# misr_response_compactor

### Supply network, misr_response_compactor

Scale bar: 20 um. Pins as bars on the die edge. Tap cells in grey.
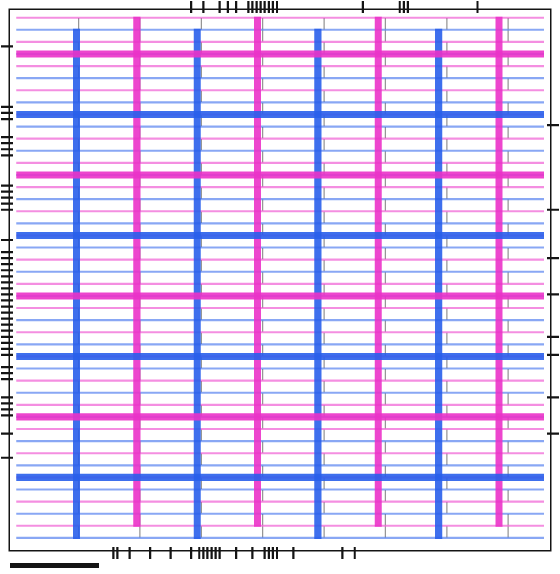

--- src/rtl/misr_response_compactor.sv ---
`default_nettype none
// ============================================================================
// misr_response_compactor -- folds per-pattern response vectors into a MISR
// and compares the final signature against a golden value.
// Revision: 1.0
// ============================================================================
module misr_response_compactor #(
   parameter int               WIDTH = 16,
   parameter logic [WIDTH-1:0] POLY  = 16'h1021,
   parameter logic [WIDTH-1:0] SEED  = 16'h0000,
   parameter int               CNT_W = 16
) (
   input  logic             CLK,
   input  logic             RST,
   input  logic             START,
   input  logic [CNT_W-1:0] NUM_PAT,
   input  logic [WIDTH-1:0] GOLDEN,
   input  logic             RESP_VALID,
   input  logic [WIDTH-1:0] RESP,
   output logic             RESP_READY,
   output logic             BUSY,
   output logic             DONE,
   output logic             PASS,
   output logic [WIDTH-1:0] SIGNATURE,
   output logic [CNT_W-1:0] PAT_COUNT
);

   typedef enum logic [1:0] {
      ST_IDLE  = 2'd0,
      ST_RUN   = 2'd1,
      ST_CHECK = 2'd2,
      ST_DONE  = 2'd3
   } state_t;

   state_t           state_q, state_d;
   logic [WIDTH-1:0] sig_q, sig_d;
   logic [CNT_W-1:0] cnt_q, cnt_d;
   logic [CNT_W-1:0] num_q, num_d;
   logic [WIDTH-1:0] gold_q, gold_d;
   logic             pass_q, pass_d;
   logic [WIDTH-1:0] misr_next;
   logic [CNT_W-1:0] cnt_inc;

   assign misr_next = {sig_q[WIDTH-2:0], 1'b0}
                    ^ (sig_q[WIDTH-1] ? POLY : {WIDTH{1'b0}})
                    ^ RESP;
   assign cnt_inc   = cnt_q + CNT_W'(1);

   always_comb begin
      state_d = state_q;
      sig_d   = sig_q;
      cnt_d   = cnt_q;
      num_d   = num_q;
      gold_d  = gold_q;
      pass_d  = pass_q;
      case (state_q)
         ST_IDLE, ST_DONE: begin
            if (START) begin
               sig_d   = SEED;
               cnt_d   = '0;
               num_d   = NUM_PAT;
               gold_d  = GOLDEN;
               pass_d  = 1'b0;
               state_d = (NUM_PAT == '0) ? ST_CHECK : ST_RUN;
            end
         end
         ST_RUN: begin
            if (RESP_VALID) begin
               sig_d = misr_next;
               cnt_d = cnt_inc;
               // Compare the incremented count so the run ends on the final beat
               if (cnt_inc == num_q) begin
                  state_d = ST_CHECK;
               end
            end
         end
         ST_CHECK: begin
            pass_d  = (sig_q == gold_q);
            state_d = ST_DONE;
         end
         default: state_d = ST_IDLE;
      endcase
   end

   always_ff @(posedge CLK) begin
      if (RST) begin
         state_q <= ST_IDLE;
         sig_q   <= SEED;
         cnt_q   <= '0;
         num_q   <= '0;
         gold_q  <= '0;
         pass_q  <= 1'b0;
      end else begin
         state_q <= state_d;
         sig_q   <= sig_d;
         cnt_q   <= cnt_d;
         num_q   <= num_d;
         gold_q  <= gold_d;
         pass_q  <= pass_d;
      end
   end

   assign RESP_READY = (state_q == ST_RUN);
   assign BUSY       = (state_q == ST_RUN) || (state_q == ST_CHECK);
   assign DONE       = (state_q == ST_DONE);
   assign PASS       = pass_q;
   assign SIGNATURE  = sig_q;
   assign PAT_COUNT  = cnt_q;

endmodule
`default_nettype wire

--- config.mk ---
export PLATFORM = sky130hd
export DESIGN_NAME = misr_response_compactor
export DESIGN_NICKNAME = d
export VERILOG_FILES = /design/src/rtl/misr_response_compactor.sv
export SDC_FILE = /design/constraint.sdc
export NUM_CORES = 1
export LEC_CHECK = 0
export ABC_AREA = 1
export CAP_MARGIN = 20
export CELL_PAD_IN_SITES_DETAIL_PLACEMENT = 0
export CELL_PAD_IN_SITES_GLOBAL_PLACEMENT = 1
export CORE_UTILIZATION = 25
export DETAILED_ROUTE_END_ITERATION = 10
export GPL_TIMING_DRIVEN = 1
export PLACE_DENSITY_LB_ADDON = 0.1
export SLEW_MARGIN = 10
export SYNTH_ARGS = -nofsm -noshare
export SYNTH_HDL_FRONTEND = slang
export SYNTH_SLANG_ARGS = --single-unit
--- constraint.sdc ---
create_clock -name CLK -period 2.85 [get_ports CLK]
set_input_delay 0.57 -clock CLK [delete_from_list [all_inputs] [get_ports CLK]]
set_output_delay 0.57 -clock CLK [all_outputs]
set_load 0.03 [all_outputs]
# matmul_ctrl_flat

==> src/rtl/matmul_pkg.sv <==
// matmul_pkg: shared types and default dimensions for the matmul datapath and its sequencer.
//   matmul_ctrl_state_t : sequencer FSM state encoding
//   DefA/DefB/DefC      : default matrix dimensions (M1 is AxB, M2 is CxB, M3 is AxC)
//   DefBits             : default element width
//   clog2_min1()        : address width helper that never returns zero
package matmul_pkg;

  localparam int unsigned DefA    = 16;
  localparam int unsigned DefB    = 8;
  localparam int unsigned DefC    = 24;
  localparam int unsigned DefBits = 16;

  typedef enum logic [1:0] {
    StIdle,
    StIssue,
    StDrain
  } matmul_ctrl_state_t;

  // Keeps a 1-entry dimension from producing a zero-width address bus.
  function automatic int unsigned clog2_min1(input int unsigned n);
    return (n > 1) ? $clog2(n) : 1;
  endfunction

endpackage

==> src/rtl/matmul_ctrl_if.sv <==
// matmul_ctrl_if: job handshake and RAM addressing bundle of the matmul sequencer.
//   start, abort         : job request / cancel from the system controller
//   busy, done           : job status (done is a one-cycle completion pulse)
//   rd_en, m1/m2_addr    : operand RAM read strobe and row/col addresses
//   m3_wr_ena/addr       : result RAM write strobe and flat address (row*C+col)
// Modports: master = system controller side, slave = sequencer side.
interface matmul_ctrl_if
  import matmul_pkg::*;
#(
  parameter int unsigned A = DefA,
  parameter int unsigned C = DefC
);

  localparam int unsigned RowW  = clog2_min1(A);
  localparam int unsigned ColW  = clog2_min1(C);
  localparam int unsigned AddrW = clog2_min1(A * C);

  logic             start;
  logic             abort;
  logic             busy;
  logic             done;
  logic             rd_en;
  logic [RowW-1:0]  m1_addr;
  logic [ColW-1:0]  m2_addr;
  logic [AddrW-1:0] m3_wr_addr;
  logic             m3_wr_ena;

  modport master (
    output start, abort,
    input  busy, done, rd_en, m1_addr, m2_addr, m3_wr_addr, m3_wr_ena
  );

  modport slave (
    input  start, abort,
    output busy, done, rd_en, m1_addr, m2_addr, m3_wr_addr, m3_wr_ena
  );

endinterface

==> src/rtl/delay_line.sv <==
// delay_line: DEPTH-stage register pipeline with asynchronous clear and synchronous flush.
//   clk_i, rst_ni : clock, async active-low clear
//   flush_i       : zero every stage on the next edge
//   d_i / q_o     : data in / data out DEPTH cycles later (DEPTH=0 is a wire)
module delay_line #(
  parameter int unsigned WIDTH = 8,
  parameter int unsigned DEPTH = 1
) (
  input  logic             clk_i,
  input  logic             rst_ni,
  input  logic             flush_i,
  input  logic [WIDTH-1:0] d_i,
  output logic [WIDTH-1:0] q_o
);

  if (DEPTH == 0) begin : g_pass
    logic unused_ctrl;
    assign unused_ctrl = ^{clk_i, rst_ni, flush_i};
    assign q_o = d_i;
  end else begin : g_pipe
    logic [WIDTH-1:0] stage_q [DEPTH];

    always_ff @(posedge clk_i or negedge rst_ni) begin
      if (!rst_ni) begin
        for (int i = 0; i < int'(DEPTH); i++) stage_q[i] <= '0;
      end else if (flush_i) begin
        for (int i = 0; i < int'(DEPTH); i++) stage_q[i] <= '0;
      end else begin
        stage_q[0] <= d_i;
        for (int i = 1; i < int'(DEPTH); i++) stage_q[i] <= stage_q[i-1];
      end
    end

    assign q_o = stage_q[DEPTH-1];
  end

endmodule

==> src/rtl/matmul_ctrl.sv <==
// matmul_ctrl: start/done sequencer for the matmul datapath. Walks every (row, col) of the
// AxC result, row inner and col outer, one pair per cycle, and delays the M3 write strobe and
// flat address by RD_LAT so each write lines up with its dot-product result.
//   clk, rst_n  : clock, async active-low reset
//   bus (slave) : start/abort in; busy/done/rd_en/m1_addr/m2_addr/m3_wr_addr/m3_wr_ena out
//   perf_cycles : busy-cycle counter of the last job, only when MATMUL_CTRL_PERF_EN is defined
// Parameters: A rows, C cols, RD_LAT operand RAM read latency (0..4).
module matmul_ctrl
  import matmul_pkg::*;
#(
  parameter int unsigned A      = DefA,
  parameter int unsigned C      = DefC,
  parameter int unsigned RD_LAT = 1
) (
  input  logic         clk,
  input  logic         rst_n,
  matmul_ctrl_if.slave bus
`ifdef MATMUL_CTRL_PERF_EN
  ,
  output logic [31:0]  perf_cycles
`endif
);

  localparam int unsigned RowW  = clog2_min1(A);
  localparam int unsigned ColW  = clog2_min1(C);
  localparam int unsigned AddrW = clog2_min1(A * C);
  localparam int unsigned CntW  = 3;

  matmul_ctrl_state_t state_q;
  logic [RowW-1:0]    row_q;
  logic [ColW-1:0]    col_q;
  logic [CntW-1:0]    drain_q;
  logic               busy_q;
  logic               done_q;
  logic               rd_en_q;

  logic               accept;
  logic               kill;
  logic               last_row;
  logic               last_col;
  logic [AddrW-1:0]   flat_addr;

  // In IDLE abort beats start; abort only kills a job that is actually running.
  assign accept   = (state_q == StIdle) && bus.start && !bus.abort;
  assign kill     = (state_q != StIdle) && bus.abort;
  assign last_row = (row_q == RowW'(A - 1));
  assign last_col = (col_q == ColW'(C - 1));

  // (A-1)*C + (C-1) = A*C-1 always fits in AddrW bits.
  assign flat_addr = AddrW'(row_q) * AddrW'(C) + AddrW'(col_q);

  always_ff @(posedge clk or negedge rst_n) begin
    if (!rst_n) begin
      state_q <= StIdle;
      row_q   <= '0;
      col_q   <= '0;
      drain_q <= '0;
      busy_q  <= 1'b0;
      done_q  <= 1'b0;
      rd_en_q <= 1'b0;
    end else begin
      done_q <= 1'b0;
      unique case (state_q)
        StIdle: begin
          if (accept) begin
            state_q <= StIssue;
            row_q   <= '0;
            col_q   <= '0;
            busy_q  <= 1'b1;
            rd_en_q <= 1'b1;
          end
        end
        StIssue: begin
          if (bus.abort) begin
            state_q <= StIdle;
            busy_q  <= 1'b0;
            rd_en_q <= 1'b0;
          end else if (last_row && last_col) begin
            // Addresses hold at the final pair once issue stops.
            rd_en_q <= 1'b0;
            if (RD_LAT == 0) begin
              state_q <= StIdle;
              busy_q  <= 1'b0;
              done_q  <= 1'b1;
            end else begin
              state_q <= StDrain;
              drain_q <= '0;
            end
          end else if (last_row) begin
            row_q <= '0;
            col_q <= col_q + 1'b1;
          end else begin
            row_q <= row_q + 1'b1;
          end
        end
        StDrain: begin
          if (bus.abort) begin
            state_q <= StIdle;
            busy_q  <= 1'b0;
          end else if (drain_q == CntW'(RD_LAT - 1)) begin
            state_q <= StIdle;
            busy_q  <= 1'b0;
            done_q  <= 1'b1;
          end else begin
            drain_q <= drain_q + 1'b1;
          end
        end
        default: begin
          state_q <= StIdle;
          busy_q  <= 1'b0;
          rd_en_q <= 1'b0;
        end
      endcase
    end
  end

  // Write strobe and address ride together so a flushed slot never writes.
  logic [AddrW:0] wr_pipe_q;

  delay_line #(
    .WIDTH (AddrW + 1),
    .DEPTH (RD_LAT)
  ) u_wr_delay (
    .clk_i   (clk),
    .rst_ni  (rst_n),
    .flush_i (kill),
    .d_i     ({rd_en_q, flat_addr}),
    .q_o     (wr_pipe_q)
  );

  assign bus.busy       = busy_q;
  assign bus.done       = done_q;
  assign bus.rd_en      = rd_en_q;
  assign bus.m1_addr    = row_q;
  assign bus.m2_addr    = col_q;
  assign bus.m3_wr_ena  = wr_pipe_q[AddrW];
  assign bus.m3_wr_addr = wr_pipe_q[AddrW-1:0];

`ifdef MATMUL_CTRL_PERF_EN
  logic [31:0] perf_q;

  always_ff @(posedge clk or negedge rst_n) begin
    if (!rst_n) begin
      perf_q <= '0;
    end else if (accept) begin
      perf_q <= '0;
    end else if (busy_q && (perf_q != '1)) begin
      perf_q <= perf_q + 32'd1;
    end
  end

  assign perf_cycles = perf_q;
`endif

endmodule
==> src/flat_wrapper.sv <==
// flat-port wrapper written by rule: the top's interface ports become plain ports
module matmul_ctrl_flat import matmul_pkg::*;
#(
  parameter int unsigned A      = DefA,
  parameter int unsigned C      = DefC,
  parameter int unsigned RD_LAT = 1
)
  (clk, rst_n, bus_start, bus_abort, bus_busy, bus_done, bus_rd_en, bus_m1_addr, bus_m2_addr, bus_m3_wr_addr, bus_m3_wr_ena);
  matmul_ctrl_if #(.A(A), .C(C)) bus_i ();
  input  logic clk;
  input  logic rst_n;
  input wire logic [$bits(bus_i.start)-1:0] bus_start;
  input wire logic [$bits(bus_i.abort)-1:0] bus_abort;
  output wire logic [$bits(bus_i.busy)-1:0] bus_busy;
  output wire logic [$bits(bus_i.done)-1:0] bus_done;
  output wire logic [$bits(bus_i.rd_en)-1:0] bus_rd_en;
  output wire logic [$bits(bus_i.m1_addr)-1:0] bus_m1_addr;
  output wire logic [$bits(bus_i.m2_addr)-1:0] bus_m2_addr;
  output wire logic [$bits(bus_i.m3_wr_addr)-1:0] bus_m3_wr_addr;
  output wire logic [$bits(bus_i.m3_wr_ena)-1:0] bus_m3_wr_ena;
  assign bus_i.start = bus_start;
  assign bus_i.abort = bus_abort;
  assign bus_busy = bus_i.busy;
  assign bus_done = bus_i.done;
  assign bus_rd_en = bus_i.rd_en;
  assign bus_m1_addr = bus_i.m1_addr;
  assign bus_m2_addr = bus_i.m2_addr;
  assign bus_m3_wr_addr = bus_i.m3_wr_addr;
  assign bus_m3_wr_ena = bus_i.m3_wr_ena;
  matmul_ctrl #(.A(A), .C(C), .RD_LAT(RD_LAT)) u_core (.clk(clk), .rst_n(rst_n), .bus(bus_i));
endmodule
==> config.mk <==
export PLATFORM = sky130hd
export DESIGN_NAME = matmul_ctrl_flat
export DESIGN_NICKNAME = d
export VERILOG_FILES = /design/src/rtl/matmul_pkg.sv /design/src/rtl/matmul_ctrl_if.sv /design/src/rtl/delay_line.sv /design/src/rtl/matmul_ctrl.sv /design/src/flat_wrapper.sv
export SDC_FILE = /design/constraint.sdc
export NUM_CORES = 1
export LEC_CHECK = 0
export ABC_CLOCK_PERIOD_IN_PS = 4700
export CAP_MARGIN = 20
export CORE_ASPECT_RATIO = 1.5
export CORE_UTILIZATION = 50
export DETAILED_ROUTE_END_ITERATION = 8
export HOLD_SLACK_MARGIN = 0.08
export MAX_ROUTING_LAYER = met4
export PLACE_DENSITY = 0.86
export SLEW_MARGIN = 10
export SYNTH_ARGS = -nofsm -noshare
export SYNTH_HDL_FRONTEND = slang
export SYNTH_SLANG_ARGS = --single-unit
==> constraint.sdc <==
create_clock -name clk -period 4.7 [get_ports clk]
set_input_delay 0.705 -clock clk [delete_from_list [all_inputs] [get_ports clk]]
set_output_delay 0.705 -clock clk [all_outputs]
set_load 0.03 [all_outputs]
# fb_arbiter_flat

===== config.mk =====
export PLATFORM = sky130hd
export DESIGN_NAME = fb_arbiter_flat
export DESIGN_NICKNAME = d
export VERILOG_FILES = /design/src/rtl/fb_pkg.sv /design/src/rtl/fb_arbiter_if.sv /design/src/rtl/fb_arb_prio.sv /design/src/rtl/fb_arbiter.sv /design/src/flat_wrapper.sv
export SDC_FILE = /design/constraint.sdc
export NUM_CORES = 1
export LEC_CHECK = 0
export ABC_AREA = 0
export CAP_MARGIN = 0
export CORE_AREA = 2 2 80 82
export DETAILED_ROUTE_END_ITERATION = 16
export DIE_AREA = 0 0 82 84
export GPL_TIMING_DRIVEN = 0
export PLACE_DENSITY = 0.87
export SLEW_MARGIN = 20
export SYNTH_ARGS = -nofsm -noshare
export SYNTH_HDL_FRONTEND = slang
export SYNTH_SLANG_ARGS = --single-unit

===== constraint.sdc =====
create_clock -name clk -period 3.5 [get_ports clk]
set_clock_uncertainty 0.2 [all_clocks]
set_input_delay 0.525 -clock clk [delete_from_list [all_inputs] [get_ports clk]]
set_output_delay 0.525 -clock clk [all_outputs]
set_load 0.03 [all_outputs]

===== src/rtl/fb_pkg.sv =====
// Shared types and default widths for the framebuffer arbiter slice.
package fb_pkg;

    localparam int FB_ADDR_W = 19;
    localparam int FB_DATA_W = 24;

    typedef enum logic [1:0] {
        SRC_NONE = 2'd0,
        SRC_SCAN = 2'd1,
        SRC_DRW  = 2'd2
    } fb_src_e;

endpackage


===== src/rtl/fb_arbiter_if.sv =====
// Bundle of the scanout, draw and framebuffer-memory signals around fb_arbiter.
interface fb_arbiter_if #(
    parameter int ADDR_WIDTH = fb_pkg::FB_ADDR_W,
    parameter int DATA_WIDTH = fb_pkg::FB_DATA_W
);
    logic                  scan_req_valid;
    logic [ADDR_WIDTH-1:0] scan_req_addr;
    logic                  scan_req_ready;
    logic                  scan_rsp_valid;
    logic [DATA_WIDTH-1:0] scan_rsp_data;

    logic                  drw_req_valid;
    logic                  drw_req_we;
    logic [ADDR_WIDTH-1:0] drw_req_addr;
    logic [DATA_WIDTH-1:0] drw_req_wdata;
    logic                  drw_req_ready;
    logic                  drw_rsp_valid;
    logic [DATA_WIDTH-1:0] drw_rsp_data;

    logic                  mem_r_en;
    logic [ADDR_WIDTH-1:0] mem_r_addr;
    logic                  mem_w_en;
    logic [ADDR_WIDTH-1:0] mem_w_addr;
    logic [DATA_WIDTH-1:0] mem_w_data;
    logic [DATA_WIDTH-1:0] mem_r_data;
    logic                  mem_r_valid;

    modport slave (
        input  scan_req_valid, scan_req_addr,
        output scan_req_ready, scan_rsp_valid, scan_rsp_data,
        input  drw_req_valid, drw_req_we, drw_req_addr, drw_req_wdata,
        output drw_req_ready, drw_rsp_valid, drw_rsp_data,
        output mem_r_en, mem_r_addr, mem_w_en, mem_w_addr, mem_w_data,
        input  mem_r_data, mem_r_valid
    );

    modport master (
        output scan_req_valid, scan_req_addr,
        input  scan_req_ready, scan_rsp_valid, scan_rsp_data,
        output drw_req_valid, drw_req_we, drw_req_addr, drw_req_wdata,
        input  drw_req_ready, drw_rsp_valid, drw_rsp_data,
        input  mem_r_en, mem_r_addr, mem_w_en, mem_w_addr, mem_w_data,
        output mem_r_data, mem_r_valid
    );
endinterface


===== src/rtl/fb_arb_prio.sv =====
// Scanout-first grant logic with a saturating wait counter that forces a
// starved draw request through after MAX_DRW_WAIT consecutive losses.
module fb_arb_prio #(
    parameter int MAX_DRW_WAIT = 4
) (
    input  logic clk,
    input  logic rst,
    input  logic scan_valid,
    input  logic drw_valid,
    output logic scan_grant,
    output logic drw_grant,
    output logic forced
);
    logic [7:0] wait_cnt;
    logic       at_max;

    assign at_max = (wait_cnt == 8'(MAX_DRW_WAIT));

    always_comb begin
        scan_grant = 1'b0;
        drw_grant  = 1'b0;
        forced     = 1'b0;
        if (!rst) begin
            if (drw_valid && (!scan_valid || at_max)) begin
                drw_grant = 1'b1;
                forced    = scan_valid;
            end else if (scan_valid) begin
                scan_grant = 1'b1;
            end
        end
    end

    always_ff @(posedge clk) begin
        if (rst) begin
            wait_cnt <= '0;
        end else if (!drw_valid || drw_grant) begin
            wait_cnt <= '0;
        end else if (!at_max) begin
            wait_cnt <= wait_cnt + 8'd1;
        end
    end
endmodule


===== src/rtl/fb_arbiter.sv =====
// Single-port framebuffer arbiter: scanout vs draw engine, tagged 1-cycle reads.
// Optional grant statistics outputs are enabled with FB_ARBITER_STATS_EN.
module fb_arbiter
    import fb_pkg::*;
#(
    parameter int ADDR_WIDTH   = FB_ADDR_W,
    parameter int DATA_WIDTH   = FB_DATA_W,
    parameter int MAX_DRW_WAIT = 4
) (
    input  logic clk,
    input  logic rst,
    fb_arbiter_if.slave bus
`ifdef FB_ARBITER_STATS_EN
    ,
    output logic [31:0] stat_scan_grants,
    output logic [31:0] stat_drw_grants,
    output logic [31:0] stat_drw_forced
`endif
);
    logic    scan_grant;
    logic    drw_grant;
    logic    forced;
    logic    drw_rd;
    logic    drw_wr;
    fb_src_e tag;

    fb_arb_prio #(.MAX_DRW_WAIT(MAX_DRW_WAIT)) u_prio (
        .clk        (clk),
        .rst        (rst),
        .scan_valid (bus.scan_req_valid),
        .drw_valid  (bus.drw_req_valid),
        .scan_grant (scan_grant),
        .drw_grant  (drw_grant),
        .forced     (forced)
    );

    assign drw_rd = drw_grant && !bus.drw_req_we;
    assign drw_wr = drw_grant &&  bus.drw_req_we;

    assign bus.scan_req_ready = scan_grant;
    assign bus.drw_req_ready  = drw_grant;

    // At most one grant per cycle, so read and write enables are exclusive.
    assign bus.mem_r_en   = scan_grant || drw_rd;
    assign bus.mem_r_addr = scan_grant ? bus.scan_req_addr :
                            drw_rd     ? bus.drw_req_addr  : {ADDR_WIDTH{1'b0}};
    assign bus.mem_w_en   = drw_wr;
    assign bus.mem_w_addr = drw_wr ? bus.drw_req_addr  : {ADDR_WIDTH{1'b0}};
    assign bus.mem_w_data = drw_wr ? bus.drw_req_wdata : {DATA_WIDTH{1'b0}};

    always_ff @(posedge clk) begin
        if (rst) begin
            tag <= SRC_NONE;
        end else if (scan_grant) begin
            tag <= SRC_SCAN;
        end else if (drw_rd) begin
            tag <= SRC_DRW;
        end else begin
            tag <= SRC_NONE;
        end
    end

    // Gating with rst drops a read that was in flight when reset arrived.
    assign bus.scan_rsp_valid = !rst && bus.mem_r_valid && (tag == SRC_SCAN);
    assign bus.drw_rsp_valid  = !rst && bus.mem_r_valid && (tag == SRC_DRW);
    assign bus.scan_rsp_data  = bus.mem_r_data;
    assign bus.drw_rsp_data   = bus.mem_r_data;

`ifdef FB_ARBITER_STATS_EN
    always_ff @(posedge clk) begin
        if (rst) begin
            stat_scan_grants <= '0;
            stat_drw_grants  <= '0;
            stat_drw_forced  <= '0;
        end else begin
            if (scan_grant) stat_scan_grants <= stat_scan_grants + 32'd1;
            if (drw_grant)  stat_drw_grants  <= stat_drw_grants  + 32'd1;
            if (forced)     stat_drw_forced  <= stat_drw_forced  + 32'd1;
        end
    end
`endif
endmodule

===== src/flat_wrapper.sv =====
// flat-port wrapper written by rule: the top's interface ports become plain ports
module fb_arbiter_flat import fb_pkg::*;
#(
    parameter int ADDR_WIDTH   = FB_ADDR_W,
    parameter int DATA_WIDTH   = FB_DATA_W,
    parameter int MAX_DRW_WAIT = 4
)
  (clk, rst, bus_scan_req_valid, bus_scan_req_addr, bus_scan_req_ready, bus_scan_rsp_valid, bus_scan_rsp_data, bus_drw_req_valid, bus_drw_req_we, bus_drw_req_addr, bus_drw_req_wdata, bus_drw_req_ready, bus_drw_rsp_valid, bus_drw_rsp_data, bus_mem_r_en, bus_mem_r_addr, bus_mem_w_en, bus_mem_w_addr, bus_mem_w_data, bus_mem_r_data, bus_mem_r_valid);
  fb_arbiter_if #(.ADDR_WIDTH(ADDR_WIDTH), .DATA_WIDTH(DATA_WIDTH)) bus_i ();
  input  logic clk;
  input  logic rst;
  input wire logic [$bits(bus_i.scan_req_valid)-1:0] bus_scan_req_valid;
  input wire logic [$bits(bus_i.scan_req_addr)-1:0] bus_scan_req_addr;
  output wire logic [$bits(bus_i.scan_req_ready)-1:0] bus_scan_req_ready;
  output wire logic [$bits(bus_i.scan_rsp_valid)-1:0] bus_scan_rsp_valid;
  output wire logic [$bits(bus_i.scan_rsp_data)-1:0] bus_scan_rsp_data;
  input wire logic [$bits(bus_i.drw_req_valid)-1:0] bus_drw_req_valid;
  input wire logic [$bits(bus_i.drw_req_we)-1:0] bus_drw_req_we;
  input wire logic [$bits(bus_i.drw_req_addr)-1:0] bus_drw_req_addr;
  input wire logic [$bits(bus_i.drw_req_wdata)-1:0] bus_drw_req_wdata;
  output wire logic [$bits(bus_i.drw_req_ready)-1:0] bus_drw_req_ready;
  output wire logic [$bits(bus_i.drw_rsp_valid)-1:0] bus_drw_rsp_valid;
  output wire logic [$bits(bus_i.drw_rsp_data)-1:0] bus_drw_rsp_data;
  output wire logic [$bits(bus_i.mem_r_en)-1:0] bus_mem_r_en;
  output wire logic [$bits(bus_i.mem_r_addr)-1:0] bus_mem_r_addr;
  output wire logic [$bits(bus_i.mem_w_en)-1:0] bus_mem_w_en;
  output wire logic [$bits(bus_i.mem_w_addr)-1:0] bus_mem_w_addr;
  output wire logic [$bits(bus_i.mem_w_data)-1:0] bus_mem_w_data;
  input wire logic [$bits(bus_i.mem_r_data)-1:0] bus_mem_r_data;
  input wire logic [$bits(bus_i.mem_r_valid)-1:0] bus_mem_r_valid;
  assign bus_i.scan_req_valid = bus_scan_req_valid;
  assign bus_i.scan_req_addr = bus_scan_req_addr;
  assign bus_scan_req_ready = bus_i.scan_req_ready;
  assign bus_scan_rsp_valid = bus_i.scan_rsp_valid;
  assign bus_scan_rsp_data = bus_i.scan_rsp_data;
  assign bus_i.drw_req_valid = bus_drw_req_valid;
  assign bus_i.drw_req_we = bus_drw_req_we;
  assign bus_i.drw_req_addr = bus_drw_req_addr;
  assign bus_i.drw_req_wdata = bus_drw_req_wdata;
  assign bus_drw_req_ready = bus_i.drw_req_ready;
  assign bus_drw_rsp_valid = bus_i.drw_rsp_valid;
  assign bus_drw_rsp_data = bus_i.drw_rsp_data;
  assign bus_mem_r_en = bus_i.mem_r_en;
  assign bus_mem_r_addr = bus_i.mem_r_addr;
  assign bus_mem_w_en = bus_i.mem_w_en;
  assign bus_mem_w_addr = bus_i.mem_w_addr;
  assign bus_mem_w_data = bus_i.mem_w_data;
  assign bus_i.mem_r_data = bus_mem_r_data;
  assign bus_i.mem_r_valid = bus_mem_r_valid;
  fb_arbiter #(.ADDR_WIDTH(ADDR_WIDTH), .DATA_WIDTH(DATA_WIDTH), .MAX_DRW_WAIT(MAX_DRW_WAIT)) u_core (.clk(clk), .rst(rst), .bus(bus_i));
endmodule

# ps2_kbd

File: src/rtl/ps2_kbd.sv
// PS/2 keyboard receiver: synchronizes the pins, deframes 11-bit frames and
// queues good scan codes in a small FIFO presented with status on dout.
module ps2_kbd #(
   parameter int FIFO_DEPTH  = 8,
   parameter int SYNC_STAGES = 2,
   parameter int TIMEOUT     = 20000
) (
   input  logic        clock,
   input  logic        reset,
   input  logic        ps2_clk,
   input  logic        ps2_dat,
   input  logic        sel,
   input  logic        rd,
   output logic [31:0] dout
);

   localparam int AW = $clog2(FIFO_DEPTH);
   localparam int TW = $clog2(TIMEOUT + 1);
   localparam logic [TW-1:0] TO_LIMIT = TW'(TIMEOUT);
   localparam logic [AW:0]   FULL     = (AW + 1)'(FIFO_DEPTH);

   typedef enum logic [1:0] {S_IDLE, S_DATA, S_PARITY, S_STOP} state_t;

   state_t                 state, state_nxt;
   logic [SYNC_STAGES-1:0] clk_sync, dat_sync;
   logic                   clk_prev;
   logic                   clk_s, dat_s, fall;
   logic [2:0]             bit_cnt;
   logic [7:0]             shift_reg;
   logic                   parity_bit;
   logic [TW-1:0]          to_cnt;
   logic                   start_frame, shift_en, parity_en, frame_done, timeout_hit;
   logic                   push, pop_req, do_push, do_pop, ovf_evt, err_evt;
   logic [7:0]             mem [FIFO_DEPTH];
   logic [AW-1:0]          wr_ptr, rd_ptr;
   logic [AW:0]            count;
   logic                   ovf_flag, err_flag, valid;

   // Pins idle high, so the stages preset to 1 and reset never fakes a falling edge.
   // NOTE: sequential state uses non-blocking assignments so every register samples pre-edge values.
   always_ff @(posedge clock) begin
      if (reset) begin
         clk_sync <= '1;
         dat_sync <= '1;
         clk_prev <= 1'b1;
      end else begin
         clk_sync <= {clk_sync[SYNC_STAGES-2:0], ps2_clk};
         dat_sync <= {dat_sync[SYNC_STAGES-2:0], ps2_dat};
         clk_prev <= clk_s;
      end
   end

   assign clk_s = clk_sync[SYNC_STAGES-1];
   assign dat_s = dat_sync[SYNC_STAGES-1];
   assign fall  = clk_prev & ~clk_s;

   always_ff @(posedge clock) begin
      if (reset) state <= S_IDLE;
      else       state <= state_nxt;
   end

   // NOTE: every comb output gets a default first, otherwise unassigned paths infer latches.
   always_comb begin
      state_nxt   = state;
      start_frame = 1'b0;
      shift_en    = 1'b0;
      parity_en   = 1'b0;
      frame_done  = 1'b0;
      timeout_hit = 1'b0;
      if (state != S_IDLE && to_cnt == TO_LIMIT) begin
         timeout_hit = 1'b1;
         state_nxt   = S_IDLE;
      end else if (fall) begin
         case (state)
            S_IDLE: if (!dat_s) begin
               start_frame = 1'b1;
               state_nxt   = S_DATA;
            end
            S_DATA: begin
               shift_en = 1'b1;
               if (bit_cnt == 3'd7) state_nxt = S_PARITY;
            end
            S_PARITY: begin
               parity_en = 1'b1;
               state_nxt = S_STOP;
            end
            S_STOP: begin
               frame_done = 1'b1;
               state_nxt  = S_IDLE;
            end
            default: state_nxt = S_IDLE;
         endcase
      end
   end

   always_ff @(posedge clock) begin
      if (reset) begin
         bit_cnt    <= '0;
         shift_reg  <= '0;
         parity_bit <= 1'b0;
         to_cnt     <= '0;
      end else begin
         if (start_frame) bit_cnt <= '0;
         if (shift_en) begin
            shift_reg <= {dat_s, shift_reg[7:1]};
            bit_cnt   <= bit_cnt + 3'd1;
         end
         if (parity_en) parity_bit <= dat_s;
         if (state == S_IDLE || fall || timeout_hit) to_cnt <= '0;
         else                                        to_cnt <= to_cnt + 1'b1;
      end
   end

   // Odd parity over data plus parity bit, and the stop bit must be high.
   assign push    = frame_done & dat_s & (^{shift_reg, parity_bit});
   assign err_evt = (frame_done & ~push) | timeout_hit;
   assign pop_req = sel & rd;
   assign valid   = (count != '0);
   assign do_pop  = pop_req & valid;
   assign do_push = push & ((count != FULL) | do_pop);
   assign ovf_evt = push & ~do_push;

   // NOTE: the storage array has no reset; count gates every read, so stale contents are never visible.
   always_ff @(posedge clock) begin
      if (do_push) mem[wr_ptr] <= shift_reg;
   end

   always_ff @(posedge clock) begin
      if (reset) begin
         wr_ptr   <= '0;
         rd_ptr   <= '0;
         count    <= '0;
         ovf_flag <= 1'b0;
         err_flag <= 1'b0;
      end else begin
         if (do_push) wr_ptr <= wr_ptr + 1'b1;
         if (do_pop)  rd_ptr <= rd_ptr + 1'b1;
         count    <= count + {{AW{1'b0}}, do_push} - {{AW{1'b0}}, do_pop};
         ovf_flag <= ovf_evt | (ovf_flag & ~pop_req);
         err_flag <= err_evt | (err_flag & ~pop_req);
      end
   end

   assign dout = {21'd0, err_flag, ovf_flag, valid, valid ? mem[rd_ptr] : 8'h00};

endmodule

File: config.mk
export PLATFORM = sky130hd
export DESIGN_NAME = ps2_kbd
export DESIGN_NICKNAME = d
export VERILOG_FILES = /design/src/rtl/ps2_kbd.sv
export SDC_FILE = /design/constraint.sdc
export NUM_CORES = 1
export LEC_CHECK = 0
export CORE_MARGIN = 2
export CORE_UTILIZATION = 48
export CTS_CLUSTER_DIAMETER = 200
export DETAILED_ROUTE_END_ITERATION = 6
export PLACE_DENSITY = 0.8
export SLEW_MARGIN = 20
export SYNTH_ARGS = -nofsm -noshare
export SYNTH_HDL_FRONTEND = slang
export SYNTH_SLANG_ARGS = --single-unit
File: constraint.sdc
create_clock -name clock -period 3.25 [get_ports clock]
set_input_delay 0.65 -clock clock [delete_from_list [all_inputs] [get_ports clock]]
set_output_delay 0.65 -clock clock [all_outputs]
set_load 0.01 [all_outputs]
### Supply network, matmul_ctrl_flat

Scale bar: 10 um. Pins as bars on the die edge. Tap cells in grey.
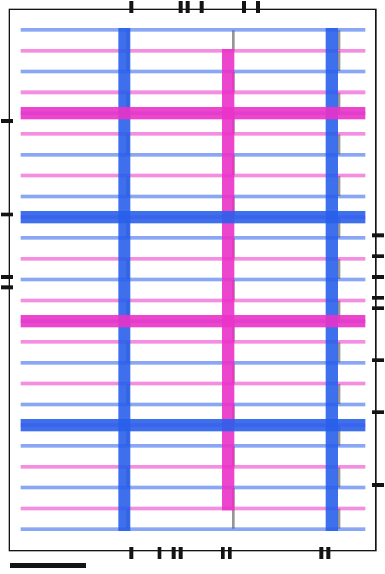
[VDD] magenta
[VSS] blue
rows: 24
signal pins: 26
met5 straps: 4
Die Span Y: 70.6 um
Die Span X: 47.7 um
worst vdd ir: 0.195 mV

==> ci_impl_report.md, matmul_ctrl_flat <==
## Implementation flow summary

| Metric | Value |
|---|---|
| # setup viols final | `0` |
| Reg-to-Reg End | `u_core.u_wr_delay.q_o[7]$_DFF_PN0_` |
| M3 GR Usage | `3.06%` |
| Status | `finished clean` |
| Final GP Congestion | `0.882` |
| Ys cells | `149` |
| Reg2reg path depth | `6` |
| Metal-1 WL | `1300 um` |
| Vias | `1,203` |
| CTS resizes | `0` |
| Non-clk invs | `14` |
| Seq area share | `35.6%` |
| Routed vias/inst | `5.57` |
| Max cap viols | `0` |
| Registers | `27` |
| Seq share, synth | `43.1%` |
| Bufs and invs on worst path | `0` |
| Logic area | `816 um2` |
| Layout cell share with drive strength beyond 1 | `8.47%` |
| Layout Utilization | `64.4%` |
| Worst-margin pin slew | `0.770 ns` |
| DRC | `0` |
| Hold_buf cts | `0` |
| Wire length per cell | `14.9 um` |
| Post-route minimum period | `2.29 ns` |
[matmul_ctrl_flat: sequential cells by signal (all words and copies together), names as in the netlist]
signal / cells
u_core.bus.done: 1
u_core.bus.m1_addr: 4
u_core.state_q: 2
u_core.bus.busy: 1
u_core.bus.m2_addr: 5
u_core.bus.rd_en: 1
u_core.u_wr_delay.q_o: 10
u_core.drain_q: 3
[matmul_ctrl_flat: through the flow]
| step | instance area, um2 | hold slack (ns) | worst slack, ns | instances |
|---|---|---|---|---|
| finish | 1900 | 0.474 | 2.41 | 216 |
| global route | 1900 | 0.505 | 2.36 | 216 |
| CTS | 1900 | 0.478 | 2.41 | 216 |
| detailed placement | 1850 | 0.466 | 2.42 | 212 |
| global placement | 1850 | 0.454 | 2.44 | 212 |
| floorplan | 1570 | 0.409 | 2.49 | 149 |
[matmul_ctrl_flat: power by group]
group | switching (mW) | internal [mW]
sequential | 0.0202 | 0.254
clock | 0.0671 | 0.0607
combinational | 0.0886 | 0.0636
[matmul_ctrl_flat: cells by family after synthesis]
kind of cell	synth area share, %
xor gates and xnor gates	3.11
muxes	3.99
buffers and inverters	4.94
adders and majority gates	9.73
DFF	43.1
AOI/OAI and AO/OA	16.4
and+or+nand+nor	18.7
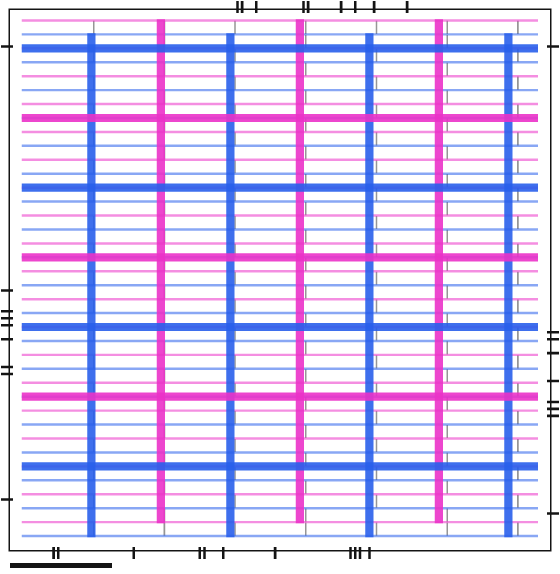
*Supply network, ps2_kbd*
Scale bar: 20 um. Pins as bars on the die edge. Tap cells in grey.
[VDD] magenta
[VSS] blue
tap cells: 136
rows: 37
met1 rails: 38
signal pins: 38

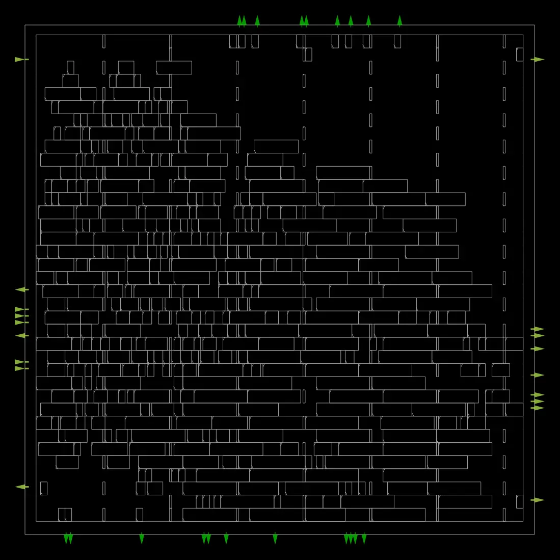
*Cell placement, ps2_kbd*
Layout Utilization: 57.3%
registers: 113

==> ci_impl_report.md, ps2_kbd <==
## Implementation flow summary

| Metric | Value |
|---|---|
| Status | `finished clean` |
| Worst-Skew Late Latency | `0.50 ns` |
| Root Buffer | `clkbuf_8` |
| Worst vdd ir | `0.494 mV` |
| Hold Crit Start | `clk_sync[0]$_SDFF_PP1_` |
| # Post-CTS Setup Buffers | `0` |
| DP Wirelength | `5590 um` |
| Final GP Congestion | `0.751` |
| Fin. Hold Viols | `0` |
| Yosys warning tally | `0` |
| Worst-path fanout max | `16` |
| Placed Instances | `542` |
| Avg Cell Area, Syn | `12.7 um2` |
| Clk pwr share | `47.1%` |
| Routed vias/inst | `5.05` |
| Setup tns final | `0 ns` |
| Pwr top | `the clock network` |
| Crit path largest cell delay | `0.56 ns` |
| Tap cells | `136` |
| Post-Route WL | `8490 um` |
| Seq pwr | `1.54 mW` |
| Final period util | `94.3%` |
| Critical-path cell with the highest stage delay | `mux4_2` |
| Reg2Reg Setup Slack | `0.42 ns` |
| Vias in the first global route | `2,899` |
| Simple share | `11.6%` |
| Seq share, synth | `58.8%` |
| CP Capture Type | `output pin` |
| Die Span Y | `105 um` |
| Post-route minimum period | `3.06 ns` |
| Max clock buf depth | `2` |
| FF/Latch Area | `2900 um2` |
| Post-synthesis xor/xnor area fraction | `4.72%` |
| Critical Path, Cell by Cell | `buf_4 -> mux4_2 -> mux2i_1 -> nor2_1 -> clkdlybuf4s50_1` |
## ps2_kbd: synthesized netlist by cell type (all sizes together)
cell	number	area (um2)
a211oi	1	7.51
a21o	2	15.0
a21oi	17	85.1
a311oi	1	8.76
a31o	1	8.76
a32o	1	10.0
and3	2	12.5
buf	31	221
clkbuf	7	26.3
conb	1	3.75
dfxtp	49	981
edfxtp	64	1920
fa	1	20.0
ha	17	213
inv	18	67.6
mux2	1	11.3
mux2i	10	100
mux4	16	360
nand2	22	82.6
nand2b	4	25.0
nand3	10	50.1
nand3b	2	15.0
nand4	2	12.5
nand4b	2	17.5
nor2	42	158
nor2b	4	25.0
nor3	7	35.0
nor3b	2	15.0
nor4	4	40.0
o211ai	2	15.0
o21ai	11	55.1
or2	6	37.5
or3	2	12.5
or3b	1	8.76
or4b	2	23.8
xnor2	16	140
xnor3	1	22.5
xor2	8	70.1
## ps2_kbd: routing by layer
layer / track usage [%] / routed length [um]
met5: 0 / 0
met1: 20.3 / 3780
met4: 6.86 / 122
met3: 5.07 / 388
met2: 27.0 / 4200
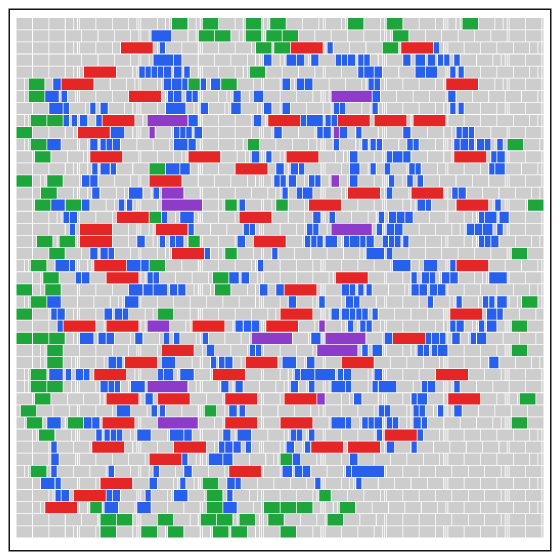
*Placement by cell class, misr_response_compactor*
Fill, decap, tap and diode cells in grey.
[combinational and other logic] blue | cells: 431 | share of their area: 45%
[clock drivers and dummy loads] purple | cells: 16 | share of their area: 5.8%
[other buffers and delay cells] green | cells: 98 | share of their area: 20%
[flops] red | cells: 67 | share of their area: 28%

Notes on 'Supply network' of misr_response_compactor above:
[VDD] magenta
[VSS] blue
met4 straps: 8
tap cells: 180
signal pins: 88
met5 straps: 8
core region area: 13,900 um2
worst vdd ir: 0.300 mV
Die Span X: 121 um

==> ci_impl_report.md, misr_response_compactor <==
## Implementation flow summary

| Metric | Value |
|---|---|
| Logic pwr share | `39.6%` |
| CTS resizes | `0` |
| Critical path depth in cells | `4` |
| CP Capture Type | `output pin` |
| CTS H-Tree Depth | `3` |
| Ao+oa area frac | `13.7%` |
| Crit path launch | `state_q[0]$_SDFFE_PP0P_` |
| Plain + repair buffers | `98` |
| Clk pwr share | `26.0%` |
| Commonest Layout Cell | `nand2_1` |
| Mapped Nets | `574` |
| Reg clk slew, reported paths | `0.05 ns` |
| FF/Latch Area | `1340 um2` |
| Cell with the most instances after synthesis | `nand2_1` |
| Worst setup path endpoint | `BUSY` |
| Crit path largest cell delay | `0.70 ns` |
| Setup tns final | `0 ns` |
| Final Slew Violations | `0` |
| Top Ports | `88` |
| Hold_ws | `0.454 ns` |
| Hold Crit Start | `gold_q[9]$_SDFFE_PP0P_` |
| Yosys warning tally | `0` |
| Top cells by count | `111 x nand2_1, 67 x dfxtp_1, 61 x nor2_1` |
| Int Power | `2.43 mW` |
| Flops after synth | `67` |
| Mux share | `0%` |
| Post-route minimum period | `2.50 ns` |
| Initial antenna violation count | `0` |
| Fa+ha+maj area frac | `1.40%` |
| Final #Nets | `663` |
| Cell taking the most area after synthesis | `dfxtp_1` |
| Clock network area share | `5.55%` |
| Post-synthesis xor/xnor area fraction | `8.35%` |
| Critical Path, Cell by Cell | `inv_1 -> ha_1 -> inv_1 -> clkdlybuf4s50_1` |
| P_leak | `1.97 nW` |
| Final period util | `87.6%` |
| Reg2reg path depth | `10` |
| Status | `finished clean` |
| Drt pass-1 iters | `4` |
| FF-to-FF Start | `state_q[0]$_SDFFE_PP0P_` |
| DRC | `0` |
| Worst-path fanout max | `7` |
| Fmax | `400 MHz` |
| Non-clk invs | `45` |
| Initial Util | `25.7%` |
misr_response_compactor: power groups by stage:
| stage | clock network [mW] | logic [mW] | registers (mW) |
|---|---|---|---|
| 2_1_floorplan | 0 | 0.948 | 1.43 |
| 3_3_place_gp | 0 | 1.60 | 1.38 |
| 3_5_place_dp | 0 | 1.60 | 1.38 |
| 4_1_cts | 1.07 | 1.61 | 1.36 |
| 5_1_grt | 1.12 | 1.75 | 1.40 |
| 6_report | 1.03 | 1.57 | 1.36 |
misr_response_compactor: state kept, by name (all words and copies together), names as in the netlist:
name,flops
num_q,16
state_q,2
PAT_COUNT,16
gold_q,16
PASS,1
SIGNATURE,16
misr_response_compactor: metal layers:
layer	track usage, %	part of all wire (%)
met1	19.1	46
met2	27.2	48
met3	3.15	3.9
met4	6.25	1.6
met5	0	0
misr_response_compactor: per-stage QoR:
stage	worst slack, ns	utilization [%]	total power [mW]	area (um2)	std cells
after floorplan	0.852	-	2.38	3560	518
after global placement	0.420	33.6	2.98	4660	776
after detailed placement	0.342	33.6	2.98	4660	776
after CTS	0.316	35.6	4.04	4940	792
after global routing	0.260	35.6	4.26	4940	792
final	0.353	35.6	3.96	4940	792
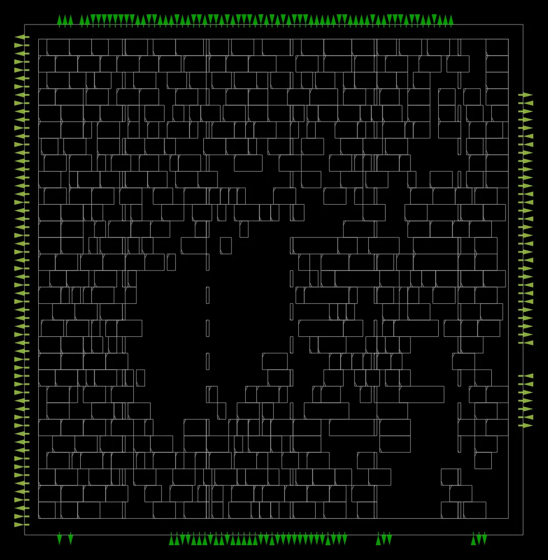
*Cell placement, fb_arbiter_flat*
Layout Utilization: 61.6%
fin cells: 515
core region area: 6100 um2

==> ci_impl_report.md, fb_arbiter_flat <==
## Implementation flow summary

| Metric | Value |
|---|---|
| Largest net degree at the start of global routing | `11` |
| Inserted Diodes | `0` |
| Status | `finished clean` |
| Root Buffer | `clkbuf_8` |
| Cell taking the most area after synthesis | `buf_4` |
| Ys cells | `253` |
| CP required | `2.77 ns` |
| P_sw | `0.264 mW` |
| Mapped Nets | `347` |
| Top cells by count | `48 x buf_4, 45 x nand2_1, 30 x nor3_2` |
| EDFF count, synth | `0` |
| M3 GR Usage | `5.09%` |
| GR Overflow Total | `0` |
| First-pass GRT wire length | `11,200 um` |
| Top cells, area | `buf_4 20%, nor3_2 17%, dfxtp_1 11%` |
| # fillers | `550` |
| Critical Path, Cell by Cell | `inv_1 -> ha_1 -> or3b_2 -> o21a_1 -> buf_6 -> buf_6 -> nor3_2 -> clkdlybuf4s50_1` |
| Met3 wire length | `629 um` |
| Setup tns final | `0 ns` |
| PnR worst setup slack | `0.0807 ns` |
| Asr flop ratio synth | `0%` |
| Biggest Area Class | `buffers` |
| IO buf count | `182` |
| Commonest Layout Cell | `clkdlybuf4s50_1` |
| Die Span Y | `84 um` |
| Synth cell types | `28` |
| Critical-path cell with the highest stage delay | `clkdlybuf4s50_1` |
[fb_arbiter_flat: cells by family (layout without fill, tap and decap cells)]
logic type | Yosys count | in the layout | share of synthesized area (%)
simple gates | 131 | 131 | 44.2
xor+xnor | 3 | 3 | 1.49
compound gates | 31 | 31 | 13.4
flops | 10 | 10 | 11.3
buf+inv | 76 | 261 | 28.2
fa+ha+maj | 2 | 2 | 1.42
[fb_arbiter_flat: worst reg2reg max path: cells and delay by family, from the launching register on]
family          cells  cell delay, ns
flops               1            0.35
simple gates        2            0.56
compound gates      1            0.51
fa+ha+maj           1            0.15
buf+inv             1            0.08
[fb_arbiter_flat: power groups by stage]
stage	combinational (mW)	sequential [mW]	clock, mW
2_1_floorplan	0.231	0.119	0
3_3_place_gp	0.422	0.119	0
3_5_place_dp	0.429	0.119	0
4_1_cts	0.424	0.117	0.149
5_1_grt	0.447	0.117	0.154
6_report	0.422	0.117	0.147
[fb_arbiter_flat: repair_timing]
item	4_1_cts	5_1_grt
endpoints found under the setup margin	57	25
resized	18	11
hold endpoints to repair	0	0

# rpn_exec

--- config.mk ---
export PLATFORM = sky130hd
export DESIGN_NAME = rpn_exec
export DESIGN_NICKNAME = d
export VERILOG_FILES = /design/src/rtl/rpn_pkg.sv /design/src/rtl/rpn_alu.sv /design/src/rtl/rpn_exec.sv
export SDC_FILE = /design/constraint.sdc
export NUM_CORES = 1
export LEC_CHECK = 0
export CORE_ASPECT_RATIO = 0.75
export CORE_UTILIZATION = 45
export CTS_BUF_LIST = sky130_fd_sc_hd__clkbuf_8
export CTS_CLUSTER_DIAMETER = 60
export CTS_CLUSTER_SIZE = 40
export DETAILED_ROUTE_END_ITERATION = 7
export SETUP_SLACK_MARGIN = 0.4
export SLEW_MARGIN = 25
export SYNTH_ARGS = -nofsm -noshare
export SYNTH_HDL_FRONTEND = slang
export SYNTH_SLANG_ARGS = --single-unit
--- constraint.sdc ---
create_clock -name CLOCK_50 -period 10.15 [get_ports CLOCK_50]
set_clock_uncertainty 0.15 [all_clocks]
set_input_delay 2.5375 -clock CLOCK_50 [delete_from_list [all_inputs] [get_ports CLOCK_50]]
set_output_delay 2.5375 -clock CLOCK_50 [all_outputs]
set_load 0.02 [all_outputs]
--- src/rtl/rpn_pkg.sv ---
// Shared definitions for the RPN execution stage.
//   opcode_e   : 3-bit opcode field of an instruction (PUSH..CLR)
//   state_e    : IDLE / EXEC / DONE sequencing states
//   err_code_e : sticky error code reported on err_code
//   OPC_MSB/OPC_LSB, IMM_MSB/IMM_LSB : instruction field positions
package rpn_pkg;

    localparam int OPC_MSB = 7;
    localparam int OPC_LSB = 5;
    localparam int IMM_MSB = 4;
    localparam int IMM_LSB = 0;
    localparam int IMM_W   = IMM_MSB - IMM_LSB + 1;

    typedef enum logic [2:0] {
        OP_PUSH = 3'b000,
        OP_ADD  = 3'b001,
        OP_SUB  = 3'b010,
        OP_MUL  = 3'b011,
        OP_DUP  = 3'b100,
        OP_SWAP = 3'b101,
        OP_DROP = 3'b110,
        OP_CLR  = 3'b111
    } opcode_e;

    typedef enum logic [1:0] {
        ST_IDLE = 2'b00,
        ST_EXEC = 2'b01,
        ST_DONE = 2'b10
    } state_e;

    typedef enum logic [1:0] {
        ERR_NONE      = 2'b00,
        ERR_UNDERFLOW = 2'b01,
        ERR_OVERFLOW  = 2'b10,
        ERR_DROPPED   = 2'b11
    } err_code_e;

endpackage

--- src/rtl/rpn_alu.sv ---
// Combinational arithmetic for the RPN stage.
//   a      : next-of-stack (left operand)
//   b      : top-of-stack (right operand)
//   opcode : instruction opcode; ADD/SUB/MUL produce a result, others pass b
//   result : a+b, a-b or low DATA_W bits of a*b
// Build option: RPN_SAT_EN defined -> unsigned saturation (ADD/MUL clamp to
// all-ones, SUB clamps to zero); undefined -> wrap-around modulo 2**DATA_W.
module rpn_alu
    import rpn_pkg::*;
#(
    parameter int DATA_W = 8
) (
    input  logic [DATA_W-1:0] a,
    input  logic [DATA_W-1:0] b,
    input  logic [2:0]        opcode,
    output logic [DATA_W-1:0] result
);

    logic [DATA_W-1:0] sum_val;
    logic [DATA_W-1:0] diff_val;
    logic [DATA_W-1:0] prod_val;

`ifdef RPN_SAT_EN
    logic [DATA_W:0]     sum_full;
    logic [DATA_W:0]     diff_full;
    logic [2*DATA_W-1:0] prod_full;

    assign sum_full  = {1'b0, a} + {1'b0, b};
    assign diff_full = {1'b0, a} - {1'b0, b};
    assign prod_full = (2*DATA_W)'(a) * (2*DATA_W)'(b);

    // Carry out / borrow / any high product bit means the result left the range.
    assign sum_val  = sum_full[DATA_W]  ? '1 : sum_full[DATA_W-1:0];
    assign diff_val = diff_full[DATA_W] ? '0 : diff_full[DATA_W-1:0];
    assign prod_val = (|prod_full[2*DATA_W-1:DATA_W]) ? '1 : prod_full[DATA_W-1:0];
`else
    assign sum_val  = a + b;
    assign diff_val = a - b;
    assign prod_val = a * b;
`endif

    always_comb begin
        result = b;
        case (opcode_e'(opcode))
            OP_ADD:  result = sum_val;
            OP_SUB:  result = diff_val;
            OP_MUL:  result = prod_val;
            default: result = b;
        endcase
    end

endmodule

--- src/rtl/rpn_exec.sv ---
// RPN execution stage: takes one 8-bit instruction per instr_valid strobe and
// runs it against an on-chip operand stack.
//   CLOCK_50    : clock, all state changes on rising edge
//   rst         : synchronous active-high reset
//   instr_valid : one-cycle strobe, instr holds a new instruction
//   instr       : [7:5] opcode, [4:0] imm5
//   busy        : high while the instruction executes (EXEC)
//   done        : one-cycle pulse when the instruction retires (DONE)
//   top / next  : stack[depth-1] / stack[depth-2], zero when not present
//   depth       : occupied entries
//   err         : sticky error flag; err_code 00 none, 01 underflow,
//                 10 overflow, 11 dropped strobe
// Build option: RPN_SAT_EN selects saturating arithmetic inside rpn_alu.
module rpn_exec
    import rpn_pkg::*;
#(
    parameter int DATA_W = 8,
    parameter int DEPTH  = 8
) (
    input  logic                       CLOCK_50,
    input  logic                       rst,
    input  logic                       instr_valid,
    input  logic [7:0]                 instr,
    output logic                       busy,
    output logic                       done,
    output logic [DATA_W-1:0]          top,
    output logic [DATA_W-1:0]          next,
    output logic [$clog2(DEPTH+1)-1:0] depth,
    output logic                       err,
    output logic [1:0]                 err_code
);

    localparam int PTR_W = $clog2(DEPTH + 1);
    localparam int IDX_W = $clog2(DEPTH);

    state_e            state_reg, state_next;
    logic [7:0]        instr_reg, instr_next;
    logic [PTR_W-1:0]  depth_reg, depth_next;
    logic              err_reg, err_next;
    err_code_e         err_code_reg, err_code_next;

    logic [DATA_W-1:0] stack_q [DEPTH];

    // Two write ports: port a serves every op, port b only the second half of SWAP.
    logic              wr_en_a, wr_en_b;
    logic [IDX_W-1:0]  wr_idx_a, wr_idx_b;
    logic [DATA_W-1:0] wr_data_a, wr_data_b;

    logic [IDX_W-1:0]  top_idx, nxt_idx, push_idx;
    logic [DATA_W-1:0] top_val, next_val, alu_result;
    logic              is_empty, is_full, has_two;
    opcode_e           opcode;
    logic [IMM_W-1:0]  imm;

    assign opcode   = opcode_e'(instr_reg[OPC_MSB:OPC_LSB]);
    assign imm      = instr_reg[IMM_MSB:IMM_LSB];

    assign is_empty = (depth_reg == '0);
    assign is_full  = (depth_reg == PTR_W'(DEPTH));
    assign has_two  = (depth_reg >= PTR_W'(2));

    // Index truncation is harmless: these are only used when in range.
    assign top_idx  = IDX_W'(depth_reg - PTR_W'(1));
    assign nxt_idx  = IDX_W'(depth_reg - PTR_W'(2));
    assign push_idx = IDX_W'(depth_reg);

    assign top_val  = is_empty ? '0 : stack_q[top_idx];
    assign next_val = has_two  ? stack_q[nxt_idx] : '0;

    rpn_alu #(
        .DATA_W (DATA_W)
    ) u_alu (
        .a      (next_val),
        .b      (top_val),
        .opcode (instr_reg[OPC_MSB:OPC_LSB]),
        .result (alu_result)
    );

    // Stack storage: one register per entry; entries need no reset because
    // depth masks everything above the occupied region.
    genvar gi;
    generate
        for (gi = 0; gi < DEPTH; gi++) begin : g_stack
            logic [DATA_W-1:0] entry_reg;

            always_ff @(posedge CLOCK_50) begin
                if (wr_en_a && (wr_idx_a == IDX_W'(gi))) begin
                    entry_reg <= wr_data_a;
                end else if (wr_en_b && (wr_idx_b == IDX_W'(gi))) begin
                    entry_reg <= wr_data_b;
                end
            end

            assign stack_q[gi] = entry_reg;
        end
    endgenerate

    always_ff @(posedge CLOCK_50) begin
        if (rst) begin
            state_reg    <= ST_IDLE;
            instr_reg    <= '0;
            depth_reg    <= '0;
            err_reg      <= 1'b0;
            err_code_reg <= ERR_NONE;
        end else begin
            state_reg    <= state_next;
            instr_reg    <= instr_next;
            depth_reg    <= depth_next;
            err_reg      <= err_next;
            err_code_reg <= err_code_next;
        end
    end

    // Sequencing: a new strobe is accepted in IDLE and in DONE, so
    // instructions can be issued back to back every two cycles.
    always_comb begin
        state_next = state_reg;
        instr_next = instr_reg;
        case (state_reg)
            ST_IDLE, ST_DONE: begin
                if (instr_valid) begin
                    state_next = ST_EXEC;
                    instr_next = instr;
                end else begin
                    state_next = ST_IDLE;
                end
            end
            ST_EXEC: state_next = ST_DONE;
            default: state_next = ST_IDLE;
        endcase
    end

    // Execution: commits at the edge that ends EXEC. Errors leave the stack
    // untouched. A strobe dropped during the same EXEC cycle is recorded after
    // the instruction's own outcome, so it wins the sticky code (even over CLR).
    always_comb begin
        depth_next    = depth_reg;
        err_next      = err_reg;
        err_code_next = err_code_reg;
        wr_en_a       = 1'b0;
        wr_idx_a      = push_idx;
        wr_data_a     = alu_result;
        wr_en_b       = 1'b0;
        wr_idx_b      = top_idx;
        wr_data_b     = next_val;

        if (state_reg == ST_EXEC) begin
            case (opcode)
                OP_PUSH: begin
                    if (is_full) begin
                        err_next      = 1'b1;
                        err_code_next = ERR_OVERFLOW;
                    end else begin
                        wr_en_a    = 1'b1;
                        wr_idx_a   = push_idx;
                        wr_data_a  = DATA_W'(imm);
                        depth_next = depth_reg + PTR_W'(1);
                    end
                end
                OP_ADD, OP_SUB, OP_MUL: begin
                    if (!has_two) begin
                        err_next      = 1'b1;
                        err_code_next = ERR_UNDERFLOW;
                    end else begin
                        wr_en_a    = 1'b1;
                        wr_idx_a   = nxt_idx;
                        wr_data_a  = alu_result;
                        depth_next = depth_reg - PTR_W'(1);
                    end
                end
                OP_DUP: begin
                    if (is_empty) begin
                        err_next      = 1'b1;
                        err_code_next = ERR_UNDERFLOW;
                    end else if (is_full) begin
                        err_next      = 1'b1;
                        err_code_next = ERR_OVERFLOW;
                    end else begin
                        wr_en_a    = 1'b1;
                        wr_idx_a   = push_idx;
                        wr_data_a  = top_val;
                        depth_next = depth_reg + PTR_W'(1);
                    end
                end
                OP_SWAP: begin
                    if (!has_two) begin
                        err_next      = 1'b1;
                        err_code_next = ERR_UNDERFLOW;
                    end else begin
                        wr_en_a   = 1'b1;
                        wr_idx_a  = nxt_idx;
                        wr_data_a = top_val;
                        wr_en_b   = 1'b1;
                        wr_idx_b  = top_idx;
                        wr_data_b = next_val;
                    end
                end
                OP_DROP: begin
                    if (is_empty) begin
                        err_next      = 1'b1;
                        err_code_next = ERR_UNDERFLOW;
                    end else begin
                        depth_next = depth_reg - PTR_W'(1);
                    end
                end
                OP_CLR: begin
                    depth_next    = '0;
                    err_next      = 1'b0;
                    err_code_next = ERR_NONE;
                end
                default: ;
            endcase

            if (instr_valid) begin
                err_next      = 1'b1;
                err_code_next = ERR_DROPPED;
            end
        end
    end

    assign busy     = (state_reg == ST_EXEC);
    assign done     = (state_reg == ST_DONE);
    assign top      = top_val;
    assign next     = next_val;
    assign depth    = depth_reg;
    assign err      = err_reg;
    assign err_code = err_code_reg;

endmodule

# cic_decimator

==> src/rtl/cic_decimator.sv <==
// cic_decimator: Hogenauer CIC decimator with run-time power-of-2 rate and gain-normalised output
module cic_decimator #(
    parameter int IN_WIDTH          = 16,
    parameter int STAGES            = 3,
    parameter int MAX_LOG2_RATE     = 4,
    parameter int DEFAULT_LOG2_RATE = 2,
    localparam int ACC_WIDTH        = IN_WIDTH + STAGES*MAX_LOG2_RATE,
    localparam int RW               = $clog2(MAX_LOG2_RATE+1)
) (
    input  logic                       clk,
    input  logic                       rstn,
    input  logic                       cfg_load,
    input  logic [RW-1:0]              log2_rate,
    input  logic                       in_valid,
    input  logic signed [IN_WIDTH-1:0] in_data,
    output logic                       out_valid,
    output logic signed [IN_WIDTH-1:0] out_data,
    output logic [RW-1:0]              rate_active
);
    localparam int SW = $clog2(STAGES*MAX_LOG2_RATE+1);

    logic signed [ACC_WIDTH-1:0] integ_q [STAGES];
    logic signed [ACC_WIDTH-1:0] integ_d [STAGES];
    logic signed [ACC_WIDTH-1:0] dly_q   [STAGES];
    logic signed [ACC_WIDTH-1:0] dly_d   [STAGES];
    logic signed [ACC_WIDTH-1:0] sum     [STAGES];
    logic signed [ACC_WIDTH-1:0] comb    [STAGES];
    logic signed [ACC_WIDTH-1:0] dly_in  [STAGES];
    logic signed [ACC_WIDTH-1:0] x_ext;
    logic signed [ACC_WIDTH-1:0] shifted;
    logic [MAX_LOG2_RATE-1:0]    phase_q, phase_d, mask;
    logic [RW-1:0]               rate_q, rate_d, rate_req;
    logic [SW-1:0]               shift;
    logic signed [IN_WIDTH-1:0]  out_data_q, out_data_d;
    logic                        out_valid_q, out_valid_d, close;

    assign x_ext       = {{(ACC_WIDTH-IN_WIDTH){in_data[IN_WIDTH-1]}}, in_data};
    assign mask        = ~({MAX_LOG2_RATE{1'b1}} << rate_q);
    assign close       = in_valid && (phase_q == mask);
    assign shift       = SW'(STAGES) * SW'(rate_q);
    assign rate_req    = (log2_rate > RW'(MAX_LOG2_RATE)) ? RW'(MAX_LOG2_RATE) : log2_rate;
    assign out_valid   = out_valid_q;
    assign out_data    = out_data_q;
    assign rate_active = rate_q;

    // Integrator and comb chains plus next-state selection; cfg_load outranks an incoming sample
    always_comb begin
        sum[0] = integ_q[0] + x_ext;
        for (int k = 1; k < STAGES; k++) sum[k] = integ_q[k] + sum[k-1];
        comb[0]   = sum[STAGES-1] - dly_q[0];
        dly_in[0] = sum[STAGES-1];
        for (int k = 1; k < STAGES; k++) begin
            comb[k]   = comb[k-1] - dly_q[k];
            dly_in[k] = comb[k-1];
        end
        shifted     = comb[STAGES-1] >>> shift;
        integ_d     = integ_q;
        dly_d       = dly_q;
        phase_d     = phase_q;
        rate_d      = rate_q;
        out_data_d  = out_data_q;
        out_valid_d = 1'b0;
        if (cfg_load) begin
            rate_d  = rate_req;
            integ_d = '{default: '0};
            dly_d   = '{default: '0};
            phase_d = '0;
        end else if (in_valid) begin
            integ_d = sum;
            phase_d = close ? '0 : phase_q + MAX_LOG2_RATE'(1);
            if (close) begin
                dly_d       = dly_in;
                out_data_d  = shifted[IN_WIDTH-1:0];
                out_valid_d = 1'b1;
            end
        end
    end

    // State registers; reset discards any partial window
    always_ff @(posedge clk or negedge rstn) begin
        if (!rstn) begin
            integ_q     <= '{default: '0};
            dly_q       <= '{default: '0};
            phase_q     <= '0;
            rate_q      <= RW'(DEFAULT_LOG2_RATE);
            out_data_q  <= '0;
            out_valid_q <= 1'b0;
        end else begin
            integ_q     <= integ_d;
            dly_q       <= dly_d;
            phase_q     <= phase_d;
            rate_q      <= rate_d;
            out_data_q  <= out_data_d;
            out_valid_q <= out_valid_d;
        end
    end
endmodule
==> config.mk <==
export PLATFORM = sky130hd
export DESIGN_NAME = cic_decimator
export DESIGN_NICKNAME = d
export VERILOG_FILES = /design/src/rtl/cic_decimator.sv
export SDC_FILE = /design/constraint.sdc
export NUM_CORES = 1
export LEC_CHECK = 0
export CAP_MARGIN = 20
export CORE_MARGIN = 4
export CORE_UTILIZATION = 28
export CTS_CLUSTER_SIZE = 14
export DETAILED_ROUTE_END_ITERATION = 8
export GPL_ROUTABILITY_DRIVEN = 0
export PLACE_DENSITY = 0.53
export SYNTH_ARGS = -nofsm -noshare
export SYNTH_HDL_FRONTEND = slang
export SYNTH_SLANG_ARGS = --single-unit
export TNS_END_PERCENT = 20
==> constraint.sdc <==
create_clock -name clk -period 12.2 [get_ports clk]
set_input_delay 1.83 -clock clk [delete_from_list [all_inputs] [get_ports clk]]
set_output_delay 1.83 -clock clk [all_outputs]
set_load 0.01 [all_outputs]
# alu32_arbiter

**src/rtl/alu32_arbiter.sv**
```systemverilog
// Two-requester round-robin front end for a shared combinational alu32.
// Holds the granted operands on the ALU for WAIT_CYCLES cycles, then returns the result.
module alu32_arbiter #(
  parameter int unsigned WAIT_CYCLES = 1
) (
  input  logic        clk,
  input  logic        reset,
  input  logic        req0_valid,
  output logic        req0_ready,
  input  logic [31:0] req0_a,
  input  logic [31:0] req0_b,
  input  logic [2:0]  req0_sel,
  input  logic        req1_valid,
  output logic        req1_ready,
  input  logic [31:0] req1_a,
  input  logic [31:0] req1_b,
  input  logic [2:0]  req1_sel,
  output logic [31:0] alu_a,
  output logic [31:0] alu_b,
  output logic [2:0]  alu_sel,
  input  logic [31:0] alu_out,
  output logic        rsp_valid,
  input  logic        rsp_ready,
  output logic [31:0] rsp_data,
  output logic        rsp_id,
  output logic        busy,
  output logic [15:0] done_count
);

  typedef enum logic [1:0] {StIdle, StExec, StResp} state_e;

  state_e      state_q, state_d;
  logic        prio_q;
  logic [2:0]  cnt_q;
  logic [31:0] a_q, b_q;
  logic [2:0]  sel_q;
  logic        id_q;
  logic [31:0] rsp_data_q;
  logic        rsp_id_q;
  logic [15:0] done_count_q;

  logic gnt0, gnt1, accept, last_exec, rsp_hs;

  always_comb begin
    gnt0 = req0_valid & (~req1_valid | ~prio_q);
    gnt1 = req1_valid & (~req0_valid | prio_q);
    // Ready is masked during reset so nothing is granted in the reset cycle.
    req0_ready = (state_q == StIdle) & ~reset & gnt0;
    req1_ready = (state_q == StIdle) & ~reset & gnt1;
    accept     = (req0_valid & req0_ready) | (req1_valid & req1_ready);
    last_exec  = (state_q == StExec) && (cnt_q == 3'd0);
    rsp_hs     = (state_q == StResp) & rsp_ready;

    state_d = state_q;
    unique case (state_q)
      StIdle:  if (accept) state_d = StExec;
      StExec:  if (last_exec) state_d = StResp;
      StResp:  if (rsp_hs) state_d = StIdle;
      default: state_d = StIdle;
    endcase
  end

  always_ff @(posedge clk) begin
    if (reset) begin
      state_q      <= StIdle;
      prio_q       <= 1'b0;
      cnt_q        <= 3'd0;
      a_q          <= 32'd0;
      b_q          <= 32'd0;
      sel_q        <= 3'd0;
      id_q         <= 1'b0;
      rsp_data_q   <= 32'd0;
      rsp_id_q     <= 1'b0;
      done_count_q <= 16'd0;
    end else begin
      state_q <= state_d;
      if (accept) begin
        a_q   <= req1_ready ? req1_a : req0_a;
        b_q   <= req1_ready ? req1_b : req0_b;
        sel_q <= req1_ready ? req1_sel : req0_sel;
        id_q  <= req1_ready;
        cnt_q <= 3'(WAIT_CYCLES - 1);
      end else if ((state_q == StExec) && (cnt_q != 3'd0)) begin
        cnt_q <= cnt_q - 3'd1;
      end
      if (last_exec) begin
        rsp_data_q <= alu_out;
        rsp_id_q   <= id_q;
      end
      if (rsp_hs) begin
        prio_q       <= ~rsp_id_q;
        done_count_q <= done_count_q + 16'd1;
      end
    end
  end

  assign alu_a      = a_q;
  assign alu_b      = b_q;
  assign alu_sel    = sel_q;
  assign rsp_valid  = (state_q == StResp);
  assign rsp_data   = rsp_data_q;
  assign rsp_id     = rsp_id_q;
  assign busy       = (state_q != StIdle);
  assign done_count = done_count_q;

endmodule

```
**config.mk**
```make
export PLATFORM = sky130hd
export DESIGN_NAME = alu32_arbiter
export DESIGN_NICKNAME = d
export VERILOG_FILES = /design/src/rtl/alu32_arbiter.sv
export SDC_FILE = /design/constraint.sdc
export NUM_CORES = 1
export LEC_CHECK = 0
export ABC_CLOCK_PERIOD_IN_PS = 2300
export CAP_MARGIN = 20
export CORE_UTILIZATION = 25
export CTS_BUF_LIST = sky130_fd_sc_hd__clkbuf_4 sky130_fd_sc_hd__clkbuf_8 sky130_fd_sc_hd__clkbuf_16
export DETAILED_ROUTE_END_ITERATION = 7
export PLACE_DENSITY = 0.57
export REMOVE_ABC_BUFFERS = 1
export SYNTH_ARGS = -nofsm -noshare
export SYNTH_HDL_FRONTEND = slang
export SYNTH_SLANG_ARGS = --single-unit
```
**constraint.sdc**
```tcl
create_clock -name clk -period 2.3 [get_ports clk]
set_input_delay 0.46 -clock clk [delete_from_list [all_inputs] [get_ports clk]]
set_output_delay 0.46 -clock clk [all_outputs]
set_load 0.05 [all_outputs]
```

==> notes/layouts.md <==
Pictures saved along the way, in no particular order.

I/O nets highlighted.
shot_01.png
Scale bar: 100 um.
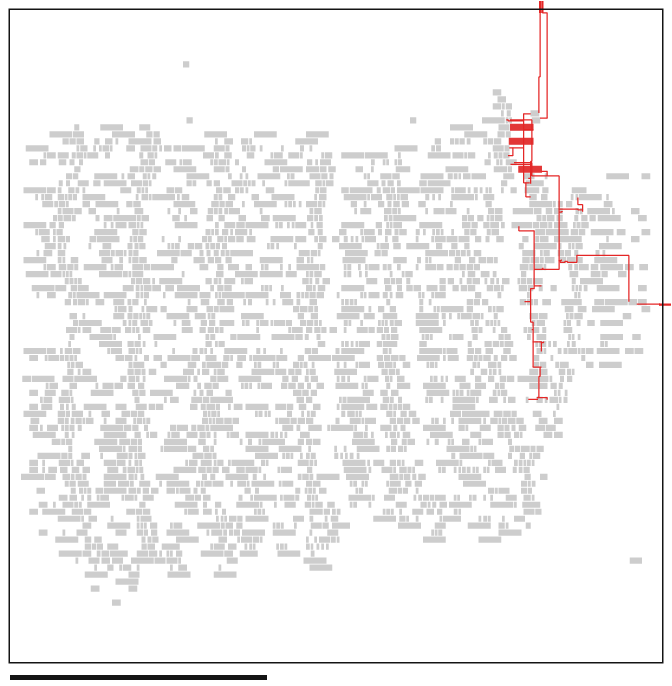
shot_02.png
Scale bar: 50 um.
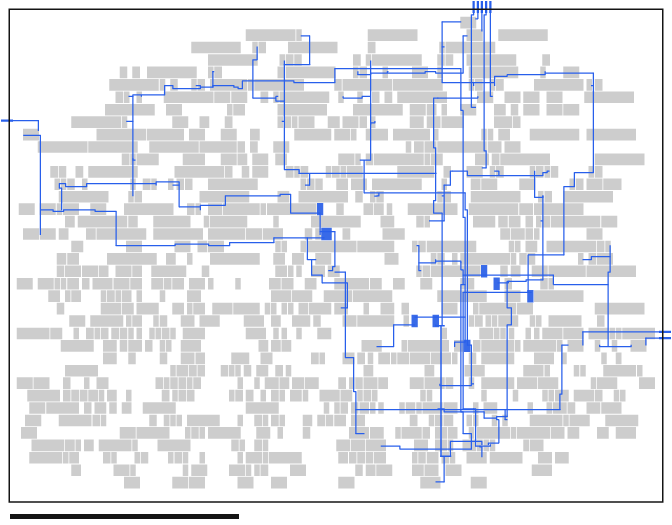
shot_03.png
Scale bar: 50 um.
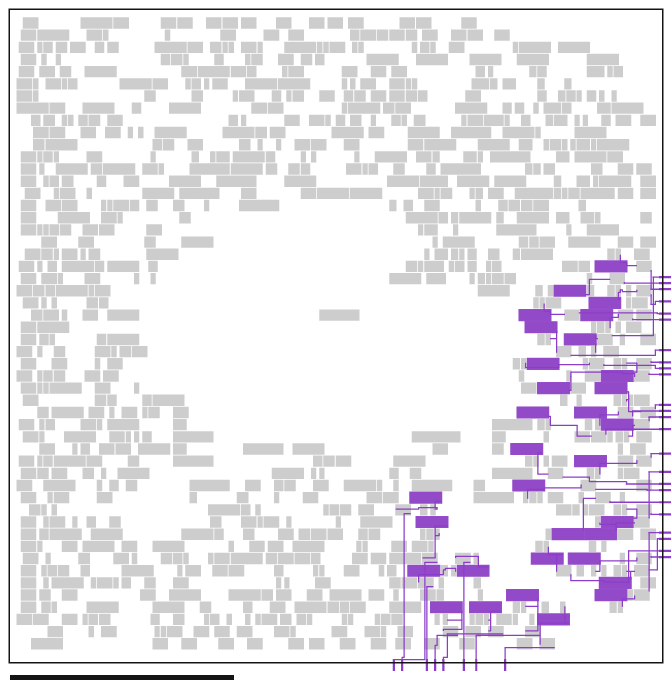
shot_03.png: alu32_arbiter
shot_02.png: rpn_exec
shot_01.png: cic_decimator
- largest die: shot_01.png
- fewest cells: shot_02.png

Key to shot_01.png:
[rate_active] red | bits: 3 | direction: output | edge: 2 top, 1 right | end cells: 3 | buffers: 3 | wire: 441 um

### Routed metal per tile, alu32_arbiter

The die is cut into 29 by 29 equal tiles; dark blue is low, red is high, scaled to the fullest tile. Values are wire area over tile area, all layers added.
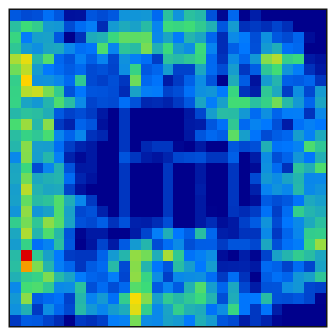
fullest tile: 0.53
tiles over half the peak: 7.4%
emptiest ninth of the die: middle
mean over tiles: 0.13
Post-Route WL: 16,700 um
vias: 5,349
wire length per cell: 14.0 um
All-Layer GR Usage: 16.1%

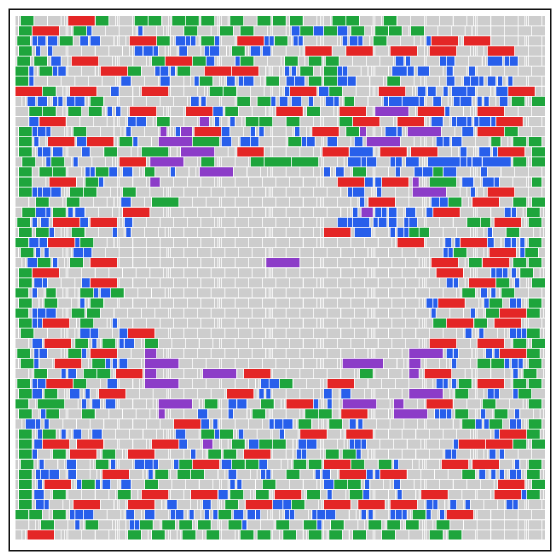
*Placement by cell class, alu32_arbiter*
Fill, decap, tap and diode cells in grey.
[flops] red | cells: 123 | share of their area: 29%
[clock drivers and dummy loads] purple | cells: 32 | share of their area: 6.5%
[other buffers and delay cells] green | cells: 301 | share of their area: 36%
[combinational and other logic] blue | cells: 469 | share of their area: 29%
Final Instance Area: 8920 um2
core region area: 20,200 um2
# rows: 52
Seq area share: 27.6%

==> ci_impl_report.md, alu32_arbiter <==
## Implementation flow summary

| Metric | Value |
|---|---|
| Initial antenna violation count | `0` |
| First-pass GRT wire length | `27,300 um` |
| PnR worst setup slack | `0.131 ns` |
| Inserted Diodes | `0` |
| Top Ports | `291` |
| FF/Latch Area | `2460 um2` |
| CP Capture Type | `output pin` |
| WL met2 | `7680 um` |
| Asr flop ratio synth | `0%` |
| CTS resizes | `0` |
| Critical path type | `reg -> out` |
| Top cells, area | `dfxtp_1 48%, nand2_1 10%, nand3b_1 9.9%` |
| Layout Utilization | `44.1%` |
| Post-synthesis xor/xnor area fraction | `1.87%` |
| Final #Nets | `1,086` |
| Fa+ha+maj area frac | `0.727%` |
| Tap cells | `270` |
| CTS sink cnt | `123` |
| M3 GR Usage | `5.89%` |
| Clock network area share | `6.24%` |
| Worst-path fanout max | `7` |
| Signal arrival time at the worst endpoint | `1.71 ns` |
| Cell with the most instances after synthesis | `nand2_1` |
| Ys cells | `642` |
| Met3 wire length | `1340 um` |
| Status | `finished clean` |
| Commonest Layout Cell | `clkdlybuf4s50_1` |
| Fin. Hold Viols | `0` |
| Routed vias/inst | `4.48` |
| Mapped Area | `5160 um2` |
| Max cap viols | `0` |
| Crit path largest cell delay | `0.85 ns` |
| Worst-margin pin slew | `0.576 ns` |
| TritonCTS Buffers | `17` |
| Non-clk buf share | `34.3%` |
| Worst-Skew Late Latency | `0.41 ns` |
| Drt pass-1 iters | `4` |
| Hold_buf cts | `0` |
## alu32_arbiter: final timing paths
check        cells after the start                  startpoint                           to
max                              1  done_count[3]$_SDFFE_PP0P_                done_count[3]
min                              2    rsp_data[9]$_SDFFE_PP0P_     rsp_data[9]$_SDFFE_PP0P_
max reg2reg                      5  done_count[0]$_SDFFE_PP0P_  done_count[10]$_SDFFE_PP0P_
min reg2reg                      2    rsp_data[9]$_SDFFE_PP0P_     rsp_data[9]$_SDFFE_PP0P_
## alu32_arbiter: cell families (layout without fill, tap and decap cells)
logic type                 count (synthesis)  in the layout
AOI/OAI and AO/OA                        113            113
xor gates and xnor gates                  11             11
adders and majority gates                  3              3
buffers and inverters                     59            342
DFF                                      123            123
muxes                                      3              3
and+or+nand+nor                          330            330
## alu32_arbiter: worst register-to-register path, delay by kind of cell, from the launching register on
family                   cells  cell delay, ns
adder cells (fa/ha/maj)      1            0.21
flip-flops                   1            0.42
multiplexers                 1            0.36
AND/OR/NAND/NOR              3            0.65
## alu32_arbiter: stage by stage
step / setup TNS (ns) / hold slack [ns]
CTS: 0 / 0.454
global route: 0 / 0.472
global placement: 0 / 0.442
detailed placement: 0 / 0.447
floorplan: -94.13 / 0.426
finish: 0 / 0.452
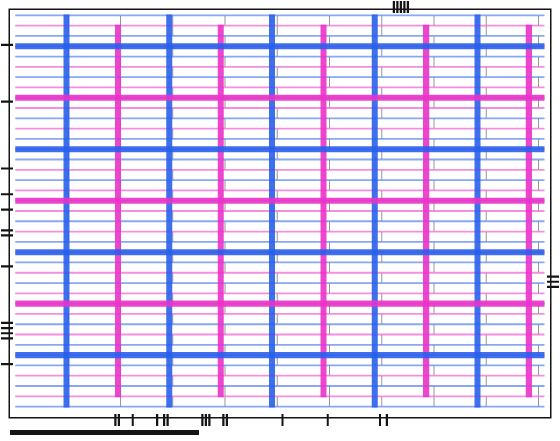
*Supply network, rpn_exec*
Scale bar: 50 um. Pins as bars on the die edge. Tap cells in grey.
[VDD] magenta
[VSS] blue
rows: 38
tap cells: 200
signal pins: 36
met1 rails: 39
met4 straps: 10
core region area: 14,500 um2
Die Span X: 143 um
Die Span Y: 107 um

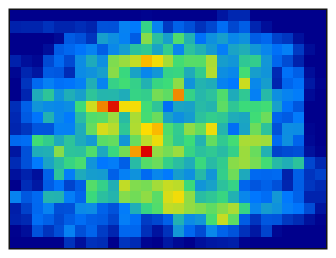
*Routed metal per tile, rpn_exec*
The die is cut into 29 by 21 equal tiles; dark blue is low, red is high, scaled to the fullest tile. Values are wire area over tile area, all layers added.
densest ninth of the die: middle
mean over tiles: 0.23
tiles over half the peak: 17%
emptiest ninth of the die: top left

==> ci_impl_report.md, rpn_exec <==
## Implementation flow summary

| Metric | Value |
|---|---|
| Mux share | `11.4%` |
| # rows | `38` |
| Hold depth | `2` |
| CP top delay family | `adder cells` |
| Largest net degree at the start of global routing | `37` |
| CTS H-Tree Depth | `3` |
| Largest logic family | `simple AND/OR/NAND/NOR gates` |
| Initial Util | `46.2%` |
| Ao+oa area frac | `16.5%` |
| Hold Crit Start | `instr_reg[1]$_SDFFE_PP0P_` |
| Reg2Reg Setup Slack | `2.36 ns` |
| Hold_ws | `0.309 ns` |
| Wire length per cell | `21.4 um` |
| Fin. Hold Viols | `0` |
| Signal arrival time at the worst endpoint | `7.74 ns` |
| Yosys warning tally | `0` |
| Status | `finished clean` |
| GR Overflow Total | `0` |
| Layout Utilization | `51.0%` |
| Routed Antenna Nets | `0` |
| Post-Route WL | `20,900 um` |
| CP required | `10.10 ns` |
| Worst slew margin | `30.9%` |
| Routed vias/inst | `6.06` |
| Fmax | `128 MHz` |
| Ys cells | `751` |
| Asr flop ratio synth | `0%` |
| DRC | `0` |
| Setup tns final | `0 ns` |
| Worst-path fanout max | `36` |
| All-Layer GR Usage | `28.2%` |
| Placed Instances | `957` |
## rpn_exec: worst register-to-register path, delay by kind of cell, from the launching register on
family,cells,cell delay [ns]
DFF,1,0.31
AOI/OAI and AO/OA,3,1.02
adders and majority gates,6,2.49
muxes,1,0.44
and+or+nand+nor,2,0.31
xor gates and xnor gates,4,1.09
buffers and inverters,7,1.73
## rpn_exec: layer usage
metal | GRT usage [%] | vias up | part of all wire [%]
li1 | - | 2712 | -
met1 | 42.7 | 2827 | 46
met2 | 41.3 | 329 | 42
met3 | 5.25 | 25 | 11
met4 | 6.30 | 0 | 1.5
met5 | 0 | - | 0
## rpn_exec: synth_stat cells, types with 4 or more instances
library cell	n
o22ai_1	4
buf_2	9
dfxtp_1	17
nor2_1	108
edfxtp_1	64
mux2i_1	46
a31oi_1	14
xnor2_1	15
a21o_1	9
nor4_1	4
xor2_1	9
nand3_1	16
nand2_1	73
nand2b_1	6
nor3_1	19
inv_1	42
ha_1	34
fa_1	13
buf_6	6
o211ai_1	6
nor2b_1	11
o21ai_0	24
a22oi_1	10
clkbuf_1	26
a21oi_1	93
mux4_2	12
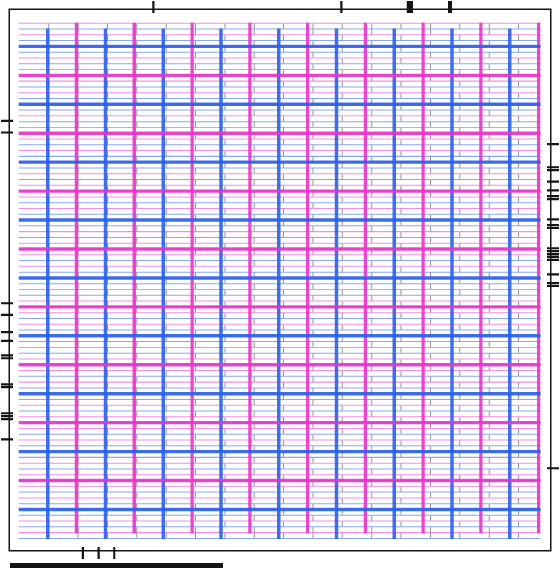
*Supply network, cic_decimator*
Scale bar: 100 um. Pins as bars on the die edge. Tap cells in grey.
[VDD] magenta
[VSS] blue
met1 rails: 90
met4 straps: 18
tap cells: 773
Die Span Y: 254 um
core region area: 59,400 um2
Die Span X: 254 um

==> ci_impl_report.md, cic_decimator <==
## Implementation flow summary

| Metric | Value |
|---|---|
| Routed Antenna Nets | `0` |
| CTS sink cnt | `192` |
| Root Buffer | `clkbuf_16` |
| Synth Instances | `2,025` |
| CP required | `12.51 ns` |
| Initial Util | `28.5%` |
| Hold depth | `2` |
| CP top delay family | `AND-OR/OR-AND gates` |
| Largest logic family | `AND-OR/OR-AND gates` |
| Hold Crit Start | `out_data[1]$_DFFE_PN0P_` |
| Seq share, synth | `28.4%` |
| Cell taking the most area after synthesis | `dfrtp_1` |
| Commonest Layout Cell | `nand2_1` |
| Post-route minimum period | `11.50 ns` |
| Area leader share | `28.3%` |
| Registers | `192` |
| Status | `finished clean` |
| FF/Latch Area | `4810 um2` |
| Initial antenna violation count | `0` |
| # rows | `89` |
| Type of origin of the critical path | `primary input` |
| Drt pass-1 iters | `5` |
| Worst-margin pin slew | `1.06 ns` |
| RSZ-0062 raised after global routing | `false` |
| Setup tns final | `0 ns` |
| Ys cells | `2,025` |
| Layout cell share with drive strength beyond 1 | `7.86%` |
| Ao+oa area frac | `22.8%` |
| Flops after synth | `192` |
| Comb/total area | `59.0%` |
| Hold_ws | `0.478 ns` |
| Bufs and invs on worst path | `3` |
| Critical path type | `in -> reg` |
[cic_decimator: routing by layer]
metal	vias up	global-route usage, %	share of wire (%)
met5	-	0	0
met2	165	22.3	47
li1	7335	-	-
met4	0	3.18	1.5
met3	37	2.06	2.3
met1	6627	16.8	49
[cic_decimator: registers in the layout, summed over array words and instances, names as in the netlist]
| name | cells |
|---|---|
| out_data | 16 |
| integ_q | 84 |
| rate_active | 3 |
| out_valid | 1 |
| phase_q | 4 |
| dly_q | 84 |
[cic_decimator: kinds of logic after synthesis]
family                   count (synthesis)
AND-OR/OR-AND                          590
AND/OR/NAND/NOR                        587
buffers and inverters                  216
flip-flops                             192
adder cells (fa/ha/maj)                179
XOR/XNOR                               148
multiplexers                           113

# mix_columns_seq

### Placement by cell class, mix_columns_seq

Fill, decap, tap and diode cells in grey.
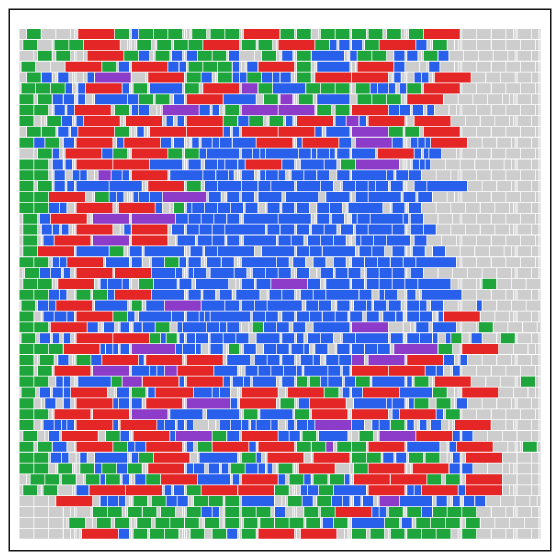

==> src/rtl/mix_columns_pkg.sv <==
// Shared AES constants, FSM encoding and GF(2^8) constant-multiply helpers
// used by the sequential (Inv)MixColumns engine.
package mix_columns_pkg;

  localparam int          AES_STATE_W = 128;
  localparam int          AES_COL_W   = 32;
  localparam logic [7:0]  AES_POLY    = 8'h1B;
  localparam logic        MC_FWD      = 1'b0;
  localparam logic        MC_INV      = 1'b1;

  typedef enum logic [1:0] {
    ST_IDLE = 2'd0,
    ST_BUSY = 2'd1,
    ST_DONE = 2'd2
  } mc_state_t;

  // Multiply by x modulo x^8+x^4+x^3+x+1.
  function automatic logic [7:0] xtime(input logic [7:0] b);
    return {b[6:0], 1'b0} ^ (b[7] ? AES_POLY : 8'h00);
  endfunction

  function automatic logic [7:0] mul2(input logic [7:0] b);
    return xtime(b);
  endfunction

  function automatic logic [7:0] mul3(input logic [7:0] b);
    return xtime(b) ^ b;
  endfunction

  // The inverse coefficients are sums of x, x^2 and x^3 multiples of b.
  function automatic logic [7:0] mul9(input logic [7:0] b);
    return xtime(xtime(xtime(b))) ^ b;
  endfunction

  function automatic logic [7:0] mulb(input logic [7:0] b);
    return xtime(xtime(xtime(b))) ^ xtime(b) ^ b;
  endfunction

  function automatic logic [7:0] muld(input logic [7:0] b);
    return xtime(xtime(xtime(b))) ^ xtime(xtime(b)) ^ b;
  endfunction

  function automatic logic [7:0] mule(input logic [7:0] b);
    return xtime(xtime(xtime(b))) ^ xtime(xtime(b)) ^ xtime(b);
  endfunction

endpackage

==> src/rtl/mix_columns_seq_gf_col_mix.sv <==
// Combinational (Inv)MixColumns of one 32-bit column, row 0 in the MSB byte.
// With INV_EN=0 only the forward matrix is built and inv is ignored.
module gf_col_mix
  import mix_columns_pkg::*;
#(
  parameter bit INV_EN = 1'b1
) (
  input  logic [AES_COL_W-1:0] col,
  input  logic                 inv,
  output logic [AES_COL_W-1:0] res
);

  logic [7:0]           a [4];
  logic [AES_COL_W-1:0] fwd_col;

  always_comb begin
    for (int i = 0; i < 4; i++) begin
      a[i] = col[AES_COL_W-1-8*i -: 8];
    end
  end

  // NOTE: every variable driven in always_comb gets a default first so no latch is inferred.
  always_comb begin
    fwd_col = '0;
    for (int i = 0; i < 4; i++) begin
      fwd_col[AES_COL_W-1-8*i -: 8] = mul2(a[i]) ^ mul3(a[(i+1)%4]) ^ a[(i+2)%4] ^ a[(i+3)%4];
    end
  end

  if (INV_EN) begin : g_inv
    logic [AES_COL_W-1:0] inv_col;

    always_comb begin
      inv_col = '0;
      for (int i = 0; i < 4; i++) begin
        inv_col[AES_COL_W-1-8*i -: 8] = mule(a[i]) ^ mulb(a[(i+1)%4]) ^
                                         muld(a[(i+2)%4]) ^ mul9(a[(i+3)%4]);
      end
    end

    assign res = inv ? inv_col : fwd_col;
  end else begin : g_fwd_only
    assign res = fwd_col;
  end

endmodule

==> src/rtl/mix_columns_seq.sv <==
// Handshaked AES (Inv)MixColumns engine: a 128-bit state is latched, transformed
// COLS_PER_CYCLE columns per clock in place, then held until the consumer takes it.
module mix_columns_seq
  import mix_columns_pkg::*;
#(
  parameter int COLS_PER_CYCLE = 1,
  parameter bit SUPPORT_INV    = 1'b1
) (
  input  logic         clk,
  input  logic         rst_n,
  input  logic         in_valid,
  output logic         in_ready,
  input  logic [127:0] in_state,
  input  logic         in_inv,
  output logic         out_valid,
  input  logic         out_ready,
  output logic [127:0] out_state,
  output logic         busy
);

  if (!(COLS_PER_CYCLE == 1 || COLS_PER_CYCLE == 2 || COLS_PER_CYCLE == 4)) begin : g_bad_cols
    $error("mix_columns_seq: COLS_PER_CYCLE must be 1, 2 or 4");
  end

  localparam int         NCYC = 4 / COLS_PER_CYCLE;
  localparam logic [1:0] LAST = 2'(NCYC - 1);

  mc_state_t              state, state_next;
  logic [1:0]             cnt;
  logic [AES_STATE_W-1:0] work, work_next;
  logic                   mode;
  logic                   started;
  logic                   accept;

  logic [1:0]             col_idx [COLS_PER_CYCLE];
  logic [AES_COL_W-1:0]   col_in  [COLS_PER_CYCLE];
  logic [AES_COL_W-1:0]   col_out [COLS_PER_CYCLE];

  // started keeps in_ready low while reset is held and for the release cycle itself.
  assign in_ready  = started & ((state == ST_IDLE) | ((state == ST_DONE) & out_ready));
  assign accept    = in_valid & in_ready;
  assign out_valid = (state == ST_DONE);
  assign busy      = (state == ST_BUSY);
  assign out_state = work;

  always_comb begin
    for (int k = 0; k < COLS_PER_CYCLE; k++) begin
      col_idx[k] = 2'(int'(cnt) * COLS_PER_CYCLE + k);
      col_in[k]  = work[AES_STATE_W-1-AES_COL_W*int'(col_idx[k]) -: AES_COL_W];
    end
  end

  for (genvar k = 0; k < COLS_PER_CYCLE; k++) begin : g_col
    gf_col_mix #(
      .INV_EN (SUPPORT_INV)
    ) u_col (
      .col (col_in[k]),
      .inv (mode),
      .res (col_out[k])
    );
  end

  always_comb begin
    work_next = work;
    if (accept) begin
      work_next = in_state;
    end else if (state == ST_BUSY) begin
      for (int k = 0; k < COLS_PER_CYCLE; k++) begin
        work_next[AES_STATE_W-1-AES_COL_W*int'(col_idx[k]) -: AES_COL_W] = col_out[k];
      end
    end
  end

  always_comb begin
    state_next = state;
    case (state)
      ST_IDLE: if (accept) state_next = ST_BUSY;
      ST_BUSY: if (cnt == LAST) state_next = ST_DONE;
      ST_DONE: if (out_ready) state_next = accept ? ST_BUSY : ST_IDLE;
      default: state_next = ST_IDLE;
    endcase
  end

  // NOTE: sequential state uses non-blocking assignments only; the wide work register is
  // a plain datapath flop (not a memory array), so it is reset to give out_state=0 in reset.
  always_ff @(posedge clk or negedge rst_n) begin
    if (!rst_n) begin
      state   <= ST_IDLE;
      cnt     <= 2'd0;
      work    <= '0;
      mode    <= MC_FWD;
      started <= 1'b0;
    end else begin
      started <= 1'b1;
      state   <= state_next;
      work    <= work_next;
      if (accept) begin
        cnt  <= 2'd0;
        mode <= SUPPORT_INV ? in_inv : MC_FWD;
      end else if (state == ST_BUSY) begin
        cnt  <= (cnt == LAST) ? 2'd0 : cnt + 2'd1;
      end
    end
  end

endmodule

==> config.mk <==
export PLATFORM = sky130hd
export DESIGN_NAME = mix_columns_seq
export DESIGN_NICKNAME = d
export VERILOG_FILES = /design/src/rtl/mix_columns_pkg.sv /design/src/rtl/mix_columns_seq_gf_col_mix.sv /design/src/rtl/mix_columns_seq.sv
export SDC_FILE = /design/constraint.sdc
export NUM_CORES = 1
export LEC_CHECK = 0
export CAP_MARGIN = 0
export CORE_MARGIN = 2
export CORE_UTILIZATION = 53
export DETAILED_ROUTE_END_ITERATION = 10
export PLACE_DENSITY = 0.92
export SYNTH_ARGS = -nofsm -noshare
export SYNTH_HDL_FRONTEND = slang
export SYNTH_SLANG_ARGS = --single-unit
==> constraint.sdc <==
create_clock -name clk -period 7.5 [get_ports clk]
set_input_delay 0.75 -clock clk [delete_from_list [all_inputs] [get_ports clk]]
set_output_delay 0.75 -clock clk [all_outputs]
set_load 0.03 [all_outputs]
# cmul_sequencer

--- config.mk ---
export PLATFORM = sky130hd
export DESIGN_NAME = cmul_sequencer
export DESIGN_NICKNAME = d
export VERILOG_FILES = /design/src/rtl/cmul_sequencer.sv
export SDC_FILE = /design/constraint.sdc
export NUM_CORES = 1
export LEC_CHECK = 0
export ABC_CLOCK_PERIOD_IN_PS = 12400
export CORE_ASPECT_RATIO = 0.8
export CORE_MARGIN = 1
export CORE_UTILIZATION = 45
export CTS_CLUSTER_SIZE = 28
export DETAILED_ROUTE_END_ITERATION = 12
export PLACE_DENSITY = 0.66
export SLEW_MARGIN = 25
export SYNTH_ARGS = -nofsm -noshare
export SYNTH_HDL_FRONTEND = slang
export SYNTH_SLANG_ARGS = --single-unit
--- constraint.sdc ---
create_clock -name clk -period 12.4 [get_ports clk]
set_clock_uncertainty 0.15 [all_clocks]
set_input_delay 2.48 -clock clk [delete_from_list [all_inputs] [get_ports clk]]
set_output_delay 2.48 -clock clk [all_outputs]
set_load 0.02 [all_outputs]
--- src/rtl/cmul_sequencer.sv ---
// Sequential complex multiplier: one shared unsigned WIDTH x WIDTH multiplier
// evaluates the four real partial products over four cycles.

module cmul_umul #(
  parameter int WIDTH = 16
) (
  input  logic [WIDTH-1:0]   a,
  input  logic [WIDTH-1:0]   b,
  output logic [2*WIDTH-1:0] p
);
  assign p = {{WIDTH{1'b0}}, a} * {{WIDTH{1'b0}}, b};
endmodule

module cmul_sequencer #(
  parameter int WIDTH = 16
) (
  input  logic                    clk,
  input  logic                    rst_n,
  input  logic                    in_valid,
  output logic                    in_ready,
  input  logic signed [WIDTH-1:0] ar,
  input  logic signed [WIDTH-1:0] ai,
  input  logic signed [WIDTH-1:0] br,
  input  logic signed [WIDTH-1:0] bi,
  input  logic                    flush,
  output logic                    out_valid,
  input  logic                    out_ready,
  output logic signed [2*WIDTH:0] pr,
  output logic signed [2*WIDTH:0] pi,
  output logic                    busy
);
  localparam int PW = 2*WIDTH+1;

  typedef enum logic [2:0] {
    IDLE = 3'd0,
    M0   = 3'd1,
    M1   = 3'd2,
    M2   = 3'd3,
    M3   = 3'd4,
    DONE = 3'd5
  } state_t;

  state_t state_r, state_s;

  logic signed [WIDTH-1:0] ar_r, ai_r, br_r, bi_r;
  logic signed [WIDTH-1:0] op_a_s, op_b_s;
  logic [WIDTH-1:0]        mag_a_s, mag_b_s;
  logic [2*WIDTH-1:0]      prod_s;
  logic                    neg_s;
  logic signed [PW-1:0]    term_s;
  logic signed [PW-1:0]    pr_acc_r, pi_acc_r, pr_r, pi_r;
  logic                    in_ready_r, out_valid_r, busy_r;

  // The most negative operand maps to 2^(WIDTH-1), which still fits unsigned.
  function automatic logic [WIDTH-1:0] magnitude(input logic [WIDTH-1:0] x);
    logic [WIDTH-1:0] m;
    if (x[WIDTH-1]) begin
      m = ~x + {{(WIDTH-1){1'b0}}, 1'b1};
    end else begin
      m = x;
    end
    return m;
  endfunction

  function automatic logic signed [PW-1:0] apply_sign(input logic [2*WIDTH-1:0] p,
                                                      input logic neg);
    logic [PW-1:0] e;
    e = {1'b0, p};
    if (neg) begin
      e = ~e + {{(PW-1){1'b0}}, 1'b1};
    end else begin
      e = e;
    end
    return $signed(e);
  endfunction

  // Operand pair routed to the shared multiplier in each compute state
  always_comb begin
    op_a_s = ar_r;
    op_b_s = br_r;
    case (state_r)
      M1:      begin op_a_s = ai_r; op_b_s = bi_r; end
      M2:      begin op_a_s = ar_r; op_b_s = bi_r; end
      M3:      begin op_a_s = ai_r; op_b_s = br_r; end
      default: begin op_a_s = ar_r; op_b_s = br_r; end
    endcase
  end

  assign mag_a_s = magnitude(op_a_s);
  assign mag_b_s = magnitude(op_b_s);
  assign neg_s   = op_a_s[WIDTH-1] ^ op_b_s[WIDTH-1];
  assign term_s  = apply_sign(prod_s, neg_s);

  cmul_umul #(.WIDTH(WIDTH)) u_umul (
    .a (mag_a_s),
    .b (mag_b_s),
    .p (prod_s)
  );

  // Next-state logic; flush overrides every other transition
  always_comb begin
    state_s = state_r;
    if (flush) begin
      state_s = IDLE;
    end else begin
      case (state_r)
        IDLE: begin
          if (in_valid) begin
            state_s = M0;
          end else begin
            state_s = IDLE;
          end
        end
        M0:   state_s = M1;
        M1:   state_s = M2;
        M2:   state_s = M3;
        M3:   state_s = DONE;
        DONE: begin
          if (out_ready) begin
            state_s = IDLE;
          end else begin
            state_s = DONE;
          end
        end
        default: state_s = IDLE;
      endcase
    end
  end

  // State register and handshake flags registered from the next state
  always_ff @(posedge clk or negedge rst_n) begin
    if (!rst_n) begin
      state_r     <= IDLE;
      in_ready_r  <= 1'b1;
      out_valid_r <= 1'b0;
      busy_r      <= 1'b0;
    end else begin
      state_r     <= state_s;
      in_ready_r  <= (state_s == IDLE);
      out_valid_r <= (state_s == DONE);
      busy_r      <= (state_s != IDLE);
    end
  end

  // Operand capture on acceptance
  always_ff @(posedge clk or negedge rst_n) begin
    if (!rst_n) begin
      ar_r <= '0;
      ai_r <= '0;
      br_r <= '0;
      bi_r <= '0;
    end else if ((state_r == IDLE) && in_valid && !flush) begin
      ar_r <= ar;
      ai_r <= ai;
      br_r <= br;
      bi_r <= bi;
    end
  end

  // Accumulation; results are published only on the M3 -> DONE edge
  always_ff @(posedge clk or negedge rst_n) begin
    if (!rst_n) begin
      pr_acc_r <= '0;
      pi_acc_r <= '0;
      pr_r     <= '0;
      pi_r     <= '0;
    end else if (!flush) begin
      case (state_r)
        M0: pr_acc_r <= term_s;
        M1: pr_acc_r <= pr_acc_r - term_s;
        M2: pi_acc_r <= term_s;
        M3: begin
          pi_acc_r <= pi_acc_r + term_s;
          pr_r     <= pr_acc_r;
          pi_r     <= pi_acc_r + term_s;
        end
        default: begin
          pr_acc_r <= pr_acc_r;
          pi_acc_r <= pi_acc_r;
        end
      endcase
    end
  end

  assign in_ready  = in_ready_r;
  assign out_valid = out_valid_r;
  assign busy      = busy_r;
  assign pr        = pr_r;
  assign pi        = pi_r;

endmodule
# usp_ev_reg_responder

## src/rtl/usp_ev_reg_responder.sv

```systemverilog
// rtl/usp_ev_reg_responder.sv - USP-side EV registration responder (M1 in, M2 out)
//
// Accepts one encrypted M1 beat with the claimed EV identity, decrypts it with
// the USP key, checks PSIDEVi against H4({IDi, RSi, 0}), then computes
// Aj = H4({IDi, CHi, RSi, USP_ID}) and returns M2 = {USP_ID, Aj} ^ {2{IDi}}.
// A failed identity check returns a reject (m2_ok=0, m2_data=0).
// H4 runs one round per clock.
//
// Ports:
//   clk, rst            clock; asynchronous active-high reset
//   m1_valid/m1_ready   request handshake
//   m1_data[191:0]      {PSIDEVi, CHi, RSi} ^ {3{key}}
//   ev_id_i[63:0]       claimed EV identity, sampled with m1_data
//   usp_key_j[63:0]     USP key, sampled at accept
//   m2_valid/m2_ready   response handshake
//   m2_data[127:0]      encrypted response, 0 on reject or when m2_valid=0
//   m2_ok               1 = accepted, 0 = rejected
//   busy                high whenever not IDLE
//   acc_count/rej_count saturating accept/reject counters
module usp_ev_reg_responder #(
  parameter logic [63:0] USP_ID = 64'hABCDEF9876543210,
  parameter int          CNT_W  = 16
) (
  input  logic             clk,
  input  logic             rst,
  input  logic             m1_valid,
  output logic             m1_ready,
  input  logic [191:0]     m1_data,
  input  logic [63:0]      ev_id_i,
  input  logic [63:0]      usp_key_j,
  output logic             m2_valid,
  input  logic             m2_ready,
  output logic [127:0]     m2_data,
  output logic             m2_ok,
  output logic             busy,
  output logic [CNT_W-1:0] acc_count,
  output logic [CNT_W-1:0] rej_count
);

  typedef enum logic [1:0] {
    ST_IDLE    = 2'd0,
    ST_HASH_PS = 2'd1,
    ST_HASH_AJ = 2'd2,
    ST_RESP    = 2'd3
  } state_t;

  localparam logic [63:0]      HASH_IV  = 64'hA5A5A5A5A5A5A5A5;
  localparam logic [63:0]      HASH_K   = 64'hC3C3C3C3C3C3C3C3;
  localparam logic [CNT_W-1:0] CNT_MAX  = {CNT_W{1'b1}};
  localparam logic [CNT_W-1:0] CNT_ONE  = CNT_W'(1);

  state_t           state_q, state_d;
  logic [63:0]      psidev_q, psidev_d;
  logic [63:0]      ch_q, ch_d;
  logic [63:0]      rs_q, rs_d;
  logic [63:0]      ev_id_q, ev_id_d;
  logic [63:0]      s_q, s_d;
  logic [1:0]       round_q, round_d;
  logic [127:0]     m2_data_q, m2_data_d;
  logic             m2_ok_q, m2_ok_d;
  logic [CNT_W-1:0] acc_q, acc_d;
  logic [CNT_W-1:0] rej_q, rej_d;

  logic [63:0]      hash_word;
  logic [63:0]      hash_mix;
  logic [63:0]      round_out;

  // Message word for the current round: word i is d[64i+63:64i].
  // PSIDEV check hashes {IDi, RSi, 128'd0}; Aj hashes {IDi, CHi, RSi, USP_ID}.
  always_comb begin
    hash_word = 64'd0;
    if (state_q == ST_HASH_PS) begin
      case (round_q)
        2'd0:    hash_word = 64'd0;
        2'd1:    hash_word = 64'd0;
        2'd2:    hash_word = rs_q;
        default: hash_word = ev_id_q;
      endcase
    end else if (state_q == ST_HASH_AJ) begin
      case (round_q)
        2'd0:    hash_word = USP_ID;
        2'd1:    hash_word = rs_q;
        2'd2:    hash_word = ch_q;
        default: hash_word = ev_id_q;
      endcase
    end
  end

  // One H4 round; the round constant is HASH_K shifted right by 8*round.
  always_comb begin
    hash_mix  = s_q ^ hash_word;
    round_out = (hash_mix << 3) ^ (hash_mix >> 5) ^ (HASH_K >> {round_q, 3'b000});
  end

  always_comb begin
    state_d   = state_q;
    psidev_d  = psidev_q;
    ch_d      = ch_q;
    rs_d      = rs_q;
    ev_id_d   = ev_id_q;
    s_d       = s_q;
    round_d   = round_q;
    m2_data_d = m2_data_q;
    m2_ok_d   = m2_ok_q;
    acc_d     = acc_q;
    rej_d     = rej_q;

    case (state_q)
      ST_IDLE: begin
        if (m1_valid) begin
          {psidev_d, ch_d, rs_d} = m1_data ^ {3{usp_key_j}};
          ev_id_d = ev_id_i;
          s_d     = HASH_IV;
          round_d = 2'd0;
          state_d = ST_HASH_PS;
        end
      end

      ST_HASH_PS: begin
        s_d     = round_out;
        round_d = round_q + 2'd1;
        if (round_q == 2'd3) begin
          // Compare the unregistered final round so a mismatch reaches RESP
          // without an extra cycle.
          if (round_out == psidev_q) begin
            s_d     = HASH_IV;
            round_d = 2'd0;
            state_d = ST_HASH_AJ;
          end else begin
            m2_ok_d   = 1'b0;
            m2_data_d = 128'd0;
            state_d   = ST_RESP;
          end
        end
      end

      ST_HASH_AJ: begin
        s_d     = round_out;
        round_d = round_q + 2'd1;
        if (round_q == 2'd3) begin
          m2_ok_d   = 1'b1;
          m2_data_d = {USP_ID, round_out} ^ {2{ev_id_q}};
          state_d   = ST_RESP;
        end
      end

      default: begin
        if (m2_ready) begin
          // Count on the handshake so an aborted response is never counted.
          if (m2_ok_q) begin
            if (acc_q != CNT_MAX) acc_d = acc_q + CNT_ONE;
          end else begin
            if (rej_q != CNT_MAX) rej_d = rej_q + CNT_ONE;
          end
          m2_data_d = 128'd0;
          m2_ok_d   = 1'b0;
          state_d   = ST_IDLE;
        end
      end
    endcase
  end

  always_ff @(posedge clk or posedge rst) begin
    if (rst) begin
      state_q   <= ST_IDLE;
      psidev_q  <= 64'd0;
      ch_q      <= 64'd0;
      rs_q      <= 64'd0;
      ev_id_q   <= 64'd0;
      s_q       <= 64'd0;
      round_q   <= 2'd0;
      m2_data_q <= 128'd0;
      m2_ok_q   <= 1'b0;
      acc_q     <= '0;
      rej_q     <= '0;
    end else begin
      state_q   <= state_d;
      psidev_q  <= psidev_d;
      ch_q      <= ch_d;
      rs_q      <= rs_d;
      ev_id_q   <= ev_id_d;
      s_q       <= s_d;
      round_q   <= round_d;
      m2_data_q <= m2_data_d;
      m2_ok_q   <= m2_ok_d;
      acc_q     <= acc_d;
      rej_q     <= rej_d;
    end
  end

  assign m1_ready  = (state_q == ST_IDLE);
  assign busy      = (state_q != ST_IDLE);
  assign m2_valid  = (state_q == ST_RESP);
  // m2_data_q is only non-zero in RESP, so this gating is belt-and-braces.
  assign m2_data   = m2_valid ? m2_data_q : 128'd0;
  assign m2_ok     = m2_ok_q;
  assign acc_count = acc_q;
  assign rej_count = rej_q;

endmodule

```

## config.mk

```make
export PLATFORM = sky130hd
export DESIGN_NAME = usp_ev_reg_responder
export DESIGN_NICKNAME = d
export VERILOG_FILES = /design/src/rtl/usp_ev_reg_responder.sv
export SDC_FILE = /design/constraint.sdc
export NUM_CORES = 1
export LEC_CHECK = 0
export ABC_CLOCK_PERIOD_IN_PS = 20700
export CAP_MARGIN = 20
export CORE_ASPECT_RATIO = 1.2
export CORE_MARGIN = 5
export CORE_UTILIZATION = 54
export CTS_CLUSTER_SIZE = 10
export DETAILED_ROUTE_END_ITERATION = 10
export HOLD_SLACK_MARGIN = 0.15
export PLACE_DENSITY_LB_ADDON = 0.1
export SLEW_MARGIN = 20
export SYNTH_ARGS = -nofsm -noshare
export SYNTH_HDL_FRONTEND = slang
export SYNTH_SLANG_ARGS = --single-unit
```

## constraint.sdc

```tcl
create_clock -name clk -period 20.7 [get_ports clk]
set_input_delay 3.105 -clock clk [delete_from_list [all_inputs] [get_ports clk]]
set_output_delay 3.105 -clock clk [all_outputs]
set_load 0.05 [all_outputs]
```

# pipe_issue

## src/rtl/pipe_pkg.sv

```systemverilog
// Shared definitions for the issue sequencer and the 4-stage pipeline:
// field widths, func encodings, instruction word layout and FSM states.
package pipe_pkg;

  localparam int unsigned REG_W  = 4;
  localparam int unsigned FUNC_W = 2;
  localparam int unsigned ADDR_W = 8;
  localparam int unsigned WORD_W = 22;

  localparam logic [FUNC_W-1:0] FUNC_ADD = 2'b00;
  localparam logic [FUNC_W-1:0] FUNC_SUB = 2'b01;

  // Instruction word bit positions (MSB of each field)
  localparam int unsigned FUNC_MSB = 21;
  localparam int unsigned RD_MSB   = 19;
  localparam int unsigned RS1_MSB  = 15;
  localparam int unsigned RS2_MSB  = 11;
  localparam int unsigned ADDR_MSB = 7;

  typedef struct packed {
    logic [FUNC_W-1:0] func;
    logic [REG_W-1:0]  rd;
    logic [REG_W-1:0]  rs1;
    logic [REG_W-1:0]  rs2;
    logic [ADDR_W-1:0] addr;
  } instr_t;

  typedef enum logic [1:0] {
    ST_IDLE,
    ST_RUN,
    ST_DRAIN,
    ST_DONE
  } state_t;

endpackage

```

## src/rtl/pipe_hazard_win.sv

```systemverilog
// Window of the last HAZ_WIN issue slots ({valid, rd}) with RAW match logic.
// Entry 0 is the instruction currently on the issue outputs.
module pipe_hazard_win
  import pipe_pkg::*;
#(
  parameter int unsigned HAZ_WIN = 2
) (
  input  logic             clk,
  input  logic             rst,
  input  logic             clr,
  input  logic             shift,
  input  logic             push_v,
  input  logic [REG_W-1:0] push_rd,
  input  logic [REG_W-1:0] rs1,
  input  logic [REG_W-1:0] rs2,
  output logic             hazard
);

  logic [HAZ_WIN-1:0] v;
  logic [REG_W-1:0]   rdq [HAZ_WIN];

  // Shift one slot per RUN cycle; bubbles push an invalid entry
  always_ff @(posedge clk) begin
    if (rst || clr) begin
      for (int unsigned i = 0; i < HAZ_WIN; i++) begin
        v[i]   <= 1'b0;
        rdq[i] <= '0;
      end
    end else if (shift) begin
      for (int unsigned i = HAZ_WIN - 1; i >= 1; i--) begin
        v[i]   <= v[i-1];
        rdq[i] <= rdq[i-1];
      end
      v[0]   <= push_v;
      rdq[0] <= push_rd;
    end
  end

  // Hazard when any valid entry writes a register the candidate reads (r0 included)
  always_comb begin
    hazard = 1'b0;
    for (int unsigned i = 0; i < HAZ_WIN; i++) begin
      if (v[i] && ((rdq[i] == rs1) || (rdq[i] == rs2))) hazard = 1'b1;
    end
  end

endmodule

```

## src/rtl/pipe_issue.sv

```systemverilog
// Instruction issue sequencer: issues program slots 0..count-1 into the
// pipeline, inserting bubbles on RAW hazards, then drains and pulses done.
module pipe_issue
  import pipe_pkg::*;
#(
  parameter int unsigned DEPTH     = 16,
  parameter int unsigned AW        = 4,
  parameter int unsigned HAZ_WIN   = 2,
  parameter int unsigned DRAIN_CYC = 4,
  parameter logic [21:0] NOP_WORD  = 22'h0
) (
  input  logic          clk1,
  input  logic          rst,
  input  logic          load_en,
  input  logic [AW-1:0] load_idx,
  input  logic [21:0]   load_word,
  input  logic          start,
  input  logic [AW:0]   count,
  output logic [3:0]    rs1,
  output logic [3:0]    rs2,
  output logic [3:0]    rd,
  output logic [1:0]    func,
  output logic [7:0]    addr,
  output logic          issue_valid,
  output logic          busy,
  output logic          done,
  output logic [15:0]   stall_cnt
);

  localparam int unsigned DCW = $clog2(DRAIN_CYC + 1);

  state_t         state;
  logic [AW-1:0]  pc;
  logic [AW-1:0]  last;
  logic [AW-1:0]  last_n;
  logic [AW:0]    cnt_cl;
  logic [DCW-1:0] dcnt;
  instr_t         prog [DEPTH];
  instr_t         cand;
  instr_t         outw;
  logic           hazard;
  logic           win_clr;
  logic           win_shift;

  assign cand = prog[pc];

  assign func = outw.func;
  assign rd   = outw.rd;
  assign rs1  = outw.rs1;
  assign rs2  = outw.rs2;
  assign addr = outw.addr;

  // Clamp count to DEPTH and derive the index of the final slot
  always_comb begin
    cnt_cl = count;
    if (count > (AW+1)'(DEPTH)) cnt_cl = (AW+1)'(DEPTH);
    last_n    = AW'(cnt_cl - 1'b1);
    win_clr   = (state == ST_IDLE) && start;
    win_shift = (state == ST_RUN);
  end

  pipe_hazard_win #(
    .HAZ_WIN (HAZ_WIN)
  ) u_win (
    .clk     (clk1),
    .rst     (rst),
    .clr     (win_clr),
    .shift   (win_shift),
    .push_v  (!hazard),
    .push_rd (cand.rd),
    .rs1     (cand.rs1),
    .rs2     (cand.rs2),
    .hazard  (hazard)
  );

  // Program store writes only while not busy; contents survive reset
  always_ff @(posedge clk1) begin
    if (load_en && ((state == ST_IDLE) || (state == ST_DONE))) begin
      prog[load_idx] <= instr_t'(load_word);
    end
  end

  // Sequencer FSM with registered issue fields and status outputs
  always_ff @(posedge clk1) begin
    if (rst) begin
      state       <= ST_IDLE;
      pc          <= '0;
      last        <= '0;
      dcnt        <= '0;
      outw        <= instr_t'(NOP_WORD);
      issue_valid <= 1'b0;
      busy        <= 1'b0;
      done        <= 1'b0;
      stall_cnt   <= '0;
    end else begin
      outw        <= instr_t'(NOP_WORD);
      issue_valid <= 1'b0;
      done        <= 1'b0;
      case (state)
        ST_IDLE: begin
          if (start) begin
            pc        <= '0;
            stall_cnt <= '0;
            last      <= last_n;
            if (count == '0) begin
              state <= ST_DONE;
              done  <= 1'b1;
            end else begin
              state <= ST_RUN;
              busy  <= 1'b1;
            end
          end
        end
        ST_RUN: begin
          if (hazard) begin
            if (stall_cnt != '1) stall_cnt <= stall_cnt + 1'b1;
          end else begin
            outw        <= cand;
            issue_valid <= 1'b1;
            pc          <= pc + 1'b1;
            if (pc == last) begin
              state <= ST_DRAIN;
              dcnt  <= DCW'(DRAIN_CYC);
            end
          end
        end
        ST_DRAIN: begin
          // Counter reaches zero DRAIN_CYC edges after the last issue;
          // done is raised on the following edge.
          if (dcnt == '0) begin
            state <= ST_DONE;
            done  <= 1'b1;
            busy  <= 1'b0;
          end else begin
            dcnt <= dcnt - 1'b1;
          end
        end
        ST_DONE: begin
          state <= ST_IDLE;
        end
        default: state <= ST_IDLE;
      endcase
    end
  end

endmodule

```

## config.mk

```make
export PLATFORM = sky130hd
export DESIGN_NAME = pipe_issue
export DESIGN_NICKNAME = d
export VERILOG_FILES = /design/src/rtl/pipe_pkg.sv /design/src/rtl/pipe_hazard_win.sv /design/src/rtl/pipe_issue.sv
export SDC_FILE = /design/constraint.sdc
export NUM_CORES = 1
export LEC_CHECK = 0
export CORE_MARGIN = 3
export CORE_UTILIZATION = 45
export DETAILED_ROUTE_END_ITERATION = 6
export HOLD_SLACK_MARGIN = 0.06
export PLACE_DENSITY = 0.7
export SLEW_MARGIN = 30
export SYNTH_ARGS = -nofsm -noshare
export SYNTH_HDL_FRONTEND = slang
export SYNTH_SLANG_ARGS = --single-unit
```

## constraint.sdc

```tcl
create_clock -name clk1 -period 6 [get_ports clk1]
set_clock_uncertainty 0.2 [all_clocks]
set_input_delay 0.9 -clock clk1 [delete_from_list [all_inputs] [get_ports clk1]]
set_output_delay 0.9 -clock clk1 [all_outputs]
set_load 0.005 [all_outputs]
```

### Routed metal per tile, usp_ev_reg_responder

The die is cut into 22 by 26 equal tiles; dark blue is low, red is high, scaled to the fullest tile. Values are wire area over tile area, all layers added.
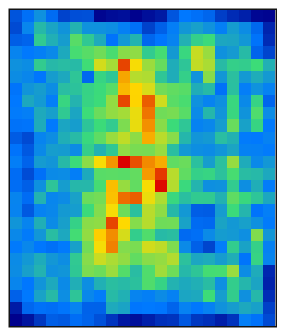
tiles over half the peak: 25%
nearly empty tiles: 0.90%
fullest tile: 0.74
mean over tiles: 0.29
densest ninth of the die: middle
Post-Route WL: 97,400 um
wire length per cell: 25.7 um

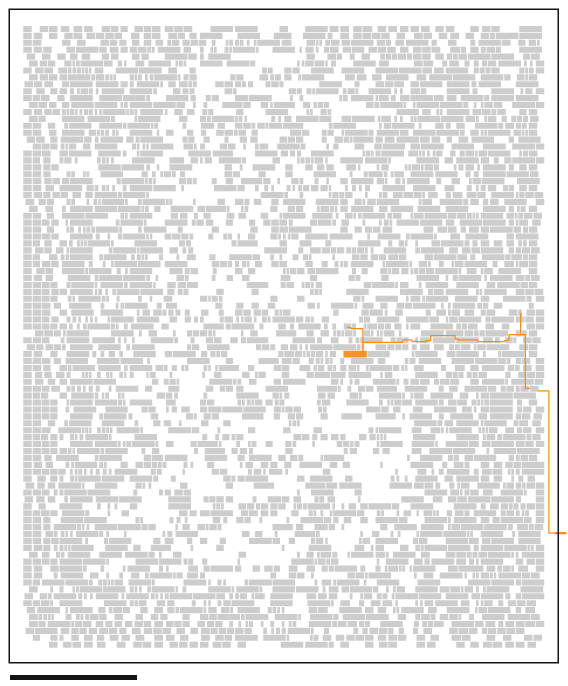
*I/O nets highlighted, usp_ev_reg_responder*
Scale bar: 50 um.
[m2_ok] orange | bits: 1 | direction: output | edge: right | end cells: 1 | buffers: 1 | wire: 185 um

==> ci_impl_report.md, usp_ev_reg_responder <==
## Implementation flow summary

| Metric | Value |
|---|---|
| Ao+oa area frac | `14.7%` |
| Vias in the first global route | `22,913` |
| FF-to-FF Start | `state_q[1]$_DFFE_PP0P_` |
| CP top delay family | `buffers and inverters` |
| First-pass GRT wire length | `145,000 um` |
| PnR worst setup slack | `13.14 ns` |
| Simple share | `14.8%` |
| EDFF count, synth | `0` |
| Critical-path cell with the highest stage delay | `buf_4` |
| Signal arrival time at the worst endpoint | `8.04 ns` |
| Reg2reg path depth | `16` |
| Reg-to-Reg End | `m2_data_q[6]$_DFFE_PP0P_` |
| Status | `finished clean` |
| CTS tree | `done` |
| Synth cell types | `80` |
| All-Layer GR Usage | `34.1%` |
| Yosys warning tally | `0` |
| Max clock buf depth | `3` |
| IO buf count | `487` |
| Hold depth | `1` |
| Worst-path fanout max | `80` |
| Hold_buf cts | `0` |
| Mux share | `5.32%` |
| TritonCTS Buffers | `56` |
| Tool Warnings | `45` |
| Drt pass-1 iters | `5` |
| Ys cells | `2,745` |
| CP Capture Type | `flip-flop` |
| Fa+ha+maj area frac | `0.504%` |
| Area leader share | `44.4%` |
| Final period util | `36.5%` |
## usp_ev_reg_responder: state kept, by name (all words and copies together), names as in the netlist
name       count
ev_id_q       64
psidev_q      64
rej_count     16
acc_count     16
rs_q          64
state_q        2
s_q           64
round_q        2
m2_ok          1
m2_data_q    128
ch_q          64
## usp_ev_reg_responder: routing by layer
layer	global-route usage, %	up-vias	share of wire, %
li1	-	10265	-
met1	49.7	11347	42
met2	51.9	1312	44
met3	7.54	146	10
met4	9.00	0	2.8
met5	0	-	0
## usp_ev_reg_responder: layout make-up
type                       instances  area [um2]
fill                            3896       16200
inverter                          72         278
timing repair buffer             517        5150
clock inverter                     5        38.8
tap                              644         806
sequential                       485       12100
clock buffer                      66        1510
multi-input combinational       2005       14100
## usp_ev_reg_responder: worst register-to-register path, stage by stage, from the launching register on
cell and delay, ns:
dfrtp_1 0.45, inv_1 0.13, ha_1 0.16, buf_4 0.50, nor2b_2 0.69, buf_4 0.43
and2_1 0.39, a221oi_1 0.27, xnor2_1 0.48, xnor3_1 0.44, xnor2_1 0.53, nand4b_1 0.25
o31ai_1 0.53, o21a_1 0.24, o31a_4 0.59, buf_4 0.91, mux2_1 0.46
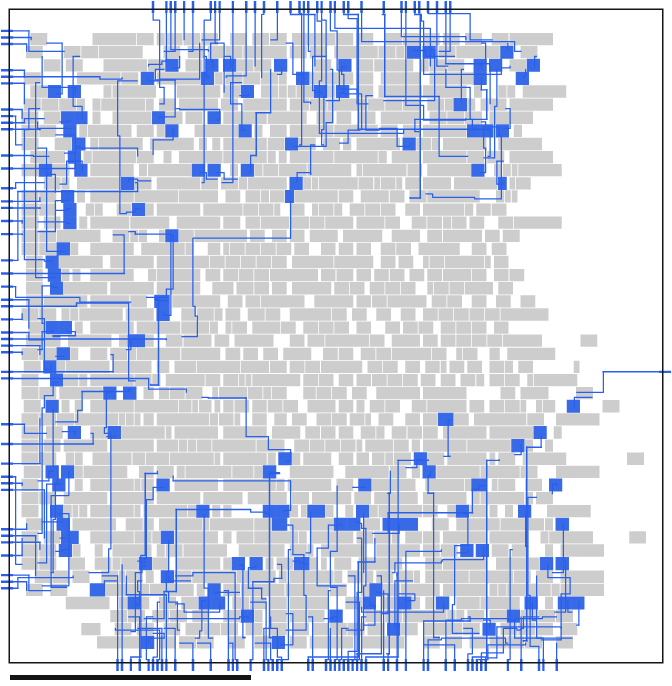
*I/O nets highlighted, mix_columns_seq*
Scale bar: 50 um.
[in_state] blue | bits: 128 | direction: input | edge: 51 bottom, 42 left, 34 top, 1 right | end cells: 128 | buffers: 128 | wire: 4,340 um
IO buf count: 263
Top Ports: 264

Notes on 'Placement by cell class' of mix_columns_seq above:
[other buffers and delay cells] green | cells: 273 | share of their area: 22%
[clock drivers and dummy loads] purple | cells: 32 | share of their area: 5.7%
[combinational and other logic] blue | cells: 611 | share of their area: 45%
[flops] red | cells: 134 | share of their area: 27%

==> ci_impl_report.md, mix_columns_seq <==
## Implementation flow summary

| Metric | Value |
|---|---|
| Fin. Hold Viols | `0` |
| Crit path launch | `cnt[0]$_DFFE_PN0P_` |
| FF-to-FF Start | `cnt[0]$_DFFE_PN0P_` |
| Fmax | `218 MHz` |
| Final Instance Area | `12,500 um2` |
| RSZ-0062 raised after global routing | `false` |
| Hold_buf cts | `0` |
| Gr busiest metal | `met2` |
| Placed Instances | `1,238` |
| Initial antenna violation count | `0` |
| Status | `finished clean` |
| Type of origin of the critical path | `flip-flop` |
| Synth Instances | `814` |
| Asr flop ratio synth | `100%` |
| GR Overflow Total | `0` |
| # rows | `47` |
| Root Buffer | `clkbuf_16` |
| Cell taking the most area after synthesis | `dfrtp_1` |
| Chip Footprint | `18,300 um2` |
| # Post-CTS Setup Buffers | `0` |
-- mix_columns_seq: critical path, stage by stage, from the launching register on --
cell and delay [ns]:
dfrtp_2 0.67, buf_4 0.52, mux4_2 0.75, xor2_4 0.45, xnor3_1 0.62, xnor2_2 0.35, xnor2_1 0.20, nand2_1 0.10
xnor2_1 0.59, o21ai_1 0.15
-- mix_columns_seq: layout make-up --
cell class	instances	area share [%]
clock inverter	13	1.92
timing repair buffer	273	21.7
sequential	134	26.8
inverter	5	0.150
multi-input combinational	606	43.6
clock buffer	19	3.62
tap	220	2.20
-- mix_columns_seq: layer usage --
| layer | vias to the layer above | share of wire [%] |
|---|---|---|
| li1 | 3394 | - |
| met1 | 4230 | 35 |
| met2 | 846 | 47 |
| met3 | 170 | 13 |
| met4 | 0 | 5.6 |
| met5 | - | 0 |
-- mix_columns_seq: logic make-up after synthesis --
kind of cell / share of synthesized area [%]
compound gates: 19.1
xor+xnor: 28.3
flops: 36.7
buf+inv: 4.04
simple gates: 2.34
mux: 8.83
fa+ha+maj: 0.548
other cells: 0.0411
-- mix_columns_seq: flip-flops by register name, indices dropped and copies added (netlist names) --
signal     count
cnt            2
mode           1
out_state    128
started        1
state          2
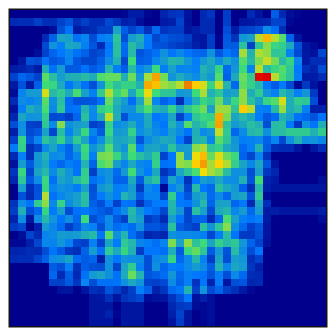
*Routed metal per tile, pipe_issue*
The die is cut into 40 by 40 equal tiles; dark blue is low, red is high, scaled to the fullest tile. Values are wire area over tile area, all layers added.
nearly empty tiles: 20%
fullest tile: 0.65
emptiest ninth of the die: bottom right
mean over tiles: 0.15
densest ninth of the die: middle
vias: 8,573
wire length per cell: 24.0 um

==> ci_impl_report.md, pipe_issue <==
## Implementation flow summary

| Metric | Value |
|---|---|
| Critical path type | `reg -> reg` |
| Final Slew Violations | `0` |
| Yosys stat chip area | `16,500 um2` |
| Cell taking the most area after synthesis | `edfxtp_1` |
| First-pass GRT wire length | `54,100 um` |
| Asr flop ratio synth | `0%` |
| Signal arrival time at the worst endpoint | `4.59 ns` |
| Gr busiest metal | `met2` |
| Post-Route WL | `35,700 um` |
| Ys cells | `890` |
| CTS tree | `done` |
| Largest net degree at the start of global routing | `43` |
| Initial antenna violation count | `1` |
| Tool Warnings | `28` |
| Status | `finished clean` |
| Bufs and invs on worst path | `1` |
| Routed Antenna Nets | `0` |
| Fmax | `229 MHz` |
| Top Ports | `76` |
## pipe_issue: sequential cells by signal, indices dropped and copies added, names as in the netlist, named ones only
name	cells
rs2	4
dcnt	3
addr	8
prog	352
u_win.rdq	8
stall_cnt	16
issue_valid	1
rs1	4
state	2
done	1
last	4
rd	4
busy	1
u_win.v	2
func	2
pc	4
## pipe_issue: cell type report
class | instances | area [um2] | share of cell area [%]
antenna | 1 | 2.50 | 0.0131
clock buffer | 59 | 1140 | 5.97
clock inverter | 17 | 118 | 0.614
inverter | 15 | 56.3 | 0.294
multi-input combinational | 417 | 4310 | 22.5
sequential | 420 | 12000 | 62.7
tap | 461 | 577 | 3.01
timing repair buffer | 98 | 936 | 4.88
## pipe_issue: per-stage QoR
step | hold slack (ns) | instances | instance area (um2) | utilization (%)
after floorplan | 0.250 | 890 | 16500 | -
after global placement | 0.261 | 1411 | 17900 | 49.9
after detailed placement | 0.270 | 1411 | 17900 | 50.0
after CTS | 0.280 | 1487 | 19200 | 53.5
after global routing | 0.307 | 1488 | 19200 | 53.5
final | 0.276 | 1488 | 19200 | 53.5
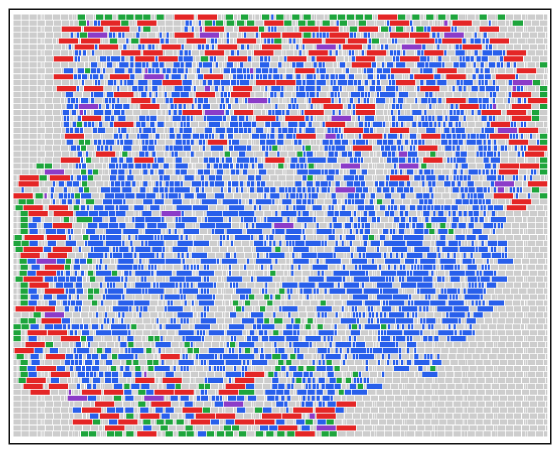
*Placement by cell class, cmul_sequencer*
Fill, decap, tap and diode cells in grey.
[clock drivers and dummy loads] purple | cells: 41 | share of their area: 3.0%
[flops] red | cells: 202 | share of their area: 21%
[other buffers and delay cells] green | cells: 244 | share of their area: 9.1%
[combinational and other logic] blue | cells: 2,213 | share of their area: 67%
Seq area share: 20.1%
core region area: 47,200 um2

==> ci_impl_report.md, cmul_sequencer <==
## Implementation flow summary

| Metric | Value |
|---|---|
| Worst-path fanout max | `10` |
| CP Capture Type | `flip-flop` |
| Status | `finished, violations left` |
| DRC | `8` |
| Initial Util | `45.7%` |
| Wire length per cell | `17.5 um` |
| Post-synthesis xor/xnor area fraction | `6.03%` |
| Yosys stat chip area | `21,600 um2` |
| Drt pass-1 iters | `9` |
| Die Span X | `247 um` |
| Clock network area share | `2.87%` |
| Failing checks | `DRC` |
| Clkbuf count | `32` |
| Worst-Skew Late Latency | `0.54 ns` |
| Non-clk invs | `289` |
| First-pass GRT wire length | `95,900 um` |
| # fillers | `4,324` |
| Max Used Layer | `met4` |
| Non-clk buf share | `8.83%` |
| Area leader share | `23.3%` |
| Commonest Layout Cell | `nand2_1` |
| Pre-CTS WS | `0.113 ns` |
| Top cells by count | `366 x nand2_1, 286 x inv_1, 246 x nor2_1` |
| Initial antenna violation count | `0` |
| Reg clk slew, reported paths | `0.06 ns` |
| Mapped Area | `21,600 um2` |
| Synth Instances | `2,504` |
| PnR worst setup slack | `0.510 ns` |
## cmul_sequencer: cells by family after synthesis
| group | Yosys count |
|---|---|
| AND/OR/NAND/NOR | 832 |
| AND-OR/OR-AND | 470 |
| buffers and inverters | 378 |
| adder cells (fa/ha/maj) | 368 |
| flip-flops | 202 |
| XOR/XNOR | 145 |
| multiplexers | 109 |
## cmul_sequencer: metrics by stage
step                      utilization, %  std cells  hold WS [ns]  setup TNS, ns
final                               53.3       3320         0.322              0
after global routing                53.3       3320         0.347        -0.0396
after CTS                           52.7       3309         0.328              0
after detailed placement            51.1       3268         0.313              0
after global placement              51.1       3268         0.307              0
after floorplan                        -       2504         0.295              0
## cmul_sequencer: repair_timing
action	4_1_cts	5_1_grt
hold buffers	0	0
setup buffers	0	11
gates resized	0	40
endpoints found under the setup margin	0	18
endpoints found under the hold margin	0	0

# req_ack_4ph_rx_mc

--- src/rtl/req_ack_4ph_rx_mc.sv ---
// ---------------------------------------------------------------------------
// req_ack_4ph_rx_mc
//
// Multi-channel receiver for the 4-phase req/ack handshake.
//
// NCH independent senders each raise req[i] while holding din[i] stable. Each
// channel has the following pieces:
//   - its own req synchronizer
//   - a small handshake FSM (IDLE -> PEND -> ACKH -> IDLE)
//   - a holding register for the captured word
// A round-robin arbiter picks one PEND channel per cycle. It writes
// {channel id, data} into a shared output FIFO, which is read through a
// valid/ready interface.
//
// Optional feature (macro REQ_ACK_RX_ERR_EN):
//   Adds the sticky per-channel error flags err and the clear input err_clr.
//   A channel whose req drops while it is still PEND is abandoned and flagged.
//   When the macro is undefined, such a channel completes normally.
//
// Ports:
//   clk_rx    in   1                 receive-domain clock
//   rst       in   1                 synchronous active-high reset
//   req       in   NCH               per-channel request (asynchronous)
//   din       in   NCH*DW            per-channel data, channel i at [i*DW +: DW]
//   ack       out  NCH               per-channel acknowledge (registered)
//   err       out  NCH               sticky protocol-error flags (macro only)
//   err_clr   in   NCH               per-channel error clear (macro only)
//   out_val   out  1                 FIFO head valid
//   out_rdy   in   1                 consumer ready
//   out_data  out  DW                FIFO head data
//   out_ch    out  CW                FIFO head channel id
//   fifo_cnt  out  $clog2(DEPTH)+1   FIFO occupancy
// ---------------------------------------------------------------------------
module req_ack_4ph_rx_mc #(
  parameter int NCH          = 4,
  parameter int DW           = 8,
  parameter int DEPTH        = 4,
  parameter int SYNC_STAGES  = 2,
  localparam int CW          = (NCH > 1) ? $clog2(NCH) : 1,
  localparam int CNTW        = $clog2(DEPTH) + 1
) (
  input  logic              clk_rx,
  input  logic              rst,
  input  logic [NCH-1:0]    req,
  input  logic [NCH*DW-1:0] din,
  output logic [NCH-1:0]    ack,
`ifdef REQ_ACK_RX_ERR_EN
  output logic [NCH-1:0]    err,
  input  logic [NCH-1:0]    err_clr,
`endif
  output logic              out_val,
  input  logic              out_rdy,
  output logic [DW-1:0]     out_data,
  output logic [CW-1:0]     out_ch,
  output logic [CNTW-1:0]   fifo_cnt
);

  localparam int AW  = $clog2(DEPTH);
  localparam int CW1 = CW + 1;

  typedef enum logic [1:0] {
    IDLE = 2'd0,
    PEND = 2'd1,
    ACKH = 2'd2
  } state_t;

  logic [SYNC_STAGES-1:0] sync_q [NCH];
  logic [NCH-1:0]         req_s;
  state_t                 state  [NCH];
  logic [DW-1:0]          hold   [NCH];
  logic [NCH-1:0]         pend;

  logic [CW-1:0]          rr_start;
  logic                   grant_vld;
  logic [CW-1:0]          grant_idx;
  logic [CW-1:0]          grant_next;

  logic [CW+DW-1:0]       mem [DEPTH];
  logic [AW-1:0]          wr_ptr;
  logic [AW-1:0]          rd_ptr;
  logic                   push;
  logic                   pop;

  // req synchronizers. Nothing else in the block looks at raw req.
  always_ff @(posedge clk_rx) begin
    for (int i = 0; i < NCH; i++) begin
      if (rst) begin
        sync_q[i] <= '0;
      end else begin
        sync_q[i] <= {sync_q[i][SYNC_STAGES-2:0], req[i]};
      end
    end
  end

  always_comb begin
    req_s = '0;
    for (int i = 0; i < NCH; i++) begin
      req_s[i] = sync_q[i][SYNC_STAGES-1];
    end
  end

  // The arbiter sees a channel as eligible in two cases.
  // With error checking: only if the channel is PEND and req is still high.
  // Without it: whenever the channel is PEND, so a dropped req still
  // completes.
  always_comb begin
    pend = '0;
    for (int i = 0; i < NCH; i++) begin
`ifdef REQ_ACK_RX_ERR_EN
      pend[i] = (state[i] == PEND) && req_s[i];
`else
      pend[i] = (state[i] == PEND);
`endif
    end
  end

  // Round-robin arbiter. rr_start holds the first channel to examine, which
  // is one past the last granted channel. It resets to 0, so channel 0 has
  // top priority after reset. A full FIFO blocks every grant, even when a pop
  // happens in the same cycle.
  always_comb begin
    logic [CW1-1:0] sum;
    logic [CW-1:0]  cand;
    grant_vld = 1'b0;
    grant_idx = '0;
    sum       = '0;
    cand      = '0;
    if (fifo_cnt < CNTW'(DEPTH)) begin
      for (int k = 0; k < NCH; k++) begin
        sum = {1'b0, rr_start} + CW1'(k);
        if (sum >= CW1'(NCH)) begin
          sum = sum - CW1'(NCH);
        end
        cand = sum[CW-1:0];
        if (!grant_vld && pend[cand]) begin
          grant_vld = 1'b1;
          grant_idx = cand;
        end
      end
    end
  end

  // Next search start after a grant: the granted index plus one, mod NCH.
  always_comb begin
    logic [CW1-1:0] nxt;
    nxt = {1'b0, grant_idx} + CW1'(1);
    if (nxt >= CW1'(NCH)) begin
      nxt = '0;
    end
    grant_next = nxt[CW-1:0];
  end

  assign push    = grant_vld;
  assign out_val = (fifo_cnt != '0);
  assign pop     = out_val && out_rdy;

  assign {out_ch, out_data} = mem[rd_ptr];

  // FIFO pointers, occupancy and RR pointer. DEPTH is a power of two, so the
  // pointers wrap naturally.
  always_ff @(posedge clk_rx) begin
    if (rst) begin
      wr_ptr   <= '0;
      rd_ptr   <= '0;
      fifo_cnt <= '0;
      rr_start <= '0;
    end else begin
      if (push) begin
        wr_ptr   <= wr_ptr + AW'(1);
        rr_start <= grant_next;
      end
      if (pop) begin
        rd_ptr <= rd_ptr + AW'(1);
      end
      case ({push, pop})
        2'b10:   fifo_cnt <= fifo_cnt + CNTW'(1);
        2'b01:   fifo_cnt <= fifo_cnt - CNTW'(1);
        default: fifo_cnt <= fifo_cnt;
      endcase
    end
  end

  // FIFO storage. Stale contents are harmless, because out_val gates the
  // head.
  always_ff @(posedge clk_rx) begin
    if (push) begin
      mem[wr_ptr] <= {grant_idx, hold[grant_idx]};
    end
  end

  // Per-channel handshake FSMs. ack changes only on state transitions.
  // In the error build the clear is applied first, so that a set occurring
  // in the same cycle overrides it.
  always_ff @(posedge clk_rx) begin
    if (rst) begin
      ack <= '0;
      for (int i = 0; i < NCH; i++) begin
        state[i] <= IDLE;
        hold[i]  <= '0;
      end
`ifdef REQ_ACK_RX_ERR_EN
      err <= '0;
`endif
    end else begin
      for (int i = 0; i < NCH; i++) begin
`ifdef REQ_ACK_RX_ERR_EN
        err[i] <= err[i] & ~err_clr[i];
`endif
        case (state[i])
          IDLE: begin
            if (req_s[i]) begin
              hold[i]  <= din[i*DW +: DW];
              state[i] <= PEND;
            end
          end
          PEND: begin
`ifdef REQ_ACK_RX_ERR_EN
            if (!req_s[i]) begin
              state[i] <= IDLE;
              err[i]   <= 1'b1;
            end else
`endif
            if (grant_vld && (grant_idx == CW'(i))) begin
              ack[i]   <= 1'b1;
              state[i] <= ACKH;
            end
          end
          ACKH: begin
            if (!req_s[i]) begin
              ack[i]   <= 1'b0;
              state[i] <= IDLE;
            end
          end
          default: begin
            ack[i]   <= 1'b0;
            state[i] <= IDLE;
          end
        endcase
      end
    end
  end

endmodule

--- config.mk ---
export PLATFORM = sky130hd
export DESIGN_NAME = req_ack_4ph_rx_mc
export DESIGN_NICKNAME = d
export VERILOG_FILES = /design/src/rtl/req_ack_4ph_rx_mc.sv
export SDC_FILE = /design/constraint.sdc
export NUM_CORES = 1
export LEC_CHECK = 0
export CAP_MARGIN = 0
export CORE_MARGIN = 5
export CORE_UTILIZATION = 49
export CTS_BUF_LIST = sky130_fd_sc_hd__clkbuf_16
export DETAILED_ROUTE_END_ITERATION = 8
export HOLD_SLACK_MARGIN = 0.06
export PLACE_DENSITY = 0.75
export SYNTH_ARGS = -nofsm -noshare
export SYNTH_HDL_FRONTEND = slang
export SYNTH_SLANG_ARGS = --single-unit
--- constraint.sdc ---
create_clock -name clk_rx -period 2.6 [get_ports clk_rx]
set_input_delay 0.52 -clock clk_rx [delete_from_list [all_inputs] [get_ports clk_rx]]
set_output_delay 0.52 -clock clk_rx [all_outputs]
set_load 0.01 [all_outputs]
# if_prefetch_stage

### src/rtl/if_pkg.sv
// ============================================================================
//  Module      : if_pkg
//  Description : Shared defaults and halt encoding for the instruction prefetch
//                stage and its fetch queue.
//  Revision    : 1.0 - initial release
// ============================================================================
`default_nettype none

package if_pkg;

    localparam int          c_NB_PC          = 32;
    localparam int          c_NB_INSTRUCTION = 32;
    localparam int          c_QUEUE_DEPTH    = 4;
    localparam int          c_PC_STEP        = 4;
    localparam logic [31:0] c_RESET_PC       = 32'h0000_0000;
    localparam logic [31:0] c_HALT_WORD      = 32'hFFFF_FFFF;

    // Occupancy needs one extra bit so a full queue is distinguishable from empty.
    function automatic int count_width(input int depth);
        return $clog2(depth) + 1;
    endfunction

endpackage

`default_nettype wire

### src/rtl/fetch_queue.sv
// ============================================================================
//  Module      : fetch_queue
//  Description : Synchronous FIFO with single-cycle flush; head is read
//                combinationally.
//  Revision    : 1.0 - initial release
// ============================================================================
`default_nettype none

module fetch_queue
    import if_pkg::*;
#(
    parameter int DEPTH = c_QUEUE_DEPTH,
    parameter int WIDTH = c_NB_INSTRUCTION + c_NB_PC
) (
    input  logic                        clk,
    input  logic                        rst_n,
    input  logic                        i_flush,
    input  logic                        i_push,
    input  logic                        i_pop,
    input  logic [WIDTH-1:0]            i_data,
    output logic [WIDTH-1:0]            o_data,
    output logic [$clog2(DEPTH):0]      o_count,
    output logic                        o_empty
);

    localparam int AW = $clog2(DEPTH);

    logic [WIDTH-1:0] r_mem [DEPTH];
    logic [AW:0]      r_wr_ptr;
    logic [AW:0]      r_rd_ptr;

    logic w_full;
    logic w_do_push;
    logic w_do_pop;

    assign o_empty   = (r_wr_ptr == r_rd_ptr);
    assign w_full    = (r_wr_ptr[AW] != r_rd_ptr[AW]) &&
                       (r_wr_ptr[AW-1:0] == r_rd_ptr[AW-1:0]);
    assign w_do_push = i_push & ~w_full;
    assign w_do_pop  = i_pop & ~o_empty;

    // Flush wins over any push/pop in the same cycle.
    always_ff @(posedge clk or negedge rst_n) begin
        if (!rst_n) begin
            r_wr_ptr <= '0;
            r_rd_ptr <= '0;
        end else if (i_flush) begin
            r_wr_ptr <= '0;
            r_rd_ptr <= '0;
        end else begin
            if (w_do_push) begin
                r_wr_ptr <= r_wr_ptr + 1'b1;
            end
            if (w_do_pop) begin
                r_rd_ptr <= r_rd_ptr + 1'b1;
            end
        end
    end

    always_ff @(posedge clk) begin
        if (w_do_push) begin
            r_mem[r_wr_ptr[AW-1:0]] <= i_data;
        end
    end

    assign o_data  = r_mem[r_rd_ptr[AW-1:0]];
    assign o_count = r_wr_ptr - r_rd_ptr;

endmodule

`default_nettype wire

### src/rtl/if_prefetch_stage.sv
// ============================================================================
//  Module      : if_prefetch_stage
//  Description : Instruction prefetch stage: credit-limited memory reads into a
//                fetch queue, with jump/branch redirect and sticky halt.
//  Revision    : 1.0 - initial release
// ============================================================================
`default_nettype none

module if_prefetch_stage
    import if_pkg::*;
#(
    parameter int                          NB_PC          = c_NB_PC,
    parameter int                          NB_INSTRUCTION = c_NB_INSTRUCTION,
    parameter int                          QUEUE_DEPTH    = c_QUEUE_DEPTH,
    parameter int                          PC_STEP        = c_PC_STEP,
    parameter logic [NB_PC-1:0]            RESET_PC       = NB_PC'(c_RESET_PC),
    parameter logic [NB_INSTRUCTION-1:0]   HALT_WORD      = NB_INSTRUCTION'(c_HALT_WORD)
) (
    input  logic                                  i_clock,
    input  logic                                  i_reset_n,
    input  logic                                  i_enable,
    input  logic                                  i_branch,
    input  logic [NB_PC-1:0]                      i_branch_addr,
    input  logic                                  i_jump,
    input  logic [NB_PC-1:0]                      i_jump_address,
    output logic                                  o_imem_read_enable,
    output logic [NB_PC-1:0]                      o_imem_addr,
    input  logic [NB_INSTRUCTION-1:0]             i_imem_data,
    output logic                                  o_valid,
    input  logic                                  i_ready,
    output logic [NB_INSTRUCTION-1:0]             o_instruction,
    output logic [NB_PC-1:0]                      o_adder_result,
    output logic                                  o_halted,
    output logic [count_width(QUEUE_DEPTH)-1:0]   o_count
);

    localparam int               CW        = count_width(QUEUE_DEPTH);
    localparam int               EW        = NB_INSTRUCTION + NB_PC;
    localparam logic [NB_PC-1:0] c_pc_step = NB_PC'(PC_STEP);
    localparam logic [CW:0]      c_depth   = (CW+1)'(QUEUE_DEPTH);

    logic [NB_PC-1:0] r_fetch_pc;
    logic             r_inflight;
    logic [NB_PC-1:0] r_inflight_pc;
    logic             r_halted;

    logic             w_redirect;
    logic [NB_PC-1:0] w_target;
    logic [CW:0]      w_credit_used;
    logic             w_issue;
    logic             w_push;
    logic             w_halt_hit;
    logic             w_pop;
    logic [EW-1:0]    w_push_data;
    logic [EW-1:0]    w_head;
    logic [CW-1:0]    w_count;
    logic             w_empty;

    assign w_redirect    = i_jump | i_branch;
    assign w_target      = i_jump ? i_jump_address : i_branch_addr;
    assign w_credit_used = {1'b0, w_count} + {{CW{1'b0}}, r_inflight};

    // Reset is folded in so the strobe drops the instant reset is asserted.
    assign w_issue = i_reset_n & i_enable & ~r_halted & ~w_redirect &
                     (w_credit_used < c_depth);

    // A redirect squashes the word returning this cycle.
    assign w_push      = r_inflight & ~w_redirect;
    assign w_halt_hit  = w_push & (i_imem_data == HALT_WORD);
    assign w_push_data = {i_imem_data, r_inflight_pc + c_pc_step};
    assign w_pop       = o_valid & i_ready;

    always_ff @(posedge i_clock or negedge i_reset_n) begin
        if (!i_reset_n) begin
            r_fetch_pc    <= RESET_PC;
            r_inflight    <= 1'b0;
            r_inflight_pc <= '0;
            r_halted      <= 1'b0;
        end else begin
            if (w_redirect) begin
                r_fetch_pc <= w_target;
                r_inflight <= 1'b0;
            end else if (w_halt_hit) begin
                // Drop any read issued alongside the halt word; the PC is left
                // pointing at that read's address.
                r_inflight <= 1'b0;
            end else begin
                r_inflight <= w_issue;
                if (w_issue) begin
                    r_fetch_pc    <= r_fetch_pc + c_pc_step;
                    r_inflight_pc <= r_fetch_pc;
                end
            end
            if (w_halt_hit) begin
                r_halted <= 1'b1;
            end
        end
    end

    fetch_queue #(
        .DEPTH (QUEUE_DEPTH),
        .WIDTH (EW)
    ) u_fetch_queue (
        .clk     (i_clock),
        .rst_n   (i_reset_n),
        .i_flush (w_redirect),
        .i_push  (w_push),
        .i_pop   (w_pop),
        .i_data  (w_push_data),
        .o_data  (w_head),
        .o_count (w_count),
        .o_empty (w_empty)
    );

    assign o_imem_read_enable = w_issue;
    assign o_imem_addr        = r_fetch_pc;
    assign o_valid            = ~w_empty;
    assign o_count            = w_count;
    assign o_halted           = r_halted;

    // Head storage is not reset, so mask it whenever the queue is empty.
    assign o_instruction  = o_valid ? w_head[EW-1 -: NB_INSTRUCTION] : '0;
    assign o_adder_result = o_valid ? w_head[NB_PC-1:0] : '0;

endmodule

`default_nettype wire

### config.mk
export PLATFORM = sky130hd
export DESIGN_NAME = if_prefetch_stage
export DESIGN_NICKNAME = d
export VERILOG_FILES = /design/src/rtl/if_pkg.sv /design/src/rtl/fetch_queue.sv /design/src/rtl/if_prefetch_stage.sv
export SDC_FILE = /design/constraint.sdc
export NUM_CORES = 1
export LEC_CHECK = 0
export CAP_MARGIN = 20
export CORE_ASPECT_RATIO = 0.75
export CORE_UTILIZATION = 35
export CTS_CLUSTER_DIAMETER = 40
export DETAILED_ROUTE_END_ITERATION = 8
export PLACE_DENSITY = 0.64
export SYNTH_ARGS = -nofsm -noshare
export SYNTH_HDL_FRONTEND = slang
export SYNTH_SLANG_ARGS = --single-unit
### constraint.sdc
create_clock -name i_clock -period 6.56 [get_ports i_clock]
set_clock_uncertainty 0.2 [all_clocks]
set_input_delay 0.656 -clock i_clock [delete_from_list [all_inputs] [get_ports i_clock]]
set_output_delay 0.656 -clock i_clock [all_outputs]
set_load 0.02 [all_outputs]
### I/O nets highlighted, if_prefetch_stage

Scale bar: 50 um.
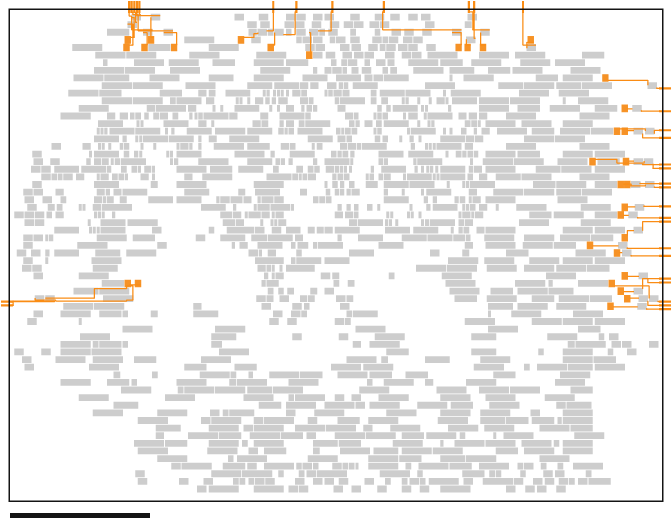
[o_adder_result] orange | bits: 32 | direction: output | edge: 18 right, 12 top, 2 left | end cells: 32 | buffers: 32 | wire: 590 um

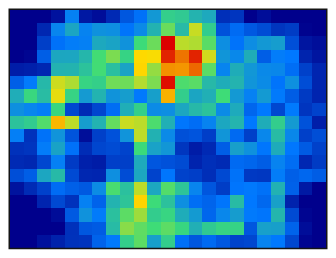
*Routed metal per tile, if_prefetch_stage*
The die is cut into 23 by 18 equal tiles; dark blue is low, red is high, scaled to the fullest tile. Values are wire area over tile area, all layers added.
densest ninth of the die: top middle
fullest tile: 0.50
nearly empty tiles: 8.5%
mean over tiles: 0.14

==> ci_impl_report.md, if_prefetch_stage <==
## Implementation flow summary

| Metric | Value |
|---|---|
| Root Buffer | `clkbuf_16` |
| Commonest Layout Cell | `edfxtp_1` |
| Reg2reg path depth | `8` |
| Fin cells | `1,689` |
| Area Overhead vs Synth | `28.8%` |
| HP Class | `reg -> reg` |
| Wire length per cell | `21.4 um` |
| Chip Footprint | `40,800 um2` |
| Worst-path fanout max | `35` |
| Final period util | `71.5%` |
| Initial antenna violation count | `4` |
| Area leader share | `54.9%` |
| Critical Path, Cell by Cell | `ha_1 -> fa_1 -> xnor2_1 -> a311oi_2 -> clkdlybuf4s50_1` |
| DRT iter0 DRCs | `612` |
| Max clock buf depth | `3` |
| Inserted Diodes | `3` |
| TritonCTS Buffers | `41` |
| Max cap viols | `0` |
| Multi-In Gates | `534` |
| Tool Warnings | `30` |
| Most frequently placed logic cells in the final layout | `256 x edfxtp_1, 202 x clkdlybuf4s50_1, 107 x nand2_1` |
| Type of origin of the critical path | `flip-flop` |
| Top cells by count | `256 x edfxtp_1, 107 x nand2_1, 72 x dfrtp_1` |
| Clock network area share | `7.76%` |
| Cell with the most instances after synthesis | `edfxtp_1` |
| Met3 wire length | `2100 um` |
| Status | `finished clean` |
| Clkbuf count | `48` |
| Hold_buf cts | `1` |
| Initial Util | `35.5%` |
==> if_prefetch_stage: cells by family (layout without fill, tap and decap cells) <==
group | Yosys count | count (layout) | share of synthesized area [%]
AOI/OAI and AO/OA | 93 | 93 | 4.57
xor gates and xnor gates | 44 | 44 | 2.81
adders and majority gates | 10 | 10 | 0.947
buffers and inverters | 60 | 304 | 1.80
DFF | 328 | 328 | 67.8
muxes | 67 | 67 | 10.5
other | 0 | 3 | 0
and+or+nand+nor | 320 | 320 | 11.6
==> if_prefetch_stage: worst reg2reg max path, cell delays in order (launching register included) <==
cell and delay (ns):
dfrtp_4 0.74, ha_1 0.35, fa_1 0.38, xnor2_1 0.17, a311oi_2 0.91, nand2_2 0.11, inv_2 0.64, o22ai_1 0.22
a211o_1 0.32
==> if_prefetch_stage: where the power goes <==
| group | switching, mW | total (mW) | leakage (nW) | internal (mW) |
|---|---|---|---|---|
| combinational | 0.225 | 0.409 | 2.35 | 0.184 |
| sequential | 0.101 | 2.46 | 3.17 | 2.36 |
| clock | 0.877 | 2.29 | 0.675 | 1.41 |
| total | 1.20 | 5.16 | 6.19 | 3.96 |
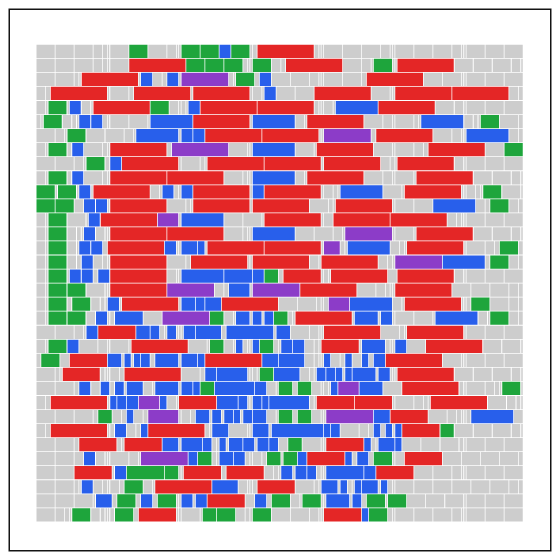
*Placement by cell class, req_ack_4ph_rx_mc*
Fill, decap, tap and diode cells in grey.
[other buffers and delay cells] green | cells: 76 | share of their area: 13%
[flops] red | cells: 103 | share of their area: 53%
[combinational and other logic] blue | cells: 177 | share of their area: 28%
[clock drivers and dummy loads] purple | cells: 16 | share of their area: 6.0%
Seq area share: 51.3%
Final Instance Area: 5580 um2

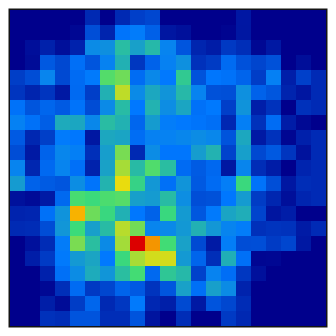
*Routed metal per tile, req_ack_4ph_rx_mc*
The die is cut into 21 by 21 equal tiles; dark blue is low, red is high, scaled to the fullest tile. Values are wire area over tile area, all layers added.
mean over tiles: 0.12
tiles over half the peak: 5.2%
nearly empty tiles: 19%
fullest tile: 0.65

==> ci_impl_report.md, req_ack_4ph_rx_mc <==
## Implementation flow summary

| Metric | Value |
|---|---|
| DRT iter0 DRCs | `198` |
| Area Overhead vs Synth | `27.4%` |
| All-Layer GR Usage | `16.2%` |
| Global routing met1 resource utilization | `20.5%` |
| Fin. Hold Viols | `0` |
| Top Ports | `57` |
| First-pass GRT wire length | `13,900 um` |
| Post-synthesis xor/xnor area fraction | `0.999%` |
| Pre-CTS WS | `0.0554 ns` |
| Non-clk invs | `8` |
| Post-route minimum period | `2.53 ns` |
| Worst-Skew Late Latency | `0.34 ns` |
| DP Wirelength | `5790 um` |
| Wire length per cell | `17.7 um` |
| Commonest Layout Cell | `edfxtp_1` |
| Worst vdd ir | `0.467 mV` |
| Seq share, synth | `65.3%` |
| Hold Crit Start | `sync_q[1][0]$_SDFF_PP0_` |
| Yosys stat chip area | `4380 um2` |
| Initial Util | `50.2%` |
| Flops after synth | `103` |
| Status | `finished clean` |
| Dpl cell area | `5170 um2` |
| DRC | `0` |
| Int Power | `4.20 mW` |
| Worst-path fanout max | `14` |
| Layout Utilization | `64.0%` |
| Chip Footprint | `10,900 um2` |
| CP Capture Type | `flip-flop` |
| Reg clk slew, reported paths | `0.07 ns` |
| Drt pass-1 iters | `5` |
| CP dominant cell by count | `a21oi_1` |
| # rows | `34` |
| Initial antenna violation count | `0` |
| Biggest registers after layout | `mem (40), hold (32)` |
| FF/Latch Area | `2860 um2` |
| Most frequently placed logic cells in the final layout | `80 x edfxtp_1, 56 x clkdlybuf4s50_1, 37 x and2_1` |
| Worst setup path endpoint | `state[3][1]$_SDFFCE_PP0P_` |
| Clkbuf count | `9` |
| M2 GR Usage | `27.1%` |
| EDFF count, synth | `80` |
| Bufs and invs on worst path | `1` |
| Area leader share | `54.8%` |
| Clk pwr share | `23.4%` |
| Die Span Y | `105 um` |
| Reg2Reg Setup Slack | `0.07 ns` |
| Routed Antenna Nets | `0` |
| Type of origin of the critical path | `flip-flop` |
-- req_ack_4ph_rx_mc: Yosys cell counts, drive strengths merged, types with 3 or more instances --
cell type and number:
or2 3, o21ai 3, ha 9, mux4 18, xor2 4, o21bai 5
inv 8, and2 37, nand2b 9, nor2b 12, clkbuf 4, dfxtp 23
nand2 14, nor2 11, buf 3, nor3 8, edfxtp 80, a21oi 12
-- req_ack_4ph_rx_mc: through the flow --
stage	TNS, ns	hold WS (ns)
2_1_floorplan	-0.623	0.414
3_3_place_gp	0	0.419
3_5_place_dp	0	0.425
4_1_cts	0	0.442
5_1_grt	-0.116	0.459
6_report	0	0.439
-- req_ack_4ph_rx_mc: timing repair --
item	CTS	global route
endpoints found under the setup margin	0	8
resized	0	13
buffers inserted	0	5
-- req_ack_4ph_rx_mc: layer usage --
layer | share of wire [%] | routed length, um | vias up
li1 | - | - | 1229
met1 | 41 | 3500 | 1250
met2 | 52 | 4380 | 98
met3 | 5.5 | 467 | 11
met4 | 1.6 | 138 | 0
met5 | 0 | 0 | -

# seq_det_n

### Cell placement, seq_det_n

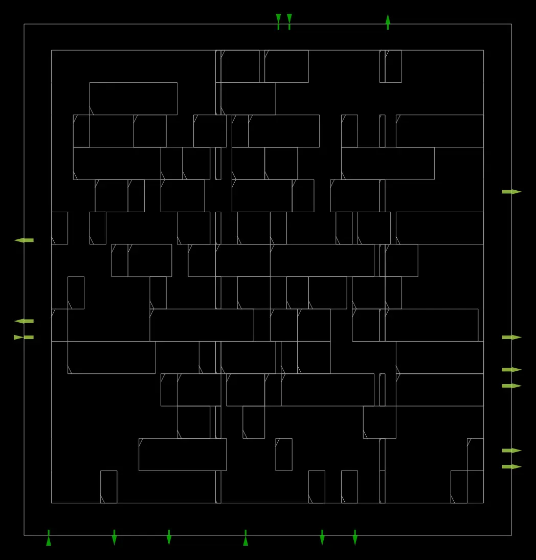

**src/rtl/seq_det_n.sv**
```systemverilog
// seq_det_n: serial pattern detector on falling n_clk with fill/window flags;
// match counter and clr_cnt present only when SEQ_DET_CNT_EN is defined.
module seq_det_n #(
  parameter int PAT_LEN = 4,
  parameter logic [PAT_LEN-1:0] PATTERN = 4'b1011,
  parameter bit OVERLAP = 1,
  parameter int CNT_W = 8
) (
  input  logic n_clk,
  input  logic rst,
  input  logic en,
  input  logic a,
  input  logic clr_cnt,
  output logic s,
  output logic t,
  output logic [$clog2(PAT_LEN+1)-1:0] fill,
  output logic [CNT_W-1:0] cnt
);
  localparam int FW = $clog2(PAT_LEN+1);
  logic [PAT_LEN-1:0] win, win_n;
  logic [FW-1:0] fill_n, fill_q;
  logic hit;
  always_comb begin
    win_n = {win[PAT_LEN-2:0], a};
    fill_n = (fill == FW'(PAT_LEN)) ? fill : fill + FW'(1);
    hit = en && fill_n == FW'(PAT_LEN) && win_n == PATTERN;
    fill_q = !en ? fill : (hit && !OVERLAP) ? '0 : fill_n;
  end
  always_ff @(negedge n_clk) begin
    if (rst) begin
      win <= '0;
      fill <= '0;
      s <= 1'b0;
      t <= 1'b0;
    end else begin
      if (en) win <= win_n;
      fill <= fill_q;
      s <= hit;
      t <= fill_q == FW'(PAT_LEN);
    end
  end
`ifdef SEQ_DET_CNT_EN
  always_ff @(negedge n_clk) begin
    if (rst || clr_cnt) cnt <= '0;
    else if (hit && !(&cnt)) cnt <= cnt + CNT_W'(1);
  end
`else
  logic unused_clr;
  assign unused_clr = clr_cnt;
  assign cnt = '0;
`endif
endmodule

```
**config.mk**
```make
export PLATFORM = sky130hd
export DESIGN_NAME = seq_det_n
export DESIGN_NICKNAME = d
export VERILOG_FILES = /design/src/rtl/seq_det_n.sv
export SDC_FILE = /design/constraint.sdc
export NUM_CORES = 1
export LEC_CHECK = 0
export CORE_AREA = 2 2 39 41
export CTS_BUF_LIST = sky130_fd_sc_hd__clkbuf_2 sky130_fd_sc_hd__clkbuf_4 sky130_fd_sc_hd__clkbuf_8
export DETAILED_ROUTE_END_ITERATION = 16
export DIE_AREA = 0 0 41 43
export PLACE_DENSITY_LB_ADDON = 0.1
export SYNTH_ARGS = -nofsm -noshare
export SYNTH_HDL_FRONTEND = slang
export SYNTH_SLANG_ARGS = --single-unit
```
**constraint.sdc**
```tcl
create_clock -name n_clk -period 3.3 [get_ports n_clk]
set_input_delay 0.99 -clock n_clk [delete_from_list [all_inputs] [get_ports n_clk]]
set_output_delay 0.99 -clock n_clk [all_outputs]
set_load 0.1 [all_outputs]
```
# set_flag_stage

## src/rtl/set_pkg.sv

```systemverilog
// Shared opcode encodings and set-word constants for the SEQ/SNE/SLT/SGT/SLE/SGE family.
package set_pkg;
  localparam int OPW = 3;

  localparam logic [OPW-1:0] SET_EQ = 3'd0;
  localparam logic [OPW-1:0] SET_NE = 3'd1;
  localparam logic [OPW-1:0] SET_LT = 3'd2;
  localparam logic [OPW-1:0] SET_GT = 3'd3;
  localparam logic [OPW-1:0] SET_LE = 3'd4;
  localparam logic [OPW-1:0] SET_GE = 3'd5;

  localparam logic [31:0] SET_TRUE  = 32'h0000_0001;
  localparam logic [31:0] SET_FALSE = 32'h0000_0000;
endpackage

```

## src/rtl/set_resolve.sv

```systemverilog
// Combinational condition resolution from unsigned subtract flags (ne, cout) to a 32-bit set word.
// Zero latency; no handshake. Reserved opcodes yield SET_FALSE and raise err.
module set_resolve #(
  parameter int OPW = set_pkg::OPW
) (
  input  logic           ne,
  input  logic           cout,
  input  logic [OPW-1:0] op,
  output logic [31:0]    set,
  output logic           err
);
  import set_pkg::*;

  logic cond;

  always_comb begin
    cond = 1'b0;
    err  = 1'b0;
    // cout is the no-borrow flag of a - b, i.e. a >= b unsigned
    case (op)
      SET_EQ:  cond = !ne;
      SET_NE:  cond = ne;
      SET_LT:  cond = !cout;
      SET_GT:  cond = cout & ne;
      SET_LE:  cond = !cout | !ne;
      SET_GE:  cond = cout;
      default: err  = 1'b1;
    endcase
    set = cond ? SET_TRUE : SET_FALSE;
  end
endmodule

```

## src/rtl/set_flag_stage.sv

```systemverilog
// Two-stage valid/ready compare pipeline: stage 1 registers subtract flags, stage 2 the resolved set word.
// Latency 2, throughput 1/cycle; in_ready depends only on pipeline occupancy and out_ready.
module set_flag_stage #(
  parameter int WIDTH = 32,
  parameter int OPW   = set_pkg::OPW
) (
  input  logic             clk,
  input  logic             rst,
  input  logic             in_valid,
  output logic             in_ready,
  input  logic [WIDTH-1:0] in_a,
  input  logic [WIDTH-1:0] in_b,
  input  logic [OPW-1:0]   in_op,
  output logic             out_valid,
  input  logic             out_ready,
  output logic             out,
  output logic             cout,
  output logic [31:0]      set,
  output logic [OPW-1:0]   out_op,
  output logic             out_err
);
  logic [WIDTH:0]   diff;
  logic             diff_ne;
  logic             s1_valid;
  logic             s1_ne;
  logic             s1_cout;
  logic [OPW-1:0]   s1_op;
  logic             s2_adv;
  logic             s1_adv;
  logic [31:0]      res_set;
  logic             res_err;

  // a + ~b + 1 at WIDTH+1 bits so the top bit is the carry-out
  assign diff    = {1'b0, in_a} + {1'b0, ~in_b} + {{WIDTH{1'b0}}, 1'b1};
  assign diff_ne = |diff[WIDTH-1:0];

  assign s2_adv   = !out_valid | out_ready;
  assign s1_adv   = !s1_valid | s2_adv;
  assign in_ready = s1_adv;

  set_resolve #(.OPW(OPW)) u_resolve (
    .ne   (s1_ne),
    .cout (s1_cout),
    .op   (s1_op),
    .set  (res_set),
    .err  (res_err)
  );

  always_ff @(posedge clk) begin
    if (rst) begin
      s1_valid  <= 1'b0;
      s1_ne     <= 1'b0;
      s1_cout   <= 1'b0;
      s1_op     <= '0;
      out_valid <= 1'b0;
      out       <= 1'b0;
      cout      <= 1'b0;
      set       <= 32'h0;
      out_op    <= '0;
      out_err   <= 1'b0;
    end else begin
      if (s1_adv) begin
        s1_valid <= in_valid;
        if (in_valid) begin
          s1_ne   <= diff_ne;
          s1_cout <= diff[WIDTH];
          s1_op   <= in_op;
        end
      end
      if (s2_adv) begin
        out_valid <= s1_valid;
        if (s1_valid) begin
          out     <= s1_ne;
          cout    <= s1_cout;
          set     <= res_set;
          out_op  <= s1_op;
          out_err <= res_err;
        end
      end
    end
  end
endmodule

```

## config.mk

```make
export PLATFORM = sky130hd
export DESIGN_NAME = set_flag_stage
export DESIGN_NICKNAME = d
export VERILOG_FILES = /design/src/rtl/set_pkg.sv /design/src/rtl/set_resolve.sv /design/src/rtl/set_flag_stage.sv
export SDC_FILE = /design/constraint.sdc
export NUM_CORES = 1
export LEC_CHECK = 0
export CAP_MARGIN = 10
export CELL_PAD_IN_SITES_DETAIL_PLACEMENT = 1
export CELL_PAD_IN_SITES_GLOBAL_PLACEMENT = 2
export CORE_MARGIN = 2
export CORE_UTILIZATION = 21
export DETAILED_ROUTE_END_ITERATION = 12
export GPL_TIMING_DRIVEN = 0
export PLACE_DENSITY = 0.76
export SYNTH_ARGS = -nofsm -noshare
export SYNTH_HDL_FRONTEND = slang
export SYNTH_SLANG_ARGS = --single-unit
```

## constraint.sdc

```tcl
create_clock -name clk -period 3.2 [get_ports clk]
set_input_delay 0.64 -clock clk [delete_from_list [all_inputs] [get_ports clk]]
set_output_delay 0.64 -clock clk [all_outputs]
set_load 0.01 [all_outputs]
```

# uart_rx_unit

--- src/rtl/uart_rx_unit.sv ---
// uart_rx_unit: 16x oversampling UART receiver (1 start, DATA_BITS data LSB first,
// 1 stop, no parity). Good words pulse rx_done_tick; a low stop bit pulses frame_err.
module uart_rx_unit #(
  parameter int DATA_BITS = 8,
  parameter int SB_TICK   = 16,
  parameter int DVSR      = 326
) (
  input  logic                 clk,
  input  logic                 reset,
  input  logic                 rx,
  output logic [DATA_BITS-1:0] rx_data,
  output logic                 rx_done_tick,
  output logic                 frame_err
);
  localparam int SMAX = (SB_TICK - 1 > 15) ? SB_TICK - 1 : 15;
  localparam int SW   = $clog2(SMAX + 1);
  localparam int NW   = (DATA_BITS > 1) ? $clog2(DATA_BITS) : 1;
  localparam int CW   = $clog2(DVSR);

  typedef enum logic [2:0] {IDLE, START, DATA, STOP, BRK} state_t;

  state_t               state_q, state_d;
  logic [1:0]           sync_q, sync_d;
  logic [CW-1:0]        cnt_q, cnt_d;
  logic [SW-1:0]        s_q, s_d;
  logic [NW-1:0]        n_q, n_d;
  logic [DATA_BITS-1:0] b_q, b_d;
  logic [DATA_BITS-1:0] data_q, data_d;
  logic                 done_q, done_d;
  logic                 ferr_q, ferr_d;
  logic                 rx_s, tick;

  assign rx_s         = sync_q[1];
  assign tick         = (cnt_q == CW'(DVSR - 1));
  assign rx_data      = data_q;
  assign rx_done_tick = done_q;
  assign frame_err    = ferr_q;

  // Synchroniser shift and free-running baud counter (never restarted by frames)
  always_comb begin
    sync_d = {sync_q[0], rx};
    cnt_d  = tick ? '0 : cnt_q + 1'b1;
  end

  // Receive FSM: next state, counters, shift register and output pulses
  always_comb begin
    state_d = state_q;
    s_d     = s_q;
    n_d     = n_q;
    b_d     = b_q;
    data_d  = data_q;
    done_d  = 1'b0;
    ferr_d  = 1'b0;
    unique case (state_q)
      IDLE: begin
        // start-bit detection runs every clk, not just on ticks
        if (!rx_s) begin
          state_d = START;
          s_d     = '0;
        end
      end
      START: begin
        if (tick) begin
          if (s_q == SW'(7)) begin
            if (!rx_s) begin
              state_d = DATA;
              s_d     = '0;
              n_d     = '0;
            end else begin
              state_d = IDLE;  // glitch shorter than half a bit
            end
          end else begin
            s_d = s_q + 1'b1;
          end
        end
      end
      DATA: begin
        if (tick) begin
          if (s_q == SW'(15)) begin
            s_d = '0;
            b_d = {rx_s, b_q[DATA_BITS-1:1]};
            if (n_q == NW'(DATA_BITS - 1)) state_d = STOP;
            else                           n_d     = n_q + 1'b1;
          end else begin
            s_d = s_q + 1'b1;
          end
        end
      end
      STOP: begin
        if (tick) begin
          if (s_q == SW'(SB_TICK - 1)) begin
            if (rx_s) begin
              data_d  = b_q;
              done_d  = 1'b1;
              state_d = IDLE;
            end else begin
              ferr_d  = 1'b1;
              state_d = BRK;
            end
          end else begin
            s_d = s_q + 1'b1;
          end
        end
      end
      BRK: begin
        // a held-low line only reports one error; wait for it to return high
        if (rx_s) state_d = IDLE;
      end
      default: state_d = IDLE;
    endcase
  end

  // State register with synchronous reset
  always_ff @(posedge clk) begin
    if (reset) begin
      state_q <= IDLE;
      sync_q  <= 2'b11;
      cnt_q   <= '0;
      s_q     <= '0;
      n_q     <= '0;
      b_q     <= '0;
      data_q  <= '0;
      done_q  <= 1'b0;
      ferr_q  <= 1'b0;
    end else begin
      state_q <= state_d;
      sync_q  <= sync_d;
      cnt_q   <= cnt_d;
      s_q     <= s_d;
      n_q     <= n_d;
      b_q     <= b_d;
      data_q  <= data_d;
      done_q  <= done_d;
      ferr_q  <= ferr_d;
    end
  end
endmodule
--- config.mk ---
export PLATFORM = sky130hd
export DESIGN_NAME = uart_rx_unit
export DESIGN_NICKNAME = d
export VERILOG_FILES = /design/src/rtl/uart_rx_unit.sv
export SDC_FILE = /design/constraint.sdc
export NUM_CORES = 1
export LEC_CHECK = 0
export CORE_MARGIN = 5
export CORE_UTILIZATION = 35
export DETAILED_ROUTE_END_ITERATION = 8
export PLACE_DENSITY = 0.54
export SKIP_CTS_REPAIR_TIMING = 1
export SLEW_MARGIN = 20
export SYNTH_ARGS = -nofsm -noshare
export SYNTH_HDL_FRONTEND = slang
export SYNTH_SLANG_ARGS = --single-unit
--- constraint.sdc ---
create_clock -name clk -period 2.2 [get_ports clk]
set_input_delay 0.22 -clock clk [delete_from_list [all_inputs] [get_ports clk]]
set_output_delay 0.22 -clock clk [all_outputs]
set_load 0.03 [all_outputs]
# reg_file_param

File: src/rtl/regfile_pkg.sv
// Shared defaults and sequencer state encoding for the register file.
package regfile_pkg;

    localparam int DATA_W_DEF = 32;
    localparam int ADDR_W_DEF = 5;

    typedef logic [0:0] state_t;
    localparam state_t IDLE  = 1'b0;
    localparam state_t CLEAR = 1'b1;

endpackage

File: src/rtl/regfile_scoreboard.sv
// Pending-bit vector: tracks registers with an outstanding producer.
// Lookups are combinational; updates land on the clock edge; no backpressure.
// While wipe_en is high, set/clear are ignored and one entry per cycle is zeroed.
import regfile_pkg::*;

module regfile_scoreboard #(
    parameter int ADDR_W   = ADDR_W_DEF,
    parameter int ZERO_REG = 1
) (
    input  logic              clk,
    input  logic              reset,
    input  logic              set_en,
    input  logic [ADDR_W-1:0] set_addr,
    input  logic              clr_en,
    input  logic [ADDR_W-1:0] clr_addr,
    input  logic              wipe_en,
    input  logic [ADDR_W-1:0] wipe_addr,
    input  logic [ADDR_W-1:0] addr_a,
    input  logic [ADDR_W-1:0] addr_b,
    output logic              busy_a,
    output logic              busy_b
);

    localparam int DEPTH = 1 << ADDR_W;

    logic [DEPTH-1:0] pending;

    always_ff @(posedge clk or posedge reset) begin
        if (reset) begin
            pending <= '0;
        end else if (wipe_en) begin
            pending[wipe_addr] <= 1'b0;
        end else begin
            if (clr_en)
                pending[clr_addr] <= 1'b0;
            // Set is issued after clear so a same-address set (newer producer) wins.
            if (set_en && !(ZERO_REG != 0 && set_addr == '0))
                pending[set_addr] <= 1'b1;
        end
    end

    assign busy_a = pending[addr_a];
    assign busy_b = pending[addr_b];

endmodule

File: src/rtl/reg_file_param.sv
// 2R/1W register file with pending-bit scoreboard and a one-entry-per-cycle clear sequencer.
// Reads are zero latency, writes land on the edge; writes/sets are dropped (not queued) while clearing.
// REGFILE_BYPASS_EN: forwards same-cycle write data and pending clear onto matching read ports.
import regfile_pkg::*;

module reg_file_param #(
    parameter int DATA_W   = DATA_W_DEF,
    parameter int ADDR_W   = ADDR_W_DEF,
    parameter int ZERO_REG = 1
) (
    input  logic              clk,
    input  logic              reset,
    input  logic [ADDR_W-1:0] rd_addr_a,
    input  logic [ADDR_W-1:0] rd_addr_b,
    output logic [DATA_W-1:0] rd_data_a,
    output logic [DATA_W-1:0] rd_data_b,
    input  logic              wr_en,
    input  logic [ADDR_W-1:0] wr_addr,
    input  logic [DATA_W-1:0] wr_data,
    input  logic              sb_set_en,
    input  logic [ADDR_W-1:0] sb_set_addr,
    output logic              sb_busy_a,
    output logic              sb_busy_b,
    input  logic              clr_req,
    output logic              clr_busy
);

    localparam int DEPTH = 1 << ADDR_W;
    localparam logic [ADDR_W-1:0] LAST = {ADDR_W{1'b1}};

    logic [DATA_W-1:0] mem [DEPTH];
    state_t            state;
    logic [ADDR_W-1:0] clr_cnt;
    logic              idle;
    logic              wr_ok;
    logic              set_ok;
    logic              pend_a;
    logic              pend_b;

    assign idle     = (state == IDLE);
    assign wr_ok    = wr_en && idle && !reset && !(ZERO_REG != 0 && wr_addr == '0);
    assign set_ok   = sb_set_en && idle;
    assign clr_busy = (state == CLEAR);

    always_ff @(posedge clk or posedge reset) begin
        if (reset) begin
            state   <= IDLE;
            clr_cnt <= '0;
            for (int i = 0; i < DEPTH; i++)
                mem[i] <= '0;
        end else if (state == IDLE) begin
            if (wr_ok)
                mem[wr_addr] <= wr_data;
            if (clr_req) begin
                state   <= CLEAR;
                clr_cnt <= '0;
            end
        end else begin
            mem[clr_cnt] <= '0;
            clr_cnt      <= clr_cnt + 1'b1;   // wraps back to 0 after the last entry
            if (clr_cnt == LAST)
                state <= IDLE;
        end
    end

    regfile_scoreboard #(
        .ADDR_W   (ADDR_W),
        .ZERO_REG (ZERO_REG)
    ) u_sb (
        .clk       (clk),
        .reset     (reset),
        .set_en    (set_ok),
        .set_addr  (sb_set_addr),
        .clr_en    (wr_en && idle),
        .clr_addr  (wr_addr),
        .wipe_en   (!idle),
        .wipe_addr (clr_cnt),
        .addr_a    (rd_addr_a),
        .addr_b    (rd_addr_b),
        .busy_a    (pend_a),
        .busy_b    (pend_b)
    );

    always_comb begin
        rd_data_a = mem[rd_addr_a];
        rd_data_b = mem[rd_addr_b];
        sb_busy_a = pend_a;
        sb_busy_b = pend_b;
        if (ZERO_REG != 0 && rd_addr_a == '0) begin
            rd_data_a = '0;
            sb_busy_a = 1'b0;
        end
        if (ZERO_REG != 0 && rd_addr_b == '0) begin
            rd_data_b = '0;
            sb_busy_b = 1'b0;
        end
`ifdef REGFILE_BYPASS_EN
        if (wr_ok && wr_addr == rd_addr_a) begin
            rd_data_a = wr_data;
            sb_busy_a = set_ok && (sb_set_addr == rd_addr_a);
        end
        if (wr_ok && wr_addr == rd_addr_b) begin
            rd_data_b = wr_data;
            sb_busy_b = set_ok && (sb_set_addr == rd_addr_b);
        end
`endif
    end

endmodule
File: config.mk
export PLATFORM = sky130hd
export DESIGN_NAME = reg_file_param
export DESIGN_NICKNAME = d
export VERILOG_FILES = /design/src/rtl/regfile_pkg.sv /design/src/rtl/regfile_scoreboard.sv /design/src/rtl/reg_file_param.sv
export SDC_FILE = /design/constraint.sdc
export NUM_CORES = 2
export LEC_CHECK = 0
export CAP_MARGIN = 10
export CELL_PAD_IN_SITES_DETAIL_PLACEMENT = 1
export CELL_PAD_IN_SITES_GLOBAL_PLACEMENT = 2
export CORE_MARGIN = 1
export CORE_UTILIZATION = 45
export CTS_CLUSTER_SIZE = 10
export DETAILED_ROUTE_END_ITERATION = 10
export PLACE_DENSITY_LB_ADDON = 0.1
export SYNTH_ARGS = -nofsm -noshare
export SYNTH_HDL_FRONTEND = slang
export SYNTH_SLANG_ARGS = --single-unit
File: constraint.sdc
create_clock -name clk -period 47.5 [get_ports clk]
set_clock_uncertainty 0.15 [all_clocks]
set_input_delay 4.75 -clock clk [delete_from_list [all_inputs] [get_ports clk]]
set_output_delay 4.75 -clock clk [all_outputs]
set_load 0.05 [all_outputs]
### Placement by cell class, seq_det_n

Fill, decap, tap and diode cells in grey.
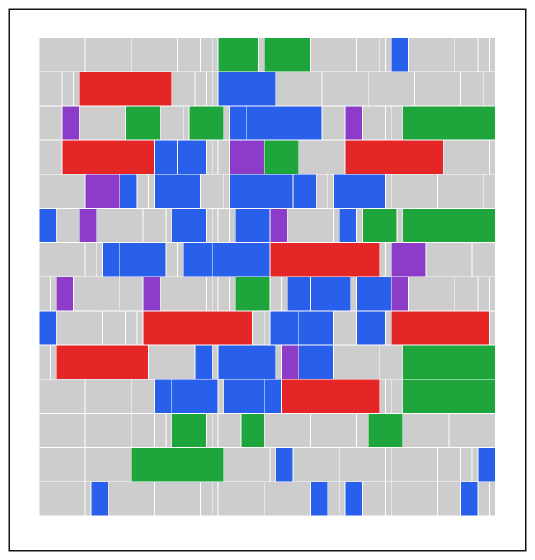
[combinational and other logic] blue | cells: 39 | share of their area: 40%
[flops] red | cells: 8 | share of their area: 26%
[other buffers and delay cells] green | cells: 15 | share of their area: 27%
[clock drivers] purple | cells: 11 | share of their area: 7.9%

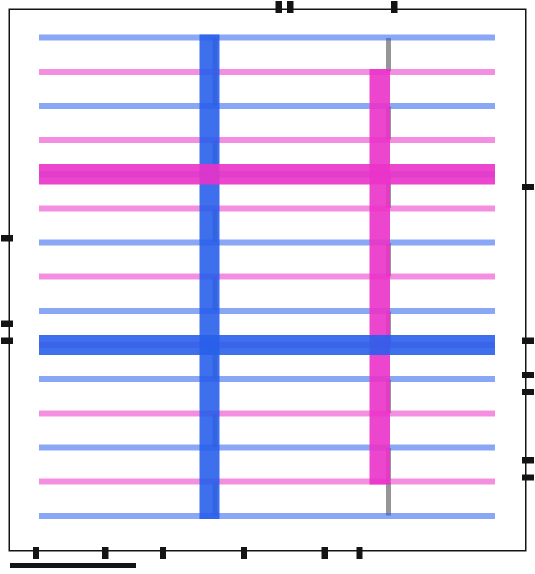
*Supply network, seq_det_n*
Scale bar: 10 um. Pins as bars on the die edge. Tap cells in grey.
[VDD] magenta
[VSS] blue
met5 straps: 2
tap cells: 16
rows: 14
worst vdd ir: 0.192 mV
Die Span X: 41 um
Die Span Y: 43 um
core region area: 1380 um2

## Picture notes: 'Cell placement' of seq_det_n
# fillers: 139
# rows: 14
fin cells: 89
tap cells: 16
Seq area share: 25.0%

==> ci_impl_report.md, seq_det_n <==
## Implementation flow summary

| Metric | Value |
|---|---|
| Status | `finished, violations left` |
| Failing checks | `setup timing` |
| Largest net degree at the start of global routing | `9` |
| Vias in the first global route | `386` |
| Final GP Congestion | `0.671` |
| Met3 wire length | `68 um` |
| Clk power | `0.111 mW` |
| Largest logic family | `simple AND/OR/NAND/NOR gates` |
| Routed Antenna Nets | `0` |
| P_sw | `0.140 mW` |
| Final Instance Area | `684 um2` |
| DRC | `0` |
| Drt pass-1 iters | `2` |
| Bufs and invs on worst path | `1` |
| CP required | `2.31 ns` |
| Layout cell share with drive strength beyond 1 | `34.2%` |
| Crit path launch | `fill[2]$_SDFF_NP0_` |
| Hold endpoint | `win[0]$_SDFFE_NP0P_` |
| Reg2reg path depth | `6` |
| Inserted Diodes | `0` |
| Avg Cell Area, Syn | `9.26 um2` |
| Cell Pwr Density | `479 nW/um2` |
| Non-clk buf share | `25.8%` |
| CP Capture Type | `output pin` |
| Flops after synth | `8` |
| Plain + repair buffers | `15` |
| Crit path largest cell delay | `0.35 ns` |
| Net Sw Frac | `42.8%` |
| HP Class | `reg -> reg` |
| # setup viols final | `5` |
| Reg clk slew, reported paths | `0.03 ns` |
| DRT iter0 DRCs | `2` |
| Hold depth | `2` |
| PnR worst setup slack | `-0.172 ns` |
| Reg2Reg Setup Slack | `1.74 ns` |
| Post-synthesis xor/xnor area fraction | `1.89%` |
| P_leak | `0.321 nW` |
| Worst-path fanout max | `2` |
| Comb/total area | `37.5%` |
| Yosys warning tally | `0` |
| Clock network area share | `7.68%` |
seq_det_n: per-layer routing:
layer,vias to the layer above,GRT usage [%]
li1,200,-
met1,173,15.3
met2,12,17.5
met3,2,11.5
met4,0,8.67
met5,-,0
seq_det_n: cell usage in the layout (no fill, tap or decap):
master and count:
and3b_1 1, nand2b_1 1, mux2i_1 3, nand3b_1 2, nor4_2 1, a21boi_2 1
a31oi_1 1, dfxtp_1 3, dlygate4sd2_1 1, o21ai_0 1, nor3_4 1, dfxtp_2 3
dfxtp_4 2, nor2_1 5, clkbuf_2 1, a21oi_1 2, ha_1 2, a21boi_1 1
buf_12 5, clkdlybuf4s50_1 1, inv_1 10, conb_1 8, nor2b_1 1, nand2_1 1
buf_4 7, xnor2_1 1, and4b_4 1, clkbuf_4 3, or3_1 1, a21boi_0 2
seq_det_n: logic make-up (layout without fill, tap and decap cells):
kind of cell | Yosys count | after routing
buffers and inverters | 12 | 28
flip-flops | 8 | 8
XOR/XNOR | 1 | 1
AND-OR/OR-AND | 8 | 8
multiplexers | 3 | 3
adder cells (fa/ha/maj) | 2 | 2
other | 1 | 8
AND/OR/NAND/NOR | 15 | 15
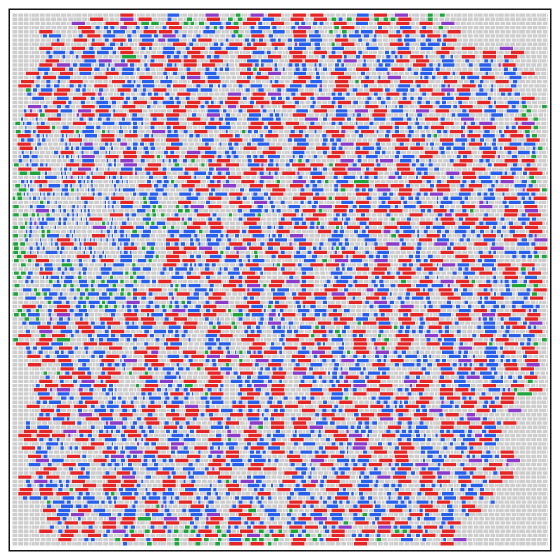
*Placement by cell class, reg_file_param*
Fill, decap, tap and diode cells in grey.
[clock drivers and dummy loads] purple | cells: 206 | share of their area: 6.4%
[flops] red | cells: 1,062 | share of their area: 44%
[combinational and other logic] blue | cells: 2,487 | share of their area: 45%
[other buffers and delay cells] green | cells: 273 | share of their area: 4.2%

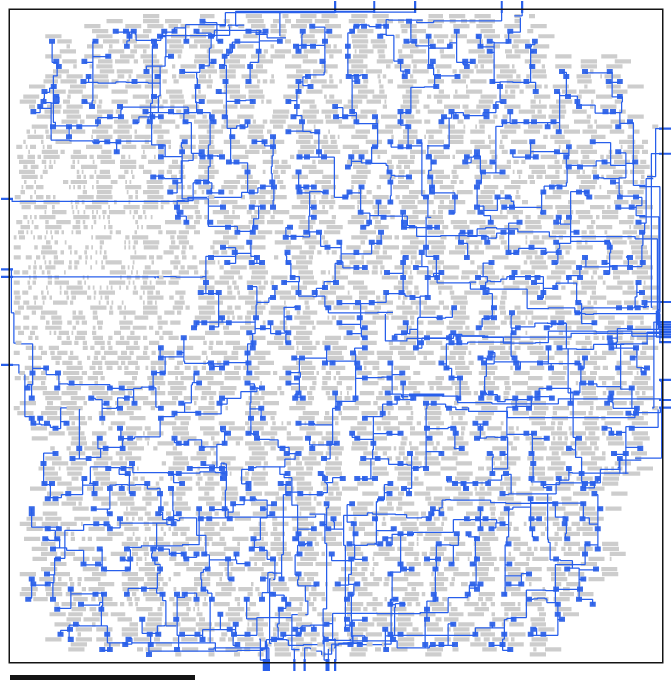
*I/O nets highlighted, reg_file_param*
Scale bar: 100 um.
[wr_data] blue | bits: 32 | direction: input | edge: 14 right, 9 bottom, 5 top, 4 left | end cells: 992 | buffers: 49 | wire: 13,400 um

==> ci_impl_report.md, reg_file_param <==
## Implementation flow summary

| Metric | Value |
|---|---|
| Registers | `1,062` |
| Final #Nets | `4,018` |
| Tool Warnings | `38` |
| CTS resizes | `0` |
| Top cells by count | `1,062 x dfrtp_1, 992 x a22o_1, 462 x mux4_2` |
| Tap cells | `1,625` |
| Pre-CTS WS | `32.51 ns` |
| Clk power | `0.945 mW` |
| Seq area share | `42.7%` |
| IO buf count | `123` |
| M3 GR Usage | `14.7%` |
| Wire length per cell | `45.5 um` |
| FF/Latch Area | `26,600 um2` |
| EDFF count, synth | `0` |
| Status | `finished clean` |
| Cell taking the most area after synthesis | `dfrtp_1` |
| GR Overflow Total | `0` |
| P_leak | `26.8 nW` |
| All-Layer GR Usage | `41.6%` |
| Top cells, area | `dfrtp_1 48%, mux4_2 19%, a22o_1 16%` |
| Worst-path fanout max | `91` |
| Dpl cell area | `58,100 um2` |
reg_file_param: worst max-delay path, cell delays in order:
cell and delay (ns):
buf_8 0.70, buf_4 0.65, buf_4 0.56, buf_4 0.78, mux2i_1 0.17, a221oi_1 0.31
o21ai_0 0.14, a311oi_1 0.96, clkdlybuf4s50_1 0.98
reg_file_param: sequential cells by signal (all words and copies together), names as in the netlist:
name,cells
mem,1024
u_sb.pending,32
clr_cnt,5
clr_busy,1
reg_file_param: worst paths after layout:
kind / start / end / slack [ns] / cells past startpoint
worst max-delay path: rd_addr_b[2] / rd_data_b[20] / 32.46 / 9
worst min-delay path: mem[324]$_DFFE_PP0P_ / mem[324]$_DFFE_PP0P_ / 0.37 / 1
worst max register to register: clr_busy$_DFF_PP0_ / mem[775]$_DFFE_PP0P_ / 42.79 / 6
worst min register to register: mem[324]$_DFFE_PP0P_ / mem[324]$_DFFE_PP0P_ / 0.37 / 1
max in group asynchronous: reset / mem[709]$_DFFE_PP0P_ / 38.26 / 6
min in group asynchronous: reset / mem[242]$_DFFE_PP0P_ / 5.07 / 2
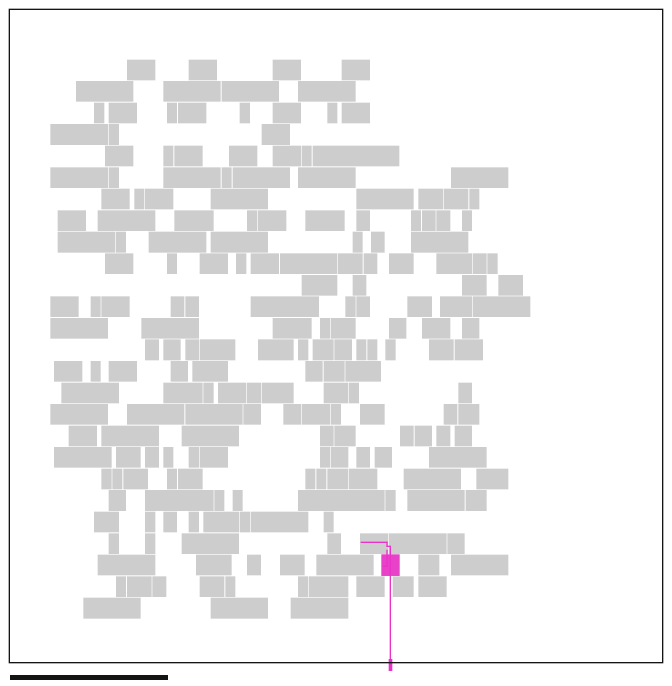
*I/O nets highlighted, uart_rx_unit*
Scale bar: 20 um.
[rx] magenta | bits: 1 | direction: input | edge: bottom | end cells: 1 | buffers: 1 | wire: 21.0 um
IO buf count: 12
Top Ports: 13

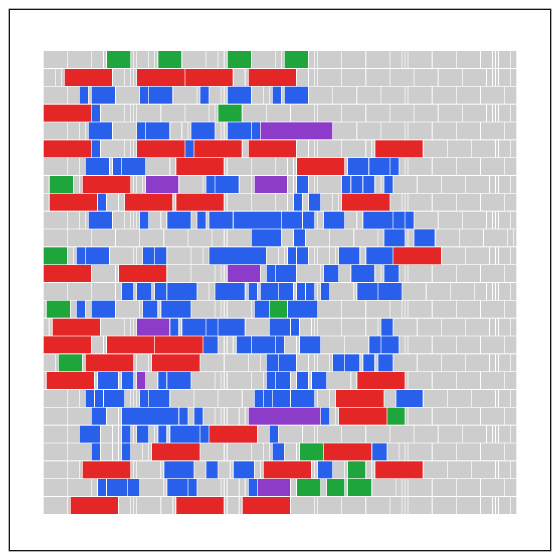
*Placement by cell class, uart_rx_unit*
Fill, decap, tap and diode cells in grey.
[flops] red | cells: 39 | share of their area: 38%
[combinational and other logic] blue | cells: 146 | share of their area: 49%
[other buffers and delay cells] green | cells: 16 | share of their area: 7.3%
[clock drivers and dummy loads] purple | cells: 8 | share of their area: 6.4%

==> ci_impl_report.md, uart_rx_unit <==
## Implementation flow summary

| Metric | Value |
|---|---|
| Status | `finished clean` |
| CTS tree | `done` |
| Initial Util | `35.9%` |
| Biggest Area Class | `multi-input combinational cells` |
| CTS sink cnt | `39` |
| Die Span X | `82.4 um` |
| Post-route minimum period | `1.87 ns` |
| Worst-margin pin slew | `0.475 ns` |
| Max cap viols | `0` |
| Critical path type | `reg -> reg` |
| Clock network area share | `6.14%` |
| Wire length per cell | `12.3 um` |
| Signal arrival time at the worst endpoint | `2.04 ns` |
| P_sw | `0.562 mW` |
| Critical Path, Cell by Cell | `ha_1 -> and4b_1 -> and2_2 -> nand4_2 -> mux2i_1 -> nor2_1` |
| Fin cells | `279` |
| Metal-1 WL | `1790 um` |
==> uart_rx_unit: cells by family after synthesis <==
group,after synthesis,share of synthesized area (%)
buffers and inverters,16,3.69
adders and majority gates,5,3.41
muxes,19,10.4
xor gates and xnor gates,10,4.78
and+or+nand+nor,81,25.5
DFF,39,42.6
AOI/OAI and AO/OA,25,9.69
==> uart_rx_unit: path summary, 6_finish.rpt <==
| kind | end | from | slack (ns) | cells after the start |
|---|---|---|---|---|
| worst min-delay path | sync_q[1]$_SDFF_PP1_ | sync_q[0]$_SDFF_PP1_ | 0.41 | 1 |
| worst min register to register | sync_q[1]$_SDFF_PP1_ | sync_q[0]$_SDFF_PP1_ | 0.41 | 1 |
| worst max-delay path | rx_data[1]$_SDFFE_PP0P_ | cnt_q[0]$_SDFF_PP0_ | 0.33 | 6 |
| worst max register to register | rx_data[1]$_SDFFE_PP0P_ | cnt_q[0]$_SDFF_PP0_ | 0.33 | 6 |
==> uart_rx_unit: flip-flops by register name (all words and copies together), names as in the netlist <==
signal	flops
b_q	8
cnt_q	9
frame_err	1
n_q	3
rx_data	8
rx_done_tick	1
s_q	4
state_q	3
sync_q	2
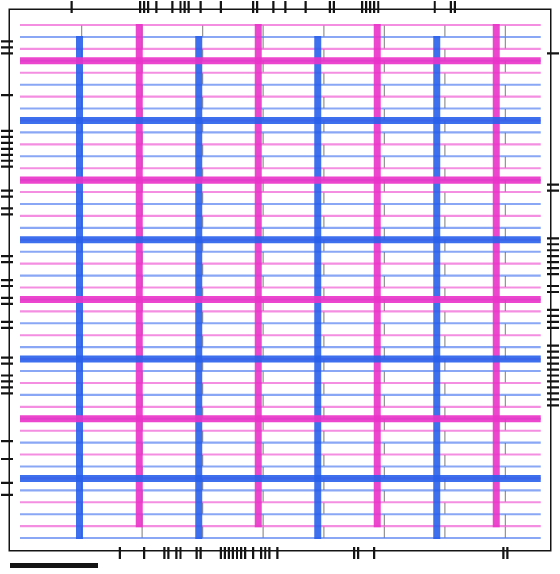
*Supply network, set_flag_stage*
Scale bar: 20 um. Pins as bars on the die edge. Tap cells in grey.
[VDD] magenta
[VSS] blue
met1 rails: 44
met4 straps: 8
tap cells: 180

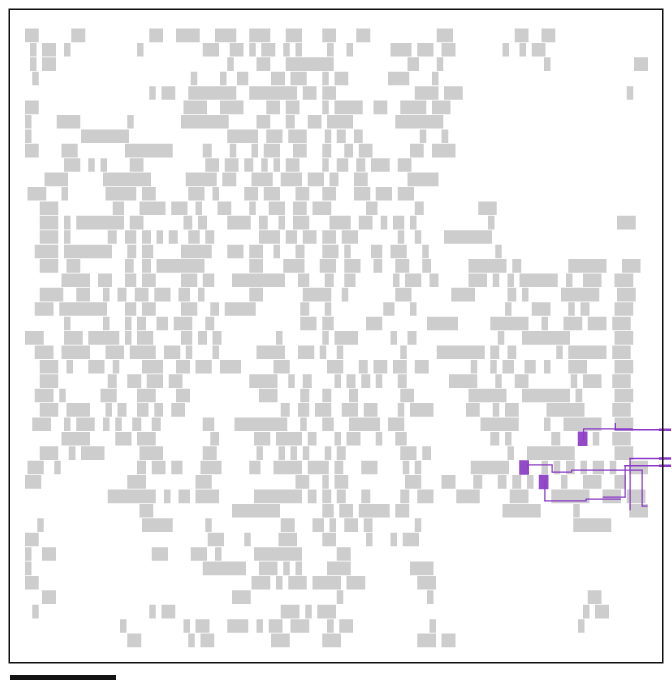
*I/O nets highlighted, set_flag_stage*
Scale bar: 20 um.
[in_op] purple | bits: 3 | direction: input | edge: right | end cells: 3 | buffers: 3 | wire: 103 um

==> ci_impl_report.md, set_flag_stage <==
## Implementation flow summary

| Metric | Value |
|---|---|
| Drt pass-1 iters | `4` |
| Ao+oa area frac | `29.0%` |
| Worst-margin pin slew | `0.575 ns` |
| Flops after synth | `14` |
| Final #Nets | `681` |
| RSZ-0062 raised after global routing | `true` |
| Vias | `3,541` |
| Status | `finished, violations left` |
| Top Ports | `111` |
| All-Layer GR Usage | `13.6%` |
| # setup viols final | `1` |
| Reg clk slew, reported paths | `0.05 ns` |
| Routed vias/inst | `4.69` |
| Failing checks | `setup timing` |
| PnR worst setup slack | `-0.0213 ns` |
| Final GP Congestion | `0.811` |
| DRC | `0` |
| CTS sink cnt | `14` |
| Top cells, area | `ha_1 13%, dfxtp_1 9.4%, buf_4 8.1%` |
| Placed Instances | `725` |
[set_flag_stage: final cells by class]
class                           instances  area, um2  share of cell area, %
Sequential cell                        14        280                   5.66
Clock buffer                            3       75.1                   1.51
Tap cell                              180        225                   4.54
Inverter                               44        170                   3.43
Buffer                                 39        308                   6.21
Timing Repair Buffer                  113       1080                   21.7
Multi-Input combinational cell        362       2820                   56.9
[set_flag_stage: stage by stage]
stage	worst slack [ns]	power (mW)	TNS (ns)	instance area, um2	hold slack (ns)
2_1_floorplan	0.0584	0.626	0	3090	0.470
3_3_place_gp	-0.825	0.825	-1.50	4110	0.472
3_5_place_dp	-0.950	0.835	-1.74	4110	0.497
4_1_cts	-0.228	1.17	-0.228	4580	0.509
5_1_grt	-0.209	1.35	-0.209	4960	0.526
6_report	-0.0213	1.26	-0.0213	4960	0.499
[set_flag_stage: power groups by stage]
stage	clock network [mW]	logic [mW]	registers, mW
2_1_floorplan	0	0.432	0.194
3_3_place_gp	0	0.631	0.194
3_5_place_dp	0	0.641	0.195
4_1_cts	0.235	0.742	0.191
5_1_grt	0.242	0.920	0.192
6_report	0.230	0.837	0.191

==> gallery <==
Routed metal per tile.
panel A
The die is cut into 25 by 25 equal tiles; dark blue is low, red is high, scaled to the fullest tile. Values are wire area over tile area, all layers added.
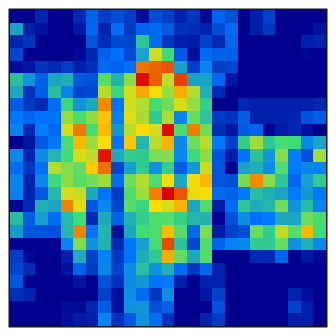
panel B
The die is cut into 8 by 9 equal tiles; dark blue is low, red is high, scaled to the fullest tile. Values are wire area over tile area, all layers added.
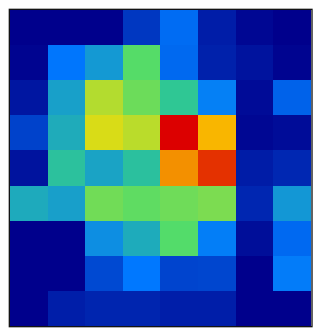
panel C
The die is cut into 35 by 35 equal tiles; dark blue is low, red is high, scaled to the fullest tile. Values are wire area over tile area, all layers added.
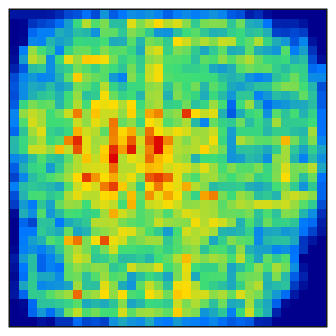
panel D
The die is cut into 16 by 16 equal tiles; dark blue is low, red is high, scaled to the fullest tile. Values are wire area over tile area, all layers added.
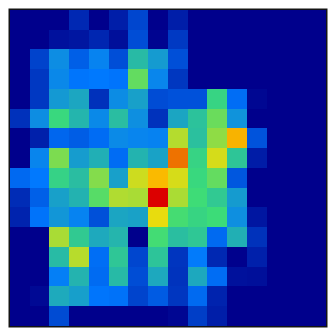
For uart_rx_unit, see panel D.
For set_flag_stage, see panel A.
For reg_file_param, see panel C.
For seq_det_n, see panel B.

Key to panel D:
tiles over half the peak: 9.4%
fullest tile: 0.41
nearly empty tiles: 40%
densest ninth of the die: middle
mean over tiles: 0.077
emptiest ninth of the die: top right


# commit_trace_buffer

### Placement by cell class, commit_trace_buffer

Fill, decap, tap and diode cells in grey.
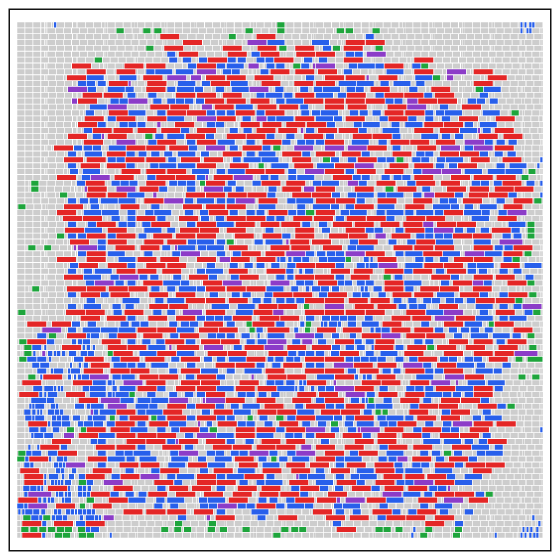

File: src/rtl/trace_pkg.sv
// trace_pkg: shared definitions for the commit trace buffer.
//   TRACE_REG / TRACE_MEM : event kind values carried in ev_kind_o
//   IDLE / RUN / DRAIN / DONE : capture state encoding
//   trace_entry_t : entry layout {kind, cycle, addr, data} at the default
//                   sizes (DATA_W=32, MAX_CYCLES=30). The top module builds
//                   the same field order at its parameterised widths.
package trace_pkg;

  localparam logic TRACE_REG = 1'b0;
  localparam logic TRACE_MEM = 1'b1;

  localparam logic [1:0] IDLE  = 2'd0;
  localparam logic [1:0] RUN   = 2'd1;
  localparam logic [1:0] DRAIN = 2'd2;
  localparam logic [1:0] DONE  = 2'd3;

  localparam int unsigned TRACE_DATA_W = 32;
  localparam int unsigned TRACE_CYC_W  = 5;

  typedef struct packed {
    logic                    kind;
    logic [TRACE_CYC_W-1:0]  cycle;
    logic [TRACE_DATA_W-1:0] addr;
    logic [TRACE_DATA_W-1:0] data;
  } trace_entry_t;

endpackage

File: src/rtl/trace_fifo.sv
// trace_fifo: circular FIFO with two push ports and one pop port.
//   clk, rst        : clock, asynchronous active-high reset
//   push0 / data0   : first push of the edge (written at the tail)
//   push1 / data1   : second push of the edge (written after data0 if both)
//   pop             : remove the head entry
//   head            : head entry (all zeros after reset)
//   count           : number of stored entries, 0..DEPTH
// The caller guarantees pushes never exceed free space and pop only when
// count is non-zero. DEPTH must be a power of two so pointers wrap freely.
module trace_fifo #(
  parameter int unsigned DEPTH = 16,
  parameter int unsigned WIDTH = 8,
  localparam int unsigned PTR_W = $clog2(DEPTH),
  localparam int unsigned CNT_W = $clog2(DEPTH + 1)
) (
  input  logic             clk,
  input  logic             rst,
  input  logic             push0,
  input  logic [WIDTH-1:0] data0,
  input  logic             push1,
  input  logic [WIDTH-1:0] data1,
  input  logic             pop,
  output logic [WIDTH-1:0] head,
  output logic [CNT_W-1:0] count
);

  logic [WIDTH-1:0] mem [DEPTH];
  logic [PTR_W-1:0] wr_ptr;
  logic [PTR_W-1:0] rd_ptr;

  always_ff @(posedge clk or posedge rst) begin
    if (rst) begin
      for (int unsigned i = 0; i < DEPTH; i++) begin
        mem[i] <= '0;
      end
      wr_ptr <= '0;
      rd_ptr <= '0;
      count  <= '0;
    end else begin
      if (push0) begin
        mem[wr_ptr] <= data0;
      end
      // Second slot lands after the first only when the first was used.
      if (push1) begin
        mem[wr_ptr + PTR_W'(push0)] <= data1;
      end
      wr_ptr <= wr_ptr + PTR_W'(push0) + PTR_W'(push1);
      rd_ptr <= rd_ptr + PTR_W'(pop);
      count  <= count + CNT_W'(push0) + CNT_W'(push1) - CNT_W'(pop);
    end
  end

  assign head = mem[rd_ptr];

endmodule

File: src/rtl/commit_trace_buffer.sv
// commit_trace_buffer: snoops register writeback and store ports, stamps each
// architectural update with its cycle number inside a capture window, and
// buffers the events for a valid/ready consumer.
//   clk_i, rst_i        : clock, asynchronous active-high reset
//   start_i             : arms capture while idle
//   wb_en_i/addr/data   : register writeback (writes to x0 are ignored)
//   mem_we_i/addr/data  : data-memory store
//   ev_valid_o/ready_i  : output stream handshake
//   ev_kind_o/cycle/addr/data : head event fields
//   busy_o, done_o      : capture or drain in progress / finished
//   drop_cnt_o          : saturating count of events lost to a full FIFO
// Build option: COMMIT_TRACE_MEM_EN enables store capture; without it the
// mem_* inputs are ignored and only register writes are logged.
module commit_trace_buffer
  import trace_pkg::*;
#(
  parameter int unsigned DATA_W     = 32,
  parameter int unsigned DEPTH      = 16,
  parameter int unsigned MAX_CYCLES = 30,
  parameter int unsigned CYC_W      = $clog2(MAX_CYCLES + 1)
) (
  input  logic              clk_i,
  input  logic              rst_i,
  input  logic              start_i,
  input  logic              wb_en_i,
  input  logic [4:0]        wb_addr_i,
  input  logic [DATA_W-1:0] wb_data_i,
  input  logic              mem_we_i,
  input  logic [DATA_W-1:0] mem_addr_i,
  input  logic [DATA_W-1:0] mem_data_i,
  output logic              ev_valid_o,
  input  logic              ev_ready_i,
  output logic              ev_kind_o,
  output logic [CYC_W-1:0]  ev_cycle_o,
  output logic [DATA_W-1:0] ev_addr_o,
  output logic [DATA_W-1:0] ev_data_o,
  output logic              busy_o,
  output logic              done_o,
  output logic [15:0]       drop_cnt_o
);

  localparam int unsigned CNT_W   = $clog2(DEPTH + 1);
  localparam int unsigned ENTRY_W = 1 + CYC_W + 2 * DATA_W;

  typedef struct packed {
    logic              kind;
    logic [CYC_W-1:0]  cycle;
    logic [DATA_W-1:0] addr;
    logic [DATA_W-1:0] data;
  } entry_t;

  logic [1:0]       state;
  logic [CYC_W-1:0] cyc;
  logic [15:0]      drop_cnt;
  logic [CNT_W-1:0] count;
  logic [CNT_W:0]   free;
  entry_t           wb_entry;
  entry_t           first_entry;
  entry_t           second_entry;
  logic [ENTRY_W-1:0] head;
  entry_t           head_entry;
  logic             wb_ev;
  logic             first_ev;
  logic             second_ev;
  logic             push0;
  logic             push1;
  logic             pop;
  logic [1:0]       drops;
  logic [16:0]      drop_sum;

`ifdef COMMIT_TRACE_MEM_EN
  entry_t mem_entry;
  logic   mem_ev;
`else
  logic   unused_mem;
  assign unused_mem = ^{mem_we_i, mem_addr_i, mem_data_i};
`endif

  always_comb begin
    wb_ev    = (state == RUN) && wb_en_i && (wb_addr_i != 5'd0);
    wb_entry = '{kind: TRACE_REG, cycle: cyc, addr: DATA_W'(wb_addr_i), data: wb_data_i};
`ifdef COMMIT_TRACE_MEM_EN
    mem_ev    = (state == RUN) && mem_we_i;
    mem_entry = '{kind: TRACE_MEM, cycle: cyc, addr: mem_addr_i, data: mem_data_i};
    // The writeback always takes the first slot; the store follows it, or
    // takes the first slot itself when it is the only event.
    first_ev     = wb_ev || mem_ev;
    second_ev    = wb_ev && mem_ev;
    first_entry  = wb_ev ? wb_entry : mem_entry;
    second_entry = mem_entry;
`else
    first_ev     = wb_ev;
    second_ev    = 1'b0;
    first_entry  = wb_entry;
    second_entry = '0;
`endif
  end

  assign pop = ev_valid_o && ev_ready_i;

  // A pop on the same edge frees a slot for this edge's pushes.
  always_comb begin
    free     = (CNT_W + 1)'(DEPTH) - {1'b0, count} + (CNT_W + 1)'(pop);
    push0    = first_ev && (free != '0);
    push1    = second_ev && (free >= (CNT_W + 1)'(2));
    drops    = {1'b0, first_ev && !push0} + {1'b0, second_ev && !push1};
    drop_sum = {1'b0, drop_cnt} + 17'(drops);
  end

  always_ff @(posedge clk_i or posedge rst_i) begin
    if (rst_i) begin
      state    <= IDLE;
      cyc      <= '0;
      drop_cnt <= '0;
    end else begin
      case (state)
        IDLE: begin
          if (start_i) begin
            state <= RUN;
            cyc   <= '0;
          end
        end
        RUN: begin
          cyc <= cyc + 1'b1;
          if (cyc == CYC_W'(MAX_CYCLES - 1)) begin
            state <= DRAIN;
          end
        end
        DRAIN: begin
          if (count == '0) begin
            state <= DONE;
          end
        end
        default: begin
          state <= DONE;
        end
      endcase

      if (drops != 2'd0) begin
        drop_cnt <= drop_sum[16] ? 16'hFFFF : drop_sum[15:0];
      end
    end
  end

  trace_fifo #(
    .DEPTH (DEPTH),
    .WIDTH (ENTRY_W)
  ) u_fifo (
    .clk   (clk_i),
    .rst   (rst_i),
    .push0 (push0),
    .data0 (first_entry),
    .push1 (push1),
    .data1 (second_entry),
    .pop   (pop),
    .head  (head),
    .count (count)
  );

  assign head_entry = head;
  assign ev_valid_o = (count != '0);
  assign ev_kind_o  = head_entry.kind;
  assign ev_cycle_o = head_entry.cycle;
  assign ev_addr_o  = head_entry.addr;
  assign ev_data_o  = head_entry.data;
  assign busy_o     = (state == RUN) || (state == DRAIN);
  assign done_o     = (state == DONE);
  assign drop_cnt_o = drop_cnt;

endmodule

File: config.mk
export PLATFORM = sky130hd
export DESIGN_NAME = commit_trace_buffer
export DESIGN_NICKNAME = d
export VERILOG_FILES = /design/src/rtl/trace_pkg.sv /design/src/rtl/trace_fifo.sv /design/src/rtl/commit_trace_buffer.sv
export SDC_FILE = /design/constraint.sdc
export NUM_CORES = 1
export LEC_CHECK = 0
export CORE_MARGIN = 3
export CORE_UTILIZATION = 55
export DETAILED_ROUTE_END_ITERATION = 12
export MAX_ROUTING_LAYER = met4
export PLACE_DENSITY = 0.79
export SLEW_MARGIN = 15
export SYNTH_ARGS = -nofsm -noshare
export SYNTH_HDL_FRONTEND = slang
export SYNTH_SLANG_ARGS = --single-unit
File: constraint.sdc
create_clock -name clk_i -period 77.3 [get_ports clk_i]
set_input_delay 15.46 -clock clk_i [delete_from_list [all_inputs] [get_ports clk_i]]
set_output_delay 15.46 -clock clk_i [all_outputs]
set_load 0.005 [all_outputs]
# wdt_core_flat

[src/rtl/cpld_pkg.sv]
`default_nettype none
// ----------------------------------------------------------------------------
// Module      : cpld_pkg
// Description : Shared CPLD types and constants. Holds the watchdog state
//               encoding and the default count-field width.
// Revision    : 1.0 - initial release
// ----------------------------------------------------------------------------
package cpld_pkg;

  // Default width of the timeout, pre-timeout and count fields (seconds).
  localparam int CNT_WIDTH_DEF = 8;

  // Watchdog states, 2-bit encoding.
  typedef enum logic [1:0] {
    WDT_IDLE = 2'd0,
    WDT_RUN  = 2'd1,
    WDT_FIRE = 2'd2
  } wdt_state_t;

endpackage : cpld_pkg
`default_nettype wire

[src/rtl/wdt_core_if.sv]
`default_nettype none
// ----------------------------------------------------------------------------
// Module      : wdt_core_if
// Description : Register-side and strobe signals of the watchdog core.
//               The master drives the controls; the slave is the watchdog.
// Revision    : 1.0 - initial release
// ----------------------------------------------------------------------------
interface wdt_core_if #(
  parameter int CNT_WIDTH = cpld_pkg::CNT_WIDTH_DEF
);

  logic                 ce_1hz;
  logic                 ce_8hz;
  logic                 en;
  logic                 lock;
  logic [CNT_WIDTH-1:0] timeout;
  logic [CNT_WIDTH-1:0] pretimeout;
  logic                 kick;
  logic                 irq_ack;
  logic [CNT_WIDTH-1:0] count;
  logic                 irq;
  logic                 wdt_rst;
  logic                 tripped;
  logic                 locked;

  modport master (
    output ce_1hz, ce_8hz, en, lock, timeout, pretimeout, kick, irq_ack,
    input  count, irq, wdt_rst, tripped, locked
  );

  modport slave (
    input  ce_1hz, ce_8hz, en, lock, timeout, pretimeout, kick, irq_ack,
    output count, irq, wdt_rst, tripped, locked
  );

endinterface : wdt_core_if
`default_nettype wire

[src/rtl/wdt_core.sv]
`default_nettype none
// ----------------------------------------------------------------------------
// Module      : wdt_core
// Description : System watchdog. Counts a programmable timeout down on the
//               1 Hz strobe, raises a pre-timeout interrupt, and on expiry
//               drives a fixed-length reset request timed by the 8 Hz strobe.
// Revision    : 1.0 - initial release
// ----------------------------------------------------------------------------
module wdt_core
  import cpld_pkg::*;
#(
  parameter int CNT_WIDTH   = CNT_WIDTH_DEF,
  parameter int PULSE_TICKS = 4
) (
  input  wire         clk,
  input  wire         rst,
  wdt_core_if.slave   bus
);

  // The counter starts at PULSE_TICKS-1 and the pulse ends on the tick that
  // finds it at zero, giving exactly PULSE_TICKS ticks of wdt_rst.
  localparam logic [3:0] c_pulse_load = 4'(PULSE_TICKS - 1);

  wdt_state_t           r_state,   w_state_n;
  logic [CNT_WIDTH-1:0] r_count,   w_count_n;
  logic [3:0]           r_pulse,   w_pulse_n;
  logic                 r_irq,     w_irq_n;
  logic                 r_wdt_rst, w_wdt_rst_n;
  logic                 r_tripped, w_tripped_n;
  logic                 r_locked,  w_locked_n;
  logic                 w_en_eff;
  logic [CNT_WIDTH-1:0] w_count_dec;

  // Once locked, the watchdog behaves as permanently enabled.
  assign w_en_eff    = bus.en | r_locked;
  assign w_count_dec = r_count - CNT_WIDTH'(1);

  // State register and all output registers; rst clears them asynchronously.
  always_ff @(posedge clk or posedge rst) begin
    if (rst) begin
      r_state   <= WDT_IDLE;
      r_count   <= '0;
      r_pulse   <= '0;
      r_irq     <= 1'b0;
      r_wdt_rst <= 1'b0;
      r_tripped <= 1'b0;
      r_locked  <= 1'b0;
    end else begin
      r_state   <= w_state_n;
      r_count   <= w_count_n;
      r_pulse   <= w_pulse_n;
      r_irq     <= w_irq_n;
      r_wdt_rst <= w_wdt_rst_n;
      r_tripped <= w_tripped_n;
      r_locked  <= w_locked_n;
    end
  end

  // Next-state and next-output logic for the IDLE/RUN/FIRE machine.
  always_comb begin
    w_state_n   = r_state;
    w_count_n   = r_count;
    w_pulse_n   = r_pulse;
    w_irq_n     = r_irq;
    w_wdt_rst_n = r_wdt_rst;
    w_tripped_n = r_tripped;
    w_locked_n  = r_locked;

    // Acknowledge first so that any set event below takes priority.
    if (bus.irq_ack) begin
      w_irq_n = 1'b0;
    end

    unique case (r_state)
      WDT_IDLE: begin
        w_count_n = '0;
        if (w_en_eff) begin
          w_state_n = WDT_RUN;
          w_count_n = bus.timeout;
        end
      end

      WDT_RUN: begin
        if (bus.lock) begin
          w_locked_n = 1'b1;
        end
        if (!w_en_eff) begin
          w_state_n = WDT_IDLE;
          w_count_n = '0;
          w_irq_n   = 1'b0;
        end else if (bus.kick) begin
          w_count_n = bus.timeout;
          w_irq_n   = 1'b0;
        end else if (bus.ce_1hz && (r_count <= CNT_WIDTH'(1))) begin
          // A count of 0 or 1 expires on this strobe, so timeout 0 acts as 1.
          w_state_n   = WDT_FIRE;
          w_count_n   = '0;
          w_wdt_rst_n = 1'b1;
          w_tripped_n = 1'b1;
          w_pulse_n   = c_pulse_load;
        end else if (bus.ce_1hz) begin
          w_count_n = w_count_dec;
          if ((bus.pretimeout != '0) && (w_count_dec == bus.pretimeout)) begin
            w_irq_n = 1'b1;
          end
        end
      end

      WDT_FIRE: begin
        // The reset pulse always runs to completion; only rst can cut it.
        if (bus.ce_8hz) begin
          if (r_pulse == 4'd0) begin
            w_wdt_rst_n = 1'b0;
            w_irq_n     = 1'b0;
            if (w_en_eff) begin
              w_state_n = WDT_RUN;
              w_count_n = bus.timeout;
            end else begin
              w_state_n = WDT_IDLE;
              w_count_n = '0;
            end
          end else begin
            w_pulse_n = r_pulse - 4'd1;
          end
        end
      end

      default: begin
        w_state_n = WDT_IDLE;
        w_count_n = '0;
      end
    endcase
  end

  assign bus.count   = r_count;
  assign bus.irq     = r_irq;
  assign bus.wdt_rst = r_wdt_rst;
  assign bus.tripped = r_tripped;
  assign bus.locked  = r_locked;

endmodule : wdt_core
`default_nettype wire

[src/flat_wrapper.sv]
// flat-port wrapper written by rule: the top's interface ports become plain ports
module wdt_core_flat import cpld_pkg::*;
#(
  parameter int CNT_WIDTH   = CNT_WIDTH_DEF,
  parameter int PULSE_TICKS = 4
)
  (clk, rst, bus_ce_1hz, bus_ce_8hz, bus_en, bus_lock, bus_timeout, bus_pretimeout, bus_kick, bus_irq_ack, bus_count, bus_irq, bus_wdt_rst, bus_tripped, bus_locked);
  wdt_core_if #(.CNT_WIDTH(CNT_WIDTH)) bus_i ();
  input  wire clk;
  input  wire rst;
  input wire logic [$bits(bus_i.ce_1hz)-1:0] bus_ce_1hz;
  input wire logic [$bits(bus_i.ce_8hz)-1:0] bus_ce_8hz;
  input wire logic [$bits(bus_i.en)-1:0] bus_en;
  input wire logic [$bits(bus_i.lock)-1:0] bus_lock;
  input wire logic [$bits(bus_i.timeout)-1:0] bus_timeout;
  input wire logic [$bits(bus_i.pretimeout)-1:0] bus_pretimeout;
  input wire logic [$bits(bus_i.kick)-1:0] bus_kick;
  input wire logic [$bits(bus_i.irq_ack)-1:0] bus_irq_ack;
  output wire logic [$bits(bus_i.count)-1:0] bus_count;
  output wire logic [$bits(bus_i.irq)-1:0] bus_irq;
  output wire logic [$bits(bus_i.wdt_rst)-1:0] bus_wdt_rst;
  output wire logic [$bits(bus_i.tripped)-1:0] bus_tripped;
  output wire logic [$bits(bus_i.locked)-1:0] bus_locked;
  assign bus_i.ce_1hz = bus_ce_1hz;
  assign bus_i.ce_8hz = bus_ce_8hz;
  assign bus_i.en = bus_en;
  assign bus_i.lock = bus_lock;
  assign bus_i.timeout = bus_timeout;
  assign bus_i.pretimeout = bus_pretimeout;
  assign bus_i.kick = bus_kick;
  assign bus_i.irq_ack = bus_irq_ack;
  assign bus_count = bus_i.count;
  assign bus_irq = bus_i.irq;
  assign bus_wdt_rst = bus_i.wdt_rst;
  assign bus_tripped = bus_i.tripped;
  assign bus_locked = bus_i.locked;
  wdt_core #(.CNT_WIDTH(CNT_WIDTH), .PULSE_TICKS(PULSE_TICKS)) u_core (.clk(clk), .rst(rst), .bus(bus_i));
endmodule
[config.mk]
export PLATFORM = sky130hd
export DESIGN_NAME = wdt_core_flat
export DESIGN_NICKNAME = d
export VERILOG_FILES = /design/src/rtl/cpld_pkg.sv /design/src/rtl/wdt_core_if.sv /design/src/rtl/wdt_core.sv /design/src/flat_wrapper.sv
export SDC_FILE = /design/constraint.sdc
export NUM_CORES = 1
export LEC_CHECK = 0
export CAP_MARGIN = 5
export CORE_MARGIN = 3
export CORE_UTILIZATION = 49
export CTS_CLUSTER_SIZE = 14
export DETAILED_ROUTE_END_ITERATION = 10
export PLACE_DENSITY_LB_ADDON = 0.3
export SLEW_MARGIN = 40
export SYNTH_ARGS = -nofsm -noshare
export SYNTH_HDL_FRONTEND = slang
export SYNTH_SLANG_ARGS = --single-unit
[constraint.sdc]
create_clock -name clk -period 3 [get_ports clk]
set_input_delay 0.45 -clock clk [delete_from_list [all_inputs] [get_ports clk]]
set_output_delay 0.45 -clock clk [all_outputs]
set_load 0.05 [all_outputs]
# mux_arbiter_rr4

==> src/rtl/mux_arbiter_rr4.sv <==
// mux_arbiter_rr4
// ---------------------------------------------------------------------------
// Round-robin arbiter and sequencer for one shared 4:1 operand path. Four
// requesters present a data word and a level request. One owner is granted
// at a time. While it holds the grant, its word is registered onto res with
// a valid strobe. The grant tenure is bounded by HOLD_LIMIT whenever another
// requester is waiting, so no requester starves.
//
// Request/grant handshake:
//   A requester raises req[i] and keeps it high for the whole transfer.
//   gnt[i] rises one edge after req[i] wins arbitration in IDLE.
//   Every cycle the owner is granted, its word is captured, and res/valid
//   show that word one cycle later.
//   The owner ends the transfer by dropping req[i]. The block can also take
//   the grant away when the hold limit expires and someone else is waiting.
//   After any release there is exactly one IDLE cycle before the next grant.
//   valid=0 means res is stale and must be ignored.
//
// Ports:
//   clk          clock; all state changes on the rising edge
//   rst          synchronous active-high reset
//   req[3:0]     level requests, bit i = requester i
//   n0..n3       requester data words
//   gnt[3:0]     registered one-hot grant (or zero)
//   sel[1:0]     registered index of the current/last owner
//   res          registered selected data word
//   valid        res carries owner data this cycle
//   dbg_state_o  FSM state (0 = IDLE, 1 = GRANT)
//   dbg_ptr_o    rotating priority pointer (highest-priority requester)
// ---------------------------------------------------------------------------
module mux_arbiter_rr4 #(
  parameter int WIDTH      = 32,
  parameter int HOLD_LIMIT = 8
) (
  input  logic             clk,
  input  logic             rst,
  input  logic [3:0]       req,
  input  logic [WIDTH-1:0] n0,
  input  logic [WIDTH-1:0] n1,
  input  logic [WIDTH-1:0] n2,
  input  logic [WIDTH-1:0] n3,
  output logic [3:0]       gnt,
  output logic [1:0]       sel,
  output logic [WIDTH-1:0] res,
  output logic             valid,
  output logic             dbg_state_o,
  output logic [1:0]       dbg_ptr_o
);

  typedef enum logic {
    IDLE  = 1'b0,
    GRANT = 1'b1
  } state_t;

  // Forced release fires once the owner has served HOLD_LIMIT grant cycles.
  // hold_q counts the cycles already served, so the check is against HOLD_LIMIT-1.
  localparam bit         HOLD_EN   = (HOLD_LIMIT != 0);
  localparam logic [7:0] HOLD_LAST = (HOLD_LIMIT == 0) ? 8'd0 : 8'(HOLD_LIMIT - 1);

  state_t           state_q, state_d;
  logic [3:0]       gnt_q, gnt_d;
  logic [1:0]       sel_q, sel_d;
  logic [WIDTH-1:0] res_q, res_d;
  logic             valid_q, valid_d;
  logic [1:0]       ptr_q, ptr_d;
  logic [7:0]       hold_q, hold_d;

  logic             pick_found;
  logic [1:0]       pick_idx;
  logic [1:0]       scan_idx;
  logic [WIDTH-1:0] owner_data;
  logic             owner_req;
  logic             others_wait;
  logic             force_rel;

  // Rotating scan. Start at ptr_q and take the first active request
  // (ptr, ptr+1, ... modulo 4).
  always_comb begin
    pick_found = 1'b0;
    pick_idx   = ptr_q;
    scan_idx   = ptr_q;
    for (int k = 0; k < 4; k++) begin
      scan_idx = ptr_q + 2'(k);
      if (!pick_found && req[scan_idx]) begin
        pick_found = 1'b1;
        pick_idx   = scan_idx;
      end
    end
  end

  // Operand mux driven by the registered owner index.
  always_comb begin
    owner_data = n0;
    case (sel_q)
      2'd0:    owner_data = n0;
      2'd1:    owner_data = n1;
      2'd2:    owner_data = n2;
      default: owner_data = n3;
    endcase
  end

  assign owner_req   = req[sel_q];
  // gnt_q masks out the owner itself. Only other requesters can force a release.
  assign others_wait = |(req & ~gnt_q);
  assign force_rel   = HOLD_EN && (hold_q >= HOLD_LAST) && others_wait;

  always_comb begin
    state_d = state_q;
    gnt_d   = gnt_q;
    sel_d   = sel_q;
    res_d   = res_q;
    valid_d = valid_q;
    ptr_d   = ptr_q;
    hold_d  = hold_q;
    case (state_q)
      IDLE: begin
        valid_d = 1'b0;
        if (pick_found) begin
          gnt_d   = 4'b0001 << pick_idx;
          sel_d   = pick_idx;
          hold_d  = 8'd0;
          state_d = GRANT;
        end
      end
      GRANT: begin
        // The release edge still captures the owner's word. valid drops one
        // cycle later, from IDLE.
        res_d   = owner_data;
        valid_d = 1'b1;
        hold_d  = (hold_q == 8'hFF) ? hold_q : hold_q + 8'd1;
        if (!owner_req || force_rel) begin
          gnt_d   = 4'b0000;
          ptr_d   = sel_q + 2'd1;
          state_d = IDLE;
        end
      end
      default: begin
        state_d = IDLE;
        gnt_d   = 4'b0000;
      end
    endcase
  end

  always_ff @(posedge clk) begin
    if (rst) begin
      state_q <= IDLE;
      gnt_q   <= 4'b0000;
      sel_q   <= 2'd0;
      res_q   <= '0;
      valid_q <= 1'b0;
      ptr_q   <= 2'd0;
      hold_q  <= 8'd0;
    end else begin
      state_q <= state_d;
      gnt_q   <= gnt_d;
      sel_q   <= sel_d;
      res_q   <= res_d;
      valid_q <= valid_d;
      ptr_q   <= ptr_d;
      hold_q  <= hold_d;
    end
  end

  assign gnt         = gnt_q;
  assign sel         = sel_q;
  assign res         = res_q;
  assign valid       = valid_q;
  assign dbg_state_o = state_q;
  assign dbg_ptr_o   = ptr_q;

endmodule

==> config.mk <==
export PLATFORM = sky130hd
export DESIGN_NAME = mux_arbiter_rr4
export DESIGN_NICKNAME = d
export VERILOG_FILES = /design/src/rtl/mux_arbiter_rr4.sv
export SDC_FILE = /design/constraint.sdc
export NUM_CORES = 1
export LEC_CHECK = 0
export CAP_MARGIN = 20
export CORE_MARGIN = 3
export CORE_UTILIZATION = 36
export DETAILED_ROUTE_END_ITERATION = 16
export GPL_TIMING_DRIVEN = 0
export HOLD_SLACK_MARGIN = 0.02
export PLACE_DENSITY = 0.79
export SLEW_MARGIN = 20
export SYNTH_ARGS = -nofsm -noshare
export SYNTH_HDL_FRONTEND = slang
export SYNTH_SLANG_ARGS = --single-unit
export TNS_END_PERCENT = 100
==> constraint.sdc <==
create_clock -name clk -period 4.8 [get_ports clk]
set_clock_uncertainty 0.1 [all_clocks]
set_input_delay 0.96 -clock clk [delete_from_list [all_inputs] [get_ports clk]]
set_output_delay 0.96 -clock clk [all_outputs]
set_load 0.01 [all_outputs]
# master_port

[src/rtl/master_port_pkg.sv]
// Shared encodings for the serial bus master port and the slave ports it drives:
// transaction state enum, mode constants and a small elaboration helper.
package master_port_pkg;

  typedef enum logic [2:0] {
    IDLE,
    ADDR,
    WDATA,
    RWAIT,
    RDATA,
    DONE
  } state_e;

  localparam logic MODE_READ  = 1'b0;
  localparam logic MODE_WRITE = 1'b1;

  function automatic int max_int(input int a, input int b);
    return (a > b) ? a : b;
  endfunction

endpackage

[src/rtl/serial_shifter.sv]
// Parallel-load shift register: MSB-first shift-out on msb_o, shift-in at the LSB.
// Loading takes priority over shifting.
module serial_shifter #(
  parameter int WIDTH = 8
) (
  input  logic             clk,
  input  logic             rstn,
  input  logic             load_i,
  input  logic [WIDTH-1:0] load_val_i,
  input  logic             shift_i,
  input  logic             in_bit_i,
  output logic [WIDTH-1:0] data_o,
  output logic             msb_o
);

  logic [WIDTH-1:0] data_q;

  always_ff @(posedge clk or negedge rstn) begin
    if (!rstn) begin
      data_q <= '0;
    end else if (load_i) begin
      data_q <= load_val_i;
    end else if (shift_i) begin
      data_q <= (data_q << 1) | WIDTH'(in_bit_i);
    end
  end

  assign data_o = data_q;
  assign msb_o  = data_q[WIDTH-1];

endmodule

[src/rtl/master_port.sv]
// Serial bus master port: serialises one local read/write request MSB-first onto
// the 1-bit bus and collects read data. Optional read timeout: MASTER_PORT_TIMEOUT_EN.
module master_port
  import master_port_pkg::*;
#(
  parameter int ADDR_WIDTH     = 16,
  parameter int DATA_WIDTH     = 8,
  parameter int TIMEOUT_CYCLES = 64
) (
  input  logic                  clk,
  input  logic                  rstn,
  input  logic                  dev_req,
  input  logic                  dev_mode,
  input  logic [ADDR_WIDTH-1:0] dev_addr,
  input  logic [DATA_WIDTH-1:0] dev_wdata,
  output logic                  dev_ready,
  output logic                  dev_done,
  output logic                  dev_err,
  output logic [DATA_WIDTH-1:0] dev_rdata,
  output logic                  split_wait,
  output logic                  mode,
  output logic                  wr_bus,
  output logic                  master_valid,
  output logic                  master_ready,
  input  logic                  rd_bus,
  input  logic                  slave_ready,
  input  logic                  slave_valid,
  input  logic                  split
);

  localparam int TX_W  = max_int(ADDR_WIDTH, DATA_WIDTH);
  localparam int CNT_W = $clog2(TX_W + 1);
  localparam logic [CNT_W-1:0] ADDR_LAST = CNT_W'(ADDR_WIDTH - 1);
  localparam logic [CNT_W-1:0] DATA_LAST = CNT_W'(DATA_WIDTH - 1);

  if (ADDR_WIDTH < 1 || DATA_WIDTH < 1 || TIMEOUT_CYCLES < 1) begin : g_bad_params
    $error("master_port: ADDR_WIDTH, DATA_WIDTH and TIMEOUT_CYCLES must be >= 1");
  end

  state_e                state_q;
  logic [CNT_W-1:0]      cnt_q;
  logic                  mode_q;
  logic [DATA_WIDTH-1:0] wdata_q;
  logic                  seen_ready_q;
  logic                  err_q;
  logic                  split_q;

`ifdef MASTER_PORT_TIMEOUT_EN
  localparam int TMO_W = $clog2(TIMEOUT_CYCLES + 1);
  localparam logic [TMO_W-1:0] TMO_LAST = TMO_W'(TIMEOUT_CYCLES - 1);
  logic [TMO_W-1:0] tmo_q;
`endif

  logic            tx_load;
  logic [TX_W-1:0] tx_load_val;
  logic            tx_shift;
  logic            tx_msb;
  logic [TX_W-1:0] tx_word_unused;
  logic            rx_load;
  logic            rx_shift;
  logic            rx_msb_unused;

  // Transaction sequencer. Any low slave_ready once a bit has been accepted is an abort.
  always_ff @(posedge clk or negedge rstn) begin
    // NOTE: every register in this block, the latched request included, is cleared by the
    // async reset so a mid-transfer reset leaves no stale mode/err/split state behind.
    if (!rstn) begin
      state_q      <= IDLE;
      cnt_q        <= '0;
      mode_q       <= MODE_READ;
      wdata_q      <= '0;
      seen_ready_q <= 1'b0;
      err_q        <= 1'b0;
      split_q      <= 1'b0;
`ifdef MASTER_PORT_TIMEOUT_EN
      tmo_q        <= '0;
`endif
    end else begin
      // NOTE: non-blocking assignments so every branch reads the pre-edge register values.
      case (state_q)
        IDLE: begin
          if (dev_req) begin
            mode_q       <= dev_mode;
            wdata_q      <= dev_wdata;
            cnt_q        <= '0;
            seen_ready_q <= 1'b0;
            err_q        <= 1'b0;
            split_q      <= 1'b0;
            state_q      <= ADDR;
          end
        end
        ADDR: begin
          if (slave_ready) begin
            seen_ready_q <= 1'b1;
            if (cnt_q == ADDR_LAST) begin
              cnt_q   <= '0;
              state_q <= (mode_q == MODE_WRITE) ? WDATA : RWAIT;
`ifdef MASTER_PORT_TIMEOUT_EN
              tmo_q   <= '0;
`endif
            end else begin
              cnt_q <= cnt_q + 1'b1;
            end
          end else if (seen_ready_q) begin
            err_q   <= 1'b1;
            state_q <= DONE;
          end
        end
        WDATA: begin
          if (slave_ready) begin
            if (cnt_q == DATA_LAST) begin
              cnt_q   <= '0;
              state_q <= DONE;
            end else begin
              cnt_q <= cnt_q + 1'b1;
            end
          end else if (seen_ready_q) begin
            err_q   <= 1'b1;
            state_q <= DONE;
          end
        end
        RWAIT: begin
          if (split) split_q <= 1'b1;
          if (slave_valid) begin
            if (DATA_LAST == '0) begin
              state_q <= DONE;
            end else begin
              cnt_q   <= CNT_W'(1);
              state_q <= RDATA;
            end
          end
`ifdef MASTER_PORT_TIMEOUT_EN
          else if (tmo_q == TMO_LAST) begin
            err_q   <= 1'b1;
            state_q <= DONE;
          end else begin
            tmo_q <= tmo_q + 1'b1;
          end
`endif
        end
        RDATA: begin
          if (split) split_q <= 1'b1;
          if (slave_valid) begin
            if (cnt_q == DATA_LAST) begin
              cnt_q   <= '0;
              state_q <= DONE;
            end else begin
              cnt_q <= cnt_q + 1'b1;
            end
          end
        end
        DONE: begin
          split_q <= 1'b0;
          state_q <= IDLE;
        end
        default: state_q <= IDLE;
      endcase
    end
  end

  // Shifter control: the address is loaded on acceptance, write data after the last address bit.
  always_comb begin
    // NOTE: defaults first so no path through the case leaves a control signal unassigned.
    tx_load     = 1'b0;
    tx_load_val = '0;
    tx_shift    = 1'b0;
    rx_load     = 1'b0;
    rx_shift    = 1'b0;
    case (state_q)
      IDLE: begin
        if (dev_req) begin
          tx_load     = 1'b1;
          tx_load_val = TX_W'(dev_addr) << (TX_W - ADDR_WIDTH);
          rx_load     = 1'b1;
        end
      end
      ADDR: begin
        if (slave_ready) begin
          if (cnt_q == ADDR_LAST) begin
            tx_load     = 1'b1;
            tx_load_val = TX_W'(wdata_q) << (TX_W - DATA_WIDTH);
          end else begin
            tx_shift = 1'b1;
          end
        end
      end
      WDATA:        tx_shift = slave_ready;
      RWAIT, RDATA: rx_shift = slave_valid;
      default: ;
    endcase
  end

  serial_shifter #(.WIDTH(TX_W)) u_tx_shifter (
    .clk        (clk),
    .rstn       (rstn),
    .load_i     (tx_load),
    .load_val_i (tx_load_val),
    .shift_i    (tx_shift),
    .in_bit_i   (1'b0),
    .data_o     (tx_word_unused),
    .msb_o      (tx_msb)
  );

  // The read word accumulates in place and is cleared on acceptance, so it holds until the next request.
  serial_shifter #(.WIDTH(DATA_WIDTH)) u_rx_shifter (
    .clk        (clk),
    .rstn       (rstn),
    .load_i     (rx_load),
    .load_val_i ('0),
    .shift_i    (rx_shift),
    .in_bit_i   (rd_bus),
    .data_o     (dev_rdata),
    .msb_o      (rx_msb_unused)
  );

  assign dev_ready    = (state_q == IDLE);
  assign dev_done     = (state_q == DONE);
  assign dev_err      = err_q;
  assign split_wait   = split_q;
  assign mode         = mode_q;
  assign master_valid = (state_q == ADDR) || (state_q == WDATA);
  assign master_ready = (state_q == RWAIT) || (state_q == RDATA);
  assign wr_bus       = master_valid & tx_msb;

endmodule

[config.mk]
export PLATFORM = sky130hd
export DESIGN_NAME = master_port
export DESIGN_NICKNAME = d
export VERILOG_FILES = /design/src/rtl/master_port_pkg.sv /design/src/rtl/serial_shifter.sv /design/src/rtl/master_port.sv
export SDC_FILE = /design/constraint.sdc
export NUM_CORES = 1
export LEC_CHECK = 0
export ABC_AREA = 1
export CORE_MARGIN = 1
export CORE_UTILIZATION = 43
export DETAILED_ROUTE_END_ITERATION = 7
export PLACE_DENSITY_LB_ADDON = 0.12
export REMOVE_ABC_BUFFERS = 1
export SLEW_MARGIN = 10
export SYNTH_ARGS = -nofsm -noshare
export SYNTH_HDL_FRONTEND = slang
export SYNTH_HIERARCHICAL = 1
export SYNTH_SLANG_ARGS = --single-unit
export TNS_END_PERCENT = 50
[constraint.sdc]
create_clock -name clk -period 2.4 [get_ports clk]
set_input_delay 0.24 -clock clk [delete_from_list [all_inputs] [get_ports clk]]
set_output_delay 0.24 -clock clk [all_outputs]
set_load 0.1 [all_outputs]
### Cell placement, mux_arbiter_rr4

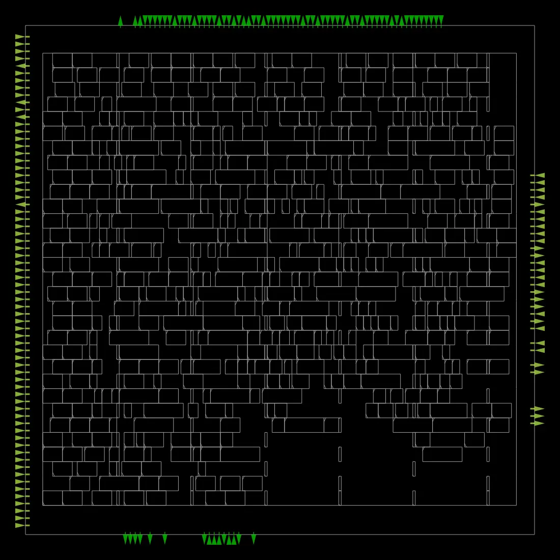
registers: 50
# rows: 31
fin cells: 628
Layout Utilization: 64.4%

==> ci_impl_report.md, mux_arbiter_rr4 <==
## Implementation flow summary

| Metric | Value |
|---|---|
| Net Sw Frac | `30.0%` |
| Critical path depth in cells | `4` |
| Final GP Congestion | `0.798` |
| Global routing met1 resource utilization | `25.6%` |
| Biggest Area Class | `buffers` |
| Most frequently placed logic cells in the final layout | `174 x clkdlybuf4s50_1, 50 x dfxtp_1, 44 x nand2_1, 44 x nor2_1` |
| Max cap viols | `0` |
| HP Class | `reg -> reg` |
| Reg power frac | `42.1%` |
| Worst-margin pin slew | `0.746 ns` |
| Final #Nets | `667` |
| Worst vdd ir | `0.146 mV` |
| Ys cells | `347` |
| Area Overhead vs Synth | `68.6%` |
| Worst-Skew Late Latency | `0.31 ns` |
| Die Span X | `94.9 um` |
| Worst slew margin | `50.3%` |
| Root Buffer | `clkbuf_8` |
| Reg2Reg Setup Slack | `2.67 ns` |
| CP required | `4.90 ns` |
| Synth Instances | `347` |
| Top Ports | `176` |
| Post-route minimum period | `2.61 ns` |
| Type of origin of the critical path | `primary input` |
| Routed Antenna Nets | `0` |
| Avg Cell Area, Syn | `8.20 um2` |
| Status | `finished clean` |
| All-Layer GR Usage | `22.7%` |
| Initial Util | `38.2%` |
| Pwr top | `registers` |
| Cell Pwr Density | `234 nW/um2` |
mux_arbiter_rr4: how the worst min path moves through the flow:
stage                            from                endpoint  slack, ns  cells after the start
2_1_floorplan  hold_q[7]$_SDFFE_PP0P_  hold_q[7]$_SDFFE_PP0P_       0.43                      2
3_3_place_gp     res[11]$_SDFFE_PP0P_    res[11]$_SDFFE_PP0P_       0.37                      2
3_5_place_dp     res[21]$_SDFFE_PP0P_    res[21]$_SDFFE_PP0P_       0.39                      2
4_1_cts          res[26]$_SDFFE_PP0P_    res[26]$_SDFFE_PP0P_       0.41                      2
5_1_grt           res[2]$_SDFFE_PP0P_     res[2]$_SDFFE_PP0P_       0.43                      2
6_report          res[2]$_SDFFE_PP0P_     res[2]$_SDFFE_PP0P_       0.41                      2
mux_arbiter_rr4: cell families after synthesis:
group | count (synthesis) | synth area share (%)
buf+inv | 39 | 5.58
simple gates | 119 | 18.9
fa+ha+maj | 5 | 2.20
mux | 36 | 13.1
compound gates | 96 | 24.4
xor+xnor | 2 | 0.615
flops | 50 | 35.2
mux_arbiter_rr4: through the flow:
step                instances  power (mW)
finish                    628        1.12
global route              628        1.18
CTS                       628        1.12
detailed placement        620       0.881
global placement          620       0.872
floorplan                 347       0.656
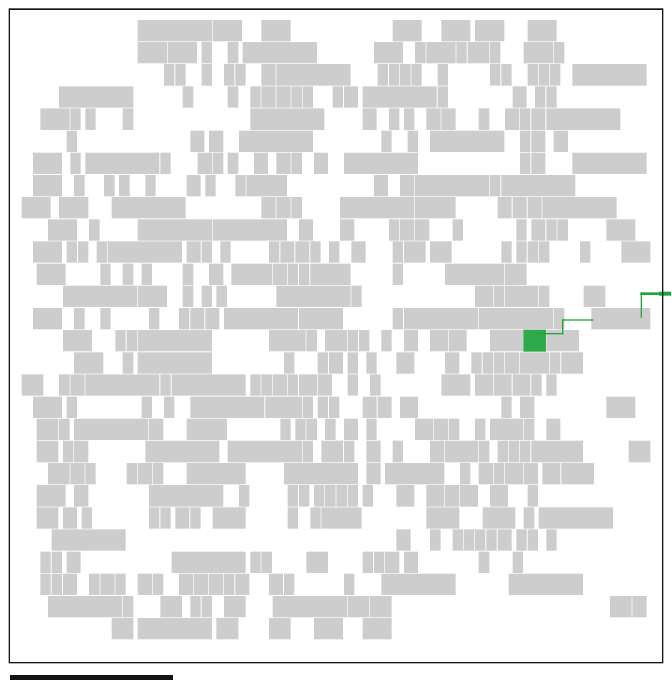
*I/O nets highlighted, master_port*
Scale bar: 20 um.
[wr_bus] green | bits: 1 | direction: output | edge: right | end cells: 1 | buffers: 1 | wire: 13.6 um

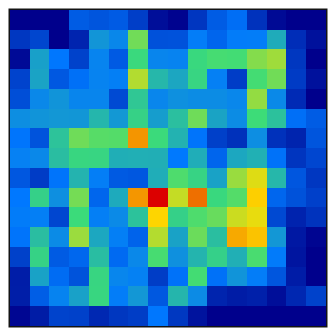
*Routed metal per tile, master_port*
The die is cut into 16 by 16 equal tiles; dark blue is low, red is high, scaled to the fullest tile. Values are wire area over tile area, all layers added.
nearly empty tiles: 7.4%
tiles over half the peak: 15%
mean over tiles: 0.14
fullest tile: 0.49
densest ninth of the die: middle

==> ci_impl_report.md, master_port <==
## Implementation flow summary

| Metric | Value |
|---|---|
| Net Sw Frac | `53.8%` |
| First-pass GRT wire length | `9960 um` |
| Signal arrival time at the worst endpoint | `2.27 ns` |
| # fillers | `595` |
| IO buf count | `47` |
| Final GP Congestion | `0.872` |
| CTS sink cnt | `44` |
| Core region area | `5890 um2` |
| # rows | `28` |
| Hold_buf cts | `0` |
| CTS tree | `done` |
| CTS H-Tree Depth | `2` |
| DRC | `1` |
| Type of origin of the critical path | `flip-flop` |
| CTS resizes | `0` |
| Failing checks | `DRC` |
| Status | `finished, violations left` |
| Placed Instances | `476` |
| P_sw | `2.25 mW` |
| Root Buffer | `clkbuf_8` |
| Hold_ws | `0.00897 ns` |
| Layout Utilization | `54.9%` |
| Worst-path fanout max | `16` |
| Cell Pwr Density | `1300 nW/um2` |
[master_port: state kept, by name, summed over array words and instances (netlist names)]
| register | flops |
|---|---|
| dev_err | 1 |
| mode | 1 |
| state_q | 3 |
| u_rx_shifter/data_o | 8 |
| u_tx_shifter/data_o | 16 |
| wdata_q | 8 |
| split_wait | 1 |
| seen_ready_q | 1 |
| cnt_q | 5 |
[master_port: worst max-delay path, stage by stage (launching register included)]
cell and delay (ns):
dfrtp_1 0.42, ha_1 0.20, nand2_1 0.08, nor2_1 0.15, ha_2 0.31, inv_1 0.15
nand3_2 0.11, nand2_1 0.14, buf_4 0.24, nand3_1 0.10, nand3_1 0.08
[master_port: cell type report]
| cell class | count | area, um2 | share of cell area (%) |
|---|---|---|---|
| multi-input cells | 277 | 1330 | 41.2 |
| flip-flops and latches | 44 | 1100 | 34.1 |
| repair buffers | 55 | 510 | 15.8 |
| inverters | 25 | 100 | 3.10 |
| well taps | 75 | 93.8 | 2.90 |
| clock buffers | 7 | 86.3 | 2.67 |
| clock inverters | 1 | 7.51 | 0.232 |
[master_port: routing by layer]
layer	part of all wire [%]	vias to the layer above
met5	0	-
met1	50	1085
met3	4.2	2
met2	45	51
li1	-	1227
met4	0.43	0
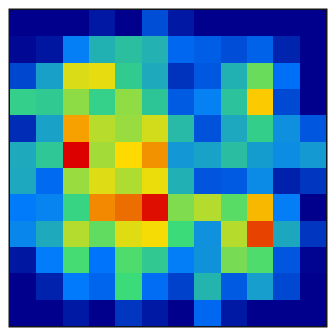
*Routed metal per tile, wdt_core_flat*
The die is cut into 12 by 12 equal tiles; dark blue is low, red is high, scaled to the fullest tile. Values are wire area over tile area, all layers added.
nearly empty tiles: 17%
fullest tile: 0.51
mean over tiles: 0.17
emptiest ninth of the die: top right

==> ci_impl_report.md, wdt_core_flat <==
## Implementation flow summary

| Metric | Value |
|---|---|
| Status | `finished clean` |
| Yosys stat chip area | `1390 um2` |
| Signal arrival time at the worst endpoint | `2.81 ns` |
| CP top delay family | `simple AND/OR/NAND/NOR gates` |
| CP Capture Type | `flip-flop` |
| Drt pass-1 iters | `5` |
| Fin. Hold Viols | `0` |
| Largest net degree at the start of global routing | `19` |
| Area Overhead vs Synth | `29.4%` |
| Cell Pwr Density | `944 nW/um2` |
| Hold_ws | `0.491 ns` |
| CTS resizes | `0` |
| Tot Pwr | `1.70 mW` |
| Hold depth | `1` |
| # setup viols final | `0` |
| IO buf count | `35` |
| # fillers | `214` |
| Most frequently placed logic cells in the final layout | `35 x clkdlybuf4s50_1, 18 x dfrtp_1, 12 x inv_1, 12 x nand2_1, 11 x nor2_1` |
| Tap cells | `30` |
| Inserted Diodes | `0` |
| Fin cells | `225` |
| Layout cell share with drive strength beyond 1 | `5.64%` |
| Worst vdd ir | `0.838 mV` |
==> wdt_core_flat: routing by layer <==
layer  wire (um)  global-route usage [%]
met5           0                       0
met4          81                    9.39
met3         200                    3.27
met2        1840                    38.7
met1        1560                    27.5
==> wdt_core_flat: cell usage after synthesis, drive strengths merged (2+ instances only) <==
| cell type | instances |
|---|---|
| a21o | 4 |
| a21oi | 4 |
| a22o | 8 |
| a32o | 3 |
| a32oi | 2 |
| and3 | 2 |
| clkbuf | 3 |
| dfrtp | 18 |
| ha | 9 |
| inv | 12 |
| mux2i | 3 |
| nand2 | 12 |
| nand2b | 3 |
| nand3 | 5 |
| nor2 | 11 |
| nor3 | 6 |
| nor4 | 5 |
| o21a | 2 |
| o21ai | 12 |
| o31ai | 3 |
| o41ai | 2 |
| or4 | 5 |
| xnor2 | 6 |
| xor2 | 4 |
==> wdt_core_flat: flip-flops by register name (all words and copies together), names as in the netlist <==
name and count:
u_core.bus.locked 1, u_core.bus.wdt_rst 1, u_core.r_pulse 4, u_core.bus.tripped 1
u_core.bus.irq 1, u_core.r_state 2, u_core.bus.count 8
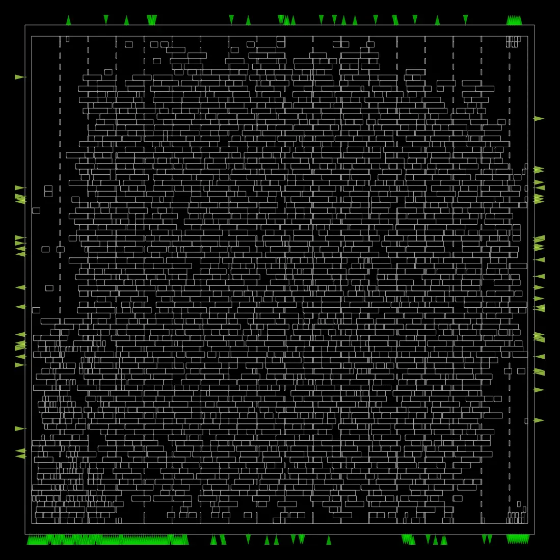
*Cell placement, commit_trace_buffer*
registers: 708
Seq area share: 48.7%
tap cells: 765
fin cells: 2,872
# fillers: 4,134

## Picture notes: 'Placement by cell class' of commit_trace_buffer
[other buffers and delay cells] green | cells: 125 | share of their area: 3.4%
[combinational and other logic] blue | cells: 1,142 | share of their area: 40%
[clock drivers and dummy loads] purple | cells: 131 | share of their area: 7.0%
[flops] red | cells: 708 | share of their area: 50%
# rows: 88
Layout Utilization: 62.4%

==> ci_impl_report.md, commit_trace_buffer <==
## Implementation flow summary

| Metric | Value |
|---|---|
| Status | `finished clean` |
| Worst-path fanout max | `56` |
| Plain + repair buffers | `125` |
| Hold depth | `1` |
| All-Layer GR Usage | `23.6%` |
| WL met2 | `35,200 um` |
| Mux share | `37.2%` |
| Biggest Area Class | `flip-flops and latches` |
| Net Sw Frac | `26.6%` |
| Multi-In Gates | `1,125` |
| Chip Footprint | `62,700 um2` |
| Routed Antenna Nets | `0` |
| Final #Nets | `2,186` |
| Post-route minimum period | `19.71 ns` |
| Reg2Reg Setup Slack | `72.46 ns` |
| Metal-1 WL | `30,800 um` |
| Mapped Area | `32,800 um2` |
| Crit path largest cell delay | `1.04 ns` |
| # Post-CTS Setup Buffers | `0` |
| DP Wirelength | `38,500 um` |
| Simple share | `2.09%` |
| Vias | `17,667` |
| Worst-margin pin slew | `1.11 ns` |
| Non-clk buf share | `3.33%` |
| Initial antenna violation count | `1` |
| Fa+ha+maj area frac | `1.01%` |
| Tool Warnings | `105` |
| Synth cell types | `49` |
| M2 GR Usage | `37.8%` |
| Worst-Skew Late Latency | `0.59 ns` |
| Seq share, synth | `54.0%` |
| Max Used Layer | `met4` |
| Post-Route WL | `70,500 um` |
| CTS H-Tree Depth | `3` |
| Critical-path cell with the highest stage delay | `dfrtp_4` |
commit_trace_buffer: registers in the layout, summed over array words and instances (netlist names):
signal / cells
state: 2
u_fifo.wr_ptr: 4
cyc: 5
drop_cnt_o: 16
u_fifo.rd_ptr: 4
u_fifo.mem: 672
u_fifo.count: 5
commit_trace_buffer: synthesized netlist by cell type (3+ instances only):
cell type / instances / area, um2
mux2_1: 29 / 327
clkbuf_1: 86 / 323
xnor2_1: 6 / 52.6
nand3_1: 8 / 40.0
buf_2: 20 / 100
o22a_1: 7 / 61.3
mux2_2: 650 / 7320
buf_1: 12 / 45.0
inv_1: 17 / 63.8
nor2_1: 18 / 67.6
dfrtp_1: 708 / 17700
a21oi_1: 12 / 60.1
mux2i_1: 19 / 190
nor2b_1: 6 / 37.5
nand2_1: 19 / 71.3
buf_6: 38 / 428
a31oi_1: 3 / 18.8
nand4_2: 6 / 75.1
o21ai_0: 17 / 85.1
a221oi_1: 5 / 43.8
o31ai_1: 3 / 22.5
nand4_1: 11 / 68.8
nand3_4: 9 / 158
or3_1: 3 / 18.8
a22oi_1: 5 / 37.5
nor3_1: 15 / 75.1
mux4_2: 195 / 4390
buf_4: 52 / 390
ha_1: 25 / 313
xor2_1: 3 / 26.3

==> screenshots <==
Placement by cell class.
Fill, decap, tap and diode cells in grey.
Plate I
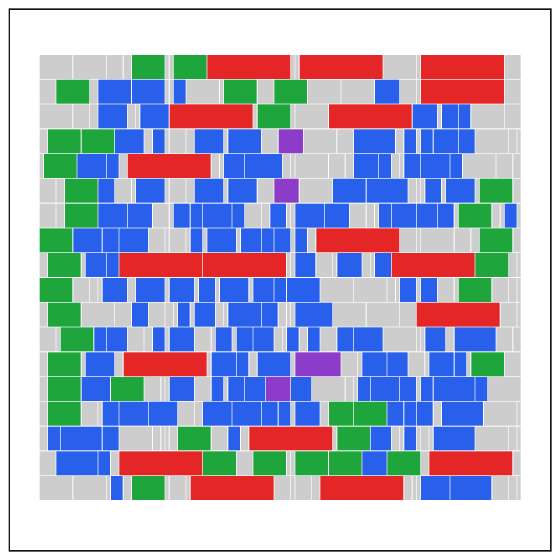
Plate II
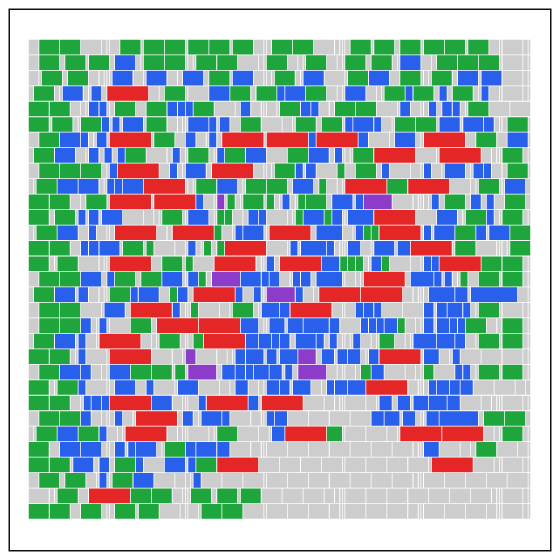
Plate III
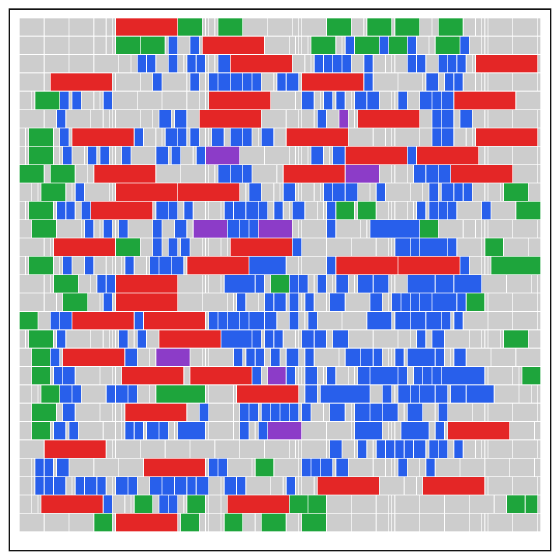
- wdt_core_flat = Plate I
- master_port = Plate III
- mux_arbiter_rr4 = Plate II
The one with the most cells is Plate II.
The one with the fewest sequential cells is Plate I.



==> notes/layouts.md <==
Pictures saved along the way, in no particular order.

Placement by cell class.
Fill, decap, tap and diode cells in grey.
picture 1
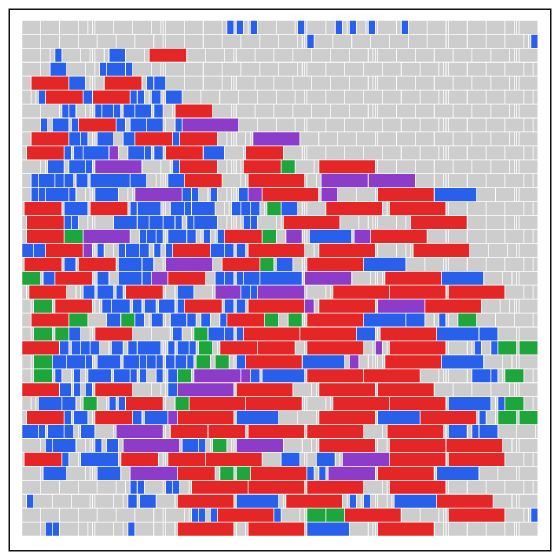
picture 2
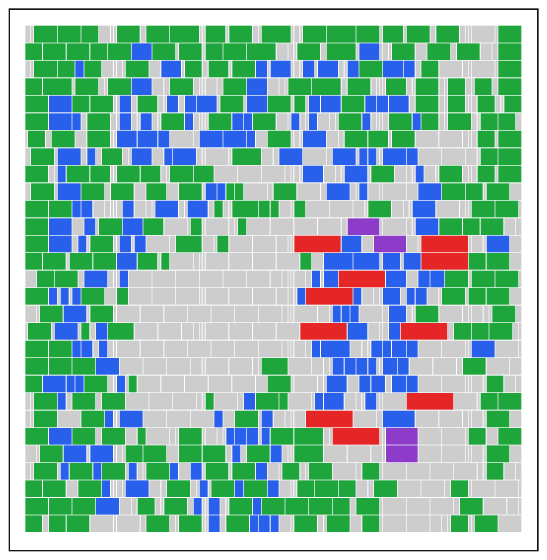
picture 3
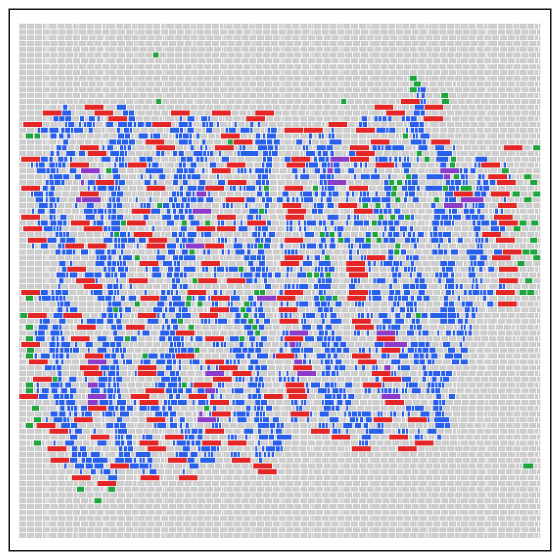
picture 4
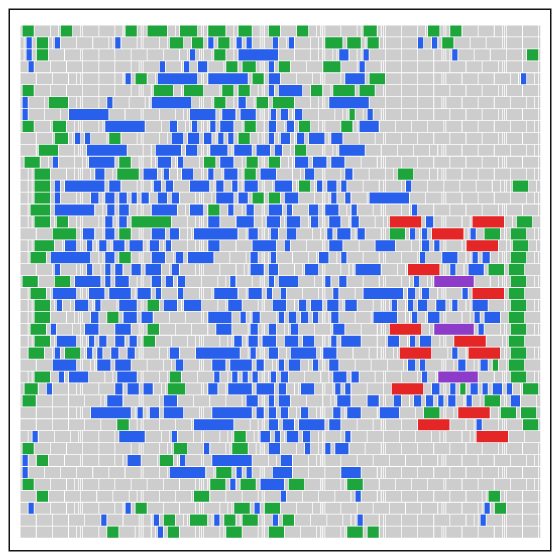
picture 5
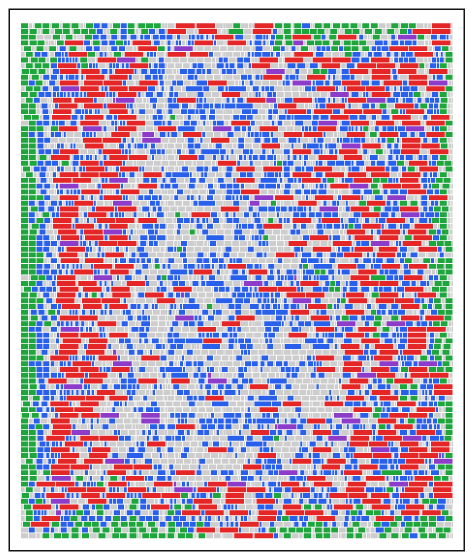
picture 6
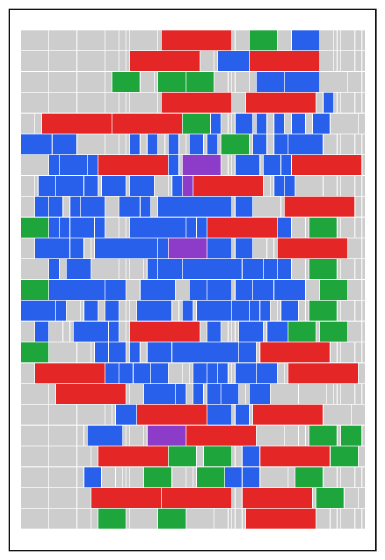
picture 3 -> cic_decimator
picture 1 -> ps2_kbd
picture 6 -> matmul_ctrl_flat
picture 5 -> usp_ev_reg_responder
picture 2 -> fb_arbiter_flat
picture 4 -> set_flag_stage


## Gallery

Routed metal per tile.
image #1
The die is cut into 19 by 19 equal tiles; dark blue is low, red is high, scaled to the fullest tile. Values are wire area over tile area, all layers added.
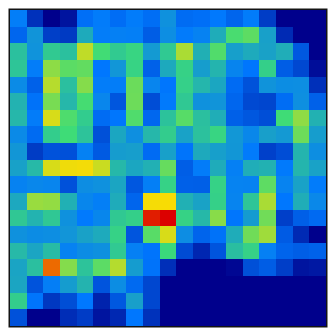
image #2
The die is cut into 25 by 25 equal tiles; dark blue is low, red is high, scaled to the fullest tile. Values are wire area over tile area, all layers added.
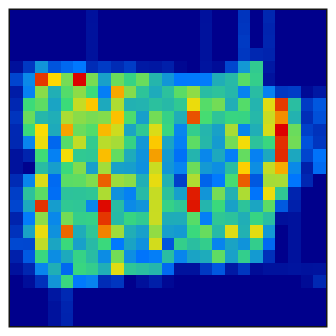
image #3
The die is cut into 16 by 17 equal tiles; dark blue is low, red is high, scaled to the fullest tile. Values are wire area over tile area, all layers added.
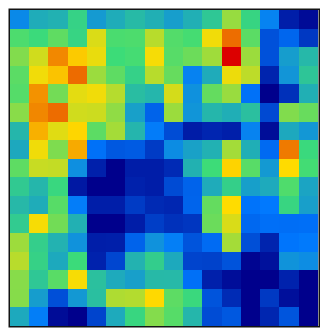
image #4
The die is cut into 25 by 20 equal tiles; dark blue is low, red is high, scaled to the fullest tile. Values are wire area over tile area, all layers added.
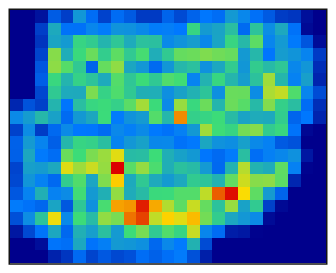
image #5
The die is cut into 21 by 21 equal tiles; dark blue is low, red is high, scaled to the fullest tile. Values are wire area over tile area, all layers added.
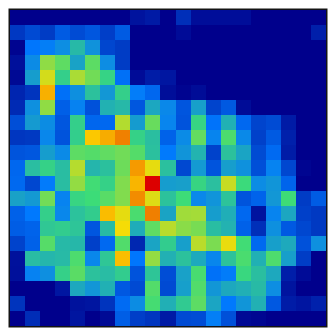
image #6
The die is cut into 10 by 14 equal tiles; dark blue is low, red is high, scaled to the fullest tile. Values are wire area over tile area, all layers added.
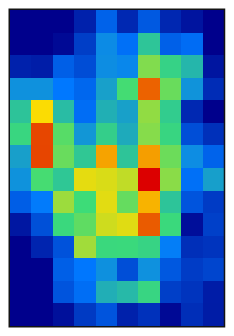
ps2_kbd is image #5.
matmul_ctrl_flat is image #6.
mux_arbiter_rr4 is image #1.
cmul_sequencer is image #4.
cic_decimator is image #2.
fb_arbiter_flat is image #3.

No activity file was given, so power comes from the tool's default toggle rates.
